# ---- wb_write_arbiter ----
wb_write_arbiter/m2.png
Cells faint in the background.
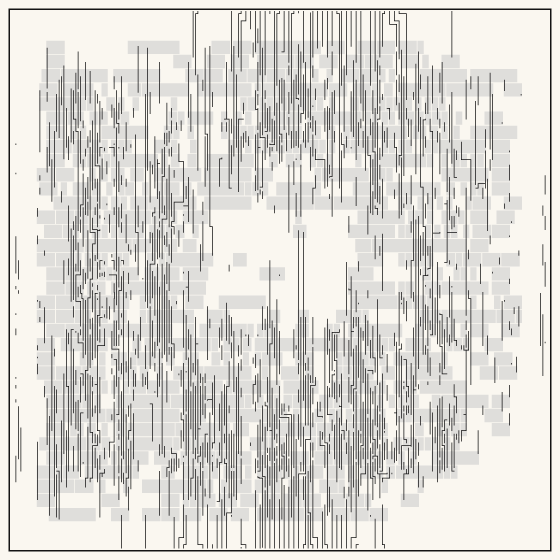
===== config.mk =====
export PLATFORM = sky130hd
export DESIGN_NAME = wb_write_arbiter
export DESIGN_NICKNAME = d
export VERILOG_FILES = /design/src/rtl/wb_write_arbiter.sv
export SDC_FILE = /design/constraint.sdc
export NUM_CORES = 1
export LEC_CHECK = 0
export ABC_AREA = 1
export CAP_MARGIN = 20
export CORE_MARGIN = 5
export CORE_UTILIZATION = 49
export CTS_CLUSTER_SIZE = 28
export DETAILED_ROUTE_END_ITERATION = 16
export GPL_ROUTABILITY_DRIVEN = 0
export PLACE_DENSITY = 0.93
export SYNTH_ARGS = -nofsm -noshare
export SYNTH_HDL_FRONTEND = slang
export SYNTH_SLANG_ARGS = --single-unit
export TNS_END_PERCENT = 5

===== constraint.sdc =====
create_clock -name clk -period 3.2 [get_ports clk]
set_clock_uncertainty 0.1 [all_clocks]
set_input_delay 0.32 -clock clk [delete_from_list [all_inputs] [get_ports clk]]
set_output_delay 0.32 -clock clk [all_outputs]
set_load 0.02 [all_outputs]

===== src/rtl/wb_write_arbiter.sv =====
// Merges two write-back lanes (R = older, I = younger) onto one register-file write port.
// Optional build macro WB_CONFLICT_STATS_EN adds a saturating 16-bit conflict counter output.
module wb_write_arbiter (
    input  logic        clk,
    input  logic        btnc_i,
    input  logic        wb_r_valid_i,
    input  logic [4:0]  wb_r_addr_i,
    input  logic [31:0] wb_r_data_i,
    input  logic        wb_i_valid_i,
    input  logic [4:0]  wb_i_addr_i,
    input  logic [31:0] wb_i_data_i,
    output logic        rf_we_o,
    output logic [4:0]  rf_waddr_o,
    output logic [31:0] rf_wdata_o,
    output logic        stall_o,
    output logic        pend_valid_o,
    output logic [4:0]  pend_addr_o,
    output logic [31:0] pend_data_o
`ifdef WB_CONFLICT_STATS_EN
    ,
    output logic [15:0] conflict_cnt_o
`endif
);

    typedef struct packed {
        logic        valid;
        logic [4:0]  addr;
        logic [31:0] data;
    } wb_req_t;

    typedef enum logic {IDLE, HOLD} state_t;

    state_t      state, state_n;
    wb_req_t     lane_r, lane_i;
    logic        r_eff, i_eff, conflict;
    logic        we_n, pend_set, pend_clr;
    logic [4:0]  waddr_n;
    logic [31:0] wdata_n;

    assign lane_r = '{valid: wb_r_valid_i, addr: wb_r_addr_i, data: wb_r_data_i};
    assign lane_i = '{valid: wb_i_valid_i, addr: wb_i_addr_i, data: wb_i_data_i};

    // Writes to r0 are architecturally discarded, so such a lane never competes.
    assign r_eff    = lane_r.valid && (lane_r.addr != 5'd0);
    assign i_eff    = lane_i.valid && (lane_i.addr != 5'd0);
    assign conflict = (state == IDLE) && r_eff && i_eff && (lane_r.addr != lane_i.addr);
    assign stall_o  = conflict && btnc_i;

    always_comb begin
        state_n  = state;
        we_n     = 1'b0;
        waddr_n  = rf_waddr_o;
        wdata_n  = rf_wdata_o;
        pend_set = 1'b0;
        pend_clr = 1'b0;
        case (state)
            IDLE: begin
                if (conflict) begin
                    we_n     = 1'b1;
                    waddr_n  = lane_r.addr;
                    wdata_n  = lane_r.data;
                    pend_set = 1'b1;
                    state_n  = HOLD;
                end else if (i_eff) begin
                    // Also covers the same-address case: the younger value wins.
                    we_n    = 1'b1;
                    waddr_n = lane_i.addr;
                    wdata_n = lane_i.data;
                end else if (r_eff) begin
                    we_n    = 1'b1;
                    waddr_n = lane_r.addr;
                    wdata_n = lane_r.data;
                end
            end
            HOLD: begin
                we_n     = 1'b1;
                waddr_n  = pend_addr_o;
                wdata_n  = pend_data_o;
                pend_clr = 1'b1;
                state_n  = IDLE;
            end
            default: state_n = IDLE;
        endcase
    end

    always_ff @(posedge clk or negedge btnc_i) begin
        if (!btnc_i) begin
            state        <= IDLE;
            rf_we_o      <= 1'b0;
            rf_waddr_o   <= 5'd0;
            rf_wdata_o   <= 32'd0;
            pend_valid_o <= 1'b0;
            pend_addr_o  <= 5'd0;
            pend_data_o  <= 32'd0;
        end else begin
            state      <= state_n;
            rf_we_o    <= we_n;
            rf_waddr_o <= waddr_n;
            rf_wdata_o <= wdata_n;
            if (pend_set) begin
                pend_valid_o <= 1'b1;
                pend_addr_o  <= lane_i.addr;
                pend_data_o  <= lane_i.data;
            end else if (pend_clr) begin
                pend_valid_o <= 1'b0;
            end
        end
    end

`ifdef WB_CONFLICT_STATS_EN
    always_ff @(posedge clk or negedge btnc_i) begin
        if (!btnc_i)
            conflict_cnt_o <= 16'd0;
        else if (conflict && (conflict_cnt_o != 16'hFFFF))
            conflict_cnt_o <= conflict_cnt_o + 16'd1;
    end
`endif

endmodule


==> ci_impl_report.md <==
## PnR job results

| Metric | Value |
|---|---|
| Seq area share | 31.9% |
| Setup TNS | 0 ps |
| Vias | 4372 |
| Worst setup EP type | output pin |
| Seq pwr | 1.26 mW |
| Met2 usage in global routing | 39.5% |
| Flip-flops with a built-in enable | 0 |
| Syn Inst Count | 611 |
| Wire length on met3 | 1.04 mm |
| Average cell area after synthesis | 7.05 sq um |
| Max Fclk | 0.360 GHz |
| Final wirelength | 12.7 mm |
| Synth-to-layout area growth | 40.4% |
| Sequential share of power | 40.0% |
| Status | completed |
| Post-CTS Setup Bufs | 0 |
| Synthesized registers | 77 |
| Met1 Use GR | 27.9% |
About wb_write_arbiter/m2.png:
main direction: vertical
wire length on this layer: 6310 um
share of all routed wire: 50%
longest straight run: 39.8 um


# ---- bellek_port_hakemi_flat ----
bellek_port_hakemi_flat/class_map.png
Fill, decap, tap and diode cells in grey.
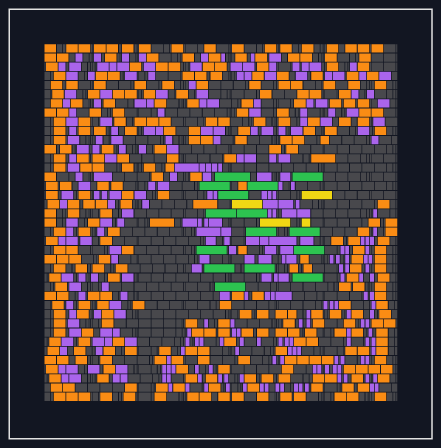
bellek_port_hakemi_flat/m3.png
Scale bar: 50 um.
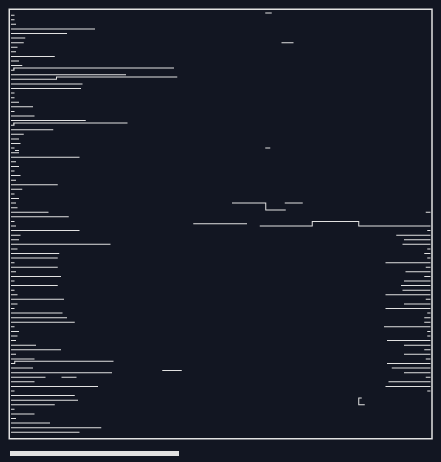
==> config.mk <==
export PLATFORM = sky130hd
export DESIGN_NAME = bellek_port_hakemi_flat
export DESIGN_NICKNAME = d
export VERILOG_FILES = /design/src/rtl/bellek_port_hakemi_if.sv /design/src/rtl/bellek_port_hakemi.sv /design/src/flat_wrapper.sv
export SDC_FILE = /design/constraint.sdc
export NUM_CORES = 1
export LEC_CHECK = 0
export ABC_CLOCK_PERIOD_IN_PS = 3260
export CAP_MARGIN = 25
export CORE_AREA = 10 10 115 117
export CTS_CLUSTER_DIAMETER = 200
export DETAILED_ROUTE_END_ITERATION = 10
export DIE_AREA = 0 0 125 127
export PLACE_DENSITY_LB_ADDON = 0.1
export SETUP_SLACK_MARGIN = 0.15
export SYNTH_ARGS = -nofsm -noshare
export SYNTH_HDL_FRONTEND = slang
export SYNTH_SLANG_ARGS = --single-unit
==> constraint.sdc <==
create_clock -name clk_i -period 3.26 [get_ports clk_i]
set_input_delay 0.652 -clock clk_i [delete_from_list [all_inputs] [get_ports clk_i]]
set_output_delay 0.652 -clock clk_i [all_outputs]
set_load 0.03 [all_outputs]
==> src/rtl/bellek_port_hakemi_if.sv <==
// Request/response bundle shared by the requesters and the L1 port.
// master drives the request and takes responses; slave is the other side.
interface bellek_port_hakemi_if #(
    parameter int ADRES_BIT = 32,
    parameter int VERI_BIT  = 32,
    parameter int MASKE_BIT = VERI_BIT / 8
);
    logic [ADRES_BIT-1:0] adres;
    logic                 gecerli;
    logic                 yaz;
    logic [VERI_BIT-1:0]  veri;
    logic [MASKE_BIT-1:0] maske;
    logic                 hazir;
    logic [VERI_BIT-1:0]  yan_veri;
    logic                 yan_gecerli;
    logic                 yan_hazir;

    modport master (
        output adres, gecerli, yaz, veri, maske,
        input  hazir,
        input  yan_veri, yan_gecerli,
        output yan_hazir
    );

    modport slave (
        input  adres, gecerli, yaz, veri, maske,
        output hazir,
        output yan_veri, yan_gecerli,
        input  yan_hazir
    );
endinterface

==> src/rtl/bellek_port_hakemi.sv <==
// Two-requester arbiter for the shared L1 port, with in-order read routing.
// Define HAKEM_SABIT_ONCELIK_EN for fixed priority (port 0 wins).
module bellek_port_hakemi #(
    parameter int ADRES_BIT    = 32,
    parameter int VERI_BIT     = 32,
    parameter int MASKE_BIT    = VERI_BIT / 8,
    parameter int MAX_BEKLEYEN = 4
) (
    input  logic                  clk_i,
    input  logic                  rst_i,
    bellek_port_hakemi_if.slave   ist0,
    bellek_port_hakemi_if.slave   ist1,
    bellek_port_hakemi_if.master  port,
    output logic                  hata_o
);
    localparam int PW = $clog2(MAX_BEKLEYEN);
    localparam logic [PW:0] DOLU_SAY = (PW + 1)'(MAX_BEKLEYEN);

    typedef enum logic {
        BOSTA   = 1'b0,
        VERILDI = 1'b1
    } durum_t;

    durum_t durum, durum_snr;
    logic   verilen;
    logic   secim;
    logic   uygun0, uygun1;
    logic   istek_el;
    logic   itme, cekme;
    logic   bos, dolu, bas;

    logic [MAX_BEKLEYEN-1:0] kimlik;
    logic [PW-1:0]           yaz_ptr, oku_ptr;
    logic [PW:0]             sayac;

    logic [ADRES_BIT-1:0] s_adres;
    logic                 s_gecerli;
    logic                 s_yaz;
    logic [VERI_BIT-1:0]  s_veri;
    logic [MASKE_BIT-1:0] s_maske;

    assign bos  = (sayac == '0);
    assign dolu = (sayac == DOLU_SAY);
    assign bas  = kimlik[oku_ptr];

    // A full ID FIFO only blocks reads; writes need no slot.
    assign uygun0 = ist0.gecerli & (ist0.yaz | ~dolu);
    assign uygun1 = ist1.gecerli & (ist1.yaz | ~dolu);

    assign istek_el = (durum == VERILDI) & s_gecerli & port.hazir;
    assign itme     = istek_el & ~s_yaz;
    assign cekme    = ~bos & port.yan_gecerli & port.yan_hazir;

`ifdef HAKEM_SABIT_ONCELIK_EN
    assign secim = ~uygun0;
`else
    logic rr;

    always_ff @(posedge clk_i or posedge rst_i) begin
        if (rst_i) begin
            rr <= 1'b0;
        end else if (istek_el) begin
            rr <= ~verilen;
        end
    end

    assign secim = (uygun0 & uygun1) ? rr : uygun1;
`endif

    always_ff @(posedge clk_i or posedge rst_i) begin
        if (rst_i) begin
            durum   <= BOSTA;
            verilen <= 1'b0;
        end else begin
            durum <= durum_snr;
            if (durum == BOSTA && (uygun0 | uygun1)) begin
                verilen <= secim;
            end
        end
    end

    always_comb begin
        durum_snr = durum;
        unique case (durum)
            BOSTA:   if (uygun0 | uygun1) durum_snr = VERILDI;
            VERILDI: if (istek_el) durum_snr = BOSTA;
            default: durum_snr = BOSTA;
        endcase
    end

    always_comb begin
        s_adres   = '0;
        s_gecerli = 1'b0;
        s_yaz     = 1'b0;
        s_veri    = '0;
        s_maske   = '0;
        ist0.hazir = 1'b0;
        ist1.hazir = 1'b0;
        if (durum == VERILDI) begin
            if (verilen) begin
                s_adres    = ist1.adres;
                s_gecerli  = ist1.gecerli;
                s_yaz      = ist1.yaz;
                s_veri     = ist1.veri;
                s_maske    = ist1.maske;
                ist1.hazir = port.hazir;
            end else begin
                s_adres    = ist0.adres;
                s_gecerli  = ist0.gecerli;
                s_yaz      = ist0.yaz;
                s_veri     = ist0.veri;
                s_maske    = ist0.maske;
                ist0.hazir = port.hazir;
            end
        end
    end

    assign port.adres   = s_adres;
    assign port.gecerli = s_gecerli;
    assign port.yaz     = s_yaz;
    assign port.veri    = s_veri;
    assign port.maske   = s_maske;

    // With no owner on record the response is drained (except under reset).
    always_comb begin
        ist0.yan_veri    = '0;
        ist0.yan_gecerli = 1'b0;
        ist1.yan_veri    = '0;
        ist1.yan_gecerli = 1'b0;
        port.yan_hazir   = ~rst_i;
        if (!bos) begin
            if (bas) begin
                ist1.yan_veri    = port.yan_veri;
                ist1.yan_gecerli = port.yan_gecerli;
                port.yan_hazir   = ist1.yan_hazir;
            end else begin
                ist0.yan_veri    = port.yan_veri;
                ist0.yan_gecerli = port.yan_gecerli;
                port.yan_hazir   = ist0.yan_hazir;
            end
        end
    end

    always_ff @(posedge clk_i or posedge rst_i) begin
        if (rst_i) begin
            kimlik  <= '0;
            yaz_ptr <= '0;
            oku_ptr <= '0;
            sayac   <= '0;
        end else begin
            if (itme) begin
                kimlik[yaz_ptr] <= verilen;
                yaz_ptr         <= yaz_ptr + 1'b1;
            end
            if (cekme) begin
                oku_ptr <= oku_ptr + 1'b1;
            end
            if (itme & ~cekme) begin
                sayac <= sayac + 1'b1;
            end else if (~itme & cekme) begin
                sayac <= sayac - 1'b1;
            end
        end
    end

    always_ff @(posedge clk_i or posedge rst_i) begin
        if (rst_i) begin
            hata_o <= 1'b0;
        end else if (bos & port.yan_gecerli & port.yan_hazir) begin
            hata_o <= 1'b1;
        end
    end
endmodule

==> src/flat_wrapper.sv <==
// flat-port wrapper written by rule: the top's interface ports become plain ports
module bellek_port_hakemi_flat 
#(
    parameter int ADRES_BIT    = 32,
    parameter int VERI_BIT     = 32,
    parameter int MASKE_BIT    = VERI_BIT / 8,
    parameter int MAX_BEKLEYEN = 4
)
  (clk_i, rst_i, hata_o, ist0_adres, ist0_gecerli, ist0_yaz, ist0_veri, ist0_maske, ist0_hazir, ist0_yan_veri, ist0_yan_gecerli, ist0_yan_hazir, ist1_adres, ist1_gecerli, ist1_yaz, ist1_veri, ist1_maske, ist1_hazir, ist1_yan_veri, ist1_yan_gecerli, ist1_yan_hazir, port_adres, port_gecerli, port_yaz, port_veri, port_maske, port_hazir, port_yan_veri, port_yan_gecerli, port_yan_hazir);
  bellek_port_hakemi_if #(.ADRES_BIT(ADRES_BIT), .VERI_BIT(VERI_BIT), .MASKE_BIT(MASKE_BIT)) ist0_i ();
  bellek_port_hakemi_if #(.ADRES_BIT(ADRES_BIT), .VERI_BIT(VERI_BIT), .MASKE_BIT(MASKE_BIT)) ist1_i ();
  bellek_port_hakemi_if #(.ADRES_BIT(ADRES_BIT), .VERI_BIT(VERI_BIT), .MASKE_BIT(MASKE_BIT)) port_i ();
  input  logic clk_i;
  input  logic rst_i;
  output logic hata_o;
  input wire logic [$bits(ist0_i.adres)-1:0] ist0_adres;
  input wire logic [$bits(ist0_i.gecerli)-1:0] ist0_gecerli;
  input wire logic [$bits(ist0_i.yaz)-1:0] ist0_yaz;
  input wire logic [$bits(ist0_i.veri)-1:0] ist0_veri;
  input wire logic [$bits(ist0_i.maske)-1:0] ist0_maske;
  output wire logic [$bits(ist0_i.hazir)-1:0] ist0_hazir;
  output wire logic [$bits(ist0_i.yan_veri)-1:0] ist0_yan_veri;
  output wire logic [$bits(ist0_i.yan_gecerli)-1:0] ist0_yan_gecerli;
  input wire logic [$bits(ist0_i.yan_hazir)-1:0] ist0_yan_hazir;
  input wire logic [$bits(ist1_i.adres)-1:0] ist1_adres;
  input wire logic [$bits(ist1_i.gecerli)-1:0] ist1_gecerli;
  input wire logic [$bits(ist1_i.yaz)-1:0] ist1_yaz;
  input wire logic [$bits(ist1_i.veri)-1:0] ist1_veri;
  input wire logic [$bits(ist1_i.maske)-1:0] ist1_maske;
  output wire logic [$bits(ist1_i.hazir)-1:0] ist1_hazir;
  output wire logic [$bits(ist1_i.yan_veri)-1:0] ist1_yan_veri;
  output wire logic [$bits(ist1_i.yan_gecerli)-1:0] ist1_yan_gecerli;
  input wire logic [$bits(ist1_i.yan_hazir)-1:0] ist1_yan_hazir;
  output wire logic [$bits(port_i.adres)-1:0] port_adres;
  output wire logic [$bits(port_i.gecerli)-1:0] port_gecerli;
  output wire logic [$bits(port_i.yaz)-1:0] port_yaz;
  output wire logic [$bits(port_i.veri)-1:0] port_veri;
  output wire logic [$bits(port_i.maske)-1:0] port_maske;
  input wire logic [$bits(port_i.hazir)-1:0] port_hazir;
  input wire logic [$bits(port_i.yan_veri)-1:0] port_yan_veri;
  input wire logic [$bits(port_i.yan_gecerli)-1:0] port_yan_gecerli;
  output wire logic [$bits(port_i.yan_hazir)-1:0] port_yan_hazir;
  assign ist0_i.adres = ist0_adres;
  assign ist0_i.gecerli = ist0_gecerli;
  assign ist0_i.yaz = ist0_yaz;
  assign ist0_i.veri = ist0_veri;
  assign ist0_i.maske = ist0_maske;
  assign ist0_hazir = ist0_i.hazir;
  assign ist0_yan_veri = ist0_i.yan_veri;
  assign ist0_yan_gecerli = ist0_i.yan_gecerli;
  assign ist0_i.yan_hazir = ist0_yan_hazir;
  assign ist1_i.adres = ist1_adres;
  assign ist1_i.gecerli = ist1_gecerli;
  assign ist1_i.yaz = ist1_yaz;
  assign ist1_i.veri = ist1_veri;
  assign ist1_i.maske = ist1_maske;
  assign ist1_hazir = ist1_i.hazir;
  assign ist1_yan_veri = ist1_i.yan_veri;
  assign ist1_yan_gecerli = ist1_i.yan_gecerli;
  assign ist1_i.yan_hazir = ist1_yan_hazir;
  assign port_adres = port_i.adres;
  assign port_gecerli = port_i.gecerli;
  assign port_yaz = port_i.yaz;
  assign port_veri = port_i.veri;
  assign port_maske = port_i.maske;
  assign port_i.hazir = port_hazir;
  assign port_i.yan_veri = port_yan_veri;
  assign port_i.yan_gecerli = port_yan_gecerli;
  assign port_yan_hazir = port_i.yan_hazir;
  bellek_port_hakemi #(.ADRES_BIT(ADRES_BIT), .VERI_BIT(VERI_BIT), .MASKE_BIT(MASKE_BIT), .MAX_BEKLEYEN(MAX_BEKLEYEN)) u_core (.clk_i(clk_i), .rst_i(rst_i), .ist0(ist0_i), .ist1(ist1_i), .port(port_i), .hata_o(hata_o));
endmodule
==> ci_impl_report.md <==
## PnR job results

| Metric | Value |
|---|---|
| Status | completed |
| Synth Net Count | 524 |
| Largest delay share family, worst path | buffers and inverters |
| Sequential share of power | 7.5% |
| Die Ht | 127 um |
| Post-synthesis mux area share | 33.2% |
| Port Buffers | 317 |
| Via/cell ratio | 4.32 |
| FF-to-FF path depth | 9 |
| CP max stage delay | 710 ps |
| Internal power | 2.88 mW |
| Max Fclk | 0.334 GHz |
| Peak VDD IR | 691 uV |
| Comb/total area | 33.1% |
| Num ports | 318 |
| Setup TNS | 0 ps |
| Top logic family | simple AND/OR/NAND/NOR gates |
Notes on bellek_port_hakemi_flat/class_map.png above:
legend:
  remaining buffers and delay cells:
    colour: orange
    cells: 328
  remaining logic cells:
    colour: purple
    cells: 296
  registers:
    colour: green
    cells: 15
  clock drivers and dummy loads:
    colour: yellow
    cells: 4

Notes on bellek_port_hakemi_flat/m3.png above:
nets with wire on the layer: 136
main direction: horizontal


# ---- wishbone_register_bank ----
File: src/rtl/wishbone_register_bank.sv
// Wishbone register bank: NUM_REGS 32-bit registers with per-bit read-only,
// live-readback and sticky (write-1-to-clear) behaviour. Single-cycle
// response followed by one dead cycle before the next transfer is accepted.
module wishbone_register_bank #(
  parameter int                     NUM_REGS        = 4,
  parameter int                     ADDR_WIDTH      = 4,
  parameter logic [NUM_REGS*32-1:0] INITIAL_VALUES  = '0,
  parameter logic [NUM_REGS*32-1:0] READ_ONLY_MASKS = '0,
  parameter logic [NUM_REGS*32-1:0] LIVE_MASKS      = '0,
  parameter logic [NUM_REGS*32-1:0] STICKY_MASKS    = '0
) (
  input  logic                     in_clock,
  input  logic                     in_reset,
  input  logic                     in_wb_cyc,
  input  logic                     in_wb_stb,
  input  logic                     in_wb_we,
  input  logic [ADDR_WIDTH-1:0]    in_wb_adr,
  input  logic [3:0]               in_wb_sel,
  input  logic [31:0]              in_wb_dat,
  output logic                     out_wb_ack,
  output logic                     out_wb_err,
  output logic [31:0]              out_wb_dat,
  output logic [NUM_REGS*32-1:0]   out_contents,
  input  logic [NUM_REGS*32-1:0]   in_live_values,
  output logic [NUM_REGS-1:0]      out_write_strobe
);

  typedef enum logic [1:0] {S_IDLE, S_RESP, S_GAP} state_t;

  localparam logic [NUM_REGS-1:0][31:0] INIT_A = INITIAL_VALUES;
  localparam logic [NUM_REGS-1:0][31:0] RO_A   = READ_ONLY_MASKS;
  localparam logic [NUM_REGS-1:0][31:0] LV_A   = LIVE_MASKS;
  localparam logic [NUM_REGS-1:0][31:0] ST_A   = STICKY_MASKS;
  localparam logic [31:0]               NREGS  = 32'(NUM_REGS);

  state_t                     state_q, state_d;
  logic [NUM_REGS-1:0][31:0]  contents_q, contents_d;
  logic [NUM_REGS-1:0][31:0]  live_a;
  logic [NUM_REGS-1:0]        strobe_q, strobe_d;
  logic [31:0]                rdat_q, rdat_d;
  logic                       err_q, err_d;

  logic [31:0] adr_ext;
  logic        in_range;
  logic        req;
  logic        wr_req;
  logic [31:0] lane_mask;
  logic [31:0] rd_val;

  assign live_a    = in_live_values;
  assign adr_ext   = 32'(in_wb_adr);
  assign in_range  = adr_ext < NREGS;
  // A transfer is only accepted from IDLE; stb during GAP is ignored.
  assign req       = in_wb_cyc & in_wb_stb & (state_q == S_IDLE);
  assign wr_req    = req & in_wb_we & in_range;
  assign lane_mask = {{8{in_wb_sel[3]}}, {8{in_wb_sel[2]}},
                      {8{in_wb_sel[1]}}, {8{in_wb_sel[0]}}};

  // State register
  always_ff @(posedge in_clock or posedge in_reset) begin
    if (in_reset) state_q <= S_IDLE;
    else          state_q <= state_d;
  end

  // Next-state: dropping cyc abandons RESP/GAP immediately
  always_comb begin
    state_d = state_q;
    unique case (state_q)
      S_IDLE: if (in_wb_cyc && in_wb_stb) state_d = S_RESP;
      S_RESP: state_d = in_wb_cyc ? S_GAP : S_IDLE;
      S_GAP:  state_d = S_IDLE;
      default: state_d = S_IDLE;
    endcase
  end

  // Bus outputs: only visible in RESP while cyc is held
  always_comb begin
    out_wb_ack = 1'b0;
    out_wb_err = 1'b0;
    out_wb_dat = '0;
    if (in_wb_cyc && state_q == S_RESP) begin
      out_wb_ack = ~err_q;
      out_wb_err = err_q;
      out_wb_dat = rdat_q;
    end
  end

  // Per-register next value: write merge, sticky clear/set, read-only pinning
  always_comb begin
    logic        hit;
    logic [31:0] wm, nrm, clr, cur;
    contents_d = contents_q;
    strobe_d   = '0;
    for (int k = 0; k < NUM_REGS; k++) begin
      hit = wr_req && (adr_ext == 32'(k));
      wm  = hit ? lane_mask : '0;
      nrm = wm & ~RO_A[k] & ~ST_A[k];
      clr = wm & ST_A[k] & in_wb_dat;
      cur = (contents_q[k] & ~nrm) | (in_wb_dat & nrm);
      cur = cur & ~clr;
      // set applied after clear so a coincident live bit wins
      cur = cur | (live_a[k] & ST_A[k]);
      cur = (cur & ~RO_A[k]) | (INIT_A[k] & RO_A[k]);
      contents_d[k] = cur;
      strobe_d[k]   = hit;
    end
  end

  // Read mux: live bits come from the input, the rest from storage
  always_comb begin
    rd_val = '0;
    for (int k = 0; k < NUM_REGS; k++) begin
      if (adr_ext == 32'(k))
        rd_val = (live_a[k] & LV_A[k]) | (contents_q[k] & ~LV_A[k]);
    end
  end

  // Response capture at the request edge
  always_comb begin
    rdat_d = rdat_q;
    err_d  = err_q;
    if (req) begin
      rdat_d = (!in_wb_we && in_range) ? rd_val : '0;
      err_d  = ~in_range;
    end
  end

  // Datapath registers
  always_ff @(posedge in_clock or posedge in_reset) begin
    if (in_reset) begin
      contents_q <= INIT_A;
      strobe_q   <= '0;
      rdat_q     <= '0;
      err_q      <= 1'b0;
    end else begin
      contents_q <= contents_d;
      strobe_q   <= strobe_d;
      rdat_q     <= rdat_d;
      err_q      <= err_d;
    end
  end

  assign out_contents     = contents_q;
  assign out_write_strobe = strobe_q;

endmodule

File: config.mk
export PLATFORM = sky130hd
export DESIGN_NAME = wishbone_register_bank
export DESIGN_NICKNAME = d
export VERILOG_FILES = /design/src/rtl/wishbone_register_bank.sv
export SDC_FILE = /design/constraint.sdc
export NUM_CORES = 1
export LEC_CHECK = 0
export CORE_AREA = 8 8 125 127
export CTS_CLUSTER_DIAMETER = 60
export DETAILED_ROUTE_END_ITERATION = 8
export DIE_AREA = 0 0 133 135
export DONT_BUFFER_PORTS = 1
export HOLD_SLACK_MARGIN = 0.03
export PLACE_DENSITY = 0.71
export SLEW_MARGIN = 40
export SYNTH_ARGS = -nofsm -noshare
export SYNTH_HDL_FRONTEND = slang
export SYNTH_SLANG_ARGS = --single-unit
File: constraint.sdc
create_clock -name in_clock -period 17.6 [get_ports in_clock]
set_input_delay 5.28 -clock in_clock [delete_from_list [all_inputs] [get_ports in_clock]]
set_output_delay 5.28 -clock in_clock [all_outputs]
set_load 0.005 [all_outputs]
wishbone_register_bank/placed.png
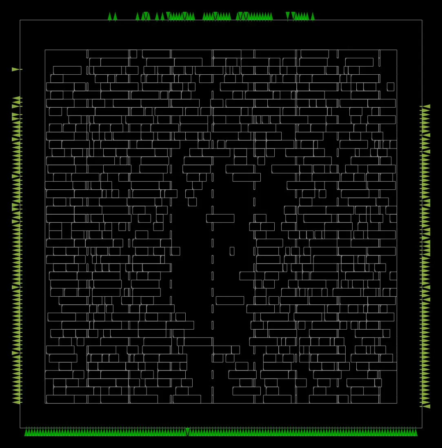
Fill cells: 1055
Cell Rows: 43
Seq area share: 50.1%
Core Util, Final: 61.3%

wishbone_register_bank/m3.png
Scale bar: 50 um.
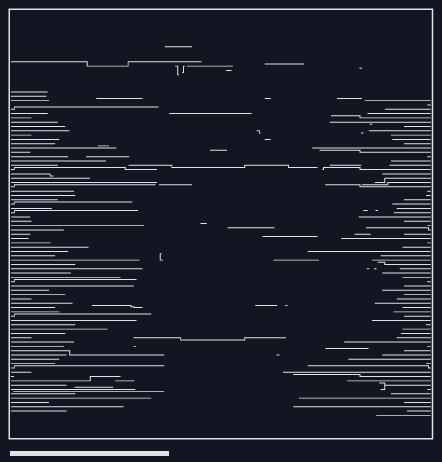
share of all routed wire: 16%
nets with wire on the layer: 165
main direction: horizontal
longest straight run: 47.4 um

wishbone_register_bank/m2.png
Cells faint in the background.
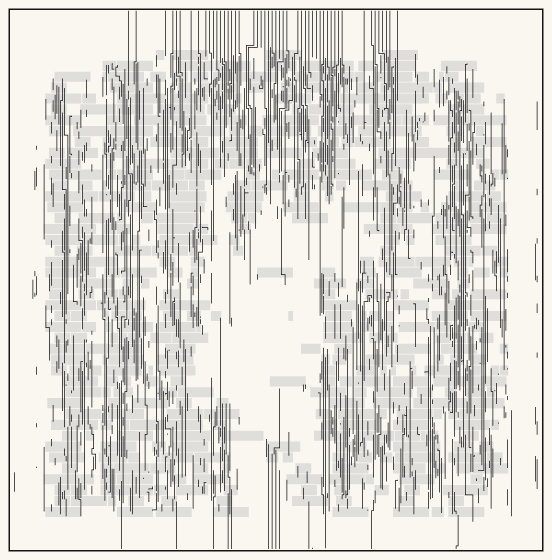
longest straight run: 67.7 um
nets with wire on the layer: 555
main direction: vertical
wire length on this layer: 8800 um
met2 usage in global routing: 33.2%
final wirelength: 20.1 mm
Vias: 4665

==> ci_impl_report.md <==
## PnR job results

| Metric | Value |
|---|---|
| Status | completed |
| Tmin final | 11310 ps |
| Critical path class | primary input to output pin |
| Num CTS Buffers | 17 |
| Yosys cell count | 564 |
| Non-clock buffer share | 0.704% |
| Worst Path Buf+Inv | 1 |
| Seq Cell Count | 167 |
| Max Cap Viol | 0 |
| Cell area leaders | dfrtp_1, mux2_2, a32o_1 |
| Met2 WL | 8.80 mm |
| Final slew viol count | 0 |
| DRT Pass-1 Iters | 4 |
| Syn Inst Count | 564 |
| CP max stage delay | 340 ps |
| Met1 Use GR | 25.0% |

# ---- timer_counter_core ----
## src/rtl/timer_counter_core.sv

```systemverilog
// timer_counter_core: up/down timer counting synchronised edges of a selectable clock source,
// with reload, one-shot/auto-reload, sticky ovf/unf flags and a compare-match pulse.
`timescale 1ns/1ps
module timer_counter_core #(
    parameter int WIDTH       = 16,
    parameter int NCLK        = 4,
    parameter int SYNC_STAGES = 2
) (
    input  logic                    pclk,
    input  logic                    preset_n,
    input  logic [NCLK-1:0]         clk_in,
    input  logic [$clog2(NCLK)-1:0] clk_sel,
    input  logic                    en,
    input  logic                    updown,
    input  logic                    load,
    input  logic                    one_shot,
    input  logic                    reconf,
    input  logic [WIDTH-1:0]        reload_val,
    input  logic [WIDTH-1:0]        cmp_val,
    input  logic                    flag_clr,
    output logic [WIDTH-1:0]        cnt,
    output logic                    ovf_flag,
    output logic                    unf_flag,
    output logic                    cmp_pulse,
    output logic                    done
);
    localparam logic [WIDTH-1:0] MAX = '1;

    logic [SYNC_STAGES-1:0][NCLK-1:0] sync_q;
    logic [$clog2(NCLK)-1:0]          sel_q;
    logic                             sel_chg_q;
    logic                             edge_q;
    logic                             sel_bit;
    logic                             tick;
    logic [WIDTH-1:0]                 init_val;
    logic [WIDTH-1:0]                 nxt_cnt;
    logic                             evt;
    logic                             term;
    logic                             upd;

    assign sel_bit  = sync_q[SYNC_STAGES-1][sel_q];
    // edge_q still holds the old source's level right after a switch, so mask that cycle
    assign tick     = sel_bit & ~edge_q & ~sel_chg_q;
    assign init_val = load ? reload_val : (updown ? MAX : '0);
    assign evt      = tick & en & ~done & ~reconf;
    assign term     = updown ? (cnt == '0) : (cnt == MAX);
    assign nxt_cnt  = term ? init_val : (updown ? cnt - WIDTH'(1) : cnt + WIDTH'(1));
    assign upd      = evt & ~(term & one_shot);

    always_ff @(posedge pclk or negedge preset_n) begin
        if (!preset_n) begin
            sync_q    <= '0;
            sel_q     <= '0;
            sel_chg_q <= 1'b0;
            edge_q    <= 1'b0;
        end else begin
            sync_q    <= {sync_q[SYNC_STAGES-2:0], clk_in};
            sel_q     <= clk_sel;
            sel_chg_q <= clk_sel != sel_q;
            edge_q    <= sel_bit;
        end
    end

    always_ff @(posedge pclk or negedge preset_n) begin
        if (!preset_n) begin
            cnt       <= '0;
            ovf_flag  <= 1'b0;
            unf_flag  <= 1'b0;
            cmp_pulse <= 1'b0;
            done      <= 1'b0;
        end else begin
            cmp_pulse <= upd && (nxt_cnt == cmp_val);
            ovf_flag  <= (evt & term & ~updown) | (ovf_flag & ~flag_clr);
            unf_flag  <= (evt & term & updown) | (unf_flag & ~flag_clr);
            if (reconf) begin
                cnt  <= init_val;
                done <= 1'b0;
            end else if (!en) begin
                done <= 1'b0;
            end else if (upd) begin
                cnt <= nxt_cnt;
            end else if (evt) begin
                done <= 1'b1;
            end
        end
    end
endmodule
```

## config.mk

```make
export PLATFORM = sky130hd
export DESIGN_NAME = timer_counter_core
export DESIGN_NICKNAME = d
export VERILOG_FILES = /design/src/rtl/timer_counter_core.sv
export SDC_FILE = /design/constraint.sdc
export NUM_CORES = 1
export LEC_CHECK = 0
export CAP_MARGIN = 20
export CORE_ASPECT_RATIO = 0.5
export CORE_MARGIN = 8
export CORE_UTILIZATION = 50
export DETAILED_ROUTE_END_ITERATION = 10
export HOLD_SLACK_MARGIN = 0.12
export PLACE_DENSITY = 0.84
export SETUP_SLACK_MARGIN = 0.15
export SLEW_MARGIN = 5
export SYNTH_ARGS = -nofsm -noshare
export SYNTH_HDL_FRONTEND = slang
export SYNTH_SLANG_ARGS = --single-unit
```

## constraint.sdc

```tcl
create_clock -name pclk -period 6.3 [get_ports pclk]
set_clock_uncertainty 0.15 [all_clocks]
set_input_delay 1.26 -clock pclk [delete_from_list [all_inputs] [get_ports pclk]]
set_output_delay 1.26 -clock pclk [all_outputs]
set_load 0.01 [all_outputs]
```

timer_counter_core/m2.png
Cells faint in the background.
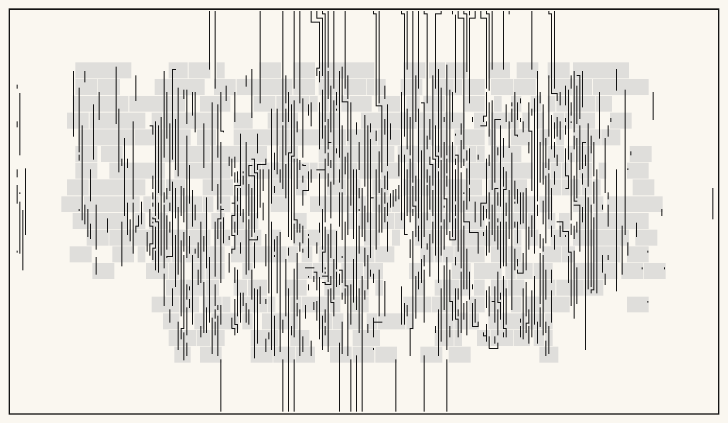
main direction: vertical
longest straight run: 27.8 um
nets with wire on the layer: 362
share of all routed wire: 46%
wire length on this layer: 3850 um
met2 usage in global routing: 35.1%
final wirelength: 8.34 mm
Vias: 2649

==> ci_impl_report.md <==
## PnR job results

| Metric | Value |
|---|---|
| Status | completed |
| H-tree depth | 2 |
| Complex Gates by Area | 26.9% |
| Max_slew headroom | 38.8% |
| Critical path class | primary input to flip-flop |
| CP max stage delay | 610 ps |
| Grt peak-use layer | met2 |
| Final setup viols | 0 |
| Buffers, non-clock | 70 |
| Worst hold start | sync_q[1] |
| Worst endpoint data arrival time | 4790 ps |
| Clock Sinks | 32 |
| Largest net degree at the start of global routing | 33 |
| Fill cells | 421 |
| Average cell area after synthesis | 8.72 sq um |
| Reg2reg setup slack | 2590 ps |
| Cell variety after synth | 51 |
| CTS tree | done |
| Pwr/cell area | 230 nW/um^2 |

# ---- ram_port_ctrl_flat ----
ram_port_ctrl_flat/placed.png
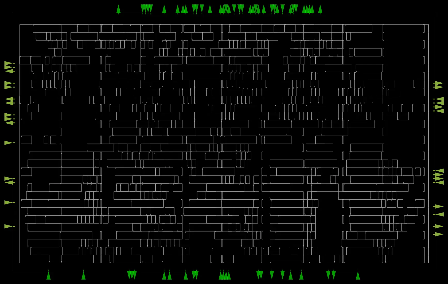
ram_port_ctrl_flat/m2.png
Cells faint in the background.
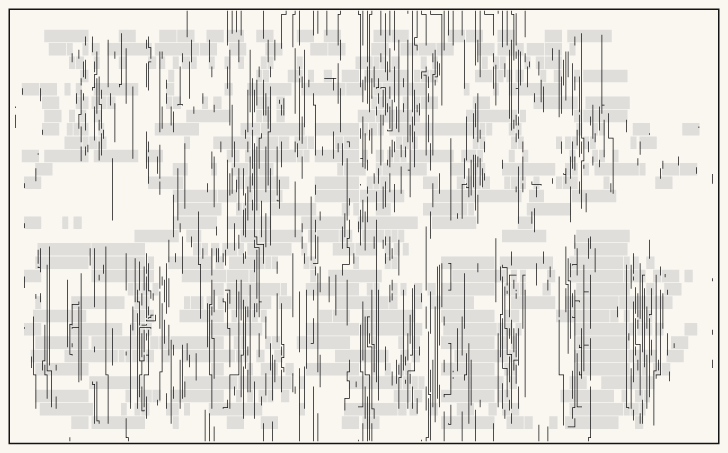
ram_port_ctrl_flat/class_map.png
Fill, decap, tap and diode cells in grey.
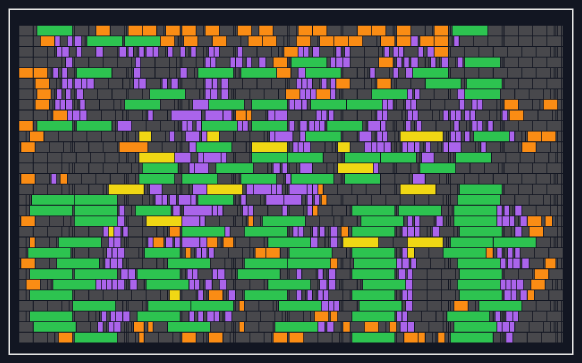
$ cat src/rtl/ram_port_ctrl_pkg.sv
// ============================================================================
// Module      : ram_port_ctrl_pkg
// Description : Shared types and constants for the RAM port controller.
// Revision    : 1.0
// ============================================================================
`default_nettype none

package ram_port_ctrl_pkg;

  typedef enum logic [0:0] {
    INIT = 1'b0,
    RUN  = 1'b1
  } state_t;

  localparam int RSP_DEPTH = 4;
  localparam int RSP_CW    = $clog2(RSP_DEPTH + 1);

endpackage

`default_nettype wire

$ cat src/rtl/ram_port_ctrl_if.sv
// ============================================================================
// Module      : ram_port_ctrl_if / ram_if
// Description : Request/response bus and single-port RAM bus with modports.
// Revision    : 1.0
// ============================================================================
`default_nettype none

interface ram_port_ctrl_if #(
  parameter int AWID = 8,
  parameter int DWID = 16
);
  logic            req_valid;
  logic            req_ready;
  logic            req_we;
  logic [AWID-1:0] req_addr;
  logic [DWID-1:0] req_wdata;
  logic            rsp_valid;
  logic            rsp_ready;
  logic [DWID-1:0] rsp_rdata;

  modport master (
    output req_valid, req_we, req_addr, req_wdata, rsp_ready,
    input  req_ready, rsp_valid, rsp_rdata
  );

  modport slave (
    input  req_valid, req_we, req_addr, req_wdata, rsp_ready,
    output req_ready, rsp_valid, rsp_rdata
  );
endinterface

interface ram_if #(
  parameter int AWID = 8,
  parameter int DWID = 16
);
  logic            we;
  logic [AWID-1:0] addr;
  logic [DWID-1:0] din;
  logic [DWID-1:0] dout;

  modport ctrl (output we, addr, din, input dout);
  modport mem  (input we, addr, din, output dout);
endinterface

`default_nettype wire

$ cat src/rtl/ram_port_rsp_fifo.sv
// ============================================================================
// Module      : ram_port_rsp_fifo
// Description : Small in-order read-response FIFO; head reads as 0 when empty.
// Revision    : 1.0
// ============================================================================
`default_nettype none

module ram_port_rsp_fifo #(
  parameter int DWID      = 16,
  parameter int RSP_DEPTH = 4
) (
  input  wire logic                             clk,
  input  wire logic                             rst,
  input  wire logic                             push,
  input  wire logic [DWID-1:0]                  din,
  input  wire logic                             pop,
  output logic      [DWID-1:0]                  dout,
  output logic                                  valid,
  output logic      [$clog2(RSP_DEPTH+1)-1:0]   count
);

  localparam int CW = $clog2(RSP_DEPTH + 1);
  localparam int PW = (RSP_DEPTH > 1) ? $clog2(RSP_DEPTH) : 1;
  localparam logic [PW-1:0] c_last_ptr = PW'(RSP_DEPTH - 1);

  logic [DWID-1:0] r_mem [RSP_DEPTH];
  logic [PW-1:0]   r_wr_ptr;
  logic [PW-1:0]   r_rd_ptr;
  logic [CW-1:0]   r_count;

  always_ff @(posedge clk or posedge rst) begin
    if (rst) begin
      r_wr_ptr <= '0;
      r_rd_ptr <= '0;
      r_count  <= '0;
    end else begin
      if (push) r_wr_ptr <= (r_wr_ptr == c_last_ptr) ? '0 : r_wr_ptr + PW'(1);
      if (pop)  r_rd_ptr <= (r_rd_ptr == c_last_ptr) ? '0 : r_rd_ptr + PW'(1);
      case ({push, pop})
        2'b10:   r_count <= r_count + CW'(1);
        2'b01:   r_count <= r_count - CW'(1);
        default: r_count <= r_count;
      endcase
    end
  end

  // Storage needs no reset: an entry is only visible once pushed.
  always_ff @(posedge clk) begin
    if (push) r_mem[r_wr_ptr] <= din;
  end

  assign valid = (r_count != '0);
  assign dout  = valid ? r_mem[r_rd_ptr] : '0;
  assign count = r_count;

endmodule

`default_nettype wire

$ cat src/rtl/ram_port_ctrl.sv
// ============================================================================
// Module      : ram_port_ctrl
// Description : Valid/ready front end for a 1-cycle-latency RAM with zero-fill.
// Revision    : 1.0
// ============================================================================
`default_nettype none

module ram_port_ctrl
  import ram_port_ctrl_pkg::*;
#(
  parameter int DEPTH         = 256,
  parameter int AWID          = 8,
  parameter int DWID          = 16,
  parameter int INIT_ON_RESET = 1
) (
  input  wire logic       clk,
  input  wire logic       rst,
  ram_port_ctrl_if.slave  bus,
  ram_if.ctrl             ram,
  output logic            init_busy
);

  localparam logic [AWID-1:0] c_last_addr   = AWID'(DEPTH - 1);
  localparam state_t          c_reset_state = (INIT_ON_RESET != 0) ? INIT : RUN;

  state_t            r_state;
  state_t            w_state_nxt;
  logic [AWID-1:0]   r_init_cnt;
  logic              r_run_en;
  logic [1:0]        r_rd_trk;
  logic              r_ram_we;
  logic [AWID-1:0]   r_ram_addr;
  logic [DWID-1:0]   r_ram_din;

  logic              w_accept;
  logic              w_rd_accept;
  logic              w_req_ready;
  logic              w_init_busy;
  logic              w_pop;
  logic [RSP_CW-1:0] w_inflight;
  logic [RSP_CW-1:0] w_fifo_count;
  logic              w_fifo_valid;
  logic [DWID-1:0]   w_fifo_dout;

  always_ff @(posedge clk or posedge rst) begin
    if (rst) r_state <= c_reset_state;
    else     r_state <= w_state_nxt;
  end

  always_comb begin
    w_state_nxt = r_state;
    if ((r_state == INIT) && (r_init_cnt == c_last_addr)) w_state_nxt = RUN;
  end

  // Reads in the tracking pipe reserve a FIFO slot so no response is dropped.
  always_comb begin
    w_init_busy = (r_state == INIT);
    w_inflight  = RSP_CW'(r_rd_trk[0]) + RSP_CW'(r_rd_trk[1]);
    w_req_ready = (r_state == RUN) && r_run_en &&
                  ((w_fifo_count + w_inflight) < RSP_CW'(RSP_DEPTH));
    w_accept    = bus.req_valid && w_req_ready;
    w_rd_accept = w_accept && !bus.req_we;
    w_pop       = w_fifo_valid && bus.rsp_ready;
  end

  // r_run_en keeps req_ready low while reset is held when starting in RUN.
  always_ff @(posedge clk or posedge rst) begin
    if (rst) begin
      r_init_cnt <= '0;
      r_run_en   <= 1'b0;
      r_rd_trk   <= '0;
      r_ram_we   <= 1'b0;
      r_ram_addr <= '0;
      r_ram_din  <= '0;
    end else begin
      r_run_en <= 1'b1;
      r_rd_trk <= {r_rd_trk[0], w_rd_accept};
      if (r_state == INIT) begin
        r_init_cnt <= r_init_cnt + AWID'(1);
        r_ram_we   <= 1'b1;
        r_ram_addr <= r_init_cnt;
        r_ram_din  <= '0;
      end else if (w_accept) begin
        r_ram_we   <= bus.req_we;
        r_ram_addr <= bus.req_addr;
        if (bus.req_we) r_ram_din <= bus.req_wdata;
      end else begin
        r_ram_we   <= 1'b0;
      end
    end
  end

  ram_port_rsp_fifo #(
    .DWID      (DWID),
    .RSP_DEPTH (RSP_DEPTH)
  ) u_rsp_fifo (
    .clk   (clk),
    .rst   (rst),
    .push  (r_rd_trk[1]),
    .din   (ram.dout),
    .pop   (w_pop),
    .dout  (w_fifo_dout),
    .valid (w_fifo_valid),
    .count (w_fifo_count)
  );

  assign bus.req_ready = w_req_ready;
  assign bus.rsp_valid = w_fifo_valid;
  assign bus.rsp_rdata = w_fifo_dout;
  assign ram.we        = r_ram_we;
  assign ram.addr      = r_ram_addr;
  assign ram.din       = r_ram_din;
  assign init_busy     = w_init_busy;

endmodule

`default_nettype wire
$ cat src/flat_wrapper.sv
// flat-port wrapper written by rule: the top's interface ports become plain ports
module ram_port_ctrl_flat import ram_port_ctrl_pkg::*;
#(
  parameter int DEPTH         = 256,
  parameter int AWID          = 8,
  parameter int DWID          = 16,
  parameter int INIT_ON_RESET = 1
)
  (clk, rst, init_busy, bus_req_valid, bus_req_we, bus_req_addr, bus_req_wdata, bus_rsp_ready, bus_req_ready, bus_rsp_valid, bus_rsp_rdata, ram_we, ram_addr, ram_din, ram_dout);
  ram_port_ctrl_if #(.AWID(AWID), .DWID(DWID)) bus_i ();
  ram_if #(.AWID(AWID), .DWID(DWID)) ram_i ();
  input  wire logic clk;
  input  wire logic rst;
  output logic init_busy;
  input wire logic [$bits(bus_i.req_valid)-1:0] bus_req_valid;
  input wire logic [$bits(bus_i.req_we)-1:0] bus_req_we;
  input wire logic [$bits(bus_i.req_addr)-1:0] bus_req_addr;
  input wire logic [$bits(bus_i.req_wdata)-1:0] bus_req_wdata;
  input wire logic [$bits(bus_i.rsp_ready)-1:0] bus_rsp_ready;
  output wire logic [$bits(bus_i.req_ready)-1:0] bus_req_ready;
  output wire logic [$bits(bus_i.rsp_valid)-1:0] bus_rsp_valid;
  output wire logic [$bits(bus_i.rsp_rdata)-1:0] bus_rsp_rdata;
  output wire logic [$bits(ram_i.we)-1:0] ram_we;
  output wire logic [$bits(ram_i.addr)-1:0] ram_addr;
  output wire logic [$bits(ram_i.din)-1:0] ram_din;
  input wire logic [$bits(ram_i.dout)-1:0] ram_dout;
  assign bus_i.req_valid = bus_req_valid;
  assign bus_i.req_we = bus_req_we;
  assign bus_i.req_addr = bus_req_addr;
  assign bus_i.req_wdata = bus_req_wdata;
  assign bus_i.rsp_ready = bus_rsp_ready;
  assign bus_req_ready = bus_i.req_ready;
  assign bus_rsp_valid = bus_i.rsp_valid;
  assign bus_rsp_rdata = bus_i.rsp_rdata;
  assign ram_we = ram_i.we;
  assign ram_addr = ram_i.addr;
  assign ram_din = ram_i.din;
  assign ram_i.dout = ram_dout;
  ram_port_ctrl #(.DEPTH(DEPTH), .AWID(AWID), .DWID(DWID), .INIT_ON_RESET(INIT_ON_RESET)) u_core (.clk(clk), .rst(rst), .bus(bus_i), .ram(ram_i), .init_busy(init_busy));
endmodule
$ cat config.mk
export PLATFORM = sky130hd
export DESIGN_NAME = ram_port_ctrl_flat
export DESIGN_NICKNAME = d
export VERILOG_FILES = /design/src/rtl/ram_port_ctrl_pkg.sv /design/src/rtl/ram_port_ctrl_if.sv /design/src/rtl/ram_port_rsp_fifo.sv /design/src/rtl/ram_port_ctrl.sv /design/src/flat_wrapper.sv
export SDC_FILE = /design/constraint.sdc
export NUM_CORES = 1
export LEC_CHECK = 0
export ABC_AREA = 1
export CAP_MARGIN = 20
export CELL_PAD_IN_SITES_DETAIL_PLACEMENT = 0
export CELL_PAD_IN_SITES_GLOBAL_PLACEMENT = 1
export CORE_ASPECT_RATIO = 0.6
export CORE_MARGIN = 2
export CORE_UTILIZATION = 40
export DETAILED_ROUTE_END_ITERATION = 8
export GPL_ROUTABILITY_DRIVEN = 1
export HOLD_SLACK_MARGIN = 0.02
export PLACE_DENSITY = 0.76
export RECOVER_POWER = 100
export SLEW_MARGIN = 15
export SYNTH_ARGS = -nofsm -noshare
export SYNTH_HDL_FRONTEND = slang
export SYNTH_SLANG_ARGS = --single-unit
$ cat constraint.sdc
create_clock -name clk -period 2.6 [get_ports clk]
set_clock_uncertainty 0.15 [all_clocks]
set_input_delay 0.39 -clock clk [delete_from_list [all_inputs] [get_ports clk]]
set_output_delay 0.39 -clock clk [all_outputs]
set_load 0.03 [all_outputs]
==> ci_impl_report.md <==
## PnR job results

| Metric | Value |
|---|---|
| Post-cts hold buffer count | 0 |
| Most common cell after layout, fill and taps aside | nor2_1 |
| Hold path cells | 0 |
| Syn Inst Count | 464 |
| GRT met3 Usage | 4.06% |
| Largest net degree at the start of global routing | 45 |
| Final wirelength | 10.0 mm |
| Post-cts gate resize count | 0 |
| Yosys cell count | 464 |
| Ys async rst share | 40.7% |
| MI comb area | 1390 sq um |
| Met1 Use GR | 24.5% |
| CP max stage delay | 610 ps |
| Starting Density | 41.5% |
| Largest delay share family, worst path | buffers and inverters |
| Top-area cell share | 40.6% |
| Max Fclk | 0.412 GHz |
| Peak VDD IR | 372 uV |
| P_comb | 1.57 mW |
| Die Ht | 88.3 um |
| Status | completed |
| Start of the worst register-to-register path | u_core.r_rd_trk[1] |
About ram_port_ctrl_flat/placed.png:
non-filler cells, final: 721
Core ar.: 11400 sq um
Cell Rows: 30
n_taps: 160

About ram_port_ctrl_flat/m2.png:
main direction: vertical
longest straight run: 33.0 um
nets with wire on the layer: 436
wire length on this layer: 4410 um
met2 usage in global routing: 24.8%
Vias: 3289

About ram_port_ctrl_flat/class_map.png:
legend:
  clock drivers and dummy loads:
    colour: yellow
    cells: 16
  remaining logic cells:
    colour: purple
    cells: 335
  remaining buffers and delay cells:
    colour: orange
    cells: 102
  registers:
    colour: green
    cells: 108


# ---- urv_mem_arbiter ----
urv_mem_arbiter/placed.png
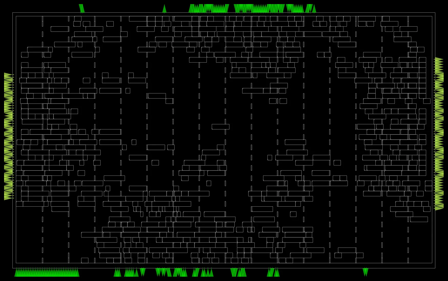
urv_mem_arbiter/port_trees.png
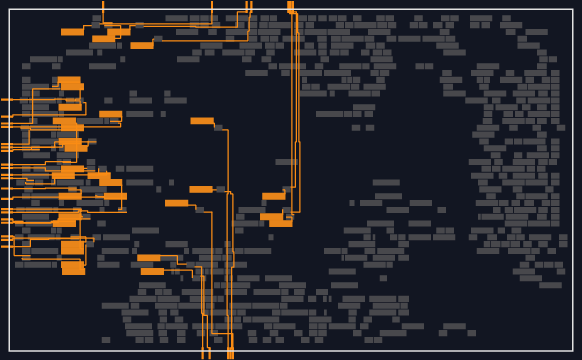
**config.mk**
```make
export PLATFORM = sky130hd
export DESIGN_NAME = urv_mem_arbiter
export DESIGN_NICKNAME = d
export VERILOG_FILES = /design/src/rtl/urv_mem_arbiter.sv
export SDC_FILE = /design/constraint.sdc
export NUM_CORES = 1
export LEC_CHECK = 0
export ABC_CLOCK_PERIOD_IN_PS = 5500
export CORE_ASPECT_RATIO = 0.6
export CORE_MARGIN = 1.5
export CORE_UTILIZATION = 23
export CTS_BUF_LIST = sky130_fd_sc_hd__clkbuf_16
export DETAILED_ROUTE_END_ITERATION = 16
export GPL_ROUTABILITY_DRIVEN = 0
export SETUP_SLACK_MARGIN = 0.4
export SKIP_LAST_GASP = 1
export SYNTH_ARGS = -nofsm -noshare
export SYNTH_HDL_FRONTEND = slang
export SYNTH_SLANG_ARGS = --single-unit
```
**constraint.sdc**
```tcl
create_clock -name clk_i -period 5.5 [get_ports clk_i]
set_input_delay 1.1 -clock clk_i [delete_from_list [all_inputs] [get_ports clk_i]]
set_output_delay 1.1 -clock clk_i [all_outputs]
set_load 0.01 [all_outputs]
```
**src/rtl/urv_mem_arbiter.sv**
```systemverilog
// Single-port RAM arbiter for the urv CPU: multiplexes instruction fetches and
// data loads/stores onto one synchronous RAM, data port first, fetch starvation bounded.
module urv_mem_arbiter #(
  parameter int g_addr_width   = 14,
  parameter int g_max_dm_burst = 4
) (
  input  logic                    clk_i,
  input  logic                    rst_i,
  input  logic [31:0]             im_addr_i,
  input  logic                    im_rd_i,
  output logic [31:0]             im_data_o,
  output logic                    im_valid_o,
  input  logic [31:0]             dm_addr_i,
  input  logic [31:0]             dm_data_s_i,
  input  logic [3:0]              dm_data_select_i,
  input  logic                    dm_store_i,
  input  logic                    dm_load_i,
  output logic [31:0]             dm_data_l_o,
  output logic                    dm_load_done_o,
  output logic                    dm_store_done_o,
  output logic                    ram_en_o,
  output logic [g_addr_width-1:0] ram_addr_o,
  output logic [3:0]              ram_we_o,
  output logic [31:0]             ram_wdata_o,
  input  logic [31:0]             ram_rdata_i
);

  localparam int          AW        = g_addr_width;
  localparam logic [3:0]  MAX_BURST = 4'(g_max_dm_burst);

  // Latched requests (capture stage)
  logic          im_pend_q, im_pend_d;
  logic [AW-1:0] im_addr_q, im_addr_d;
  logic          dm_pend_q, dm_pend_d;
  logic [AW-1:0] dm_addr_q, dm_addr_d;
  logic [31:0]   dm_wdata_q, dm_wdata_d;
  logic [3:0]    dm_sel_q, dm_sel_d;
  logic          dm_is_store_q, dm_is_store_d;
  logic [3:0]    streak_q, streak_d;

  // Grant stage registers
  logic          ram_en_q, ram_en_d;
  logic [AW-1:0] ram_addr_q, ram_addr_d;
  logic [3:0]    ram_we_q, ram_we_d;
  logic [31:0]   ram_wdata_q, ram_wdata_d;
  logic          tag_ld_p1_q, tag_ld_p1_d;
  logic          tag_st_p1_q, tag_st_p1_d;
  logic          tag_im_p1_q, tag_im_p1_d;

  // RAM read-latency stage and response registers
  logic          tag_ld_p2_q, tag_ld_p2_d;
  logic          tag_im_p2_q, tag_im_p2_d;
  logic          dm_load_done_q, dm_load_done_d;
  logic          dm_store_done_q, dm_store_done_d;
  logic          im_valid_q, im_valid_d;
  logic [31:0]   dm_data_l_q, dm_data_l_d;
  logic [31:0]   im_data_q, im_data_d;

  logic grant_dm, grant_im, dm_strobe, dm_accept;

  logic unused_addr_bits;
  assign unused_addr_bits = ^{im_addr_i[31:AW+2], im_addr_i[1:0],
                              dm_addr_i[31:AW+2], dm_addr_i[1:0]};

  always_comb begin
    // A fetch strobed this cycle supersedes whatever is pending, so granting
    // the stale address would only produce a response that must be squashed.
    grant_dm  = dm_pend_q && (streak_q < MAX_BURST);
    grant_im  = !grant_dm && im_pend_q && !im_rd_i;
    dm_strobe = dm_store_i || dm_load_i;
    dm_accept = dm_strobe && (!dm_pend_q || grant_dm);

    im_pend_d     = im_rd_i || (im_pend_q && !grant_im);
    im_addr_d     = im_rd_i ? im_addr_i[AW+1:2] : im_addr_q;
    dm_pend_d     = dm_accept || (dm_pend_q && !grant_dm);
    dm_addr_d     = dm_accept ? dm_addr_i[AW+1:2] : dm_addr_q;
    dm_wdata_d    = dm_accept ? dm_data_s_i : dm_wdata_q;
    dm_sel_d      = dm_accept ? dm_data_select_i : dm_sel_q;
    dm_is_store_d = dm_accept ? dm_store_i : dm_is_store_q;

    streak_d = streak_q;
    if (!im_pend_q || grant_im)
      streak_d = '0;
    else if (grant_dm)
      streak_d = streak_q + 4'd1;

    ram_en_d    = grant_dm || grant_im;
    ram_addr_d  = '0;
    ram_we_d    = '0;
    ram_wdata_d = '0;
    if (grant_dm) begin
      ram_addr_d  = dm_addr_q;
      ram_we_d    = dm_is_store_q ? dm_sel_q : 4'b0000;
      ram_wdata_d = dm_wdata_q;
    end else if (grant_im) begin
      ram_addr_d  = im_addr_q;
    end
    tag_ld_p1_d = grant_dm && !dm_is_store_q;
    tag_st_p1_d = grant_dm && dm_is_store_q;
    tag_im_p1_d = grant_im;

    // Any new fetch kills fetches already in flight.
    tag_ld_p2_d     = tag_ld_p1_q;
    tag_im_p2_d     = tag_im_p1_q && !im_rd_i;
    dm_store_done_d = tag_st_p1_q;

    dm_load_done_d = tag_ld_p2_q;
    dm_data_l_d    = tag_ld_p2_q ? ram_rdata_i : dm_data_l_q;
    im_valid_d     = tag_im_p2_q && !im_rd_i;
    im_data_d      = im_valid_d ? ram_rdata_i : im_data_q;
  end

  always_ff @(posedge clk_i or posedge rst_i) begin
    if (rst_i) begin
      im_pend_q       <= 1'b0;
      dm_pend_q       <= 1'b0;
      streak_q        <= '0;
      ram_en_q        <= 1'b0;
      ram_addr_q      <= '0;
      ram_we_q        <= '0;
      ram_wdata_q     <= '0;
      tag_ld_p1_q     <= 1'b0;
      tag_st_p1_q     <= 1'b0;
      tag_im_p1_q     <= 1'b0;
      tag_ld_p2_q     <= 1'b0;
      tag_im_p2_q     <= 1'b0;
      dm_load_done_q  <= 1'b0;
      dm_store_done_q <= 1'b0;
      im_valid_q      <= 1'b0;
      dm_data_l_q     <= '0;
      im_data_q       <= '0;
    end else begin
      im_pend_q       <= im_pend_d;
      dm_pend_q       <= dm_pend_d;
      streak_q        <= streak_d;
      ram_en_q        <= ram_en_d;
      ram_addr_q      <= ram_addr_d;
      ram_we_q        <= ram_we_d;
      ram_wdata_q     <= ram_wdata_d;
      tag_ld_p1_q     <= tag_ld_p1_d;
      tag_st_p1_q     <= tag_st_p1_d;
      tag_im_p1_q     <= tag_im_p1_d;
      tag_ld_p2_q     <= tag_ld_p2_d;
      tag_im_p2_q     <= tag_im_p2_d;
      dm_load_done_q  <= dm_load_done_d;
      dm_store_done_q <= dm_store_done_d;
      im_valid_q      <= im_valid_d;
      dm_data_l_q     <= dm_data_l_d;
      im_data_q       <= im_data_d;
    end
  end

  // Request payloads are only meaningful while their pending flag is set.
  always_ff @(posedge clk_i) begin
    im_addr_q     <= im_addr_d;
    dm_addr_q     <= dm_addr_d;
    dm_wdata_q    <= dm_wdata_d;
    dm_sel_q      <= dm_sel_d;
    dm_is_store_q <= dm_is_store_d;
  end

  assign ram_en_o        = ram_en_q;
  assign ram_addr_o      = ram_addr_q;
  assign ram_we_o        = ram_we_q;
  assign ram_wdata_o     = ram_wdata_q;
  assign dm_load_done_o  = dm_load_done_q;
  assign dm_store_done_o = dm_store_done_q;
  assign dm_data_l_o     = dm_data_l_q;
  assign im_valid_o      = im_valid_q;
  assign im_data_o       = im_data_q;

endmodule

```
==> ci_impl_report.md <==
## PnR job results

| Metric | Value |
|---|---|
| Status | completed |
| Start of the worst register-to-register path | streak_q[3] |
| Largest net degree at the start of global routing | 98 |
| Period Utilization, post-route | 50.1% |
| Wire length on met3 | 1.35 mm |
| Post-synthesis mux area share | 11.1% |
| Buffers, non-clock | 223 |
| Switching Share | 27.8% |
| Grt peak-use layer | met2 |
| Placement Cell Area | 9280 sq um |
| Gr usage total | 11.0% |
| Cell Rows | 48 |
| Share of layout cells above drive strength 1 | 18.7% |
| Dominant cell type by area after synthesis | dfrtp_1 |
| Fill cells | 2765 |
| List of most frequent post-synthesis cells | dfrtp_1, edfxtp_1, mux2_2, and2_1 |
| Inverter count | 2 |
| Pre-CTS setup slack | 2260 ps |
| Post-CTS Setup Bufs | 0 |
| Crit start category | primary input |
| GRT met3 Usage | 5.29% |
| Clock Path Buffers | 2 |
| Routed length per instance | 16.2 um |
Notes on urv_mem_arbiter/placed.png above:
Core ar.: 28700 sq um
Seq Cell Count: 194

Notes on urv_mem_arbiter/port_trees.png above:
legend:
  ram_wdata_o:
    colour: orange
    direction: output
    end_cells: 32
    buffers: 32
    wire: 1600 um
num ports: 255
Port Buffers: 218


# ---- tick_divider_multi_flat ----
tick_divider_multi_flat/class_map.png
Fill, decap, tap and diode cells in grey.
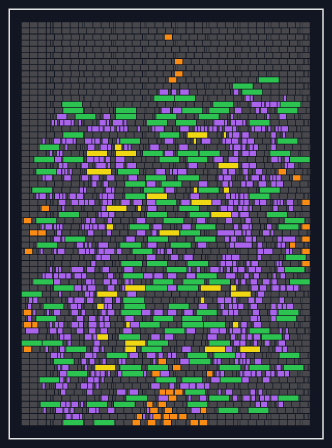
tick_divider_multi_flat/port_trees.png
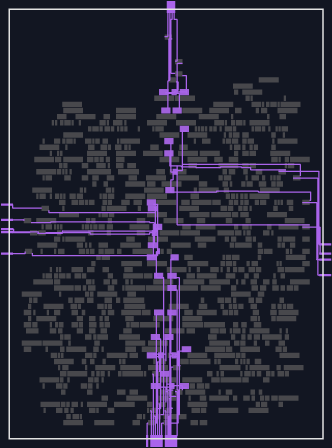
### src/rtl/tick_div_pkg.sv
// ----------------------------------------------------------------------------
// tick_div_pkg
// Shared constants, types and helpers for the multi-channel tick divider.
//   CNT_W_DEFAULT   : default counter/divisor width
//   DIV_RST_DEFAULT : default reset divisor (1 Hz from a 50 MHz clock)
//   CH_W_MAX        : channel-index width for the largest supported build (8 ch)
//   div_t           : divisor/counter word at the default width
//   slot_t          : pending config slot {valid, ch, div} at default widths
//   ch_width()      : $clog2 of the channel count, never less than 1
// ----------------------------------------------------------------------------
package tick_div_pkg;

    localparam int CNT_W_DEFAULT   = 26;
    localparam int DIV_RST_DEFAULT = 50_000_000;
    localparam int CH_W_MAX        = 3;

    typedef logic [CNT_W_DEFAULT-1:0] div_t;

    typedef struct packed {
        logic                valid;
        logic [CH_W_MAX-1:0] ch;
        div_t                div;
    } slot_t;

    function automatic int ch_width(input int n);
        return (n > 1) ? $clog2(n) : 1;
    endfunction

endpackage

### src/rtl/tick_divider_multi_if.sv
// ----------------------------------------------------------------------------
// tick_divider_multi_if
// Valid/ready configuration port of tick_divider_multi.
//   cfg_valid : request from the host
//   cfg_ready : divider can take a request (pending slot empty)
//   cfg_ch    : target channel index
//   cfg_div   : new divisor for that channel
// Modports: master (host side), slave (divider side).
// ----------------------------------------------------------------------------
interface tick_divider_multi_if
    import tick_div_pkg::*;
#(
    parameter int NUM_CH = 2,
    parameter int CNT_W  = CNT_W_DEFAULT
);
    localparam int CH_W = ch_width(NUM_CH);

    logic             cfg_valid;
    logic             cfg_ready;
    logic [CH_W-1:0]  cfg_ch;
    logic [CNT_W-1:0] cfg_div;

    modport master (
        output cfg_valid,
        output cfg_ch,
        output cfg_div,
        input  cfg_ready
    );

    modport slave (
        input  cfg_valid,
        input  cfg_ch,
        input  cfg_div,
        output cfg_ready
    );

endinterface

### src/rtl/tick_div_ch.sv
// ----------------------------------------------------------------------------
// tick_div_ch
// One divider channel: counter, active divisor, one-cycle tick and 50% square.
//   clk, rst     : clock, asynchronous active-high reset
//   i_en         : run enable; low clears the channel to phase 0
//   i_sync       : phase restart (only when TICK_DIV_SYNC_EN is defined)
//   i_load       : replace the divisor on this edge
//   i_load_div   : divisor to load (already non-zero)
//   o_boundary   : this edge is a period boundary (wrap, disable or restart)
//   o_tick, o_sq : registered outputs
// Optional feature macro: TICK_DIV_SYNC_EN.
// ----------------------------------------------------------------------------
module tick_div_ch
    import tick_div_pkg::*;
#(
    parameter int CNT_W   = CNT_W_DEFAULT,
    parameter int DIV_RST = DIV_RST_DEFAULT
) (
    input  logic             clk,
    input  logic             rst,
    input  logic             i_en,
`ifdef TICK_DIV_SYNC_EN
    input  logic             i_sync,
`endif
    input  logic             i_load,
    input  logic [CNT_W-1:0] i_load_div,
    output logic             o_boundary,
    output logic             o_tick,
    output logic             o_sq
);

    localparam logic [CNT_W-1:0] ONE = CNT_W'(1);

    logic [CNT_W-1:0] r_cnt;
    logic [CNT_W-1:0] r_div;
    logic             r_tick;
    logic             r_sq;
    logic             w_wrap;
    logic             w_restart;

    assign w_wrap = (r_cnt == r_div - ONE);

`ifdef TICK_DIV_SYNC_EN
    assign w_restart = !i_en || i_sync;
`else
    assign w_restart = !i_en;
`endif

    // A disabled or restarting channel counts as being at a boundary, so a
    // pending divisor lands on the very next edge instead of waiting.
    assign o_boundary = w_restart || w_wrap;

    always_ff @(posedge clk or posedge rst) begin
        if (rst) begin
            r_cnt  <= '0;
            r_div  <= CNT_W'(DIV_RST);
            r_tick <= 1'b0;
            r_sq   <= 1'b0;
        end else begin
            if (w_restart) begin
                r_cnt  <= '0;
                r_tick <= 1'b0;
                r_sq   <= 1'b0;
            end else if (w_wrap) begin
                r_cnt  <= '0;
                r_tick <= 1'b1;
                r_sq   <= ~r_sq;
            end else begin
                r_cnt  <= r_cnt + ONE;
                r_tick <= 1'b0;
            end
            // The wrap compare above used the old divisor, so the period in
            // flight always completes before the new value takes effect.
            if (i_load) begin
                r_div <= i_load_div;
            end
        end
    end

    assign o_tick = r_tick;
    assign o_sq   = r_sq;

endmodule

### src/rtl/tick_divider_multi.sv
// ----------------------------------------------------------------------------
// tick_divider_multi
// NUM_CH independent clock dividers producing slow enables (tick) and 50%
// square waves (sq), reprogrammable at runtime through a single-entry
// valid/ready config slot; updates land at the target channel's period edge.
//   clk, rst : clock, asynchronous active-high reset
//   ch_en    : per-channel run enable
//   sync_in  : restart all enabled channels at phase 0 (TICK_DIV_SYNC_EN only)
//   cfg      : config port (tick_divider_multi_if.slave)
//   tick     : per-channel one-cycle pulse, registered
//   sq       : per-channel square wave, registered
// Optional feature macro: TICK_DIV_SYNC_EN.
// ----------------------------------------------------------------------------
module tick_divider_multi
    import tick_div_pkg::*;
#(
    parameter int NUM_CH  = 2,
    parameter int CNT_W   = CNT_W_DEFAULT,
    parameter int DIV_RST = DIV_RST_DEFAULT
) (
    input  logic                 clk,
    input  logic                 rst,
    input  logic [NUM_CH-1:0]    ch_en,
`ifdef TICK_DIV_SYNC_EN
    input  logic                 sync_in,
`endif
    tick_divider_multi_if.slave  cfg,
    output logic [NUM_CH-1:0]    tick,
    output logic [NUM_CH-1:0]    sq
);

    localparam int CH_W = ch_width(NUM_CH);

    typedef struct packed {
        logic             valid;
        logic [CH_W-1:0]  ch;
        logic [CNT_W-1:0] div;
    } pend_t;

    pend_t              r_pend;
    logic [NUM_CH-1:0]  w_boundary;
    logic [NUM_CH-1:0]  w_load;
    logic               w_apply;
    logic               w_accept;
    logic               w_ch_ok;
    logic [CNT_W-1:0]   w_div_coerced;

    assign cfg.cfg_ready = !r_pend.valid;
    assign w_accept      = cfg.cfg_valid && !r_pend.valid;
    // Out-of-range channel indices (only possible for non power-of-two
    // NUM_CH) complete the handshake but never occupy the slot.
    assign w_ch_ok       = (int'(cfg.cfg_ch) < NUM_CH);
    assign w_div_coerced = (cfg.cfg_div == '0) ? CNT_W'(1) : cfg.cfg_div;

    always_comb begin
        w_load = '0;
        for (int unsigned i = 0; i < NUM_CH; i++) begin
            w_load[i] = r_pend.valid && (int'(r_pend.ch) == int'(i)) && w_boundary[i];
        end
    end

    assign w_apply = |w_load;

    // Accept and apply are mutually exclusive: accepting needs an empty slot,
    // applying needs a full one.
    always_ff @(posedge clk or posedge rst) begin
        if (rst) begin
            r_pend <= '0;
        end else if (w_apply) begin
            r_pend.valid <= 1'b0;
        end else if (w_accept && w_ch_ok) begin
            r_pend <= {1'b1, cfg.cfg_ch, w_div_coerced};
        end
    end

    for (genvar g = 0; g < NUM_CH; g++) begin : g_ch
        tick_div_ch #(
            .CNT_W   (CNT_W),
            .DIV_RST (DIV_RST)
        ) u_ch (
            .clk        (clk),
            .rst        (rst),
            .i_en       (ch_en[g]),
`ifdef TICK_DIV_SYNC_EN
            .i_sync     (sync_in),
`endif
            .i_load     (w_load[g]),
            .i_load_div (r_pend.div),
            .o_boundary (w_boundary[g]),
            .o_tick     (tick[g]),
            .o_sq       (sq[g])
        );
    end

endmodule

### src/flat_wrapper.sv
// flat-port wrapper written by rule: the top's interface ports become plain ports
module tick_divider_multi_flat import tick_div_pkg::*;
#(
    parameter int NUM_CH  = 2,
    parameter int CNT_W   = CNT_W_DEFAULT,
    parameter int DIV_RST = DIV_RST_DEFAULT
)
  (clk, rst, ch_en, tick, sq, cfg_cfg_valid, cfg_cfg_ch, cfg_cfg_div, cfg_cfg_ready);
  tick_divider_multi_if #(.NUM_CH(NUM_CH), .CNT_W(CNT_W)) cfg_i ();
  input  logic clk;
  input  logic rst;
  input  logic [NUM_CH-1:0] ch_en;
  output logic [NUM_CH-1:0] tick;
  output logic [NUM_CH-1:0] sq;
  input wire logic [$bits(cfg_i.cfg_valid)-1:0] cfg_cfg_valid;
  input wire logic [$bits(cfg_i.cfg_ch)-1:0] cfg_cfg_ch;
  input wire logic [$bits(cfg_i.cfg_div)-1:0] cfg_cfg_div;
  output wire logic [$bits(cfg_i.cfg_ready)-1:0] cfg_cfg_ready;
  assign cfg_i.cfg_valid = cfg_cfg_valid;
  assign cfg_i.cfg_ch = cfg_cfg_ch;
  assign cfg_i.cfg_div = cfg_cfg_div;
  assign cfg_cfg_ready = cfg_i.cfg_ready;
  tick_divider_multi #(.NUM_CH(NUM_CH), .CNT_W(CNT_W), .DIV_RST(DIV_RST)) u_core (.clk(clk), .rst(rst), .ch_en(ch_en), .cfg(cfg_i), .tick(tick), .sq(sq));
endmodule
### config.mk
export PLATFORM = sky130hd
export DESIGN_NAME = tick_divider_multi_flat
export DESIGN_NICKNAME = d
export VERILOG_FILES = /design/src/rtl/tick_div_pkg.sv /design/src/rtl/tick_divider_multi_if.sv /design/src/rtl/tick_div_ch.sv /design/src/rtl/tick_divider_multi.sv /design/src/flat_wrapper.sv
export SDC_FILE = /design/constraint.sdc
export NUM_CORES = 1
export LEC_CHECK = 0
export CAP_MARGIN = 15
export CORE_ASPECT_RATIO = 1.4
export CORE_MARGIN = 5
export CORE_UTILIZATION = 34
export DETAILED_ROUTE_END_ITERATION = 12
export GPL_TIMING_DRIVEN = 1
export PLACE_DENSITY = 0.5
export SLEW_MARGIN = 0
export SYNTH_ARGS = -nofsm -noshare
export SYNTH_HDL_FRONTEND = slang
export SYNTH_HIERARCHICAL = 1
export SYNTH_SLANG_ARGS = --single-unit
### constraint.sdc
create_clock -name clk -period 12.05 [get_ports clk]
set_clock_uncertainty 0.2 [all_clocks]
set_input_delay 2.41 -clock clk [delete_from_list [all_inputs] [get_ports clk]]
set_output_delay 2.41 -clock clk [all_outputs]
set_load 0.005 [all_outputs]
==> ci_impl_report.md <==
## PnR job results

| Metric | Value |
|---|---|
| Worst hold start | u_core/g_ch[0].u_ch/r_cnt[0] |
| Clock Sinks | 136 |
| Met1 Use GR | 18.2% |
| Worst setup EP type | flip-flop |
| Worst endpoint data arrival time | 4720 ps |
| GRT met3 Usage | 2.82% |
| Critical path endpoint | u_core/g_ch[1].u_ch/r_div[8] |
| Max Cap Viol | 0 |
| Total grt overflow | 0 |
| Most common cell after layout, fill and taps aside | dfrtp_1 |
| Leakage dissipation | 3.44 nW |
| Num ports | 37 |
| Max_slew headroom | 47.3% |
| RSZ-0062 raised after global routing | false |
| Biggest consumer | sequential cells |
| Buffers, non-clock | 44 |
| Status | completed |
| Cell with the most instances after synthesis | dfrtp_1 |
| Multi-input gate count | 569 |
Notes on tick_divider_multi_flat/class_map.png above:
legend:
  clock drivers and dummy loads:
    colour: yellow
    cells: 32
  remaining logic cells:
    colour: purple
    cells: 593
  remaining buffers and delay cells:
    colour: orange
    cells: 44
  registers:
    colour: green
    cells: 136
Core Util, Final: 39.0%
Seq area share: 38.2%
Cell Rows: 66
Core ar.: 23000 sq um
post-route cell area: 9000 sq um

Notes on tick_divider_multi_flat/port_trees.png above:
legend:
  cfg_cfg_div:
    colour: purple
    direction: input
    end_cells: 33
    buffers: 26
    wire: 1750 um


# ---- wb_stage ----
wb_stage/m3.png
Scale bar: 20 um.
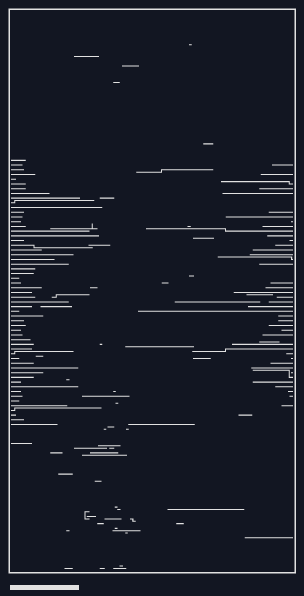
wb_stage/class_map.png
Fill, decap, tap and diode cells in grey.
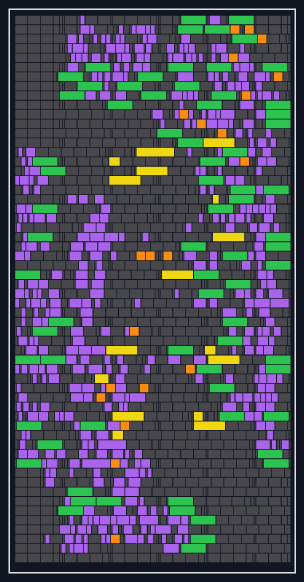
wb_stage/m2.png
Cells faint in the background.
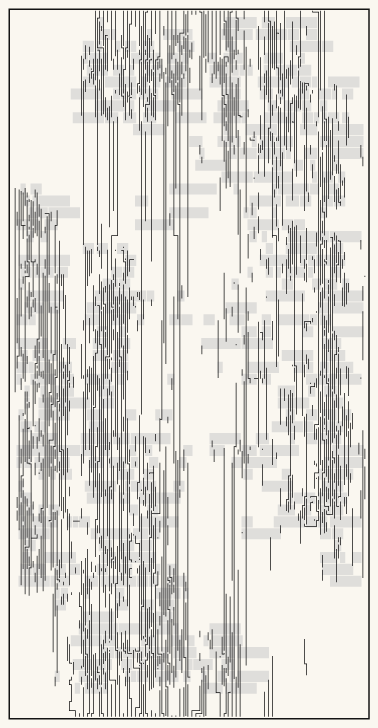
File: config.mk
export PLATFORM = sky130hd
export DESIGN_NAME = wb_stage
export DESIGN_NICKNAME = d
export VERILOG_FILES = /design/src/rtl/wb_stage.sv
export SDC_FILE = /design/constraint.sdc
export NUM_CORES = 1
export LEC_CHECK = 0
export CORE_ASPECT_RATIO = 2
export CORE_MARGIN = 1
export CORE_UTILIZATION = 35
export CTS_CLUSTER_SIZE = 12
export DETAILED_ROUTE_END_ITERATION = 16
export DONT_BUFFER_PORTS = 1
export GPL_TIMING_DRIVEN = 1
export HOLD_SLACK_MARGIN = 0.08
export PLACE_DENSITY = 0.61
export SYNTH_ARGS = -nofsm -noshare
export SYNTH_HDL_FRONTEND = slang
export SYNTH_SLANG_ARGS = --single-unit
File: constraint.sdc
create_clock -name clk -period 3.25 [get_ports clk]
set_input_delay 0.975 -clock clk [delete_from_list [all_inputs] [get_ports clk]]
set_output_delay 0.975 -clock clk [all_outputs]
set_load 0.05 [all_outputs]
File: src/rtl/wb_stage.sv
// wb_stage: write-back pipeline stage.
// Registers the MEM-stage result, extracts and sign/zero-extends load data,
// flags misaligned or illegal loads, gates the register-file write strobe
// and counts retired instructions.
// Optional macro WB_FORWARD_EN adds combinational copies of the write port
// (fwd_valid, fwd_rd, fwd_data) for the decode-stage bypass.
//
// Handshake: there is no back-pressure. A slot is accepted at a posedge when
// mem_valid=1, stall=0 and flush=0; otherwise a bubble is captured.
module wb_stage #(
    parameter int INSTRET_W = 32
) (
    input  logic                 clk,
    input  logic                 rst,
    input  logic                 mem_valid,
    input  logic                 mem_reg_write,
    input  logic [4:0]           mem_rd,
    input  logic [1:0]           mem_wb_sel,
    input  logic [2:0]           mem_funct3,
    input  logic [31:0]          mem_alu_result,
    input  logic [31:0]          mem_load_data,
    input  logic [31:0]          mem_pc4,
    input  logic                 stall,
    input  logic                 flush,
    output logic                 WriteEnable,
    output logic [4:0]           rd,
    output logic [31:0]          data,
    output logic                 wb_valid,
    output logic                 load_fault,
    output logic [INSTRET_W-1:0] instret
`ifdef WB_FORWARD_EN
    ,
    output logic                 fwd_valid,
    output logic [4:0]           fwd_rd,
    output logic [31:0]          fwd_data
`endif
);

    localparam logic [1:0] SEL_ALU  = 2'b00;
    localparam logic [1:0] SEL_LOAD = 2'b01;
    localparam logic [1:0] SEL_PC4  = 2'b10;

    logic [1:0]  off;
    logic [7:0]  ld_byte;
    logic [15:0] ld_half;
    logic [31:0] load_val;
    logic        fault;
    logic        take;
    logic [31:0] nxt_data;
    logic        nxt_we;

    assign off  = mem_alu_result[1:0];
    assign take = mem_valid && !stall && !flush;

    // Load extraction and fault detection from funct3 and byte offset.
    always_comb begin
        ld_byte  = mem_load_data[7:0];
        ld_half  = mem_load_data[15:0];
        load_val = 32'h0;
        fault    = 1'b0;
        case (off)
            2'd0:    ld_byte = mem_load_data[7:0];
            2'd1:    ld_byte = mem_load_data[15:8];
            2'd2:    ld_byte = mem_load_data[23:16];
            default: ld_byte = mem_load_data[31:24];
        endcase
        if (off[1]) ld_half = mem_load_data[31:16];
        case (mem_funct3)
            3'b000: load_val = {{24{ld_byte[7]}}, ld_byte};
            3'b001: begin
                load_val = {{16{ld_half[15]}}, ld_half};
                fault    = off[0];
            end
            3'b010: begin
                load_val = mem_load_data;
                fault    = (off != 2'd0);
            end
            3'b100: load_val = {24'h0, ld_byte};
            3'b101: begin
                load_val = {16'h0, ld_half};
                fault    = off[0];
            end
            default: fault = 1'b1;
        endcase
        // Faults only matter when the result actually comes from memory.
        if (mem_wb_sel != SEL_LOAD) fault = 1'b0;
    end

    // Result mux and write-strobe qualification.
    always_comb begin
        nxt_data = mem_alu_result;
        case (mem_wb_sel)
            SEL_ALU:  nxt_data = mem_alu_result;
            SEL_LOAD: nxt_data = fault ? 32'h0 : load_val;
            SEL_PC4:  nxt_data = mem_pc4;
            default:  nxt_data = mem_alu_result;
        endcase
        // Reserved select still retires but never writes; x0 is never written.
        nxt_we = mem_reg_write && (mem_rd != 5'd0) && !fault &&
                 (mem_wb_sel != 2'b11);
    end

    // Output registers; rd and data hold their last value across bubbles.
    always_ff @(posedge clk) begin
        if (rst) begin
            WriteEnable <= 1'b0;
            wb_valid    <= 1'b0;
            load_fault  <= 1'b0;
            rd          <= 5'd0;
            data        <= 32'h0;
        end else if (take) begin
            WriteEnable <= nxt_we;
            wb_valid    <= 1'b1;
            load_fault  <= fault;
            rd          <= mem_rd;
            data        <= nxt_data;
        end else begin
            WriteEnable <= 1'b0;
            wb_valid    <= 1'b0;
            load_fault  <= 1'b0;
        end
    end

    // Retired-instruction counter advances in step with wb_valid rising for a slot.
    always_ff @(posedge clk) begin
        if (rst) begin
            instret <= '0;
        end else if (take) begin
            instret <= instret + INSTRET_W'(1);
        end
    end

`ifdef WB_FORWARD_EN
    assign fwd_valid = WriteEnable;
    assign fwd_rd    = rd;
    assign fwd_data  = data;
`endif

endmodule

==> ci_impl_report.md <==
## PnR job results

| Metric | Value |
|---|---|
| Status | completed |
| Hold path cells | 3 |
| Clock transition at the registers of the reported paths | 60 ps |
| Gr usage total | 22.5% |
| Final total power | 2.28 mW |
| Gpl congestion | 0.907 |
| Period Utilization, post-route | 79.0% |
| Most common cell after layout, fill and taps aside | nand2_1 |
| Buffers, non-clock | 21 |
| FF-to-FF path depth | 4 |
| Largest class | logic gates |
| Top logic family | AND-OR/OR-AND gates |
| Clock Sinks | 72 |
| GRT met3 Usage | 6.85% |
| CP Launch Point | instret[9] |
| Worst-path fanout max | 31 |
| Internal power | 1.62 mW |
| Yosys adder share | 1.12% |
| Most frequent cells in the layout | nand2_1, dfxtp_1, o21ai_0, nor2_1, a21oi_1 |
Notes on wb_stage/m3.png above:
share of all routed wire: 8.3%
nets with wire on the layer: 126
main direction: horizontal
longest straight run: 44.4 um
wire length on this layer: 1250 um

Notes on wb_stage/class_map.png above:
legend:
  remaining buffers and delay cells:
    colour: orange
    cells: 21
  clock drivers and dummy loads:
    colour: yellow
    cells: 16
  registers:
    colour: green
    cells: 72
  remaining logic cells:
    colour: purple
    cells: 437
post-route cell area: 4920 sq um
Cell Rows: 58
Core ar.: 12600 sq um
Core Util, Final: 39.2%
Seq area share: 29.3%

Notes on wb_stage/m2.png above:
longest straight run: 87.2 um
share of all routed wire: 54%
nets with wire on the layer: 554
main direction: vertical
final wirelength: 15.0 mm
met2 usage in global routing: 41.5%
Vias: 4476


# ---- syn_wm8731_cfg_seq ----
syn_wm8731_cfg_seq/class_map.png
Fill, decap, tap and diode cells in grey.
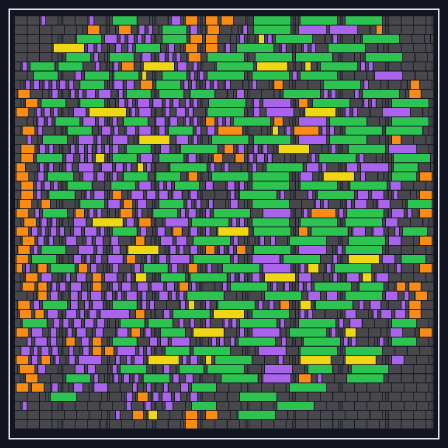
syn_wm8731_cfg_seq/port_trees.png
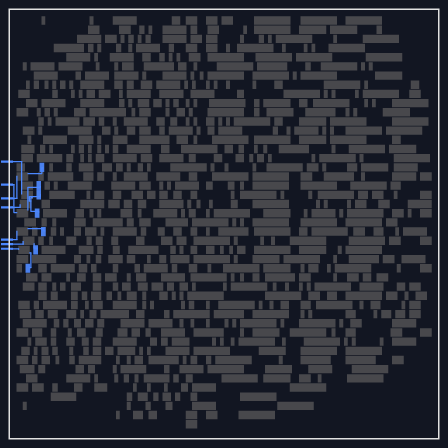
### src/rtl/syn_aud_codec_pkg.sv
// Shared WM8731 definitions: write-word layout, register map, power-on
// defaults, the boot-time init table and the config sequencer states.
package syn_aud_codec_pkg;

  localparam int WM8731_NUM_REGS = 10;
  localparam int WM8731_NUM_INIT = 10;

  // One control-port write: 7-bit register address, 9-bit register data.
  // Packed so the struct is exactly the 16-bit word shifted out MSB first.
  typedef struct packed {
    logic [6:0] addr;
    logic [8:0] data;
  } wm8731_wr_t;

  localparam logic [6:0] WM_LINVOL   = 7'h00;
  localparam logic [6:0] WM_RINVOL   = 7'h01;
  localparam logic [6:0] WM_LHPOUT   = 7'h02;
  localparam logic [6:0] WM_RHPOUT   = 7'h03;
  localparam logic [6:0] WM_APANA    = 7'h04;
  localparam logic [6:0] WM_DAPATH   = 7'h05;
  localparam logic [6:0] WM_PWR      = 7'h06;
  localparam logic [6:0] WM_IFACE    = 7'h07;
  localparam logic [6:0] WM_SAMPLING = 7'h08;
  localparam logic [6:0] WM_ACTIVE   = 7'h09;
  localparam logic [6:0] WM_RESET    = 7'h0F;

  // Codec power-on values; index 0 is the rightmost element.
  localparam logic [WM8731_NUM_REGS-1:0][8:0] WM8731_POR_DEFAULTS = {
    9'h000,   // 9 ACTIVE
    9'h000,   // 8 SAMPLING
    9'h00A,   // 7 IFACE
    9'h09F,   // 6 PWR
    9'h008,   // 5 DAPATH
    9'h00A,   // 4 APANA
    9'h079,   // 3 RHPOUT
    9'h079,   // 2 LHPOUT
    9'h097,   // 1 RINVOL
    9'h097    // 0 LINVOL
  };

  // Boot sequence; entry 0 must be RESET so the codec and the shadow agree.
  localparam wm8731_wr_t [WM8731_NUM_INIT-1:0] WM8731_INIT_TABLE = {
    {WM_ACTIVE, 9'h001},  // 9 activate interface last
    {WM_IFACE,  9'h042},  // 8 I2S, 16-bit, master
    {WM_PWR,    9'h002},  // 7 power up all but mic
    {WM_DAPATH, 9'h000},  // 6 unmute DAC
    {WM_APANA,  9'h010},  // 5 DAC to output
    {WM_RHPOUT, 9'h079},  // 4
    {WM_LHPOUT, 9'h06F},  // 3
    {WM_RINVOL, 9'h017},  // 2
    {WM_LINVOL, 9'h017},  // 1
    {WM_RESET,  9'h000}   // 0
  };

  typedef enum logic [2:0] {
    ST_IDLE,
    ST_LOAD,
    ST_ISSUE,
    ST_WAIT,
    ST_GAP,
    ST_READY
  } cfg_state_t;

  // Registers 0..9 exist; 0x0F is the write-only reset register.
  function automatic logic reg_addr_legal(input logic [6:0] addr);
    return (addr < 7'd10) || (addr == WM_RESET);
  endfunction

endpackage

### src/rtl/syn_wm8731_shadow_rf.sv
// Readable shadow of the write-only WM8731 registers. A reload strobe
// restores every entry to its power-on value (mirrors a codec reset write).
module syn_wm8731_shadow_rf
  import syn_aud_codec_pkg::*;
(
  input  logic       clk,
  input  logic       rst,
  input  logic       wr_en,
  input  logic [3:0] wr_addr,
  input  logic [8:0] wr_data,
  input  logic       reload,
  input  logic [3:0] rd_addr,
  output logic [8:0] rd_data
);

  logic [8:0] mem [WM8731_NUM_REGS];

  // Storage: POR values on reset or reload, otherwise single-entry write.
  always_ff @(posedge clk) begin
    if (rst || reload) begin
      for (int i = 0; i < WM8731_NUM_REGS; i++) begin
        mem[i] <= WM8731_POR_DEFAULTS[i];
      end
    end else if (wr_en && (wr_addr < 4'd10)) begin
      mem[wr_addr] <= wr_data;
    end
  end

  // Registered read; the reset register and unmapped addresses read as zero.
  always_ff @(posedge clk) begin
    if (rst) begin
      rd_data <= 9'h000;
    end else if (rd_addr < 4'd10) begin
      rd_data <= mem[rd_addr];
    end else begin
      rd_data <= 9'h000;
    end
  end

endmodule

### src/rtl/syn_wm8731_cfg_seq.sv
// WM8731 configuration sequencer: plays the init table through the I2C
// master after reset, then serialises host register writes onto the same
// master with retry-on-NACK and a fixed idle gap after every transfer.
module syn_wm8731_cfg_seq
  import syn_aud_codec_pkg::*;
#(
  parameter logic [6:0] I2C_DEV_ADDR = 7'h1A,
  parameter int         NUM_INIT     = WM8731_NUM_INIT,
  parameter int         MAX_RETRY    = 3,
  parameter int         GAP_CYCLES   = 16
) (
  input  logic        sys_clk,
  input  logic        sys_rst,
  input  logic        cfg_restart,
  input  logic        host_wr_req,
  input  logic [6:0]  host_wr_addr,
  input  logic [8:0]  host_wr_data,
  output logic        host_wr_ack,
  output logic        host_wr_done,
  output logic        host_wr_err,
  input  logic [3:0]  shadow_rd_addr,
  output logic [8:0]  shadow_rd_data,
  output logic        init_done,
  output logic        cfg_err,
  output logic        i2c_start,
  output logic [6:0]  i2c_dev_addr,
  output logic [15:0] i2c_wdata,
  input  logic        i2c_busy,
  input  logic        i2c_done,
  input  logic        i2c_nack
);

  localparam int IDX_W = (NUM_INIT > 1) ? $clog2(NUM_INIT) : 1;
  localparam int GAP_W = $clog2(GAP_CYCLES + 1);
  localparam int RTY_W = (MAX_RETRY > 1) ? $clog2(MAX_RETRY) : 1;

  localparam logic [IDX_W-1:0] LAST_IDX = IDX_W'(NUM_INIT - 1);
  localparam logic [GAP_W-1:0] GAP_LAST = GAP_W'(GAP_CYCLES - 1);
  localparam logic [RTY_W-1:0] RTY_LAST = RTY_W'(MAX_RETRY - 1);

  cfg_state_t       state;
  cfg_state_t       state_nxt;
  logic [IDX_W-1:0] idx;
  logic [GAP_W-1:0] gap_cnt;
  logic [RTY_W-1:0] retry;
  logic             retry_pend;
  logic             host_mode;
  logic             host_err;
  logic             init_cmpl;
  wm8731_wr_t       host_req;
  wm8731_wr_t       wdata;
  logic             host_legal;
  logic             gap_end;
  logic             shadow_wr_en;
  logic             shadow_reload;

  assign host_legal = reg_addr_legal(host_req.addr);
  assign gap_end    = (state == ST_GAP) && (gap_cnt == GAP_LAST);
  assign i2c_wdata  = wdata;

  // State register.
  always_ff @(posedge sys_clk) begin
    if (sys_rst) begin
      state <= ST_IDLE;
    end else begin
      state <= state_nxt;
    end
  end

  // Next-state logic.
  always_comb begin
    state_nxt = state;
    case (state)
      ST_IDLE:  state_nxt = ST_LOAD;
      ST_LOAD:  state_nxt = (host_mode && !host_legal) ? ST_READY : ST_ISSUE;
      ST_ISSUE: if (!i2c_busy) state_nxt = ST_WAIT;
      ST_WAIT:  if (i2c_done) state_nxt = ST_GAP;
      ST_GAP: begin
        if (gap_end) begin
          if (retry_pend) begin
            state_nxt = ST_ISSUE;
          end else if (host_mode || (idx == LAST_IDX)) begin
            state_nxt = ST_READY;
          end else begin
            state_nxt = ST_LOAD;
          end
        end
      end
      ST_READY: if (cfg_restart || host_wr_req) state_nxt = ST_LOAD;
      default:  state_nxt = ST_IDLE;
    endcase
  end

  // Outputs and shadow strobes decoded from the current state.
  always_comb begin
    i2c_start     = (state == ST_ISSUE) && !i2c_busy;
    i2c_dev_addr  = (state == ST_IDLE) ? 7'h00 : I2C_DEV_ADDR;
    host_wr_ack   = (state == ST_READY) && !cfg_restart && host_wr_req;
    host_wr_done  = 1'b0;
    host_wr_err   = 1'b0;
    if ((state == ST_LOAD) && host_mode && !host_legal) begin
      host_wr_done = 1'b1;
      host_wr_err  = 1'b1;
    end else if (gap_end && !retry_pend && host_mode) begin
      host_wr_done = 1'b1;
      host_wr_err  = host_err;
    end
    init_done     = init_cmpl && (state == ST_READY);
    shadow_wr_en  = (state == ST_WAIT) && i2c_done && !i2c_nack && (wdata.addr != WM_RESET);
    shadow_reload = (state == ST_WAIT) && i2c_done && !i2c_nack && (wdata.addr == WM_RESET);
  end

  // Sequencing registers: table index, retry/gap counters, host latch, flags.
  always_ff @(posedge sys_clk) begin
    if (sys_rst) begin
      idx        <= '0;
      gap_cnt    <= '0;
      retry      <= '0;
      retry_pend <= 1'b0;
      host_mode  <= 1'b0;
      host_err   <= 1'b0;
      init_cmpl  <= 1'b0;
      cfg_err    <= 1'b0;
      host_req   <= '0;
      wdata      <= '0;
    end else begin
      case (state)
        ST_LOAD: begin
          retry      <= '0;
          retry_pend <= 1'b0;
          if (!host_mode) begin
            wdata <= WM8731_INIT_TABLE[idx];
          end else if (host_legal) begin
            wdata <= host_req;
          end
        end
        ST_WAIT: begin
          if (i2c_done) begin
            gap_cnt <= '0;
            if (!i2c_nack) begin
              retry      <= '0;
              retry_pend <= 1'b0;
            end else if (retry < RTY_LAST) begin
              retry      <= retry + 1'b1;
              retry_pend <= 1'b1;
            end else begin
              retry      <= '0;
              retry_pend <= 1'b0;
              if (host_mode) begin
                host_err <= 1'b1;
              end else begin
                cfg_err  <= 1'b1;
              end
            end
          end
        end
        ST_GAP: begin
          gap_cnt <= gap_cnt + 1'b1;
          if (gap_end && !retry_pend && !host_mode) begin
            if (idx == LAST_IDX) begin
              init_cmpl <= 1'b1;
            end else begin
              idx <= idx + 1'b1;
            end
          end
        end
        ST_READY: begin
          if (cfg_restart) begin
            init_cmpl <= 1'b0;
            cfg_err   <= 1'b0;
            idx       <= '0;
            host_mode <= 1'b0;
          end else if (host_wr_req) begin
            host_mode <= 1'b1;
            host_err  <= 1'b0;
            host_req  <= {host_wr_addr, host_wr_data};
          end
        end
        default: ;
      endcase
    end
  end

  syn_wm8731_shadow_rf u_shadow (
    .clk     (sys_clk),
    .rst     (sys_rst),
    .wr_en   (shadow_wr_en),
    .wr_addr (wdata.addr[3:0]),
    .wr_data (wdata.data),
    .reload  (shadow_reload),
    .rd_addr (shadow_rd_addr),
    .rd_data (shadow_rd_data)
  );

endmodule
### config.mk
export PLATFORM = sky130hd
export DESIGN_NAME = syn_wm8731_cfg_seq
export DESIGN_NICKNAME = d
export VERILOG_FILES = /design/src/rtl/syn_aud_codec_pkg.sv /design/src/rtl/syn_wm8731_shadow_rf.sv /design/src/rtl/syn_wm8731_cfg_seq.sv
export SDC_FILE = /design/constraint.sdc
export NUM_CORES = 1
export LEC_CHECK = 0
export ABC_CLOCK_PERIOD_IN_PS = 3200
export CELL_PAD_IN_SITES_DETAIL_PLACEMENT = 1
export CELL_PAD_IN_SITES_GLOBAL_PLACEMENT = 1
export CORE_UTILIZATION = 45
export CTS_CLUSTER_SIZE = 25
export DETAILED_ROUTE_END_ITERATION = 10
export PLACE_DENSITY = 0.87
export SYNTH_ARGS = -nofsm -noshare
export SYNTH_HDL_FRONTEND = slang
export SYNTH_SLANG_ARGS = --single-unit
export TNS_END_PERCENT = 100
### constraint.sdc
create_clock -name sys_clk -period 3.2 [get_ports sys_clk]
set_clock_uncertainty 0.1 [all_clocks]
set_input_delay 0.96 -clock sys_clk [delete_from_list [all_inputs] [get_ports sys_clk]]
set_output_delay 0.96 -clock sys_clk [all_outputs]
set_load 0.01 [all_outputs]
==> ci_impl_report.md <==
## PnR job results

| Metric | Value |
|---|---|
| Status | completed |
| DRT Pass-1 Iters | 5 |
| Post-cts gate resize count | 10 |
| Log Warnings | 29 |
| Met2 WL | 9.97 mm |
| Diodes inserted | 0 |
| Post-cts hold buffer count | 0 |
| Max Fclk | 0.321 GHz |
| Worst Path Buf+Inv | 3 |
| Crit start category | primary input |
| CTS tree | done |
| Largest delay share family, worst path | buffers and inverters |
| Yosys adder share | 1.25% |
| Grt peak-use layer | met2 |
| Biggest consumer | sequential cells |
| Max_slew headroom | 61.5% |
| Hold_ws | 356 ps |
| Yosys cell count | 633 |
| Sw Pwr | 1.34 mW |
| Register area | 4110 sq um |
| List of most frequent post-synthesis cells | nand2_1, nor2_1, edfxtp_1, dfxtp_1, a21oi_1 |
| Hold path cells | 2 |
## Picture notes: syn_wm8731_cfg_seq/class_map.png
legend:
  clock drivers and dummy loads:
    colour: yellow
    cells: 32
  remaining buffers and delay cells:
    colour: orange
    cells: 102
  registers:
    colour: green
    cells: 160
  remaining logic cells:
    colour: purple
    cells: 438

## Picture notes: syn_wm8731_cfg_seq/port_trees.png
legend:
  host_wr_addr:
    colour: blue
    direction: input
    end_cells: 7
    buffers: 7
    wire: 88.7 um


# ---- mem_access_unit ----
===== src/rtl/mem_access_unit_pkg.sv =====
// rtl/mem_access_unit_pkg.sv - shared state encoding, timeout default and alignment helper for the MEM stage
package mem_access_unit_pkg;

    typedef enum logic {
        IDLE = 1'b0,
        WAIT = 1'b1
    } mauState_t;

    localparam int TIMEOUT_DEFAULT = 16;
    localparam logic [1:0] ALIGN_MASK = 2'b11;

    function automatic logic isAligned(input logic [31:0] addr);
        return (addr[1:0] & ALIGN_MASK) == 2'b00;
    endfunction

endpackage


===== src/rtl/mem_wait_timer.sv =====
// rtl/mem_wait_timer.sv - counts WAIT cycles and flags the last permitted cycle before timeout
module mem_wait_timer
    import mem_access_unit_pkg::*;
#(
    parameter int TIMEOUT = TIMEOUT_DEFAULT
) (
    input  logic clk,
    input  logic rst,
    input  logic clear,
    input  logic enable,
    output logic expired
);

    localparam int CW = $clog2(TIMEOUT + 1);
    localparam logic [CW-1:0] LAST = CW'(TIMEOUT - 1);

    logic [CW-1:0] count;

    always_ff @(posedge clk or posedge rst) begin
        if (rst) begin
            count <= '0;
        end else if (clear) begin
            count <= '0;
        end else if (enable) begin
            count <= count + 1'b1;
        end
    end

    assign expired = enable && (count == LAST);

endmodule


===== src/rtl/mem_access_unit.sv =====
// rtl/mem_access_unit.sv - MEM pipeline stage: branch resolve, word-aligned load/store handshake, writeback register
module mem_access_unit
    import mem_access_unit_pkg::*;
#(
    parameter int TIMEOUT = TIMEOUT_DEFAULT
) (
    input  logic        clk,
    input  logic        rst,
    input  logic [31:0] inAdder,
    input  logic        inZf,
    input  logic [31:0] inOutAlu,
    input  logic [31:0] inRD2,
    input  logic [4:0]  inMux5b,
    input  logic        inBranch,
    input  logic        inMemRead,
    input  logic        inMemWrite,
    input  logic        inRegWrite,
    input  logic        inMemToReg,
    output logic        memReq,
    output logic        memWe,
    output logic [31:0] memAddr,
    output logic [31:0] memWdata,
    input  logic [31:0] memRdata,
    input  logic        memAck,
    output logic        outPcSrc,
    output logic [31:0] outBranchTarget,
    output logic        outStall,
    output logic [31:0] outWbData,
    output logic [4:0]  outWbReg,
    output logic        outRegWrite,
    output logic        outValid,
    output logic        outMisalign,
    output logic        outBusErr
);

    mauState_t state, nextState;

    logic       isMemOp;
    logic       aligned;
    logic       issue;
    logic       misalignOp;
    logic       ackDone;
    logic       timeoutDone;
    logic       timeout;
    logic [4:0] latReg;
    logic       latRegWrite;
    logic       latMemToReg;

    assign outPcSrc        = inBranch & inZf;
    assign outBranchTarget = inAdder;

    assign isMemOp = inMemRead | inMemWrite;
    assign aligned = isAligned(inOutAlu);

    mem_wait_timer #(
        .TIMEOUT (TIMEOUT)
    ) uTimer (
        .clk     (clk),
        .rst     (rst),
        .clear   (issue),
        .enable  (state == WAIT),
        .expired (timeout)
    );

    always_ff @(posedge clk or posedge rst) begin
        if (rst) begin
            state <= IDLE;
        end else begin
            state <= nextState;
        end
    end

    always_comb begin
        nextState = state;
        case (state)
            IDLE:    if (isMemOp && aligned) nextState = WAIT;
            WAIT:    if (memAck || timeout) nextState = IDLE;
            default: nextState = IDLE;
        endcase
    end

    // Stall also drops on the timeout cycle so upstream retires the failed op instead of reissuing it.
    always_comb begin
        issue       = 1'b0;
        misalignOp  = 1'b0;
        ackDone     = 1'b0;
        timeoutDone = 1'b0;
        outStall    = 1'b0;
        case (state)
            IDLE: begin
                issue      = isMemOp && aligned;
                misalignOp = isMemOp && !aligned;
                outStall   = isMemOp && aligned;
            end
            WAIT: begin
                ackDone     = memAck;
                timeoutDone = !memAck && timeout;
                outStall    = !(memAck || timeout);
            end
            default: ;
        endcase
    end

    always_ff @(posedge clk or posedge rst) begin
        if (rst) begin
            memReq      <= 1'b0;
            memWe       <= 1'b0;
            memAddr     <= '0;
            memWdata    <= '0;
            outWbData   <= '0;
            outWbReg    <= '0;
            outRegWrite <= 1'b0;
            outValid    <= 1'b0;
            outMisalign <= 1'b0;
            outBusErr   <= 1'b0;
            latReg      <= '0;
            latRegWrite <= 1'b0;
            latMemToReg <= 1'b0;
        end else begin
            outValid    <= 1'b0;
            outMisalign <= 1'b0;
            outBusErr   <= 1'b0;
            outRegWrite <= 1'b0;
            if (issue) begin
                memReq      <= 1'b1;
                memWe       <= inMemWrite;
                memAddr     <= inOutAlu;
                memWdata    <= inRD2;
                latReg      <= inMux5b;
                latRegWrite <= inRegWrite;
                latMemToReg <= inMemToReg;
            end else if (misalignOp) begin
                outValid    <= 1'b1;
                outMisalign <= 1'b1;
                outWbData   <= inOutAlu;
                outWbReg    <= inMux5b;
            end else if (state == IDLE) begin
                outValid    <= 1'b1;
                outWbData   <= inOutAlu;
                outWbReg    <= inMux5b;
                outRegWrite <= inRegWrite;
            end else if (ackDone) begin
                memReq      <= 1'b0;
                memWe       <= 1'b0;
                outValid    <= 1'b1;
                outWbReg    <= latReg;
                outRegWrite <= memWe ? 1'b0 : latRegWrite;
                outWbData   <= (!memWe && latMemToReg) ? memRdata : memAddr;
            end else if (timeoutDone) begin
                memReq    <= 1'b0;
                memWe     <= 1'b0;
                outValid  <= 1'b1;
                outBusErr <= 1'b1;
                outWbReg  <= latReg;
                outWbData <= memAddr;
            end
        end
    end

endmodule


===== config.mk =====
export PLATFORM = sky130hd
export DESIGN_NAME = mem_access_unit
export DESIGN_NICKNAME = d
export VERILOG_FILES = /design/src/rtl/mem_access_unit_pkg.sv /design/src/rtl/mem_wait_timer.sv /design/src/rtl/mem_access_unit.sv
export SDC_FILE = /design/constraint.sdc
export NUM_CORES = 1
export LEC_CHECK = 0
export CELL_PAD_IN_SITES_DETAIL_PLACEMENT = 1
export CELL_PAD_IN_SITES_GLOBAL_PLACEMENT = 2
export CORE_UTILIZATION = 24
export CTS_CLUSTER_DIAMETER = 200
export DETAILED_ROUTE_END_ITERATION = 6
export PLACE_DENSITY = 0.8
export SETUP_SLACK_MARGIN = 0.3
export SYNTH_ARGS = -nofsm -noshare
export SYNTH_HDL_FRONTEND = slang
export SYNTH_SLANG_ARGS = --single-unit

===== constraint.sdc =====
create_clock -name clk -period 5.6 [get_ports clk]
set_clock_uncertainty 0.2 [all_clocks]
set_input_delay 1.12 -clock clk [delete_from_list [all_inputs] [get_ports clk]]
set_output_delay 1.12 -clock clk [all_outputs]
set_load 0.02 [all_outputs]

mem_access_unit/m3.png
Scale bar: 50 um.
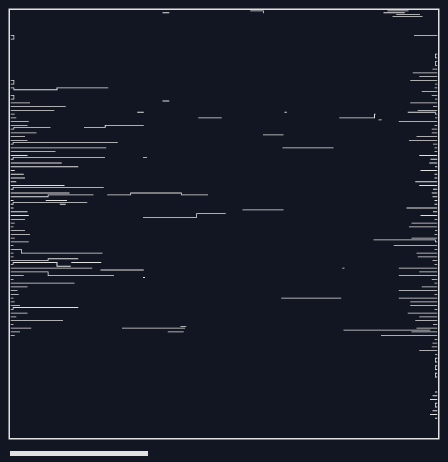
wire length on this layer: 1500 um
share of all routed wire: 8.1%
final wirelength: 18.5 mm
Vias: 4386
GRT met3 Usage: 5.60%

mem_access_unit/m2.png
Cells faint in the background.
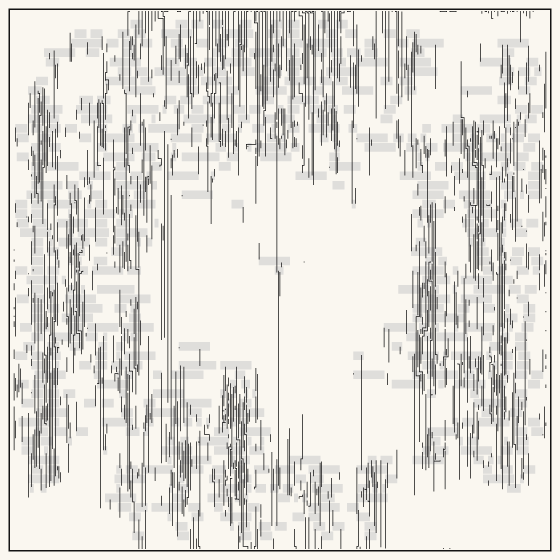
wire length on this layer: 9120 um
main direction: vertical
met2 usage in global routing: 27.5%

==> ci_impl_report.md <==
## PnR job results

| Metric | Value |
|---|---|
| Placement Cell Area | 7700 sq um |
| Share of layout cells above drive strength 1 | 16.4% |
| Clock buf/inv share | 7.53% |
| Biggest regs | memAddr: 32 flops, memWdata: 32 flops, outWbData: 32 flops |
| Seq area share | 36.1% |
| Comb/total area | 24.6% |
| Status | completed |
| RSZ-0062 raised after global routing | false |
| Critical path class | primary input to output pin |
| Clock Sinks | 120 |
| Peak VDD IR | 180 uV |
| Fill cells | 2469 |
| Synth Net Count | 609 |
| Post-Place Cells | 939 |
| Worst-path fanout max | 7 |
| Die W | 155 um |
| First-pass GRT wire length | 29.1 mm |
| Average cell area after synthesis | 12.1 sq um |
| Register area | 3000 sq um |
| Most frequent cells in the layout | clkdlybuf4s50_1, dfrtp_1, nand2_1, mux2_2, a21oi_1 |
| Cell with the most instances after synthesis | dfrtp_1 |
| CTS tree | done |
| Clock transition at the registers of the reported paths | 60 ps |
| Grt peak-use layer | met2 |
| Basic Gates by Area | 10.1% |
| Clk root buf | clkbuf_16 |

# ---- bsg_sdr_link_tag_driver ----
bsg_sdr_link_tag_driver/port_trees.png
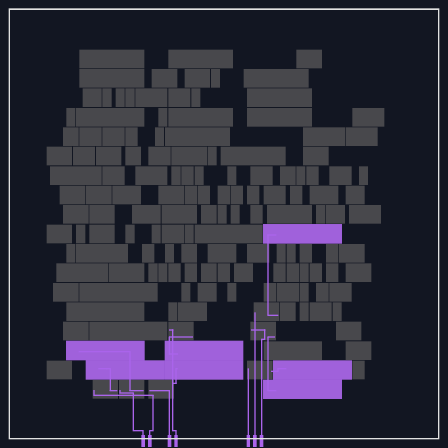
<file path="config.mk">
export PLATFORM = sky130hd
export DESIGN_NAME = bsg_sdr_link_tag_driver
export DESIGN_NICKNAME = d
export VERILOG_FILES = /design/src/rtl/bsg_sdr_link_tag_driver.sv
export SDC_FILE = /design/constraint.sdc
export NUM_CORES = 1
export LEC_CHECK = 0
export CAP_MARGIN = 20
export CORE_MARGIN = 5
export CORE_UTILIZATION = 55
export CTS_BUF_LIST = sky130_fd_sc_hd__clkbuf_8 sky130_fd_sc_hd__clkbuf_16
export DETAILED_ROUTE_END_ITERATION = 10
export PLACE_DENSITY = 0.81
export SLEW_MARGIN = 10
export SYNTH_ARGS = -nofsm -noshare
export SYNTH_HDL_FRONTEND = slang
export SYNTH_SLANG_ARGS = --single-unit
</file>
<file path="constraint.sdc">
create_clock -name clk_i -period 4.8 [get_ports clk_i]
set_input_delay 1.44 -clock clk_i [delete_from_list [all_inputs] [get_ports clk_i]]
set_output_delay 1.44 -clock clk_i [all_outputs]
set_load 0.01 [all_outputs]
</file>
<file path="src/rtl/bsg_sdr_link_tag_driver.sv">
// bsg_sdr_link_tag_driver
//
// Serial bsg_tag packet transmitter for the SDR link pearl's tag clients.
// It accepts one parallel packet request at a time over ready/valid and
// shifts it out LSB-first on tag_data_o. Packet framing:
//   start(1) | node_id (id_width_lp) | data_not_reset (1) | len (lg_width_p) | payload (len)
//
// Ports:
//   clk_i            clock, also forwarded externally as the tag clock
//   reset_i          asynchronous active-high reset
//   v_i              packet request valid
//   node_id_i        destination client id
//   data_not_reset_i 1 = data packet, 0 = client reset packet
//   len_i            number of payload bits
//   payload_i        payload, bits at index >= len_i ignored
//   ready_and_o      request accepted when v_i & ready_and_o
//   tag_data_o       serial tag line (registered)
//   busy_o           high whenever the FSM is not idle
//
// Build option: define BSG_SDR_LINK_TAG_DRIVER_IDLE_GAP_EN to insert four
// zero cycles (GAP state) after every packet; otherwise packets may run
// back to back with no idle bit between them.
module bsg_sdr_link_tag_driver #(
  parameter int els_p      = 4,
  parameter int lg_width_p = 3
) (
  input  logic                                         clk_i,
  input  logic                                         reset_i,
  input  logic                                         v_i,
  input  logic [((els_p > 1) ? $clog2(els_p) : 1)-1:0] node_id_i,
  input  logic                                         data_not_reset_i,
  input  logic [lg_width_p-1:0]                        len_i,
  input  logic [((1 << lg_width_p) - 1)-1:0]           payload_i,
  output logic                                         ready_and_o,
  output logic                                         tag_data_o,
  output logic                                         busy_o
);

  localparam int id_width_lp          = (els_p > 1) ? $clog2(els_p) : 1;
  localparam int max_payload_width_lp = (1 << lg_width_p) - 1;
  localparam int cnt_width_lp         = (id_width_lp > lg_width_p + 1) ? id_width_lp : lg_width_p + 1;

  typedef enum logic [2:0] {
    S_IDLE,
    S_START,
    S_ID,
    S_DNR,
    S_LEN,
`ifdef BSG_SDR_LINK_TAG_DRIVER_IDLE_GAP_EN
    S_PAYLOAD,
    S_GAP
`else
    S_PAYLOAD
`endif
  } state_e;

  state_e                          state_q, state_d;
  logic [cnt_width_lp-1:0]         cnt_q, cnt_d, cnt_inc;
  logic                            tag_q, tag_d;
  logic                            ready_q, ready_d;
  logic                            busy_q, busy_d;

  logic [id_width_lp-1:0]          id_q, id_d, id_sh;
  logic                            dnr_q, dnr_d;
  logic [lg_width_p-1:0]           len_q, len_d, len_sh;
  logic [max_payload_width_lp-1:0] pay_q, pay_d, pay_sh;

  logic hs;
  logic eop;

  always_comb begin
    state_d = state_q;
    cnt_d   = cnt_q;
    tag_d   = 1'b0;
    id_d    = id_q;
    dnr_d   = dnr_q;
    len_d   = len_q;
    pay_d   = pay_q;
    eop     = 1'b0;
    hs      = v_i & ready_q;
    cnt_inc = cnt_q + cnt_width_lp'(1);
    // Next bit of each field is selected by shifting with the advanced count.
    id_sh   = id_q >> cnt_inc;
    len_sh  = len_q >> cnt_inc;
    pay_sh  = pay_q >> cnt_inc;

    // ready is only high in IDLE or on a packet's last bit, so a handshake
    // always means the request fields can be captured right now.
    if (hs) begin
      id_d  = node_id_i;
      dnr_d = data_not_reset_i;
      len_d = len_i;
      pay_d = payload_i;
    end

    unique case (state_q)
      S_IDLE: begin
        if (hs) begin
          state_d = S_START;
          cnt_d   = '0;
          tag_d   = 1'b1;
        end
      end
      S_START: begin
        state_d = S_ID;
        cnt_d   = '0;
        tag_d   = id_q[0];
      end
      S_ID: begin
        if (cnt_q == cnt_width_lp'(id_width_lp - 1)) begin
          state_d = S_DNR;
          cnt_d   = '0;
          tag_d   = dnr_q;
        end else begin
          cnt_d = cnt_inc;
          tag_d = id_sh[0];
        end
      end
      S_DNR: begin
        state_d = S_LEN;
        cnt_d   = '0;
        tag_d   = len_q[0];
      end
      S_LEN: begin
        if (cnt_q == cnt_width_lp'(lg_width_p - 1)) begin
          if (len_q != '0) begin
            state_d = S_PAYLOAD;
            cnt_d   = '0;
            tag_d   = pay_q[0];
          end else begin
            eop = 1'b1;
          end
        end else begin
          cnt_d = cnt_inc;
          tag_d = len_sh[0];
        end
      end
      S_PAYLOAD: begin
        if (cnt_inc == cnt_width_lp'(len_q)) begin
          eop = 1'b1;
        end else begin
          cnt_d = cnt_inc;
          tag_d = pay_sh[0];
        end
      end
`ifdef BSG_SDR_LINK_TAG_DRIVER_IDLE_GAP_EN
      S_GAP: begin
        if (cnt_q == cnt_width_lp'(3)) begin
          state_d = S_IDLE;
          cnt_d   = '0;
        end else begin
          cnt_d = cnt_inc;
        end
      end
`endif
      default: begin
        state_d = S_IDLE;
        cnt_d   = '0;
      end
    endcase

    if (eop) begin
`ifdef BSG_SDR_LINK_TAG_DRIVER_IDLE_GAP_EN
      state_d = S_GAP;
      cnt_d   = '0;
      tag_d   = 1'b0;
`else
      // A request taken on the final bit starts immediately with no idle bit.
      cnt_d = '0;
      if (hs) begin
        state_d = S_START;
        tag_d   = 1'b1;
      end else begin
        state_d = S_IDLE;
        tag_d   = 1'b0;
      end
`endif
    end

    busy_d = (state_d != S_IDLE);
`ifdef BSG_SDR_LINK_TAG_DRIVER_IDLE_GAP_EN
    ready_d = (state_d == S_IDLE);
`else
    // Registered look-ahead: ready rises in the cycle that drives the final bit.
    ready_d = (state_d == S_IDLE)
            || ((state_d == S_LEN) && (cnt_d == cnt_width_lp'(lg_width_p - 1)) && (len_d == '0))
            || ((state_d == S_PAYLOAD) && ((cnt_d + cnt_width_lp'(1)) == cnt_width_lp'(len_d)));
`endif
  end

  always_ff @(posedge clk_i or posedge reset_i) begin
    if (reset_i) begin
      state_q <= S_IDLE;
      cnt_q   <= '0;
      tag_q   <= 1'b0;
      ready_q <= 1'b1;
      busy_q  <= 1'b0;
    end else begin
      state_q <= state_d;
      cnt_q   <= cnt_d;
      tag_q   <= tag_d;
      ready_q <= ready_d;
      busy_q  <= busy_d;
    end
  end

  // Request fields are only meaningful while the FSM is active, so no reset.
  always_ff @(posedge clk_i) begin
    id_q  <= id_d;
    dnr_q <= dnr_d;
    len_q <= len_d;
    pay_q <= pay_d;
  end

  assign ready_and_o = ready_q;
  assign tag_data_o  = tag_q;
  assign busy_o      = busy_q;

endmodule

</file>
==> ci_impl_report.md <==
## PnR job results

| Metric | Value |
|---|---|
| Seq area share | 38.0% |
| Area fraction in xor and xnor cells | 8.59% |
| Worst endpoint data arrival time | 3780 ps |
| Pwr/cell area | 612 nW/um^2 |
| Final net count | 172 |
| Clock network power | 0.112 mW |
| Status | completed |
| Fin worst setup slack | 1220 ps |
| CTS tree | done |
| Critical path endpoint | ready_and_o |
| Non-clock buffer share | 11.2% |
| Largest net degree at the start of global routing | 13 |
| Cell area leaders | edfxtp_1, dfrtp_1, ha_1 |
| Largest delay share family, worst path | buffers and inverters |
| Worst hold start | pay_q[0] |
| WL met1 | 1.28 mm |
| Share of layout cells above drive strength 1 | 9.33% |
| Worst setup EP type | flip-flop |
| Vias in the first global route | 1039 |
| Post-synth seq share | 44.7% |
| List of most frequent post-synthesis cells | nor2_1, inv_1, edfxtp_1, nand2_1, dfrtp_1 |
| H-tree depth | 1 |
Notes on bsg_sdr_link_tag_driver/port_trees.png above:
legend:
  payload_i:
    colour: purple
    direction: input
    end_cells: 7
    buffers: 7
    wire: 148 um


# ---- mario_tile_poller ----
**config.mk**
```make
export PLATFORM = sky130hd
export DESIGN_NAME = mario_tile_poller
export DESIGN_NICKNAME = d
export VERILOG_FILES = /design/src/rtl/mario_tile_poller.sv
export SDC_FILE = /design/constraint.sdc
export NUM_CORES = 1
export LEC_CHECK = 0
export ABC_AREA = 1
export ABC_CLOCK_PERIOD_IN_PS = 5880
export CORE_ASPECT_RATIO = 1.4
export CORE_UTILIZATION = 58
export CTS_CLUSTER_SIZE = 20
export DETAILED_ROUTE_END_ITERATION = 12
export PLACE_DENSITY = 0.82
export SKIP_CTS_REPAIR_TIMING = 1
export SLEW_MARGIN = 0
export SYNTH_ARGS = -nofsm -noshare
export SYNTH_HDL_FRONTEND = slang
export SYNTH_SLANG_ARGS = --single-unit
```
**constraint.sdc**
```tcl
create_clock -name Clk -period 5.88 [get_ports Clk]
set_input_delay 0.882 -clock Clk [delete_from_list [all_inputs] [get_ports Clk]]
set_output_delay 0.882 -clock Clk [all_outputs]
set_load 0.01 [all_outputs]
```
**src/rtl/mario_tile_poller.sv**
```systemverilog
// mario_tile_poller
//
// Purpose:
//   Produces the four collision inputs of the Mario movement block. Each
//   sweep snapshots Mario's centre position and works out probe pixels just
//   outside his 40x40 box. Every probe is turned into a level-map tile
//   address and the tile RAM is read. The four tile codes are then committed
//   to the poll outputs together. Sweeps run back to back. The block also
//   owns the horizontal scroll column, which advances one tile per Shift
//   pulse. A Shift pulse aborts the sweep in flight.
//
// Ports:
//   Clk                 system clock
//   Reset               asynchronous reset, active low
//   Mario_X_Pos [9:0]   Mario centre X in pixels
//   Mario_Y_Pos [9:0]   Mario centre Y in pixels
//   Shift               one-cycle scroll pulse from the Mario block
//   tile_data   [2:0]   tile RAM read data, valid one cycle after tile_rd
//   tile_addr   [10:0]  tile RAM address {row[3:0], col[6:0]}
//   tile_rd             tile RAM read strobe
//   mario_poll_up/down/left/right [2:0]  committed tile codes, 0 = air
//   scroll_col  [6:0]   map column shown at the left playfield edge
//   sweep_done          one-cycle pulse, high while freshly committed polls
//                       first appear on the outputs
//
// Configuration macro:
//   POLL_CORNER_EN - when defined, each direction probes the two corners of
//   its edge (8 probes, 11-cycle sweep). The first corner's code is reported
//   when it is nonzero, otherwise the second corner's code. When the macro is
//   undefined, each direction uses one centre probe (4 probes, 7-cycle sweep).

module mario_tile_poller #(
    parameter int         X_MIN         = 120,
    parameter int         X_MAX         = 519,
    parameter int         Y_MIN         = 40,
    parameter int         Y_MAX         = 439,
    parameter int         HALF_SIZE     = 20,
    parameter int         PROBE_GAP     = 2,
    parameter int         TILE_SIZE     = 40,
    parameter int         MAP_COLS_LOG2 = 7,
    parameter logic [2:0] BOUNDARY_CODE = 3'b001
) (
    input  logic                       Clk,
    input  logic                       Reset,
    input  logic [9:0]                 Mario_X_Pos,
    input  logic [9:0]                 Mario_Y_Pos,
    input  logic                       Shift,
    input  logic [2:0]                 tile_data,
    output logic [MAP_COLS_LOG2+3:0]   tile_addr,
    output logic                       tile_rd,
    output logic [2:0]                 mario_poll_up,
    output logic [2:0]                 mario_poll_down,
    output logic [2:0]                 mario_poll_left,
    output logic [2:0]                 mario_poll_right,
    output logic [MAP_COLS_LOG2-1:0]   scroll_col,
    output logic                       sweep_done
);

`ifdef POLL_CORNER_EN
    localparam int NPROBE = 8;
    localparam int IDX_W  = 3;
`else
    localparam int NPROBE = 4;
    localparam int IDX_W  = 2;
`endif

    // Offsets of the probe pixels from Mario's centre. They are 11 bits wide,
    // so a probe left of or above pixel 0 wraps to a large value. That value
    // then fails the upper playfield bound.
    localparam logic [10:0] OUT_NEAR = 11'(HALF_SIZE + PROBE_GAP);
    localparam logic [10:0] OUT_FAR  = 11'(HALF_SIZE + PROBE_GAP - 1);
    localparam logic [10:0] EDGE_LO  = 11'(HALF_SIZE);
    localparam logic [10:0] EDGE_HI  = 11'(HALF_SIZE - 1);

    typedef enum logic [3:0] {
        SNAP,
        P0,
        P1,
        P2,
        P3,
`ifdef POLL_CORNER_EN
        P4,
        P5,
        P6,
        P7,
`endif
        DRAIN,
        COMMIT
    } state_t;

    state_t                      state_q, state_d;
    logic [9:0]                  xSnap_q, ySnap_q;
    logic [MAP_COLS_LOG2-1:0]    scrollCol_q, scrollCol_d;
    logic [2:0]                  shadow_q [NPROBE];
    logic                        prevInRange_q;
    logic [2:0]                  pollUp_q, pollDown_q, pollLeft_q, pollRight_q;
    logic                        sweepDone_q;

    logic                        isProbe;
    logic [IDX_W-1:0]            probeIdx;
    logic                        captureEn;
    logic [IDX_W-1:0]            captureIdx;
    logic [2:0]                  captureData;
    logic [10:0]                 xs, ys, probeX, probeY, relX, relY;
    logic                        probeInRange;
    logic [MAP_COLS_LOG2-1:0]    tileCol;
    logic [3:0]                  tileRow;
    logic [2:0]                  commitUp, commitDown, commitLeft, commitRight;

    // Sweep sequencing. A Shift pulse sends the FSM back to SNAP from any
    // state. COMMIT already goes to SNAP, so a commit in progress still
    // completes.
    always_comb begin
        state_d = state_q;
        case (state_q)
            SNAP:    state_d = P0;
            P0:      state_d = P1;
            P1:      state_d = P2;
            P2:      state_d = P3;
`ifdef POLL_CORNER_EN
            P3:      state_d = P4;
            P4:      state_d = P5;
            P5:      state_d = P6;
            P6:      state_d = P7;
            P7:      state_d = DRAIN;
`else
            P3:      state_d = DRAIN;
`endif
            DRAIN:   state_d = COMMIT;
            COMMIT:  state_d = SNAP;
            default: state_d = SNAP;
        endcase
        if (Shift) begin
            state_d = SNAP;
        end
    end

    // Map each probe state to the probe it addresses. The read data for the
    // previous probe arrives one cycle later, so it is captured in the
    // following state. DRAIN catches the data for the last probe.
    always_comb begin
        isProbe    = 1'b0;
        probeIdx   = '0;
        captureEn  = 1'b0;
        captureIdx = '0;
        case (state_q)
            P0:    begin isProbe = 1'b1; probeIdx = IDX_W'(0); end
            P1:    begin isProbe = 1'b1; probeIdx = IDX_W'(1); captureEn = 1'b1; captureIdx = IDX_W'(0); end
            P2:    begin isProbe = 1'b1; probeIdx = IDX_W'(2); captureEn = 1'b1; captureIdx = IDX_W'(1); end
            P3:    begin isProbe = 1'b1; probeIdx = IDX_W'(3); captureEn = 1'b1; captureIdx = IDX_W'(2); end
`ifdef POLL_CORNER_EN
            P4:    begin isProbe = 1'b1; probeIdx = IDX_W'(4); captureEn = 1'b1; captureIdx = IDX_W'(3); end
            P5:    begin isProbe = 1'b1; probeIdx = IDX_W'(5); captureEn = 1'b1; captureIdx = IDX_W'(4); end
            P6:    begin isProbe = 1'b1; probeIdx = IDX_W'(6); captureEn = 1'b1; captureIdx = IDX_W'(5); end
            P7:    begin isProbe = 1'b1; probeIdx = IDX_W'(7); captureEn = 1'b1; captureIdx = IDX_W'(6); end
`endif
            DRAIN: begin captureEn = 1'b1; captureIdx = IDX_W'(NPROBE - 1); end
            default: ;
        endcase
    end

    // Probe pixel coordinates, taken from the snapshot so that one sweep
    // never mixes two positions.
    always_comb begin
        xs     = {1'b0, xSnap_q};
        ys     = {1'b0, ySnap_q};
        probeX = xs;
        probeY = ys;
`ifdef POLL_CORNER_EN
        case (probeIdx)
            3'd0:    begin probeX = xs - EDGE_LO;  probeY = ys - OUT_NEAR; end
            3'd1:    begin probeX = xs + EDGE_HI;  probeY = ys - OUT_NEAR; end
            3'd2:    begin probeX = xs - EDGE_LO;  probeY = ys + OUT_FAR;  end
            3'd3:    begin probeX = xs + EDGE_HI;  probeY = ys + OUT_FAR;  end
            3'd4:    begin probeX = xs - OUT_NEAR; probeY = ys - EDGE_LO;  end
            3'd5:    begin probeX = xs - OUT_NEAR; probeY = ys + EDGE_HI;  end
            3'd6:    begin probeX = xs + OUT_FAR;  probeY = ys - EDGE_LO;  end
            default: begin probeX = xs + OUT_FAR;  probeY = ys + EDGE_HI;  end
        endcase
`else
        case (probeIdx)
            2'd0:    probeY = ys - OUT_NEAR;
            2'd1:    probeY = ys + OUT_FAR;
            2'd2:    probeX = xs - OUT_NEAR;
            default: probeX = xs + OUT_FAR;
        endcase
`endif
    end

    // Range test and tile address. The column is offset by the scroll column
    // and wraps around the 128-wide map.
    always_comb begin
        probeInRange = (probeX >= 11'(X_MIN)) && (probeX <= 11'(X_MAX)) &&
                       (probeY >= 11'(Y_MIN)) && (probeY <= 11'(Y_MAX));
        relX         = probeX - 11'(X_MIN);
        relY         = probeY - 11'(Y_MIN);
        tileCol      = MAP_COLS_LOG2'(relX / 11'(TILE_SIZE)) + scrollCol_q;
        tileRow      = 4'(relY / 11'(TILE_SIZE));
        tile_rd      = isProbe && probeInRange;
        tile_addr    = tile_rd ? {tileRow, tileCol} : '0;
        captureData  = prevInRange_q ? tile_data : BOUNDARY_CODE;
    end

    // Per-direction result. In corner mode the first corner wins when it is
    // solid.
    always_comb begin
`ifdef POLL_CORNER_EN
        commitUp    = (shadow_q[0] != 3'd0) ? shadow_q[0] : shadow_q[1];
        commitDown  = (shadow_q[2] != 3'd0) ? shadow_q[2] : shadow_q[3];
        commitLeft  = (shadow_q[4] != 3'd0) ? shadow_q[4] : shadow_q[5];
        commitRight = (shadow_q[6] != 3'd0) ? shadow_q[6] : shadow_q[7];
`else
        commitUp    = shadow_q[0];
        commitDown  = shadow_q[1];
        commitLeft  = shadow_q[2];
        commitRight = shadow_q[3];
`endif
    end

    always_comb begin
        scrollCol_d = Shift ? scrollCol_q + 1'b1 : scrollCol_q;
    end

    // State, snapshot, shadow and output registers. An aborted sweep leaves
    // stale shadows behind. They are harmless because a later sweep
    // overwrites every shadow before it reaches COMMIT.
    always_ff @(posedge Clk or negedge Reset) begin
        if (!Reset) begin
            state_q       <= SNAP;
            xSnap_q       <= '0;
            ySnap_q       <= '0;
            scrollCol_q   <= '0;
            prevInRange_q <= 1'b0;
            for (int i = 0; i < NPROBE; i++) begin
                shadow_q[i] <= '0;
            end
            pollUp_q      <= '0;
            pollDown_q    <= '0;
            pollLeft_q    <= '0;
            pollRight_q   <= '0;
            sweepDone_q   <= 1'b0;
        end else begin
            state_q     <= state_d;
            scrollCol_q <= scrollCol_d;
            sweepDone_q <= (state_q == COMMIT);
            if (state_q == SNAP) begin
                xSnap_q <= Mario_X_Pos;
                ySnap_q <= Mario_Y_Pos;
            end
            if (isProbe) begin
                prevInRange_q <= probeInRange;
            end
            if (captureEn) begin
                shadow_q[captureIdx] <= captureData;
            end
            if (state_q == COMMIT) begin
                pollUp_q    <= commitUp;
                pollDown_q  <= commitDown;
                pollLeft_q  <= commitLeft;
                pollRight_q <= commitRight;
            end
        end
    end

    assign mario_poll_up    = pollUp_q;
    assign mario_poll_down  = pollDown_q;
    assign mario_poll_left  = pollLeft_q;
    assign mario_poll_right = pollRight_q;
    assign scroll_col       = scrollCol_q;
    assign sweep_done       = sweepDone_q;

endmodule

```
mario_tile_poller/m2.png
Cells faint in the background.
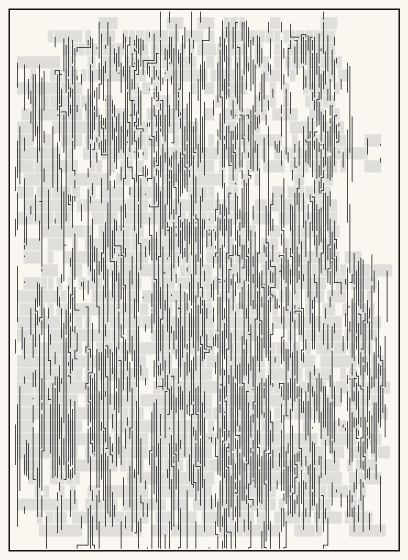
longest straight run: 39.4 um
nets with wire on the layer: 789
wire length on this layer: 7720 um
share of all routed wire: 55%
final wirelength: 14.1 mm
Vias: 5414
met2 usage in global routing: 54.4%

mario_tile_poller/m3.png
Scale bar: 20 um.
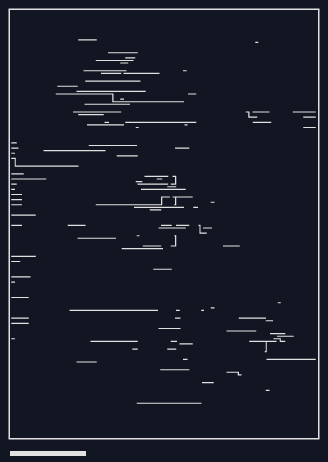
wire length on this layer: 610 um
share of all routed wire: 4.3%
longest straight run: 23.0 um

==> ci_impl_report.md <==
## PnR job results

| Metric | Value |
|---|---|
| Failing checks | negative setup slack |
| Clock Sinks | 56 |
| Via/cell ratio | 5.63 |
| Combinational share of power | 77.3% |
| Final slew viol count | 0 |
| Comb/total area | 54.0% |
| Most common cell after layout, fill and taps aside | nand2_1 |
| Multi-input gate count | 594 |
| Largest net degree at the start of global routing | 57 |
| Final setup viols | 1 |
| Num ports | 58 |
| Status | complete, but fails checks |
| Fin worst setup slack | -111 ps |
| Port Buffers | 57 |
| Max Clock Skew | 5.48 ps |
| DRT Pass-1 Iters | 7 |
| Worst slew pin tran | 703 ps |
| Internal power | 2.02 mW |
| Setup TNS | -111 ps |
| Worst Path Buf+Inv | 8 |
mario_tile_poller/class_map.png
Fill, decap, tap and diode cells in grey.
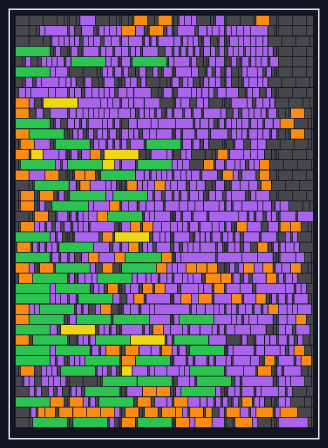
legend:
  clock drivers and dummy loads:
    colour: yellow
    cells: 8
  registers:
    colour: green
    cells: 56
  remaining buffers and delay cells:
    colour: orange
    cells: 111
  remaining logic cells:
    colour: purple
    cells: 682
Core Util, Final: 76.2%
Seq area share: 21.6%
post-route cell area: 6520 sq um
Cell Rows: 40


# ---- butterfly2_pipe ----
`src/rtl/butterfly2_pipe.sv`:
```
`default_nettype none
// ============================================================================
// Module   : butterfly2_pipe
// Brief    : 4-stage radix-2 DIT butterfly with stall, conj twiddle, /2 scaling,
//            output saturation and sticky overflow.
// Revision : 1.0
// ============================================================================
module butterfly2_pipe #(
  parameter int N     = 16,
  parameter int Q     = 8,
  parameter int TAG_W = 4
) (
  input  logic                i_clk,
  input  logic                i_rst,
  input  logic                i_valid,
  output logic                o_ready,
  input  logic signed [N-1:0] i_in0_re,
  input  logic signed [N-1:0] i_in0_im,
  input  logic signed [N-1:0] i_in1_re,
  input  logic signed [N-1:0] i_in1_im,
  input  logic signed [N-1:0] i_twiddle_re,
  input  logic signed [N-1:0] i_twiddle_im,
  input  logic                i_inverse,
  input  logic                i_scale,
  input  logic [TAG_W-1:0]    i_tag,
  input  logic                i_ready,
  output logic                o_valid,
  output logic signed [N-1:0] o_out0_re,
  output logic signed [N-1:0] o_out0_im,
  output logic signed [N-1:0] o_out1_re,
  output logic signed [N-1:0] o_out1_im,
  output logic [TAG_W-1:0]    o_tag,
  input  logic                i_clr_ovf,
  output logic                o_ovf
);

  localparam int c_PW = 2*N;
  localparam int c_TW = 2*N + 1;
  localparam int c_SW = 2*N + 2;
  localparam logic signed [N-1:0]    c_WMAX = {1'b0, {(N-1){1'b1}}};
  localparam logic signed [N-1:0]    c_WMIN = {1'b1, {(N-1){1'b0}}};
  localparam logic signed [c_TW-1:0] c_HALF = {{(c_TW-1){1'b0}}, 1'b1} << (Q-1);
  localparam logic signed [c_SW-1:0] c_ONE  = {{(c_SW-1){1'b0}}, 1'b1};
  localparam logic signed [c_SW-1:0] c_SMAX = {{(c_SW-N+1){1'b0}}, {(N-1){1'b1}}};
  localparam logic signed [c_SW-1:0] c_SMIN = {{(c_SW-N+1){1'b1}}, {(N-1){1'b0}}};

  logic w_en;
  logic r4_valid;

  assign w_en    = !r4_valid || i_ready;
  assign o_ready = w_en;
  assign o_valid = r4_valid;

  // Conjugate for inverse mode; negating the most negative value saturates.
  logic signed [N-1:0] w_wim_sel;
  always_comb begin
    w_wim_sel = i_twiddle_im;
    if (i_inverse) begin
      w_wim_sel = (i_twiddle_im == c_WMIN) ? c_WMAX : -i_twiddle_im;
    end
  end

  // ---------------- S1: operand capture ----------------
  logic                r1_valid, r1_scale;
  logic signed [N-1:0] r1_in0_re, r1_in0_im, r1_in1_re, r1_in1_im, r1_w_re, r1_w_im;
  logic [TAG_W-1:0]    r1_tag;

  always_ff @(posedge i_clk or negedge i_rst) begin
    if (!i_rst) begin
      r1_valid  <= 1'b0;
      r1_scale  <= 1'b0;
      r1_in0_re <= '0;
      r1_in0_im <= '0;
      r1_in1_re <= '0;
      r1_in1_im <= '0;
      r1_w_re   <= '0;
      r1_w_im   <= '0;
      r1_tag    <= '0;
    end else if (w_en) begin
      r1_valid  <= i_valid;
      r1_scale  <= i_scale;
      r1_in0_re <= i_in0_re;
      r1_in0_im <= i_in0_im;
      r1_in1_re <= i_in1_re;
      r1_in1_im <= i_in1_im;
      r1_w_re   <= i_twiddle_re;
      r1_w_im   <= w_wim_sel;
      r1_tag    <= i_tag;
    end
  end

  // ---------------- S2: full-precision products ----------------
  logic                   r2_valid, r2_scale;
  logic signed [c_PW-1:0] r2_rr, r2_ii, r2_ri, r2_ir;
  logic signed [N-1:0]    r2_in0_re, r2_in0_im;
  logic [TAG_W-1:0]       r2_tag;

  always_ff @(posedge i_clk or negedge i_rst) begin
    if (!i_rst) begin
      r2_valid  <= 1'b0;
      r2_scale  <= 1'b0;
      r2_rr     <= '0;
      r2_ii     <= '0;
      r2_ri     <= '0;
      r2_ir     <= '0;
      r2_in0_re <= '0;
      r2_in0_im <= '0;
      r2_tag    <= '0;
    end else if (w_en) begin
      r2_valid  <= r1_valid;
      r2_scale  <= r1_scale;
      r2_rr     <= r1_in1_re * r1_w_re;
      r2_ii     <= r1_in1_im * r1_w_im;
      r2_ri     <= r1_in1_re * r1_w_im;
      r2_ir     <= r1_in1_im * r1_w_re;
      r2_in0_re <= r1_in0_re;
      r2_in0_im <= r1_in0_im;
      r2_tag    <= r1_tag;
    end
  end

  // ---------------- S3: complex combine, round half-up, rescale by 2^Q ----------------
  logic signed [c_TW-1:0] w_tre_full, w_tim_full, w_t_re, w_t_im;

  assign w_tre_full = $signed({r2_rr[c_PW-1], r2_rr}) - $signed({r2_ii[c_PW-1], r2_ii}) + c_HALF;
  assign w_tim_full = $signed({r2_ri[c_PW-1], r2_ri}) + $signed({r2_ir[c_PW-1], r2_ir}) + c_HALF;
  assign w_t_re     = w_tre_full >>> Q;
  assign w_t_im     = w_tim_full >>> Q;

  logic                   r3_valid, r3_scale;
  logic signed [c_TW-1:0] r3_t_re, r3_t_im, r3_in0_re, r3_in0_im;
  logic [TAG_W-1:0]       r3_tag;

  always_ff @(posedge i_clk or negedge i_rst) begin
    if (!i_rst) begin
      r3_valid  <= 1'b0;
      r3_scale  <= 1'b0;
      r3_t_re   <= '0;
      r3_t_im   <= '0;
      r3_in0_re <= '0;
      r3_in0_im <= '0;
      r3_tag    <= '0;
    end else if (w_en) begin
      r3_valid  <= r2_valid;
      r3_scale  <= r2_scale;
      r3_t_re   <= w_t_re;
      r3_t_im   <= w_t_im;
      r3_in0_re <= {{(N+1){r2_in0_re[N-1]}}, r2_in0_re};
      r3_in0_im <= {{(N+1){r2_in0_im[N-1]}}, r2_in0_im};
      r3_tag    <= r2_tag;
    end
  end

  // ---------------- S4: add/sub, optional /2, saturate ----------------
  logic signed [c_SW-1:0] w_sum [4];
  logic [N-1:0]           w_res [4];
  logic [3:0]             w_satf;

  assign w_sum[0] = $signed({r3_in0_re[c_TW-1], r3_in0_re}) + $signed({r3_t_re[c_TW-1], r3_t_re});
  assign w_sum[1] = $signed({r3_in0_im[c_TW-1], r3_in0_im}) + $signed({r3_t_im[c_TW-1], r3_t_im});
  assign w_sum[2] = $signed({r3_in0_re[c_TW-1], r3_in0_re}) - $signed({r3_t_re[c_TW-1], r3_t_re});
  assign w_sum[3] = $signed({r3_in0_im[c_TW-1], r3_in0_im}) - $signed({r3_t_im[c_TW-1], r3_t_im});

  for (genvar g = 0; g < 4; g++) begin : g_sat
    logic signed [c_SW-1:0] w_scaled;
    logic                   w_hi, w_lo;
    assign w_scaled  = r3_scale ? ((w_sum[g] + c_ONE) >>> 1) : w_sum[g];
    assign w_hi      = (w_scaled > c_SMAX);
    assign w_lo      = (w_scaled < c_SMIN);
    assign w_satf[g] = w_hi || w_lo;
    assign w_res[g]  = w_hi ? c_SMAX[N-1:0] : (w_lo ? c_SMIN[N-1:0] : w_scaled[N-1:0]);
  end

  logic [N-1:0]     r4_out [4];
  logic [TAG_W-1:0] r4_tag;
  logic             r_ovf;

  always_ff @(posedge i_clk or negedge i_rst) begin
    if (!i_rst) begin
      r4_valid <= 1'b0;
      r4_tag   <= '0;
      for (int k = 0; k < 4; k++) r4_out[k] <= '0;
    end else if (w_en) begin
      r4_valid <= r3_valid;
      r4_tag   <= r3_tag;
      for (int k = 0; k < 4; k++) r4_out[k] <= w_res[k];
    end
  end

  // A new saturation takes priority over a simultaneous clear.
  always_ff @(posedge i_clk or negedge i_rst) begin
    if (!i_rst) begin
      r_ovf <= 1'b0;
    end else if (w_en && r3_valid && (|w_satf)) begin
      r_ovf <= 1'b1;
    end else if (i_clr_ovf) begin
      r_ovf <= 1'b0;
    end
  end

  assign o_out0_re = r4_out[0];
  assign o_out0_im = r4_out[1];
  assign o_out1_re = r4_out[2];
  assign o_out1_im = r4_out[3];
  assign o_tag     = r4_tag;
  assign o_ovf     = r_ovf;

endmodule
`default_nettype wire

```
`config.mk`:
```
export PLATFORM = sky130hd
export DESIGN_NAME = butterfly2_pipe
export DESIGN_NICKNAME = d
export VERILOG_FILES = /design/src/rtl/butterfly2_pipe.sv
export SDC_FILE = /design/constraint.sdc
export NUM_CORES = 2
export LEC_CHECK = 0
export ABC_AREA = 1
export CAP_MARGIN = 20
export CORE_ASPECT_RATIO = 0.75
export CORE_MARGIN = 1.5
export CORE_UTILIZATION = 54
export CTS_BUF_LIST = sky130_fd_sc_hd__clkbuf_8
export CTS_CLUSTER_DIAMETER = 30
export DETAILED_ROUTE_END_ITERATION = 8
export HOLD_SLACK_MARGIN = 0.05
export PLACE_DENSITY_LB_ADDON = 0.2
export SLEW_MARGIN = 10
export SYNTH_ARGS = -nofsm -noshare
export SYNTH_HDL_FRONTEND = slang
export SYNTH_SLANG_ARGS = --single-unit
```
`constraint.sdc`:
```
create_clock -name i_clk -period 11.7 [get_ports i_clk]
set_input_delay 2.925 -clock i_clk [delete_from_list [all_inputs] [get_ports i_clk]]
set_output_delay 2.925 -clock i_clk [all_outputs]
set_load 0.02 [all_outputs]
```
butterfly2_pipe/class_map.png
Fill, decap, tap and diode cells in grey.
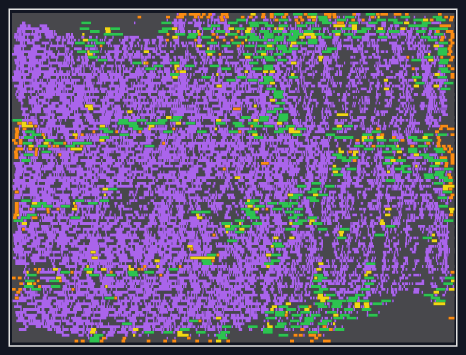
legend:
  remaining logic cells:
    colour: purple
    cells: 8804
  registers:
    colour: green
    cells: 426
  clock drivers and dummy loads:
    colour: yellow
    cells: 198
  remaining buffers and delay cells:
    colour: orange
    cells: 255
Cell Rows: 115
Seq area share: 13.9%
post-route cell area: 77000 sq um
Core Util, Final: 58.6%

butterfly2_pipe/port_trees.png
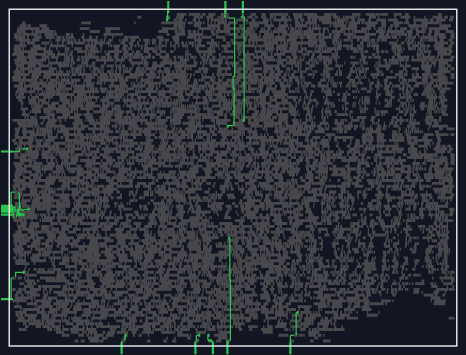
legend:
  i_twiddle_re:
    colour: green
    direction: input
    end_cells: 16
    buffers: 16
    wire: 564 um
num ports: 178
Port Buffers: 177

==> ci_impl_report.md <==
## PnR job results

| Metric | Value |
|---|---|
| Seq Cell Count | 426 |
| Pre-CTS setup slack | 4280 ps |
| CP required | 12460 ps |
| Area fraction in xor and xnor cells | 1.87% |
| Status | completed |
| Largest delay share family, worst path | adder cells |
| Period Utilization, post-route | 65.2% |
| Post-synthesis mux area share | 0% |
| Die area | 135000 sq um |
| Clock transition at the registers of the reported paths | 60 ps |
| Worst hold start | r2_in0_im[12] |
| Complex Gates by Area | 7.71% |
| Crit start category | flip-flop |
| Clock buf/inv share | 3.22% |
| Fill cells | 12300 |
| Post-cts gate resize count | 0 |
| Clk root buf | clkbuf_8 |
| CP Launch Point | r1_w_im[1] |
| Post-synth seq share | 14.9% |
| Worst r2r dst | r2_ri[28] |

# ---- bcd_frame_assembler_flat ----
bcd_frame_assembler_flat/port_trees.png
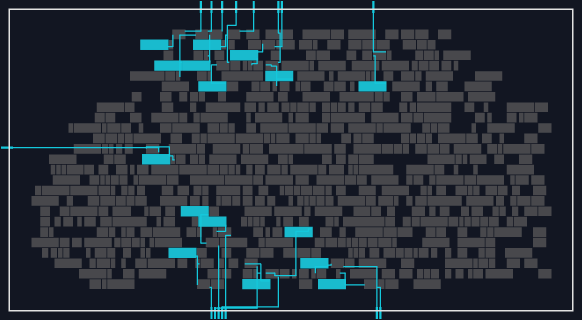
bcd_frame_assembler_flat/m2.png
Cells faint in the background.
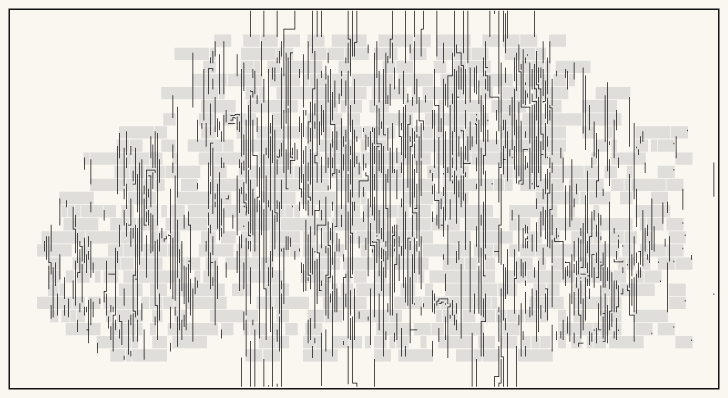
### src/rtl/bcd_pkg.sv
// Shared types and helpers for the BCD frame assembler.
package bcd_pkg;

  typedef enum logic [0:0] {
    ST_IDLE    = 1'b0,
    ST_COLLECT = 1'b1
  } state_t;

  localparam logic [3:0] BCD_MAX = 4'd9;

  function automatic logic is_bcd(input logic [3:0] nibble);
    return (nibble <= BCD_MAX);
  endfunction

endpackage

### src/rtl/bcd_frame_assembler_if.sv
// Byte-in / frame-out bus of the BCD frame assembler.
interface bcd_frame_assembler_if #(
  parameter int NIBBLES = 4
) ();

  logic                   in_valid;
  logic [7:0]             in_byte;
  logic [4*NIBBLES-1:0]   data_lo;
  logic [4*NIBBLES-1:0]   data_hi;
  logic                   out_valid;
  logic                   frame_err;
  logic                   bcd_err;
  logic [15:0]            frame_count;

  modport master (
    output in_valid, in_byte,
    input  data_lo, data_hi, out_valid, frame_err, bcd_err, frame_count
  );

  modport slave (
    input  in_valid, in_byte,
    output data_lo, data_hi, out_valid, frame_err, bcd_err, frame_count
  );

endinterface

### src/rtl/bcd_timeout_counter.sv
// Inter-byte idle counter; expired is asserted on the idle cycle that makes
// the count reach TIMEOUT_CYCLES, so a byte in that same cycle still wins.
module bcd_timeout_counter #(
  parameter int TIMEOUT_CYCLES = 1000000
) (
  input  logic clk,
  input  logic rst,
  input  logic enable,
  input  logic clear,
  output logic expired
);

  localparam int CW = (TIMEOUT_CYCLES > 0) ? $clog2(TIMEOUT_CYCLES + 1) : 1;
  localparam logic [CW-1:0] LAST_COUNT = CW'((TIMEOUT_CYCLES > 0) ? (TIMEOUT_CYCLES - 1) : 0);

  logic [CW-1:0] r_count;

  assign expired = enable && !clear && (r_count == LAST_COUNT);

  // idle-cycle count, held at zero outside a frame
  always_ff @(posedge clk) begin
    if (rst) begin
      r_count <= '0;
    end else if (!enable || clear || expired) begin
      r_count <= '0;
    end else begin
      r_count <= r_count + CW'(1);
    end
  end

endmodule

### src/rtl/bcd_frame_assembler.sv
// Assembles NIBBLES received bytes into two packed BCD words and publishes
// them atomically; partial frames are dropped on timeout or reset.
module bcd_frame_assembler
  import bcd_pkg::*;
#(
  parameter int NIBBLES        = 4,
  parameter int TIMEOUT_CYCLES = 1000000,
  parameter int CHECK_BCD      = 1
) (
  input  logic                  clk,
  input  logic                  rst,
  bcd_frame_assembler_if.slave  bus
);

  localparam int IDXW = $clog2(NIBBLES) + 1;
  localparam int DW   = 4 * NIBBLES;
  localparam logic [IDXW-1:0] LAST_IDX = IDXW'(NIBBLES - 1);

  state_t            r_state;
  logic [IDXW-1:0]   r_idx;
  logic [DW-1:0]     r_shadow_lo;
  logic [DW-1:0]     r_shadow_hi;
  logic              r_bad;
  logic [DW-1:0]     r_data_lo;
  logic [DW-1:0]     r_data_hi;
  logic              r_out_valid;
  logic              r_frame_err;
  logic              r_bcd_err;
  logic [15:0]       r_frame_count;

  logic [IDXW-1:0]   w_pos;
  logic [DW-1:0]     w_merge_lo;
  logic [DW-1:0]     w_merge_hi;
  logic              w_byte_bad;
  logic              w_frame_bad;
  logic              w_last;
  logic              w_complete;
  logic              w_enable;
  logic              w_expired;

  assign w_enable = (r_state == ST_COLLECT);

  generate
    if (TIMEOUT_CYCLES > 0) begin : g_timeout
      bcd_timeout_counter #(
        .TIMEOUT_CYCLES(TIMEOUT_CYCLES)
      ) u_timeout (
        .clk     (clk),
        .rst     (rst),
        .enable  (w_enable),
        .clear   (bus.in_valid),
        .expired (w_expired)
      );
    end else begin : g_no_timeout
      assign w_expired = 1'b0;
    end
  endgenerate

  // shadow words with the incoming byte dropped into its digit slot;
  // a new frame starts from a clean shadow
  always_comb begin
    w_pos      = (r_state == ST_IDLE) ? '0 : r_idx;
    w_merge_lo = (r_state == ST_IDLE) ? '0 : r_shadow_lo;
    w_merge_hi = (r_state == ST_IDLE) ? '0 : r_shadow_hi;
    for (int k = 0; k < NIBBLES; k++) begin
      if (IDXW'(k) == w_pos) begin
        w_merge_lo[4*k +: 4] = bus.in_byte[3:0];
        w_merge_hi[4*k +: 4] = bus.in_byte[7:4];
      end else begin
        w_merge_lo[4*k +: 4] = w_merge_lo[4*k +: 4];
        w_merge_hi[4*k +: 4] = w_merge_hi[4*k +: 4];
      end
    end
    w_byte_bad  = (CHECK_BCD != 0) && (!is_bcd(bus.in_byte[3:0]) || !is_bcd(bus.in_byte[7:4]));
    w_frame_bad = w_byte_bad || ((r_state == ST_COLLECT) && r_bad);
    w_last      = (r_state == ST_IDLE) ? (NIBBLES == 1) : (r_idx == LAST_IDX);
    w_complete  = bus.in_valid && w_last;
  end

  // frame FSM, shadow capture, atomic publish and status pulses
  always_ff @(posedge clk) begin
    if (rst) begin
      r_state       <= ST_IDLE;
      r_idx         <= '0;
      r_shadow_lo   <= '0;
      r_shadow_hi   <= '0;
      r_bad         <= 1'b0;
      r_data_lo     <= '0;
      r_data_hi     <= '0;
      r_out_valid   <= 1'b0;
      r_frame_err   <= 1'b0;
      r_bcd_err     <= 1'b0;
      r_frame_count <= 16'd0;
    end else begin
      r_out_valid <= 1'b0;
      r_frame_err <= 1'b0;
      r_bcd_err   <= 1'b0;
      if (w_complete) begin
        r_state     <= ST_IDLE;
        r_idx       <= '0;
        r_shadow_lo <= '0;
        r_shadow_hi <= '0;
        r_bad       <= 1'b0;
        if (w_frame_bad) begin
          r_bcd_err <= 1'b1;
        end else begin
          r_data_lo     <= w_merge_lo;
          r_data_hi     <= w_merge_hi;
          r_frame_count <= r_frame_count + 16'd1;
          r_out_valid   <= 1'b1;
        end
      end else begin
        case (r_state)
          ST_IDLE: begin
            if (bus.in_valid) begin
              r_shadow_lo <= w_merge_lo;
              r_shadow_hi <= w_merge_hi;
              r_idx       <= IDXW'(1);
              r_bad       <= w_byte_bad;
              r_state     <= ST_COLLECT;
            end
          end
          ST_COLLECT: begin
            if (bus.in_valid) begin
              r_shadow_lo <= w_merge_lo;
              r_shadow_hi <= w_merge_hi;
              r_idx       <= r_idx + IDXW'(1);
              r_bad       <= w_frame_bad;
            end else if (w_expired) begin
              r_shadow_lo <= '0;
              r_shadow_hi <= '0;
              r_idx       <= '0;
              r_bad       <= 1'b0;
              r_state     <= ST_IDLE;
              r_frame_err <= 1'b1;
            end
          end
          default: begin
            r_state <= ST_IDLE;
            r_idx   <= '0;
            r_bad   <= 1'b0;
          end
        endcase
      end
    end
  end

  assign bus.data_lo     = r_data_lo;
  assign bus.data_hi     = r_data_hi;
  assign bus.out_valid   = r_out_valid;
  assign bus.frame_err   = r_frame_err;
  assign bus.bcd_err     = r_bcd_err;
  assign bus.frame_count = r_frame_count;

endmodule

### src/flat_wrapper.sv
// flat-port wrapper written by rule: the top's interface ports become plain ports
module bcd_frame_assembler_flat import bcd_pkg::*;
#(
  parameter int NIBBLES        = 4,
  parameter int TIMEOUT_CYCLES = 1000000,
  parameter int CHECK_BCD      = 1
)
  (clk, rst, bus_in_valid, bus_in_byte, bus_data_lo, bus_data_hi, bus_out_valid, bus_frame_err, bus_bcd_err, bus_frame_count);
  bcd_frame_assembler_if #(.NIBBLES(NIBBLES)) bus_i ();
  input  logic clk;
  input  logic rst;
  input wire logic [$bits(bus_i.in_valid)-1:0] bus_in_valid;
  input wire logic [$bits(bus_i.in_byte)-1:0] bus_in_byte;
  output wire logic [$bits(bus_i.data_lo)-1:0] bus_data_lo;
  output wire logic [$bits(bus_i.data_hi)-1:0] bus_data_hi;
  output wire logic [$bits(bus_i.out_valid)-1:0] bus_out_valid;
  output wire logic [$bits(bus_i.frame_err)-1:0] bus_frame_err;
  output wire logic [$bits(bus_i.bcd_err)-1:0] bus_bcd_err;
  output wire logic [$bits(bus_i.frame_count)-1:0] bus_frame_count;
  assign bus_i.in_valid = bus_in_valid;
  assign bus_i.in_byte = bus_in_byte;
  assign bus_data_lo = bus_i.data_lo;
  assign bus_data_hi = bus_i.data_hi;
  assign bus_out_valid = bus_i.out_valid;
  assign bus_frame_err = bus_i.frame_err;
  assign bus_bcd_err = bus_i.bcd_err;
  assign bus_frame_count = bus_i.frame_count;
  bcd_frame_assembler #(.NIBBLES(NIBBLES), .TIMEOUT_CYCLES(TIMEOUT_CYCLES), .CHECK_BCD(CHECK_BCD)) u_core (.clk(clk), .rst(rst), .bus(bus_i));
endmodule
### config.mk
export PLATFORM = sky130hd
export DESIGN_NAME = bcd_frame_assembler_flat
export DESIGN_NICKNAME = d
export VERILOG_FILES = /design/src/rtl/bcd_pkg.sv /design/src/rtl/bcd_frame_assembler_if.sv /design/src/rtl/bcd_timeout_counter.sv /design/src/rtl/bcd_frame_assembler.sv /design/src/flat_wrapper.sv
export SDC_FILE = /design/constraint.sdc
export NUM_CORES = 1
export LEC_CHECK = 0
export ABC_CLOCK_PERIOD_IN_PS = 2100
export CORE_ASPECT_RATIO = 0.5
export CORE_MARGIN = 5
export CORE_UTILIZATION = 49
export DETAILED_ROUTE_END_ITERATION = 8
export HOLD_SLACK_MARGIN = 0.15
export PLACE_DENSITY = 0.75
export SYNTH_ARGS = -nofsm -noshare
export SYNTH_HDL_FRONTEND = slang
export SYNTH_SLANG_ARGS = --single-unit
### constraint.sdc
create_clock -name clk -period 2.1 [get_ports clk]
set_clock_uncertainty 0.1 [all_clocks]
set_input_delay 0.21 -clock clk [delete_from_list [all_inputs] [get_ports clk]]
set_output_delay 0.21 -clock clk [all_outputs]
set_load 0.005 [all_outputs]
==> ci_impl_report.md <==
## PnR job results

| Metric | Value |
|---|---|
| Status | completed |
| Clock buffer cells | 11 |
| WL met1 | 5.28 mm |
| CP max stage delay | 480 ps |
| Clock Path Buffers | 2 |
| Comb/total area | 38.3% |
| CP Launch Point | u_core.g_timeout.u_timeout.r_count[19] |
| Hold_ws | 358 ps |
| Worst endpoint data arrival time | 2160 ps |
| Final hold violations | 0 |
| Clock Latency Late Sink | 340 ps |
| Most common cell after layout, fill and taps aside | dfxtp_1 |
| Sequential share of power | 50.1% |
| CTS tree | done |
| Final total power | 4.15 mW |
| Pwr/cell area | 697 nW/um^2 |
| P_comb | 0.227 mW |
| Critical-path top delay cell | or4_4 |
About bcd_frame_assembler_flat/port_trees.png:
legend:
  bus_data_lo:
    colour: cyan
    direction: output
    end_cells: 16
    buffers: 16
    wire: 398 um

About bcd_frame_assembler_flat/m2.png:
longest straight run: 37.4 um
main direction: vertical
share of all routed wire: 47%
wire length on this layer: 5560 um
nets with wire on the layer: 517
final wirelength: 11.9 mm
Vias: 4248


# ---- ili9341_reader ----
$ cat src/rtl/ili9341_reader.sv
// ILI9341 4-wire SPI read engine: sends one command byte, clocks dummy bits,
// then shifts 1-4 response bytes in from the panel's SDO line.
module ili9341_reader #(
   parameter int CLK_HALF = 1,
   parameter int CS_GAP   = 2
) (
   input  logic        clk,
   input  logic        rst,
   input  logic        start,
   input  logic [7:0]  cmd,
   input  logic [2:0]  num_bytes,
   input  logic [3:0]  dummy_bits,
   output logic        busy,
   output logic        done,
   output logic [31:0] rdata,
   output logic        lcd_cs,
   output logic        lcd_dc,
   output logic        lcd_sclk,
   output logic        lcd_mosi,
   input  logic        lcd_miso
);

   localparam int PW = (CLK_HALF > 1) ? $clog2(CLK_HALF) : 1;
   localparam int GW = (CS_GAP > 0) ? $clog2(CS_GAP + 1) : 1;

   typedef enum logic [2:0] {S_IDLE, S_CMD, S_DUMMY, S_DATA, S_GAP} state_t;

   state_t        state_q, state_d;
   logic [PW-1:0] ph_q, ph_d;
   logic [4:0]    bit_q, bit_d;
   logic [4:0]    last_q, last_d;
   logic [3:0]    dcnt_q, dcnt_d;
   logic [GW-1:0] gap_q, gap_d;
   logic [6:0]    cmd_q, cmd_d;
   logic [31:0]   shift_q, shift_d;
   logic [31:0]   rdata_q, rdata_d;
   logic          busy_q, busy_d;
   logic          done_q, done_d;
   logic          cs_q, cs_d;
   logic          dc_q, dc_d;
   logic          sclk_q, sclk_d;
   logic          mosi_q, mosi_d;

   logic [2:0]    n_clamp;
   logic [1:0]    n_m1;
   logic [3:0]    d_clamp;
   logic          phase_end;
   logic          bit_end;

   always_comb begin
      n_clamp = num_bytes;
      if (num_bytes == 3'd0)
         n_clamp = 3'd1;
      else if (num_bytes > 3'd4)
         n_clamp = 3'd4;
      n_m1    = 2'(n_clamp - 3'd1);
      d_clamp = (dummy_bits > 4'd8) ? 4'd8 : dummy_bits;
   end

   // A bit ends on the clk edge that closes its SCLK high phase.
   assign phase_end = (ph_q == PW'(CLK_HALF - 1));
   assign bit_end   = phase_end && sclk_q;

   always_comb begin
      state_d = state_q;
      ph_d    = ph_q;
      bit_d   = bit_q;
      last_d  = last_q;
      dcnt_d  = dcnt_q;
      gap_d   = gap_q;
      cmd_d   = cmd_q;
      shift_d = shift_q;
      rdata_d = rdata_q;
      busy_d  = busy_q;
      done_d  = 1'b0;
      cs_d    = cs_q;
      dc_d    = dc_q;
      sclk_d  = sclk_q;
      mosi_d  = mosi_q;

      case (state_q)
         S_IDLE: begin
            if (start) begin
               state_d = S_CMD;
               cmd_d   = cmd[6:0];
               last_d  = {n_m1, 3'b111};
               dcnt_d  = d_clamp;
               shift_d = '0;
               ph_d    = '0;
               bit_d   = '0;
               busy_d  = 1'b1;
               cs_d    = 1'b0;
               dc_d    = 1'b0;
               sclk_d  = 1'b0;
               mosi_d  = cmd[7];
            end
         end

         S_CMD, S_DUMMY, S_DATA: begin
            if (phase_end) begin
               ph_d   = '0;
               sclk_d = ~sclk_q;
            end else begin
               ph_d = ph_q + PW'(1);
            end

            if (bit_end) begin
               bit_d = bit_q + 5'd1;
               case (state_q)
                  S_CMD: begin
                     mosi_d = cmd_q[6];
                     cmd_d  = {cmd_q[5:0], 1'b0};
                     if (bit_q == 5'd7) begin
                        bit_d   = '0;
                        dc_d    = 1'b1;
                        mosi_d  = 1'b0;
                        state_d = (dcnt_q == 4'd0) ? S_DATA : S_DUMMY;
                     end
                  end
                  S_DUMMY: begin
                     if ((bit_q + 5'd1) == {1'b0, dcnt_q}) begin
                        bit_d   = '0;
                        state_d = S_DATA;
                     end
                  end
                  default: begin
                     shift_d = {shift_q[30:0], lcd_miso};
                     if (bit_q == last_q) begin
                        state_d = S_GAP;
                        cs_d    = 1'b1;
                        gap_d   = '0;
                     end
                  end
               endcase
            end
         end

         S_GAP: begin
            if (gap_q == GW'(CS_GAP)) begin
               state_d = S_IDLE;
               rdata_d = shift_q;
               done_d  = 1'b1;
               busy_d  = 1'b0;
            end else begin
               gap_d = gap_q + GW'(1);
            end
         end

         default: state_d = S_IDLE;
      endcase
   end

   always_ff @(posedge clk) begin
      if (rst) begin
         state_q <= S_IDLE;
         ph_q    <= '0;
         bit_q   <= '0;
         last_q  <= '0;
         dcnt_q  <= '0;
         gap_q   <= '0;
         cmd_q   <= '0;
         shift_q <= '0;
         rdata_q <= '0;
         busy_q  <= 1'b0;
         done_q  <= 1'b0;
         cs_q    <= 1'b1;
         dc_q    <= 1'b1;
         sclk_q  <= 1'b0;
         mosi_q  <= 1'b0;
      end else begin
         state_q <= state_d;
         ph_q    <= ph_d;
         bit_q   <= bit_d;
         last_q  <= last_d;
         dcnt_q  <= dcnt_d;
         gap_q   <= gap_d;
         cmd_q   <= cmd_d;
         shift_q <= shift_d;
         rdata_q <= rdata_d;
         busy_q  <= busy_d;
         done_q  <= done_d;
         cs_q    <= cs_d;
         dc_q    <= dc_d;
         sclk_q  <= sclk_d;
         mosi_q  <= mosi_d;
      end
   end

   assign busy     = busy_q;
   assign done     = done_q;
   assign rdata    = rdata_q;
   assign lcd_cs   = cs_q;
   assign lcd_dc   = dc_q;
   assign lcd_sclk = sclk_q;
   assign lcd_mosi = mosi_q;

endmodule

$ cat config.mk
export PLATFORM = sky130hd
export DESIGN_NAME = ili9341_reader
export DESIGN_NICKNAME = d
export VERILOG_FILES = /design/src/rtl/ili9341_reader.sv
export SDC_FILE = /design/constraint.sdc
export NUM_CORES = 1
export LEC_CHECK = 0
export CAP_MARGIN = 40
export CORE_MARGIN = 1
export CORE_UTILIZATION = 50
export CTS_BUF_LIST = sky130_fd_sc_hd__clkbuf_4
export DETAILED_ROUTE_END_ITERATION = 10
export MAX_ROUTING_LAYER = met4
export PLACE_DENSITY = 0.79
export SYNTH_ARGS = -nofsm -noshare
export SYNTH_HDL_FRONTEND = slang
export SYNTH_SLANG_ARGS = --single-unit
$ cat constraint.sdc
create_clock -name clk -period 3.9 [get_ports clk]
set_input_delay 0.39 -clock clk [delete_from_list [all_inputs] [get_ports clk]]
set_output_delay 0.39 -clock clk [all_outputs]
set_load 0.05 [all_outputs]
ili9341_reader/class_map.png
Fill, decap, tap and diode cells in grey.
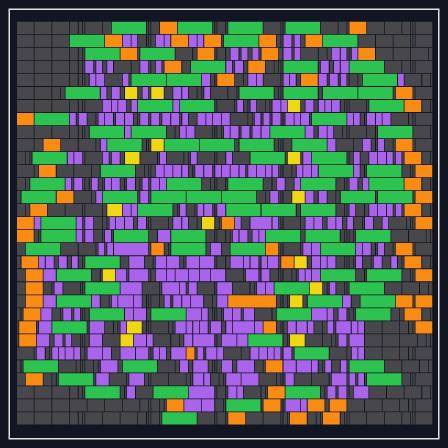
legend:
  registers:
    colour: green
    cells: 94
  clock drivers and dummy loads:
    colour: yellow
    cells: 16
  remaining logic cells:
    colour: purple
    cells: 344
  remaining buffers and delay cells:
    colour: orange
    cells: 62
Core ar.: 7330 sq um
Seq area share: 41.6%
Cell Rows: 31
post-route cell area: 4530 sq um

ili9341_reader/placed.png
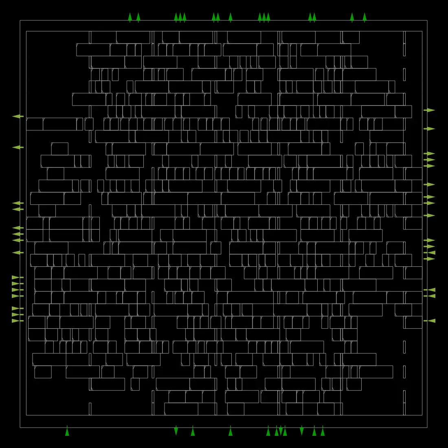
n_taps: 99
Core Util, Final: 61.8%
non-filler cells, final: 615

==> ci_impl_report.md <==
## PnR job results

| Metric | Value |
|---|---|
| Status | completed |
| Total grt overflow | 0 |
| Sw Pwr | 0.746 mW |
| Start of the worst register-to-register path | state_q[1] |
| Vias | 3289 |
| Pwr/cell area | 463 nW/um^2 |
| Yosys adder share | 0.655% |
| Worst endpoint data arrival time | 2650 ps |
| Hold EP | rdata[25] |
| Post-DRT Antenna Nets | 0 |
| Setup TNS | 0 ps |
| Multi-input gate count | 338 |
| Diodes inserted | 0 |
| List of most frequent post-synthesis cells | nand2_1, dfxtp_1, a21oi_1, nand3_1, nor2_1 |
| Wire length on met3 | 277 um |
| Log Warnings | 26 |

# ---- fifo_word_packer ----
<file path="src/rtl/fifo_pkg.sv">
// Shared definitions for the FIFO word packer: default word width, the
// packer state encoding and the count-width helper.
package fifo_pkg;

  localparam int WL_DEF = 5;

  typedef enum logic {
    FILL = 1'b0,
    HOLD = 1'b1
  } pack_state_e;

  // Bits needed to count 0..pack inclusive.
  function automatic int cnt_w(input int pack);
    return $clog2(pack + 1);
  endfunction

endpackage

</file>
<file path="src/rtl/fifo_pack_lanes.sv">
// Lane register array for the word packer. One word is written per cycle
// at the capture index. A clear zeroes every lane, so the lanes of a partial
// beat that were never written read back as 0.
module fifo_pack_lanes #(
  parameter int WL   = 5,
  parameter int PACK = 4,
  parameter int CW   = 3
) (
  input  logic               clk,
  input  logic               n_rst,
  input  logic               wr_en,
  input  logic [CW-1:0]      wr_idx,
  input  logic [WL-1:0]      wr_data,
  input  logic               clr,
  output logic [PACK*WL-1:0] lanes
);

  logic [PACK-1:0][WL-1:0] lane_q;

  // Capture the incoming word into its lane; a clear wins and zero-fills all lanes.
  always_ff @(posedge clk or negedge n_rst) begin
    if (!n_rst) begin
      lane_q <= '0;
    end else if (clr) begin
      lane_q <= '0;
    end else if (wr_en) begin
      for (int i = 0; i < PACK; i++) begin
        if (wr_idx == CW'(i)) lane_q[i] <= wr_data;
      end
    end
  end

  assign lanes = lane_q;

endmodule

</file>
<file path="src/rtl/fifo_word_packer.sv">
// Drains WL-bit words from a synchronous FIFO (1-cycle registered read data)
// and packs PACK words into one beat on a valid/ready output.
// Optional macro PACK_TIMEOUT_EN: flush a partial beat after TIMEOUT idle cycles.
module fifo_word_packer import fifo_pkg::*; #(
  parameter int WL      = WL_DEF,
  parameter int PACK    = 4,
  parameter int TIMEOUT = 16
) (
  input  logic                     clk,
  input  logic                     n_rst,
  input  logic                     fifo_empty,
  output logic                     fifo_rd_rq,
  input  logic [WL-1:0]            fifo_data,
  output logic [PACK*WL-1:0]       out_data,
  output logic [cnt_w(PACK)-1:0]   out_words,
  output logic                     out_valid,
  input  logic                     out_ready
);

  localparam int            CW      = cnt_w(PACK);
  localparam logic [CW-1:0] PACK_C  = CW'(PACK);
  localparam logic [CW-1:0] LAST_C  = CW'(PACK - 1);

  // Parameter sanity, caught at elaboration.
  if (PACK < 2 || PACK > 16) begin : g_bad_pack
    $error("fifo_word_packer: PACK out of range 2..16");
  end
  if (TIMEOUT < 1 || TIMEOUT > 255) begin : g_bad_timeout
    $error("fifo_word_packer: TIMEOUT out of range 1..255");
  end

  pack_state_e   state;
  logic [CW-1:0] issued;
  logic [CW-1:0] captured;
  logic          rd_pending;
  logic          handshake;
  logic          done_full;
  logic          flush;

  // Reads stop once PACK are outstanding or captured; the FIFO empty flag
  // already accounts for the previous read, so back-to-back requests are safe.
  // Gating with n_rst keeps the request low while reset is held.
  assign fifo_rd_rq = n_rst & (state == FILL) & ~fifo_empty & (issued < PACK_C);
  assign handshake  = out_valid & out_ready;
  assign done_full  = rd_pending & (captured == LAST_C);

`ifdef PACK_TIMEOUT_EN
  logic [7:0] idle_cnt;
  logic       idle;

  // Idle means: partial beat, nothing in flight and nothing to read.
  assign idle  = (state == FILL) & (captured != '0) & (captured < PACK_C)
               & fifo_empty & ~rd_pending;
  assign flush = idle & (({1'b0, idle_cnt} + 9'd1) >= 9'(TIMEOUT));

  // Count idle cycles of a partial beat; any read or leaving FILL restarts it.
  always_ff @(posedge clk or negedge n_rst) begin
    if (!n_rst)                          idle_cnt <= '0;
    else if (fifo_rd_rq || state != FILL) idle_cnt <= '0;
    else if (idle)                       idle_cnt <= idle_cnt + 8'd1;
  end
`else
  assign flush = 1'b0;
`endif

  // Packer FSM: issue/capture counters, beat presentation and handshake.
  always_ff @(posedge clk or negedge n_rst) begin
    if (!n_rst) begin
      state      <= FILL;
      issued     <= '0;
      captured   <= '0;
      rd_pending <= 1'b0;
      out_valid  <= 1'b0;
      out_words  <= '0;
    end else begin
      rd_pending <= fifo_rd_rq;
      case (state)
        FILL: begin
          if (fifo_rd_rq) issued   <= issued + 1'b1;
          if (rd_pending) captured <= captured + 1'b1;
          // Go valid on the same edge as the last capture to save a cycle.
          if (done_full) begin
            state     <= HOLD;
            out_valid <= 1'b1;
            out_words <= PACK_C;
          end else if (flush) begin
            state     <= HOLD;
            out_valid <= 1'b1;
            out_words <= captured;
          end
        end
        HOLD: begin
          if (handshake) begin
            state     <= FILL;
            out_valid <= 1'b0;
            out_words <= '0;
            issued    <= '0;
            captured  <= '0;
          end
        end
        default: state <= FILL;
      endcase
    end
  end

  // Lanes are written only in FILL, so out_data is frozen while the beat is held.
  fifo_pack_lanes #(
    .WL   (WL),
    .PACK (PACK),
    .CW   (CW)
  ) u_lanes (
    .clk     (clk),
    .n_rst   (n_rst),
    .wr_en   (rd_pending),
    .wr_idx  (captured),
    .wr_data (fifo_data),
    .clr     (handshake),
    .lanes   (out_data)
  );

endmodule

</file>
<file path="config.mk">
export PLATFORM = sky130hd
export DESIGN_NAME = fifo_word_packer
export DESIGN_NICKNAME = d
export VERILOG_FILES = /design/src/rtl/fifo_pkg.sv /design/src/rtl/fifo_pack_lanes.sv /design/src/rtl/fifo_word_packer.sv
export SDC_FILE = /design/constraint.sdc
export NUM_CORES = 1
export LEC_CHECK = 0
export CELL_PAD_IN_SITES_DETAIL_PLACEMENT = 0
export CELL_PAD_IN_SITES_GLOBAL_PLACEMENT = 1
export CORE_ASPECT_RATIO = 1.4
export CORE_MARGIN = 2
export CORE_UTILIZATION = 33
export DETAILED_ROUTE_END_ITERATION = 10
export PLACE_DENSITY_LB_ADDON = 0.12
export SYNTH_ARGS = -nofsm -noshare
export SYNTH_HDL_FRONTEND = slang
export SYNTH_SLANG_ARGS = --single-unit
</file>
<file path="constraint.sdc">
create_clock -name clk -period 1.25 [get_ports clk]
set_clock_uncertainty 0.05 [all_clocks]
set_input_delay 0.1875 -clock clk [delete_from_list [all_inputs] [get_ports clk]]
set_output_delay 0.1875 -clock clk [all_outputs]
set_load 0.05 [all_outputs]
</file>
fifo_word_packer/placed.png
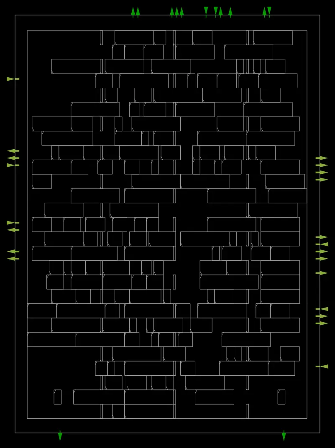
Fill cells: 341
Seq Cell Count: 29
n_taps: 43
Seq area share: 31.0%

fifo_word_packer/port_trees.png
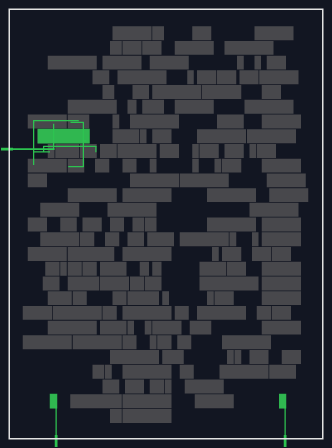
legend:
  out_words:
    colour: green
    direction: output
    end_cells: 3
    buffers: 2
    wire: 68.2 um

==> ci_impl_report.md <==
## PnR job results

| Metric | Value |
|---|---|
| Final total power | 3.92 mW |
| DP HPWL | 2.30 mm |
| Vias | 1034 |
| Total grt overflow | 0 |
| Grt peak-use layer | met2 |
| Status | complete, but fails checks |
| Placement Cell Area | 2040 sq um |
| Gpl congestion | 0.758 |
| Clock Latency Late Sink | 280 ps |
| Flip-flops with a built-in enable | 0 |
| GRT met3 Usage | 4.89% |
| Post-route cell area | 2350 sq um |
| Num CTS Buffers | 5 |
| Post-cts hold buffer count | 0 |
| Clock network power | 0.997 mW |
| Tmin final | 1540 ps |
| Most frequent cells in the layout | dfrtp_1, buf_12, mux2i_1, buf_4, nor2_1 |
| Complex Gates by Area | 6.31% |
| Buffers, non-clock | 53 |
| Register area | 728 sq um |
| Biggest consumer | combinational logic |
| Failing checks | negative setup slack |
| Clock Sinks | 29 |
| Fin worst setup slack | -291 ps |
| CTS tree | done |
| Sw Pwr | 1.31 mW |
| Top-area cell share | 54.6% |
| Log Warnings | 32 |
| Critical path class | flip-flop to output pin |
| Final setup viols | 25 |

# ---- gshare_bp ----
[config.mk]
export PLATFORM = sky130hd
export DESIGN_NAME = gshare_bp
export DESIGN_NICKNAME = d
export VERILOG_FILES = /design/src/rtl/gshare_bp.sv
export SDC_FILE = /design/constraint.sdc
export NUM_CORES = 1
export LEC_CHECK = 0
export CAP_MARGIN = 20
export CELL_PAD_IN_SITES_DETAIL_PLACEMENT = 1
export CELL_PAD_IN_SITES_GLOBAL_PLACEMENT = 2
export CORE_ASPECT_RATIO = 1.4
export CORE_UTILIZATION = 40
export CTS_CLUSTER_DIAMETER = 150
export DETAILED_ROUTE_END_ITERATION = 10
export GPL_ROUTABILITY_DRIVEN = 0
export PLACE_DENSITY = 0.8
export REMOVE_ABC_BUFFERS = 1
export SYNTH_ARGS = -nofsm -noshare
export SYNTH_HDL_FRONTEND = slang
export SYNTH_SLANG_ARGS = --single-unit
export TNS_END_PERCENT = 30
[constraint.sdc]
create_clock -name clk -period 6.73 [get_ports clk]
set_clock_uncertainty 0.2 [all_clocks]
set_input_delay 1.346 -clock clk [delete_from_list [all_inputs] [get_ports clk]]
set_output_delay 1.346 -clock clk [all_outputs]
set_load 0.05 [all_outputs]
[src/rtl/gshare_bp.sv]
// gshare_bp: gshare branch predictor.
// The fetch index is the branch tag XOR the global history register (ghr).
// Each table entry is a saturating counter whose MSB is the taken prediction.
// Fetch reads the table combinationally. Commit trains the table, and a
// mispredict restores the history from the committed snapshot.
// Optional feature: define BP_STATS_EN to enable the commit/mispredict
// statistics counters. Without it, the statistics ports are tied to zero.
module gshare_bp #(
    parameter int IDX_W = 8,
    parameter int CNT_W = 2,
    parameter int GHR_W = 8
) (
    input  logic             clk,
    input  logic             rst,
    input  logic             rdy,
    input  logic             in_fetcher_valid,
    input  logic [IDX_W-1:0] in_fetcher_tag,
    output logic             out_fetcher_jump_res,
    output logic [GHR_W-1:0] out_fetcher_ghr,
    input  logic             in_rob_bp_res,
    input  logic [IDX_W-1:0] in_rob_tag,
    input  logic [GHR_W-1:0] in_rob_ghr,
    input  logic             in_rob_jump_res,
    input  logic             in_rob_mispredict,
    output logic [31:0]      out_stat_commits,
    output logic [31:0]      out_stat_miss
);

    localparam int              DEPTH   = 1 << IDX_W;
    localparam logic [CNT_W-1:0] CNT_MAX = '1;

    logic [CNT_W-1:0] table_q [DEPTH];
    logic [GHR_W-1:0] ghr_q;
    logic [GHR_W-1:0] ghr_d;
    logic [GHR_W-1:0] spec_ghr;
    logic [GHR_W-1:0] repair_ghr;
    logic [IDX_W-1:0] fetch_idx;
    logic [IDX_W-1:0] commit_idx;
    logic [CNT_W-1:0] commit_cnt;
    logic [CNT_W-1:0] commit_cnt_next;
    logic             commit_en;

    // Both indices hash the tag with the zero-extended history.
    assign fetch_idx  = in_fetcher_tag ^ IDX_W'(ghr_q);
    assign commit_idx = in_rob_tag ^ IDX_W'(in_rob_ghr);
    assign commit_en  = rdy && in_rob_bp_res;

    // The fetch port reads the registered table. A commit to the same entry
    // in the same cycle therefore becomes visible only after the clock edge.
    assign out_fetcher_jump_res = table_q[fetch_idx][CNT_W-1];
    assign out_fetcher_ghr      = ghr_q;

    // The shifted-history forms need special handling when the history is one bit.
    generate
        if (GHR_W == 1) begin : g_ghr_one
            assign spec_ghr   = out_fetcher_jump_res;
            assign repair_ghr = in_rob_jump_res;
        end else begin : g_ghr_wide
            assign spec_ghr   = {ghr_q[GHR_W-2:0], out_fetcher_jump_res};
            assign repair_ghr = {in_rob_ghr[GHR_W-2:0], in_rob_jump_res};
        end
    endgenerate

    // Next history: a mispredict repair overrides the speculative fetch shift.
    always_comb begin
        // NOTE: assigning a default first on every path keeps always_comb from inferring a latch.
        ghr_d = ghr_q;
        if (in_rob_bp_res && in_rob_mispredict) begin
            ghr_d = repair_ghr;
        end else if (in_fetcher_valid) begin
            ghr_d = spec_ghr;
        end
    end

    // Saturating increment or decrement of the committing counter.
    always_comb begin
        commit_cnt      = table_q[commit_idx];
        commit_cnt_next = commit_cnt;
        if (in_rob_jump_res) begin
            if (commit_cnt != CNT_MAX) begin
                commit_cnt_next = commit_cnt + CNT_W'(1);
            end
        end else begin
            if (commit_cnt != '0) begin
                commit_cnt_next = commit_cnt - CNT_W'(1);
            end
        end
    end

    // History register. Only updated while the predictor is enabled.
    always_ff @(posedge clk or negedge rst) begin
        // NOTE: sequential state uses non-blocking assignments so that every flop samples pre-edge values.
        if (!rst) begin
            ghr_q <= '0;
        end else if (rdy) begin
            ghr_q <= ghr_d;
        end
    end

    // Counter table. Reset sets every entry to strongly taken.
    always_ff @(posedge clk or negedge rst) begin
        // NOTE: the table is built from flops rather than a RAM macro because reset must initialise every entry.
        if (!rst) begin
            for (int i = 0; i < DEPTH; i++) begin
                table_q[i] <= CNT_MAX;
            end
        end else if (commit_en) begin
            table_q[commit_idx] <= commit_cnt_next;
        end
    end

`ifdef BP_STATS_EN
    logic [31:0] commits_q;
    logic [31:0] miss_q;

    // Commit and mispredict counters. Both saturate at all-ones.
    always_ff @(posedge clk or negedge rst) begin
        if (!rst) begin
            commits_q <= '0;
            miss_q    <= '0;
        end else if (commit_en) begin
            if (commits_q != '1) begin
                commits_q <= commits_q + 32'd1;
            end
            if (in_rob_mispredict && (miss_q != '1)) begin
                miss_q <= miss_q + 32'd1;
            end
        end
    end

    assign out_stat_commits = commits_q;
    assign out_stat_miss    = miss_q;
`else
    assign out_stat_commits = 32'd0;
    assign out_stat_miss    = 32'd0;
`endif

endmodule
gshare_bp/m2.png
Cells faint in the background.
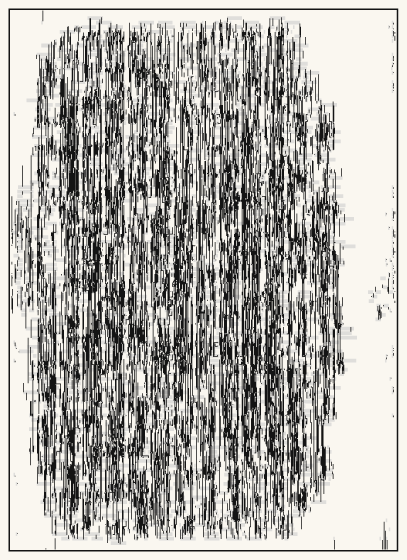
main direction: vertical
wire length on this layer: 50.7 mm
share of all routed wire: 48%

gshare_bp/class_map.png
Fill, decap, tap and diode cells in grey.
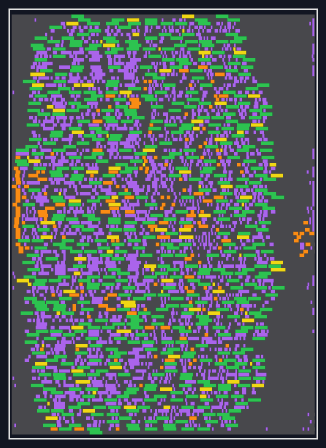
legend:
  registers:
    colour: green
    cells: 520
  clock drivers and dummy loads:
    colour: yellow
    cells: 100
  remaining logic cells:
    colour: purple
    cells: 1811
  remaining buffers and delay cells:
    colour: orange
    cells: 173
Cell Rows: 116
Core Util, Final: 45.9%

gshare_bp/m3.png
Scale bar: 50 um.
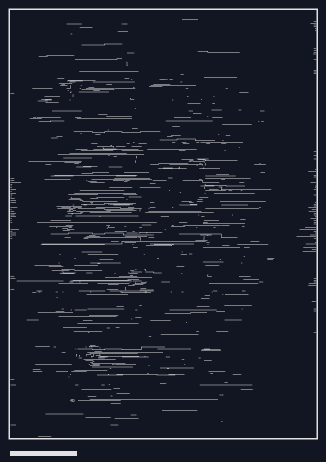
share of all routed wire: 6.0%
wire length on this layer: 6330 um
nets with wire on the layer: 332
longest straight run: 96.1 um
main direction: horizontal

==> ci_impl_report.md <==
## PnR job results

| Metric | Value |
|---|---|
| Status | completed |
| Cell with the most instances after synthesis | dfstp_2 |
| Period Utilization, post-route | 91.7% |
| Initial drt markers | 2087 |
| Post-synthesis mux area share | 15.8% |
| Final net count | 2592 |
| Non-clock buffer share | 5.99% |
| CTS tree | done |
| First-pass GRT wire length | 161 mm |
| Clock Sinks | 520 |
| Register name with the most flops | table_q |
| Hold EP | table_q[396] |
| Hold path cells | 2 |
| Max Fclk | 0.162 GHz |
| Reg2reg setup slack | 3080 ps |
| CP Launch Point | in_fetcher_tag[0] |
| Fin worst setup slack | 558 ps |
| Peak VDD IR | 213 uV |

# ---- rggen_apb_reg_adapter_flat ----
rggen_apb_reg_adapter_flat/class_map.png
Fill, decap, tap and diode cells in grey.
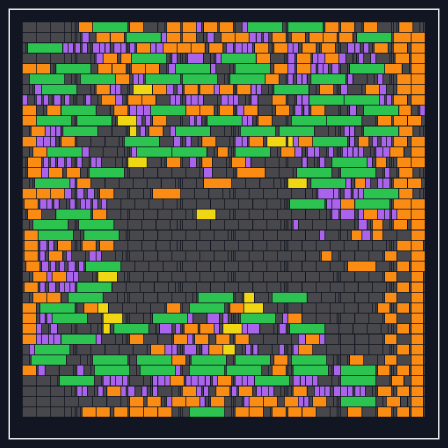
rggen_apb_reg_adapter_flat/m3.png
Scale bar: 20 um.
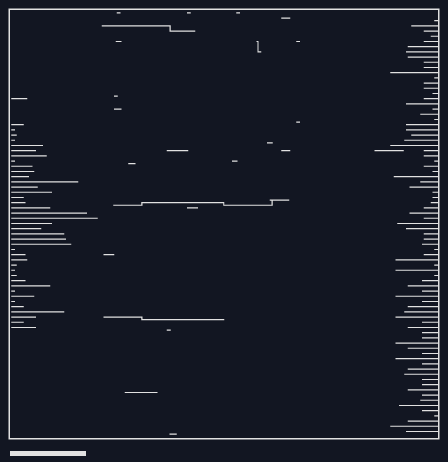
===== config.mk =====
export PLATFORM = sky130hd
export DESIGN_NAME = rggen_apb_reg_adapter_flat
export DESIGN_NICKNAME = d
export VERILOG_FILES = /design/src/rtl/rggen_apb_reg_adapter_if.sv /design/src/rtl/rggen_apb_reg_adapter.sv /design/src/flat_wrapper.sv
export SDC_FILE = /design/constraint.sdc
export NUM_CORES = 1
export LEC_CHECK = 0
export ABC_AREA = 1
export CAP_MARGIN = 10
export CORE_MARGIN = 3
export CORE_UTILIZATION = 35
export DETAILED_ROUTE_END_ITERATION = 10
export HOLD_SLACK_MARGIN = 0.03
export PLACE_DENSITY = 0.79
export SKIP_LAST_GASP = 1
export SYNTH_ARGS = -nofsm -noshare
export SYNTH_HDL_FRONTEND = slang
export SYNTH_SLANG_ARGS = --single-unit

===== constraint.sdc =====
create_clock -name i_clk -period 2.4 [get_ports i_clk]
set_input_delay 0.36 -clock i_clk [delete_from_list [all_inputs] [get_ports i_clk]]
set_output_delay 0.36 -clock i_clk [all_outputs]
set_load 0.02 [all_outputs]

===== src/rtl/rggen_apb_reg_adapter_if.sv =====
// APB slave-side bus bundle for the register adapter.
interface rggen_apb_reg_adapter_if #(
  parameter int ADDRESS_WIDTH = 16,
  parameter int BUS_WIDTH     = 32
);
  logic                     psel;
  logic                     penable;
  logic                     pwrite;
  logic [ADDRESS_WIDTH-1:0] paddr;
  logic [BUS_WIDTH-1:0]     pwdata;
  logic [BUS_WIDTH/8-1:0]   pstrb;
  logic                     pready;
  logic [BUS_WIDTH-1:0]     prdata;
  logic                     pslverr;

  modport master (
    output psel, penable, pwrite, paddr, pwdata, pstrb,
    input  pready, prdata, pslverr
  );

  modport slave (
    input  psel, penable, pwrite, paddr, pwdata, pstrb,
    output pready, prdata, pslverr
  );
endinterface


===== src/rtl/rggen_apb_reg_adapter.sv =====
// APB to register-file access adapter (setup / one or more busy cycles / response).
// Optional busy timeout enabled by defining RGGEN_APB_REG_ADAPTER_TIMEOUT_EN.
//
// state   | meaning
// IDLE    | waiting for an APB setup phase
// BUSY    | register access in progress, o_reg_valid high
// RESP    | one-cycle pready pulse with registered response
module rggen_apb_reg_adapter #(
  parameter int ADDRESS_WIDTH  = 16,
  parameter int BUS_WIDTH      = 32,
  parameter int TIMEOUT_CYCLES = 255
) (
  input  logic                      i_clk,
  input  logic                      i_rst_n,
  rggen_apb_reg_adapter_if.slave    apb_if,
  output logic                      o_reg_valid,
  output logic [ADDRESS_WIDTH-1:0]  o_reg_address,
  output logic [BUS_WIDTH-1:0]      o_reg_write_data,
  output logic [BUS_WIDTH-1:0]      o_reg_write_mask,
  output logic [BUS_WIDTH-1:0]      o_reg_read_mask,
  input  logic                      i_reg_ready,
  input  logic                      i_reg_error,
  input  logic [BUS_WIDTH-1:0]      i_reg_read_data
);
  localparam logic [1:0] ST_IDLE = 2'd0;
  localparam logic [1:0] ST_BUSY = 2'd1;
  localparam logic [1:0] ST_RESP = 2'd2;

  localparam int BYTES = BUS_WIDTH / 8;
  localparam int LSB   = $clog2(BYTES);
  localparam logic [ADDRESS_WIDTH-1:0] ADDR_MASK = {ADDRESS_WIDTH{1'b1}} << LSB;

  logic [1:0]               state_q;
  logic [1:0]               state_d;
  logic                     setup;
  logic                     busy;
  logic                     timeout;
  logic [ADDRESS_WIDTH-1:0] addr_q;
  logic                     write_q;
  logic [BUS_WIDTH-1:0]     wdata_q;
  logic [BYTES-1:0]         strb_q;
  logic [BUS_WIDTH-1:0]     prdata_q;
  logic                     pslverr_q;

  assign setup = apb_if.psel & ~apb_if.penable;
  assign busy  = (state_q == ST_BUSY);

`ifdef RGGEN_APB_REG_ADAPTER_TIMEOUT_EN
  localparam int CNT_W = (TIMEOUT_CYCLES > 1) ? $clog2(TIMEOUT_CYCLES + 1) : 1;
  logic [CNT_W-1:0] busy_cnt_q;

  // Counter sits at zero outside BUSY, so it is clear on every BUSY entry.
  always_ff @(posedge i_clk or negedge i_rst_n) begin
    if (!i_rst_n) begin
      busy_cnt_q <= '0;
    end else if (!busy) begin
      busy_cnt_q <= '0;
    end else if (!timeout) begin
      busy_cnt_q <= busy_cnt_q + 1'b1;
    end
  end

  assign timeout = busy && !i_reg_ready && (busy_cnt_q == CNT_W'(TIMEOUT_CYCLES - 1));
`else
  logic unused_timeout_cycles;
  assign unused_timeout_cycles = (TIMEOUT_CYCLES != 0);
  assign timeout               = 1'b0;
`endif

  always_comb begin
    state_d = state_q;
    case (state_q)
      ST_IDLE: if (setup) state_d = ST_BUSY;
      ST_BUSY: if (i_reg_ready || timeout) state_d = ST_RESP;
      ST_RESP: state_d = ST_IDLE;
      default: state_d = ST_IDLE;
    endcase
  end

  always_ff @(posedge i_clk or negedge i_rst_n) begin
    if (!i_rst_n) begin
      state_q <= ST_IDLE;
    end else begin
      state_q <= state_d;
    end
  end

  always_ff @(posedge i_clk or negedge i_rst_n) begin
    if (!i_rst_n) begin
      addr_q  <= '0;
      write_q <= 1'b0;
      wdata_q <= '0;
      strb_q  <= '0;
    end else if ((state_q == ST_IDLE) && setup) begin
      addr_q  <= apb_if.paddr;
      write_q <= apb_if.pwrite;
      wdata_q <= apb_if.pwdata;
      strb_q  <= apb_if.pstrb;
    end
  end

  // Normal completion wins over a timeout landing on the same cycle.
  always_ff @(posedge i_clk or negedge i_rst_n) begin
    if (!i_rst_n) begin
      prdata_q  <= '0;
      pslverr_q <= 1'b0;
    end else if (busy && i_reg_ready) begin
      prdata_q  <= write_q ? '0 : i_reg_read_data;
      pslverr_q <= i_reg_error;
    end else if (timeout) begin
      prdata_q  <= '0;
      pslverr_q <= 1'b1;
    end
  end

  always_comb begin
    o_reg_write_mask = '0;
    o_reg_read_mask  = '0;
    if (busy) begin
      if (write_q) begin
        for (int k = 0; k < BYTES; k++) begin
          o_reg_write_mask[8*k +: 8] = {8{strb_q[k]}};
        end
      end else begin
        o_reg_read_mask = '1;
      end
    end
  end

  assign o_reg_valid      = busy;
  assign o_reg_address    = addr_q & ADDR_MASK;
  assign o_reg_write_data = wdata_q;

  assign apb_if.pready  = (state_q == ST_RESP);
  assign apb_if.prdata  = prdata_q;
  assign apb_if.pslverr = pslverr_q;
endmodule


===== src/flat_wrapper.sv =====
// flat-port wrapper written by rule: the top's interface ports become plain ports
module rggen_apb_reg_adapter_flat 
#(
  parameter int ADDRESS_WIDTH  = 16,
  parameter int BUS_WIDTH      = 32,
  parameter int TIMEOUT_CYCLES = 255
)
  (i_clk, i_rst_n, o_reg_valid, o_reg_address, o_reg_write_data, o_reg_write_mask, o_reg_read_mask, i_reg_ready, i_reg_error, i_reg_read_data, apb_if_psel, apb_if_penable, apb_if_pwrite, apb_if_paddr, apb_if_pwdata, apb_if_pstrb, apb_if_pready, apb_if_prdata, apb_if_pslverr);
  rggen_apb_reg_adapter_if #(.ADDRESS_WIDTH(ADDRESS_WIDTH), .BUS_WIDTH(BUS_WIDTH)) apb_if_i ();
  input  logic i_clk;
  input  logic i_rst_n;
  output logic o_reg_valid;
  output logic [ADDRESS_WIDTH-1:0] o_reg_address;
  output logic [BUS_WIDTH-1:0] o_reg_write_data;
  output logic [BUS_WIDTH-1:0] o_reg_write_mask;
  output logic [BUS_WIDTH-1:0] o_reg_read_mask;
  input  logic i_reg_ready;
  input  logic i_reg_error;
  input  logic [BUS_WIDTH-1:0] i_reg_read_data;
  input wire logic [$bits(apb_if_i.psel)-1:0] apb_if_psel;
  input wire logic [$bits(apb_if_i.penable)-1:0] apb_if_penable;
  input wire logic [$bits(apb_if_i.pwrite)-1:0] apb_if_pwrite;
  input wire logic [$bits(apb_if_i.paddr)-1:0] apb_if_paddr;
  input wire logic [$bits(apb_if_i.pwdata)-1:0] apb_if_pwdata;
  input wire logic [$bits(apb_if_i.pstrb)-1:0] apb_if_pstrb;
  output wire logic [$bits(apb_if_i.pready)-1:0] apb_if_pready;
  output wire logic [$bits(apb_if_i.prdata)-1:0] apb_if_prdata;
  output wire logic [$bits(apb_if_i.pslverr)-1:0] apb_if_pslverr;
  assign apb_if_i.psel = apb_if_psel;
  assign apb_if_i.penable = apb_if_penable;
  assign apb_if_i.pwrite = apb_if_pwrite;
  assign apb_if_i.paddr = apb_if_paddr;
  assign apb_if_i.pwdata = apb_if_pwdata;
  assign apb_if_i.pstrb = apb_if_pstrb;
  assign apb_if_pready = apb_if_i.pready;
  assign apb_if_prdata = apb_if_i.prdata;
  assign apb_if_pslverr = apb_if_i.pslverr;
  rggen_apb_reg_adapter #(.ADDRESS_WIDTH(ADDRESS_WIDTH), .BUS_WIDTH(BUS_WIDTH), .TIMEOUT_CYCLES(TIMEOUT_CYCLES)) u_core (.i_clk(i_clk), .i_rst_n(i_rst_n), .apb_if(apb_if_i), .o_reg_valid(o_reg_valid), .o_reg_address(o_reg_address), .o_reg_write_data(o_reg_write_data), .o_reg_write_mask(o_reg_write_mask), .o_reg_read_mask(o_reg_read_mask), .i_reg_ready(i_reg_ready), .i_reg_error(i_reg_error), .i_reg_read_data(i_reg_read_data));
endmodule

==> ci_impl_report.md <==
## PnR job results

| Metric | Value |
|---|---|
| Largest delay share family, worst path | buffers and inverters |
| Post-Place Cells | 747 |
| Multi-input gate count | 269 |
| Core Util, Final | 56.4% |
| Yosys synthesis chip area | 3930 sq um |
| Clock share of power | 16.7% |
| Fill cells | 965 |
| Average cell area after synthesis | 8.81 sq um |
| Switching Share | 37.9% |
| Most frequent cells in the layout | clkdlybuf4s50_1, nand2_1, dfrtp_1, nand3_1, dlygate4sd2_1 |
| Dominant cell type by area after synthesis | dfrtp_1 |
| Fin worst setup slack | 154 ps |
| Period Utilization, post-route | 93.6% |
| Critical path class | flip-flop to output pin |
| Worst hold start | u_core.o_reg_write_data[22] |
| Yosys adder share | 0% |
| Clock Path Buffers | 2 |
| Area fraction in xor and xnor cells | 0% |
| Status | completed |
| Seq pwr | 2.09 mW |
| Clock network power | 0.914 mW |
| Worst Path Buf+Inv | 3 |
| Hold WC Path Type | flip-flop to flip-flop |
Notes on rggen_apb_reg_adapter_flat/class_map.png above:
legend:
  registers:
    colour: green
    cells: 86
  clock drivers and dummy loads:
    colour: yellow
    cells: 16
  remaining logic cells:
    colour: purple
    cells: 275
  remaining buffers and delay cells:
    colour: orange
    cells: 247

Notes on rggen_apb_reg_adapter_flat/m3.png above:
wire length on this layer: 851 um
longest straight run: 22.3 um
nets with wire on the layer: 133
share of all routed wire: 8.0%
main direction: horizontal


# ---- serial_audio_frame_sequencer ----
serial_audio_frame_sequencer/m2.png
Cells faint in the background.
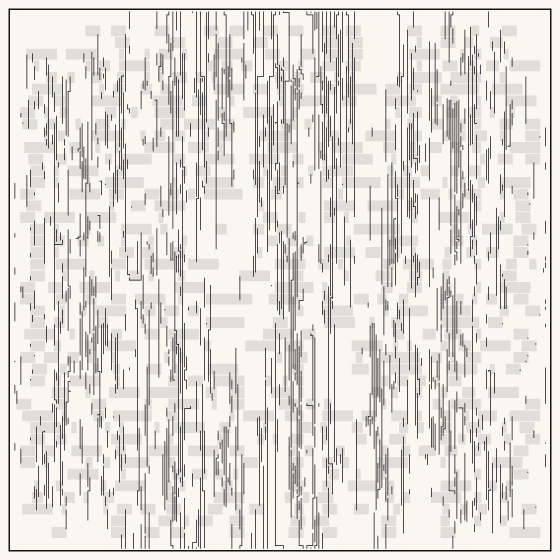
serial_audio_frame_sequencer/class_map.png
Fill, decap, tap and diode cells in grey.
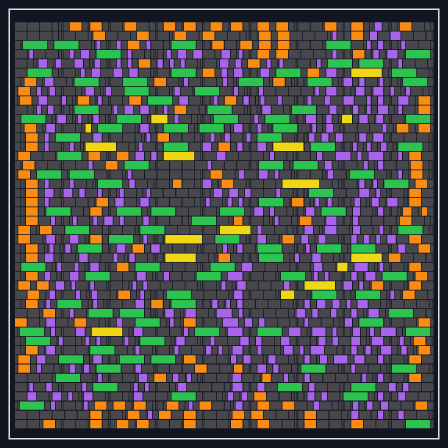
`src/rtl/serial_audio_frame_sequencer.sv`:
```
// Stereo frame sequencer: takes one L/R frame per source handshake and issues it to the
// serial audio encoder as a left word then a right word, with optional silence fill and stats.
module serial_audio_frame_sequencer #(
  parameter int data_width  = 32,
  parameter int count_width = 16
) (
  input  logic                   sclk,
  input  logic                   reset,
  input  logic                   enable,
  input  logic                   zero_fill,
  input  logic                   clear_stats,
  input  logic                   s_valid,
  output logic                   s_ready,
  input  logic [data_width-1:0]  s_left,
  input  logic [data_width-1:0]  s_right,
  output logic                   o_valid,
  input  logic                   o_ready,
  output logic                   o_is_left,
  output logic [data_width-1:0]  o_data,
  input  logic                   enc_underrun,
  output logic                   running,
  output logic [count_width-1:0] underrun_count,
  output logic [count_width-1:0] zero_frame_count
);

  typedef enum logic [1:0] {IDLE = 2'd0, LEFT = 2'd1, RIGHT = 2'd2} state_t;

  localparam logic [count_width-1:0] cnt_one = {{(count_width-1){1'b0}}, 1'b1};

  state_t                 state_q, state_d;
  logic [data_width-1:0]  left_q, left_d, right_q, right_d;
  logic [data_width-1:0]  o_data_q, o_data_d;
  logic                   o_valid_q, o_valid_d;
  logic                   o_is_left_q, o_is_left_d;
  logic                   running_q, running_d;
  logic                   und_prev_q, und_prev_d;
  logic [count_width-1:0] urc_q, urc_d, zfc_q, zfc_d;
  logic                   word_xfer, frame_xfer, load_frame, load_zero, go_idle;

  // Next-state, next-output and statistics computation.
  always_comb begin
    state_d     = state_q;
    left_d      = left_q;
    right_d     = right_q;
    o_data_d    = o_data_q;
    o_valid_d   = o_valid_q;
    o_is_left_d = o_is_left_q;
    load_frame  = 1'b0;
    load_zero   = 1'b0;
    go_idle     = 1'b0;

    case (state_q)
      IDLE:    s_ready = enable;
      RIGHT:   s_ready = enable && o_ready;
      default: s_ready = 1'b0;
    endcase

    word_xfer  = o_valid_q && o_ready;
    frame_xfer = s_valid && s_ready;

    case (state_q)
      IDLE: begin
        if (frame_xfer) begin
          load_frame = 1'b1;
        end else if (enable && zero_fill && !s_valid) begin
          load_zero = 1'b1;
        end else begin
          go_idle = 1'b0;
        end
      end
      LEFT: begin
        if (word_xfer) begin
          state_d     = RIGHT;
          o_is_left_d = 1'b0;
          o_data_d    = right_q;
        end else begin
          state_d = LEFT;
        end
      end
      RIGHT: begin
        if (word_xfer && frame_xfer) begin
          load_frame = 1'b1;
        end else if (word_xfer && enable && zero_fill) begin
          load_zero = 1'b1;
        end else if (word_xfer) begin
          go_idle = 1'b1;
        end else begin
          state_d = RIGHT;
        end
      end
      default: begin
        go_idle = 1'b1;
      end
    endcase

    // A new frame (real or silent) always restarts on the left word.
    if (load_frame || load_zero) begin
      state_d     = LEFT;
      left_d      = load_frame ? s_left  : '0;
      right_d     = load_frame ? s_right : '0;
      o_data_d    = load_frame ? s_left  : '0;
      o_valid_d   = 1'b1;
      o_is_left_d = 1'b1;
    end else if (go_idle) begin
      state_d     = IDLE;
      o_valid_d   = 1'b0;
      o_is_left_d = 1'b1;
    end else begin
      running_d = 1'b0;
    end

    running_d  = (state_d != IDLE);
    und_prev_d = enc_underrun;

    if (clear_stats) begin
      urc_d = '0;
    end else if (enc_underrun && !und_prev_q && running_q && (urc_q != '1)) begin
      urc_d = urc_q + cnt_one;
    end else begin
      urc_d = urc_q;
    end

    if (clear_stats) begin
      zfc_d = '0;
    end else if (load_zero && (zfc_q != '1)) begin
      zfc_d = zfc_q + cnt_one;
    end else begin
      zfc_d = zfc_q;
    end
  end

  // State, held frame, registered encoder outputs and counters.
  always_ff @(posedge sclk) begin
    if (reset) begin
      state_q     <= IDLE;
      left_q      <= '0;
      right_q     <= '0;
      o_data_q    <= '0;
      o_valid_q   <= 1'b0;
      o_is_left_q <= 1'b1;
      running_q   <= 1'b0;
      und_prev_q  <= 1'b1;
      urc_q       <= '0;
      zfc_q       <= '0;
    end else begin
      state_q     <= state_d;
      left_q      <= left_d;
      right_q     <= right_d;
      o_data_q    <= o_data_d;
      o_valid_q   <= o_valid_d;
      o_is_left_q <= o_is_left_d;
      running_q   <= running_d;
      und_prev_q  <= und_prev_d;
      urc_q       <= urc_d;
      zfc_q       <= zfc_d;
    end
  end

  assign o_valid          = o_valid_q;
  assign o_is_left        = o_is_left_q;
  assign o_data           = o_data_q;
  assign running          = running_q;
  assign underrun_count   = urc_q;
  assign zero_frame_count = zfc_q;

endmodule

```
`config.mk`:
```
export PLATFORM = sky130hd
export DESIGN_NAME = serial_audio_frame_sequencer
export DESIGN_NICKNAME = d
export VERILOG_FILES = /design/src/rtl/serial_audio_frame_sequencer.sv
export SDC_FILE = /design/constraint.sdc
export NUM_CORES = 1
export LEC_CHECK = 0
export CELL_PAD_IN_SITES_DETAIL_PLACEMENT = 2
export CELL_PAD_IN_SITES_GLOBAL_PLACEMENT = 2
export CORE_UTILIZATION = 28
export DETAILED_ROUTE_END_ITERATION = 12
export HOLD_SLACK_MARGIN = 0.05
export PLACE_DENSITY_LB_ADDON = 0.1
export SYNTH_ARGS = -nofsm -noshare
export SYNTH_HDL_FRONTEND = slang
export SYNTH_SLANG_ARGS = --single-unit
```
`constraint.sdc`:
```
create_clock -name sclk -period 5.75 [get_ports sclk]
set_input_delay 1.15 -clock sclk [delete_from_list [all_inputs] [get_ports sclk]]
set_output_delay 1.15 -clock sclk [all_outputs]
set_load 0.02 [all_outputs]
```
==> ci_impl_report.md <==
## PnR job results

| Metric | Value |
|---|---|
| Status | completed |
| CP Launch Point | o_ready |
| Max Cap Viol | 0 |
| Met2 usage in global routing | 33.3% |
| CP max stage delay | 610 ps |
| Worst hold start | o_is_left |
| Peak VDD IR | 168 uV |
| Met1 Use GR | 20.3% |
| Pre-CTS setup slack | 1810 ps |
| Worst slew pin tran | 774 ps |
| Vias in the first global route | 4522 |
| Dominant cell type by area after synthesis | dfxtp_1 |
| Area fraction in xor and xnor cells | 3.46% |
| Final net count | 713 |
| Syn Inst Count | 512 |
| Hold WC Path Type | flip-flop to flip-flop |
| Post-route cell area | 6160 sq um |
| Register area | 2040 sq um |
| Inverter count | 6 |
| Pwr/cell area | 336 nW/um^2 |
Notes on serial_audio_frame_sequencer/m2.png above:
share of all routed wire: 51%
main direction: vertical
longest straight run: 73.8 um
nets with wire on the layer: 660

Notes on serial_audio_frame_sequencer/class_map.png above:
legend:
  registers:
    colour: green
    cells: 102
  remaining buffers and delay cells:
    colour: orange
    cells: 144
  clock drivers and dummy loads:
    colour: yellow
    cells: 16
  remaining logic cells:
    colour: purple
    cells: 378


# ---- pipe_seg_reg ----
### config.mk
export PLATFORM = sky130hd
export DESIGN_NAME = pipe_seg_reg
export DESIGN_NICKNAME = d
export VERILOG_FILES = /design/src/rtl/pipe_seg_reg.sv
export SDC_FILE = /design/constraint.sdc
export NUM_CORES = 1
export LEC_CHECK = 0
export CORE_MARGIN = 2
export CORE_UTILIZATION = 57
export DETAILED_ROUTE_END_ITERATION = 6
export DONT_BUFFER_PORTS = 1
export HOLD_SLACK_MARGIN = 0.15
export PLACE_DENSITY = 0.75
export RECOVER_POWER = 100
export SLEW_MARGIN = 20
export SYNTH_ARGS = -nofsm -noshare
export SYNTH_HDL_FRONTEND = slang
export SYNTH_SLANG_ARGS = --single-unit
### constraint.sdc
create_clock -name clk -period 2.3 [get_ports clk]
set_clock_uncertainty 0.1 [all_clocks]
set_input_delay 0.69 -clock clk [delete_from_list [all_inputs] [get_ports clk]]
set_output_delay 0.69 -clock clk [all_outputs]
set_load 0.05 [all_outputs]
### src/rtl/pipe_seg_reg.sv
// pipe_seg_reg -- generic pipeline segment register.
//
// Carries an opaque data bundle and a control bundle from one pipeline stage
// to the next. It is used for every inter-stage boundary (IF/ID, ID/EX,
// EX/Mem, Mem/WB); each stage instantiates it with its own concatenated
// field widths. All state changes on the falling edge of clk.
//
// Parameters
//   DATA_W : width of the data bundle (passed bit-exact)
//   CTRL_W : width of the control bundle (forced to zero for a bubble)
//   SKID   : 1 = two-entry skid buffer, registered in_ready
//            0 = single register, combinational in_ready
//   CNT_W  : width of the saturating stall counter
//
// Ports
//   clk       : clock, state updates on falling edge
//   rst       : synchronous active-high reset
//   flush     : squash every held entry (and any entry offered this cycle)
//   in_valid  : upstream offers an entry
//   in_ready  : segment accepts an entry this cycle
//   in_ctrl   : upstream control bundle
//   in_data   : upstream data bundle
//   out_valid : head entry is valid
//   out_ready : downstream consumes the head entry this cycle
//   out_ctrl  : head control bundle, zero when out_valid=0
//   out_data  : head data bundle, last held value when out_valid=0
//   stall_cnt : saturating count of edges with out_valid=1 and out_ready=0
//
// Handshake: an entry moves on a falling edge where valid and ready are both
// high on that side (in_fire / out_fire). valid, once raised, is held with
// stable payload by the producer until the transfer happens; ready may change
// freely and never waits on valid.

module pipe_seg_reg #(
  parameter int DATA_W = 128,
  parameter int CTRL_W = 8,
  parameter int SKID   = 1,
  parameter int CNT_W  = 16
) (
  input  logic              clk,
  input  logic              rst,
  input  logic              flush,
  input  logic              in_valid,
  output logic              in_ready,
  input  logic [CTRL_W-1:0] in_ctrl,
  input  logic [DATA_W-1:0] in_data,
  output logic              out_valid,
  input  logic              out_ready,
  output logic [CTRL_W-1:0] out_ctrl,
  output logic [DATA_W-1:0] out_data,
  output logic [CNT_W-1:0]  stall_cnt
);

  // Main entry M: drives the outputs.
  logic              m_valid_q, m_valid_d;
  logic [CTRL_W-1:0] m_ctrl_q,  m_ctrl_d;
  logic [DATA_W-1:0] m_data_q,  m_data_d;

  // Skid entry S: only meaningful when SKID=1.
  logic              s_valid_q, s_valid_d;
  logic [CTRL_W-1:0] s_ctrl_q,  s_ctrl_d;
  logic [DATA_W-1:0] s_data_q,  s_data_d;

  logic [CNT_W-1:0]  cnt_q, cnt_d;

  logic in_fire;
  logic out_fire;
  logic stall;

  assign in_fire  = in_valid & in_ready;
  assign out_fire = m_valid_q & out_ready;
  assign stall    = m_valid_q & ~out_ready;

  assign out_valid = m_valid_q;
  // A bubble must never present live control bits (RegWr, MemWr, ...)
  // downstream, whatever stale value M still holds.
  assign out_ctrl  = m_valid_q ? m_ctrl_q : '0;
  assign out_data  = m_data_q;
  assign stall_cnt = cnt_q;

  // Saturating stall counter: sticks at all-ones instead of wrapping.
  always_comb begin
    cnt_d = cnt_q;
    if (stall && (cnt_q != {CNT_W{1'b1}})) begin
      cnt_d = cnt_q + CNT_W'(1);
    end
  end

  if (SKID != 0) begin : g_skid
    // in_ready comes straight from a flop, so no combinational path exists
    // from out_ready back to the upstream stage. Accepting while M is held
    // parks the entry in S, which then closes in_ready for the next cycle.
    assign in_ready = ~s_valid_q;

    always_comb begin
      m_valid_d = m_valid_q;
      m_ctrl_d  = m_ctrl_q;
      m_data_d  = m_data_q;
      s_valid_d = s_valid_q;
      s_ctrl_d  = s_ctrl_q;
      s_data_d  = s_data_q;
      if (!m_valid_q || out_fire) begin
        // M is free this edge: the older entry in S goes first (FIFO order).
        if (s_valid_q) begin
          m_valid_d = 1'b1;
          m_ctrl_d  = s_ctrl_q;
          m_data_d  = s_data_q;
          s_valid_d = 1'b0;
        end else if (in_fire) begin
          m_valid_d = 1'b1;
          m_ctrl_d  = in_ctrl;
          m_data_d  = in_data;
        end else begin
          m_valid_d = 1'b0;
        end
      end else if (in_fire) begin
        s_valid_d = 1'b1;
        s_ctrl_d  = in_ctrl;
        s_data_d  = in_data;
      end
    end
  end else begin : g_single
    // Single register: can refill in the same edge it drains.
    assign in_ready = ~m_valid_q | out_ready;

    always_comb begin
      m_valid_d = m_valid_q;
      m_ctrl_d  = m_ctrl_q;
      m_data_d  = m_data_q;
      s_valid_d = 1'b0;
      s_ctrl_d  = '0;
      s_data_d  = '0;
      if (!m_valid_q || out_ready) begin
        if (in_fire) begin
          m_valid_d = 1'b1;
          m_ctrl_d  = in_ctrl;
          m_data_d  = in_data;
        end else begin
          m_valid_d = 1'b0;
        end
      end
    end
  end

  // Priority: rst > flush > normal. Flush clears valid and control but keeps
  // the data bundles; the stall counter keeps counting through a flush.
  always_ff @(negedge clk) begin
    if (rst) begin
      m_valid_q <= 1'b0;
      m_ctrl_q  <= '0;
      m_data_q  <= '0;
      s_valid_q <= 1'b0;
      s_ctrl_q  <= '0;
      s_data_q  <= '0;
      cnt_q     <= '0;
    end else begin
      cnt_q <= cnt_d;
      if (flush) begin
        m_valid_q <= 1'b0;
        m_ctrl_q  <= '0;
        s_valid_q <= 1'b0;
        s_ctrl_q  <= '0;
      end else begin
        m_valid_q <= m_valid_d;
        m_ctrl_q  <= m_ctrl_d;
        m_data_q  <= m_data_d;
        s_valid_q <= s_valid_d;
        s_ctrl_q  <= s_ctrl_d;
        s_data_q  <= s_data_d;
      end
    end
  end

endmodule

pipe_seg_reg/port_trees.png
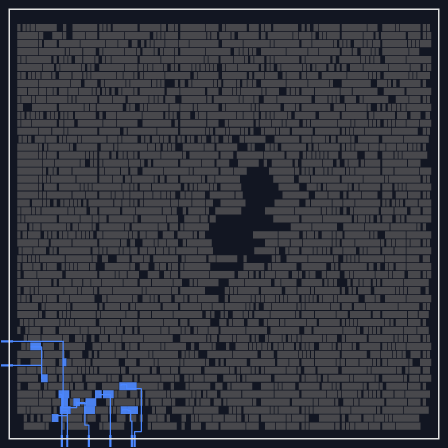
legend:
  in_ctrl:
    colour: blue
    direction: input
    end_cells: 16
    buffers: 0
    wire: 181 um
num ports: 295
Port Buffers: 0

==> ci_impl_report.md <==
## PnR job results

| Metric | Value |
|---|---|
| Failing checks | negative setup slack |
| Final wirelength | 49.9 mm |
| Met2 usage in global routing | 67.2% |
| Grt peak-use layer | met2 |
| Status | complete, but fails checks |
| Critical-path top delay cell | dfxtp_4 |
| Synth-to-layout area growth | 54.5% |
| Fin worst setup slack | -999 ps |
| Met1 Use GR | 38.4% |
| Clock Latency Late Sink | 630 ps |
| Post-synth seq share | 50.4% |
| Routed length per instance | 25.2 um |
| Gr usage total | 39.3% |
| Ys async rst share | 0% |
| Post-cts hold buffer count | 0 |
| Final setup viols | 435 |
| FF-to-FF path depth | 4 |
pipe_seg_reg/m2.png
Cells faint in the background.
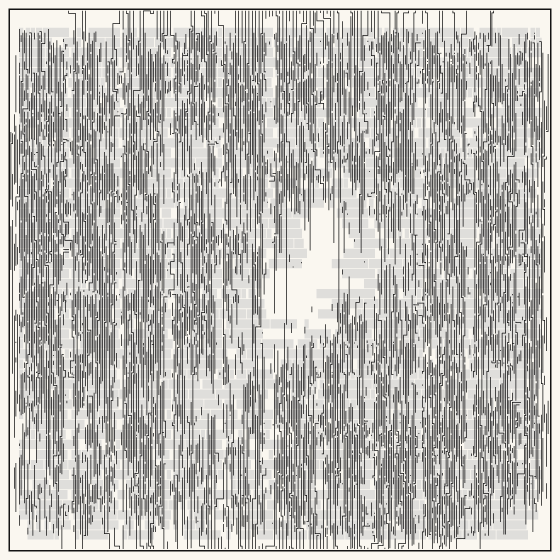
main direction: vertical
share of all routed wire: 48%
nets with wire on the layer: 1673
longest straight run: 70.7 um
wire length on this layer: 23.9 mm


# ---- uart_tx_arbiter ----
uart_tx_arbiter/m2.png
Cells faint in the background.
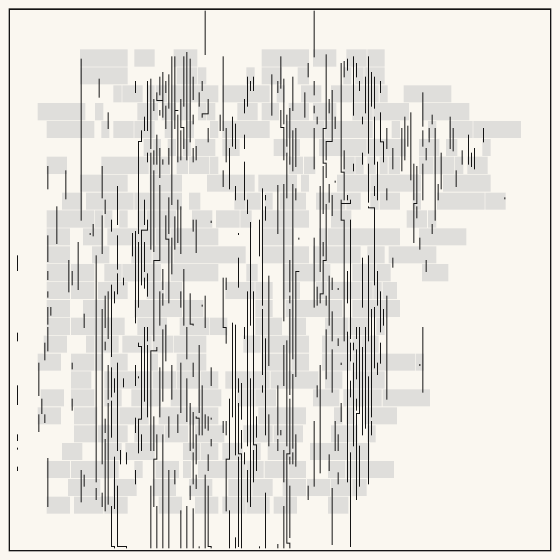
uart_tx_arbiter/class_map.png
Fill, decap, tap and diode cells in grey.
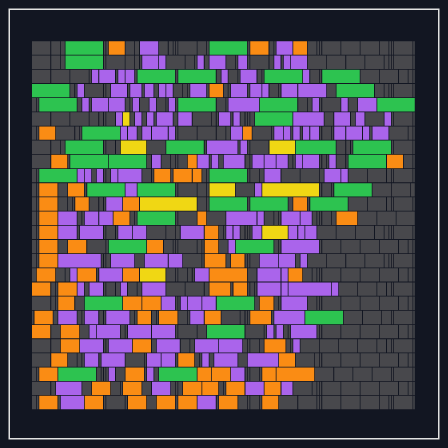
File: src/rtl/uart_tx_arbiter_pkg.sv
// Shared definitions for the UART transmit arbiter: FSM encoding and default sizing.
package uart_pkg;

  localparam int N_REQ_DEF       = 4;
  localparam int DATA_W_DEF      = 8;
  localparam int TIMEOUT_CYC_DEF = 200000;

  typedef enum logic [1:0] {
    ST_IDLE      = 2'd0,
    ST_START     = 2'd1,
    ST_WAIT_DONE = 2'd2
  } state_t;

  // Index width for a requester number; never below one bit.
  function automatic int idx_w(input int n);
    return (n > 1) ? $clog2(n) : 1;
  endfunction

endpackage

File: src/rtl/uart_tx_arbiter_rr_pick.sv
// Combinational round-robin picker: first asserted request after last_gnt, wrapping mod N_REQ.
module rr_pick
  import uart_pkg::*;
#(
  parameter int N_REQ = N_REQ_DEF,
  localparam int IDX_W = idx_w(N_REQ)
) (
  input  logic [N_REQ-1:0] req,
  input  logic [IDX_W-1:0] last_gnt,
  output logic             valid,
  output logic [IDX_W-1:0] winner
);

  function automatic logic [IDX_W-1:0] wrap_idx(input logic [IDX_W-1:0] base, input int off);
    return IDX_W'((int'(base) + off) % N_REQ);
  endfunction

  // Scan from the farthest offset down so the nearest requester overwrites last.
  always_comb begin
    valid  = |req;
    winner = '0;
    for (int k = N_REQ; k >= 1; k--) begin
      if (req[wrap_idx(last_gnt, k)]) begin
        winner = wrap_idx(last_gnt, k);
      end
    end
  end

endmodule

File: src/rtl/uart_tx_arbiter.sv
// Round-robin arbiter sharing one UART transmitter among N_REQ requesters, with done timeout.
module uart_tx_arbiter
  import uart_pkg::*;
#(
  parameter int N_REQ       = N_REQ_DEF,
  parameter int DATA_W      = DATA_W_DEF,
  parameter int TIMEOUT_CYC = TIMEOUT_CYC_DEF
) (
  input  logic                    clk,
  input  logic                    reset,
  input  logic [N_REQ-1:0]        req,
  input  logic [N_REQ*DATA_W-1:0] req_data,
  output logic [N_REQ-1:0]        gnt,
  output logic                    start,
  output logic [DATA_W-1:0]       tx_data,
  input  logic                    tx_done,
  output logic                    busy,
  output logic                    err
);

  localparam int IDX_W = idx_w(N_REQ);
  localparam int CNT_W = $clog2(TIMEOUT_CYC + 1);
  localparam logic [CNT_W-1:0] CNT_LAST = CNT_W'(TIMEOUT_CYC - 1);

  state_t             r_state;
  logic [IDX_W-1:0]   r_last_gnt;
  logic [IDX_W-1:0]   r_winner;
  logic [CNT_W-1:0]   r_cnt;
  logic [DATA_W-1:0]  r_tx_data;
  logic [N_REQ-1:0]   r_gnt;
  logic               r_start;
  logic               r_busy;
  logic               r_err;

  state_t             w_state_nxt;
  logic               w_pick_vld;
  logic [IDX_W-1:0]   w_pick_idx;
  logic [DATA_W-1:0]  w_pick_data;
  logic               w_ld;
  logic               w_upd_last;
  logic [N_REQ-1:0]   w_gnt_nxt;
  logic               w_start_nxt;
  logic               w_busy_nxt;
  logic               w_err_nxt;

  rr_pick #(
    .N_REQ(N_REQ)
  ) u_rr_pick (
    .req     (req),
    .last_gnt(r_last_gnt),
    .valid   (w_pick_vld),
    .winner  (w_pick_idx)
  );

  assign w_pick_data = req_data[int'(w_pick_idx)*DATA_W +: DATA_W];

  always_comb begin
    w_state_nxt = r_state;
    w_ld        = 1'b0;
    w_upd_last  = 1'b0;
    w_gnt_nxt   = '0;
    w_start_nxt = 1'b0;
    w_err_nxt   = 1'b0;
    unique case (r_state)
      ST_IDLE: begin
        if (w_pick_vld) begin
          w_state_nxt           = ST_START;
          w_ld                  = 1'b1;
          w_start_nxt           = 1'b1;
          w_gnt_nxt[w_pick_idx] = 1'b1;
        end
      end
      ST_START: begin
        w_state_nxt = ST_WAIT_DONE;
        w_upd_last  = 1'b1;
      end
      ST_WAIT_DONE: begin
        // A frame completing on the limit cycle wins over the timeout.
        if (tx_done) begin
          w_state_nxt = ST_IDLE;
        end else if (r_cnt == CNT_LAST) begin
          w_state_nxt = ST_IDLE;
          w_err_nxt   = 1'b1;
        end
      end
      default: w_state_nxt = ST_IDLE;
    endcase
    w_busy_nxt = (w_state_nxt != ST_IDLE);
  end

  always_ff @(posedge clk) begin
    if (reset) begin
      r_state <= ST_IDLE;
    end else begin
      r_state <= w_state_nxt;
    end
  end

  // Registered outputs carry the value belonging to the state being entered.
  always_ff @(posedge clk) begin
    if (reset) begin
      r_last_gnt <= IDX_W'(N_REQ - 1);
      r_winner   <= '0;
      r_cnt      <= '0;
      r_tx_data  <= '0;
      r_gnt      <= '0;
      r_start    <= 1'b0;
      r_busy     <= 1'b0;
      r_err      <= 1'b0;
    end else begin
      r_gnt   <= w_gnt_nxt;
      r_start <= w_start_nxt;
      r_busy  <= w_busy_nxt;
      r_err   <= w_err_nxt;
      if (w_ld) begin
        r_winner  <= w_pick_idx;
        r_tx_data <= w_pick_data;
      end
      if (w_upd_last) begin
        r_last_gnt <= r_winner;
      end
      if (r_state == ST_START) begin
        r_cnt <= '0;
      end else if (r_state == ST_WAIT_DONE) begin
        r_cnt <= r_cnt + CNT_W'(1);
      end
    end
  end

  assign gnt     = r_gnt;
  assign start   = r_start;
  assign tx_data = r_tx_data;
  assign busy    = r_busy;
  assign err     = r_err;

endmodule

File: config.mk
export PLATFORM = sky130hd
export DESIGN_NAME = uart_tx_arbiter
export DESIGN_NICKNAME = d
export VERILOG_FILES = /design/src/rtl/uart_tx_arbiter_pkg.sv /design/src/rtl/uart_tx_arbiter_rr_pick.sv /design/src/rtl/uart_tx_arbiter.sv
export SDC_FILE = /design/constraint.sdc
export NUM_CORES = 1
export LEC_CHECK = 0
export CAP_MARGIN = 20
export CORE_MARGIN = 4
export CORE_UTILIZATION = 35
export DETAILED_ROUTE_END_ITERATION = 10
export GPL_TIMING_DRIVEN = 0
export PLACE_DENSITY = 0.62
export SETUP_SLACK_MARGIN = 0.4
export SYNTH_ARGS = -nofsm -noshare
export SYNTH_HDL_FRONTEND = slang
export SYNTH_SLANG_ARGS = --single-unit
File: constraint.sdc
create_clock -name clk -period 2.12 [get_ports clk]
set_clock_uncertainty 0.2 [all_clocks]
set_input_delay 0.424 -clock clk [delete_from_list [all_inputs] [get_ports clk]]
set_output_delay 0.424 -clock clk [all_outputs]
set_load 0.01 [all_outputs]
==> ci_impl_report.md <==
## PnR job results

| Metric | Value |
|---|---|
| Status | completed |
| Pwr/cell area | 715 nW/um^2 |
| Wire length on met3 | 377 um |
| Met1 Use GR | 22.1% |
| First-pass GRT wire length | 8.22 mm |
| CP Launch Point | req[3] |
| Post-synth seq share | 40.6% |
| FF-to-FF path depth | 7 |
| Final slew viol count | 0 |
| CP required | 2110 ps |
| Biggest consumer | sequential cells |
| Period Utilization, post-route | 83.7% |
| Clock buf/inv share | 4.44% |
| Non-filler cells, final | 360 |
| Basic Gates by Area | 20.6% |
| Final total power | 2.14 mW |
| Flip-flops with a built-in enable | 0 |
| Inverter count | 12 |
## Picture notes: uart_tx_arbiter/m2.png
main direction: vertical
nets with wire on the layer: 267
final wirelength: 5.19 mm
met2 usage in global routing: 23.0%
Vias: 1780

## Picture notes: uart_tx_arbiter/class_map.png
legend:
  registers:
    colour: green
    cells: 39
  remaining buffers and delay cells:
    colour: orange
    cells: 76
  remaining logic cells:
    colour: purple
    cells: 167
  clock drivers and dummy loads:
    colour: yellow
    cells: 8



==> gallery <==
Signal wires on met3.
panel A
Scale bar: 20 um.
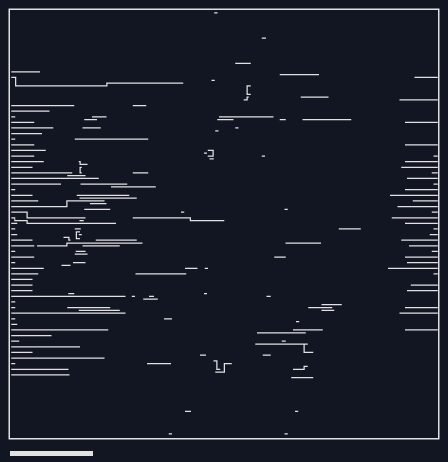
panel B
Scale bar: 50 um.
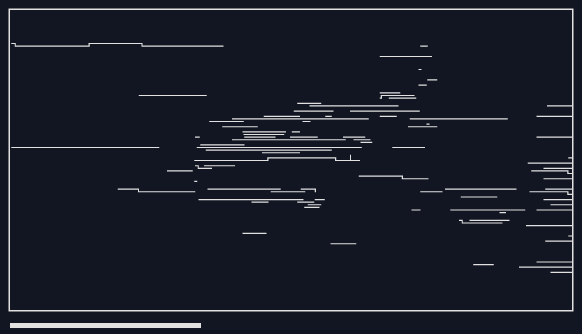
panel C
Scale bar: 20 um.
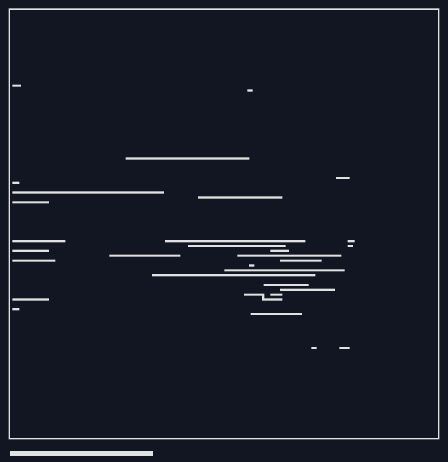
panel D
Scale bar: 50 um.
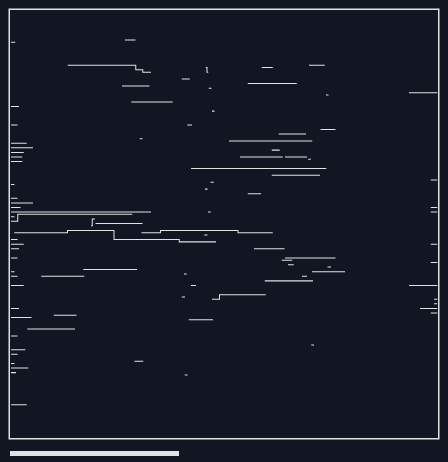
panel E
Scale bar: 50 um.
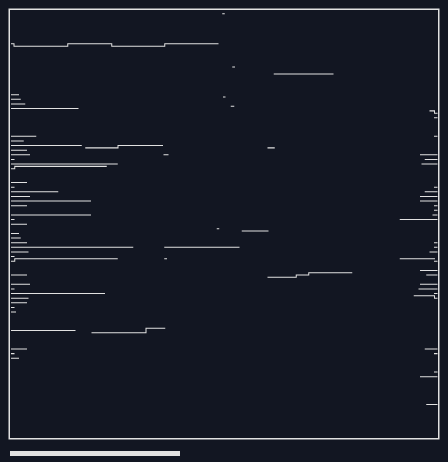
panel F
Scale bar: 20 um.
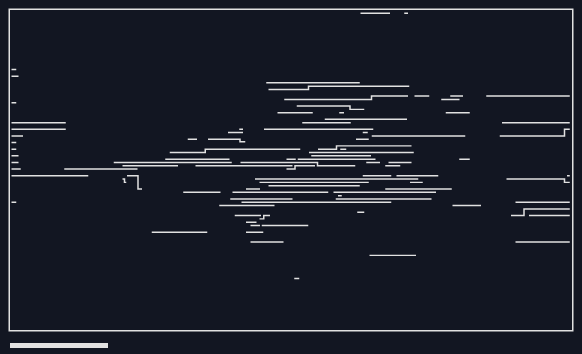
panel A -> wb_write_arbiter
panel F -> timer_counter_core
panel D -> syn_wm8731_cfg_seq
panel B -> bcd_frame_assembler_flat
panel C -> bsg_sdr_link_tag_driver
panel E -> serial_audio_frame_sequencer
The one with the smallest die is panel C.


==> gallery <==
Metal 2.
Cells faint in the background.
picture 1
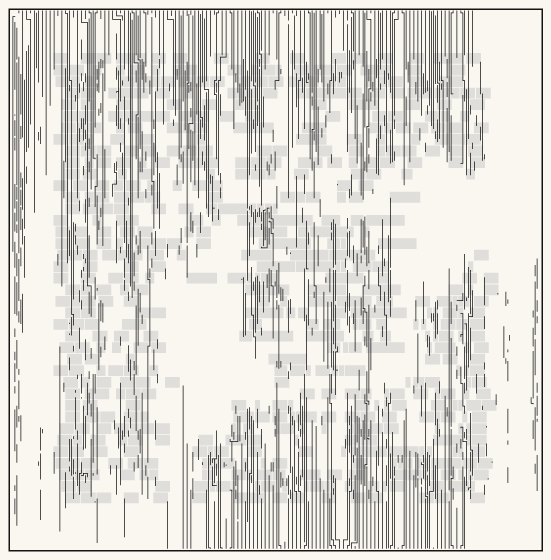
picture 2
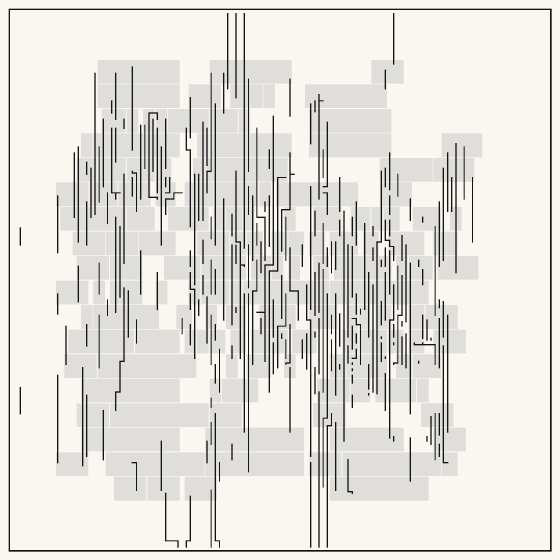
picture 3
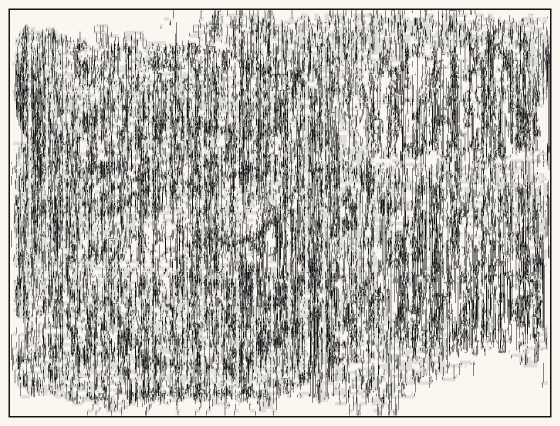
picture 4
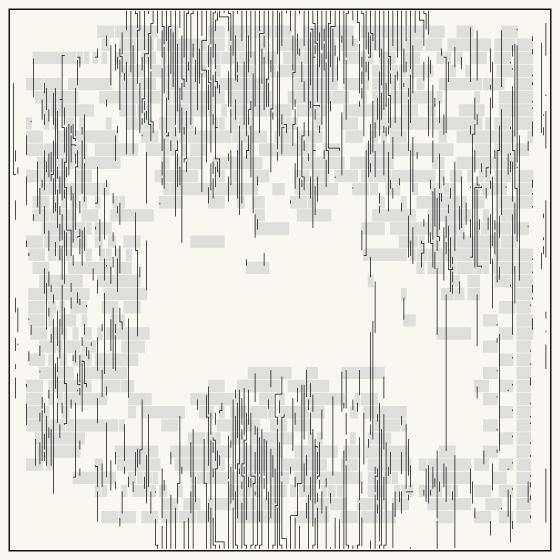
picture 5
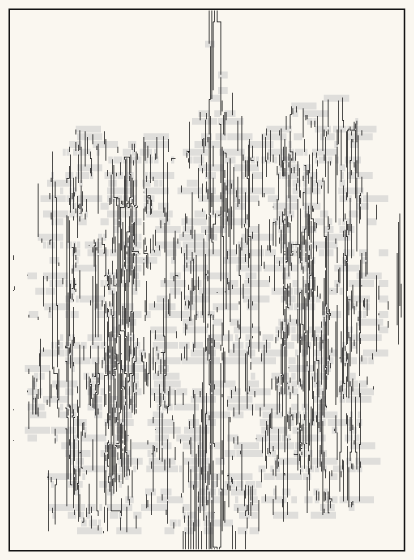
picture 6
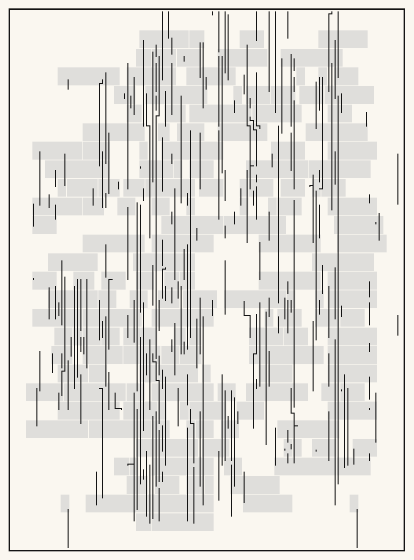
For fifo_word_packer, see picture 6.
For rggen_apb_reg_adapter_flat, see picture 4.
For butterfly2_pipe, see picture 3.
For tick_divider_multi_flat, see picture 5.
For bellek_port_hakemi_flat, see picture 1.
For bsg_sdr_link_tag_driver, see picture 2.

Key to picture 6:
longest straight run: 56.8 um
share of all routed wire: 53%
nets with wire on the layer: 168

Power is estimated from default activity; no workload was simulated.
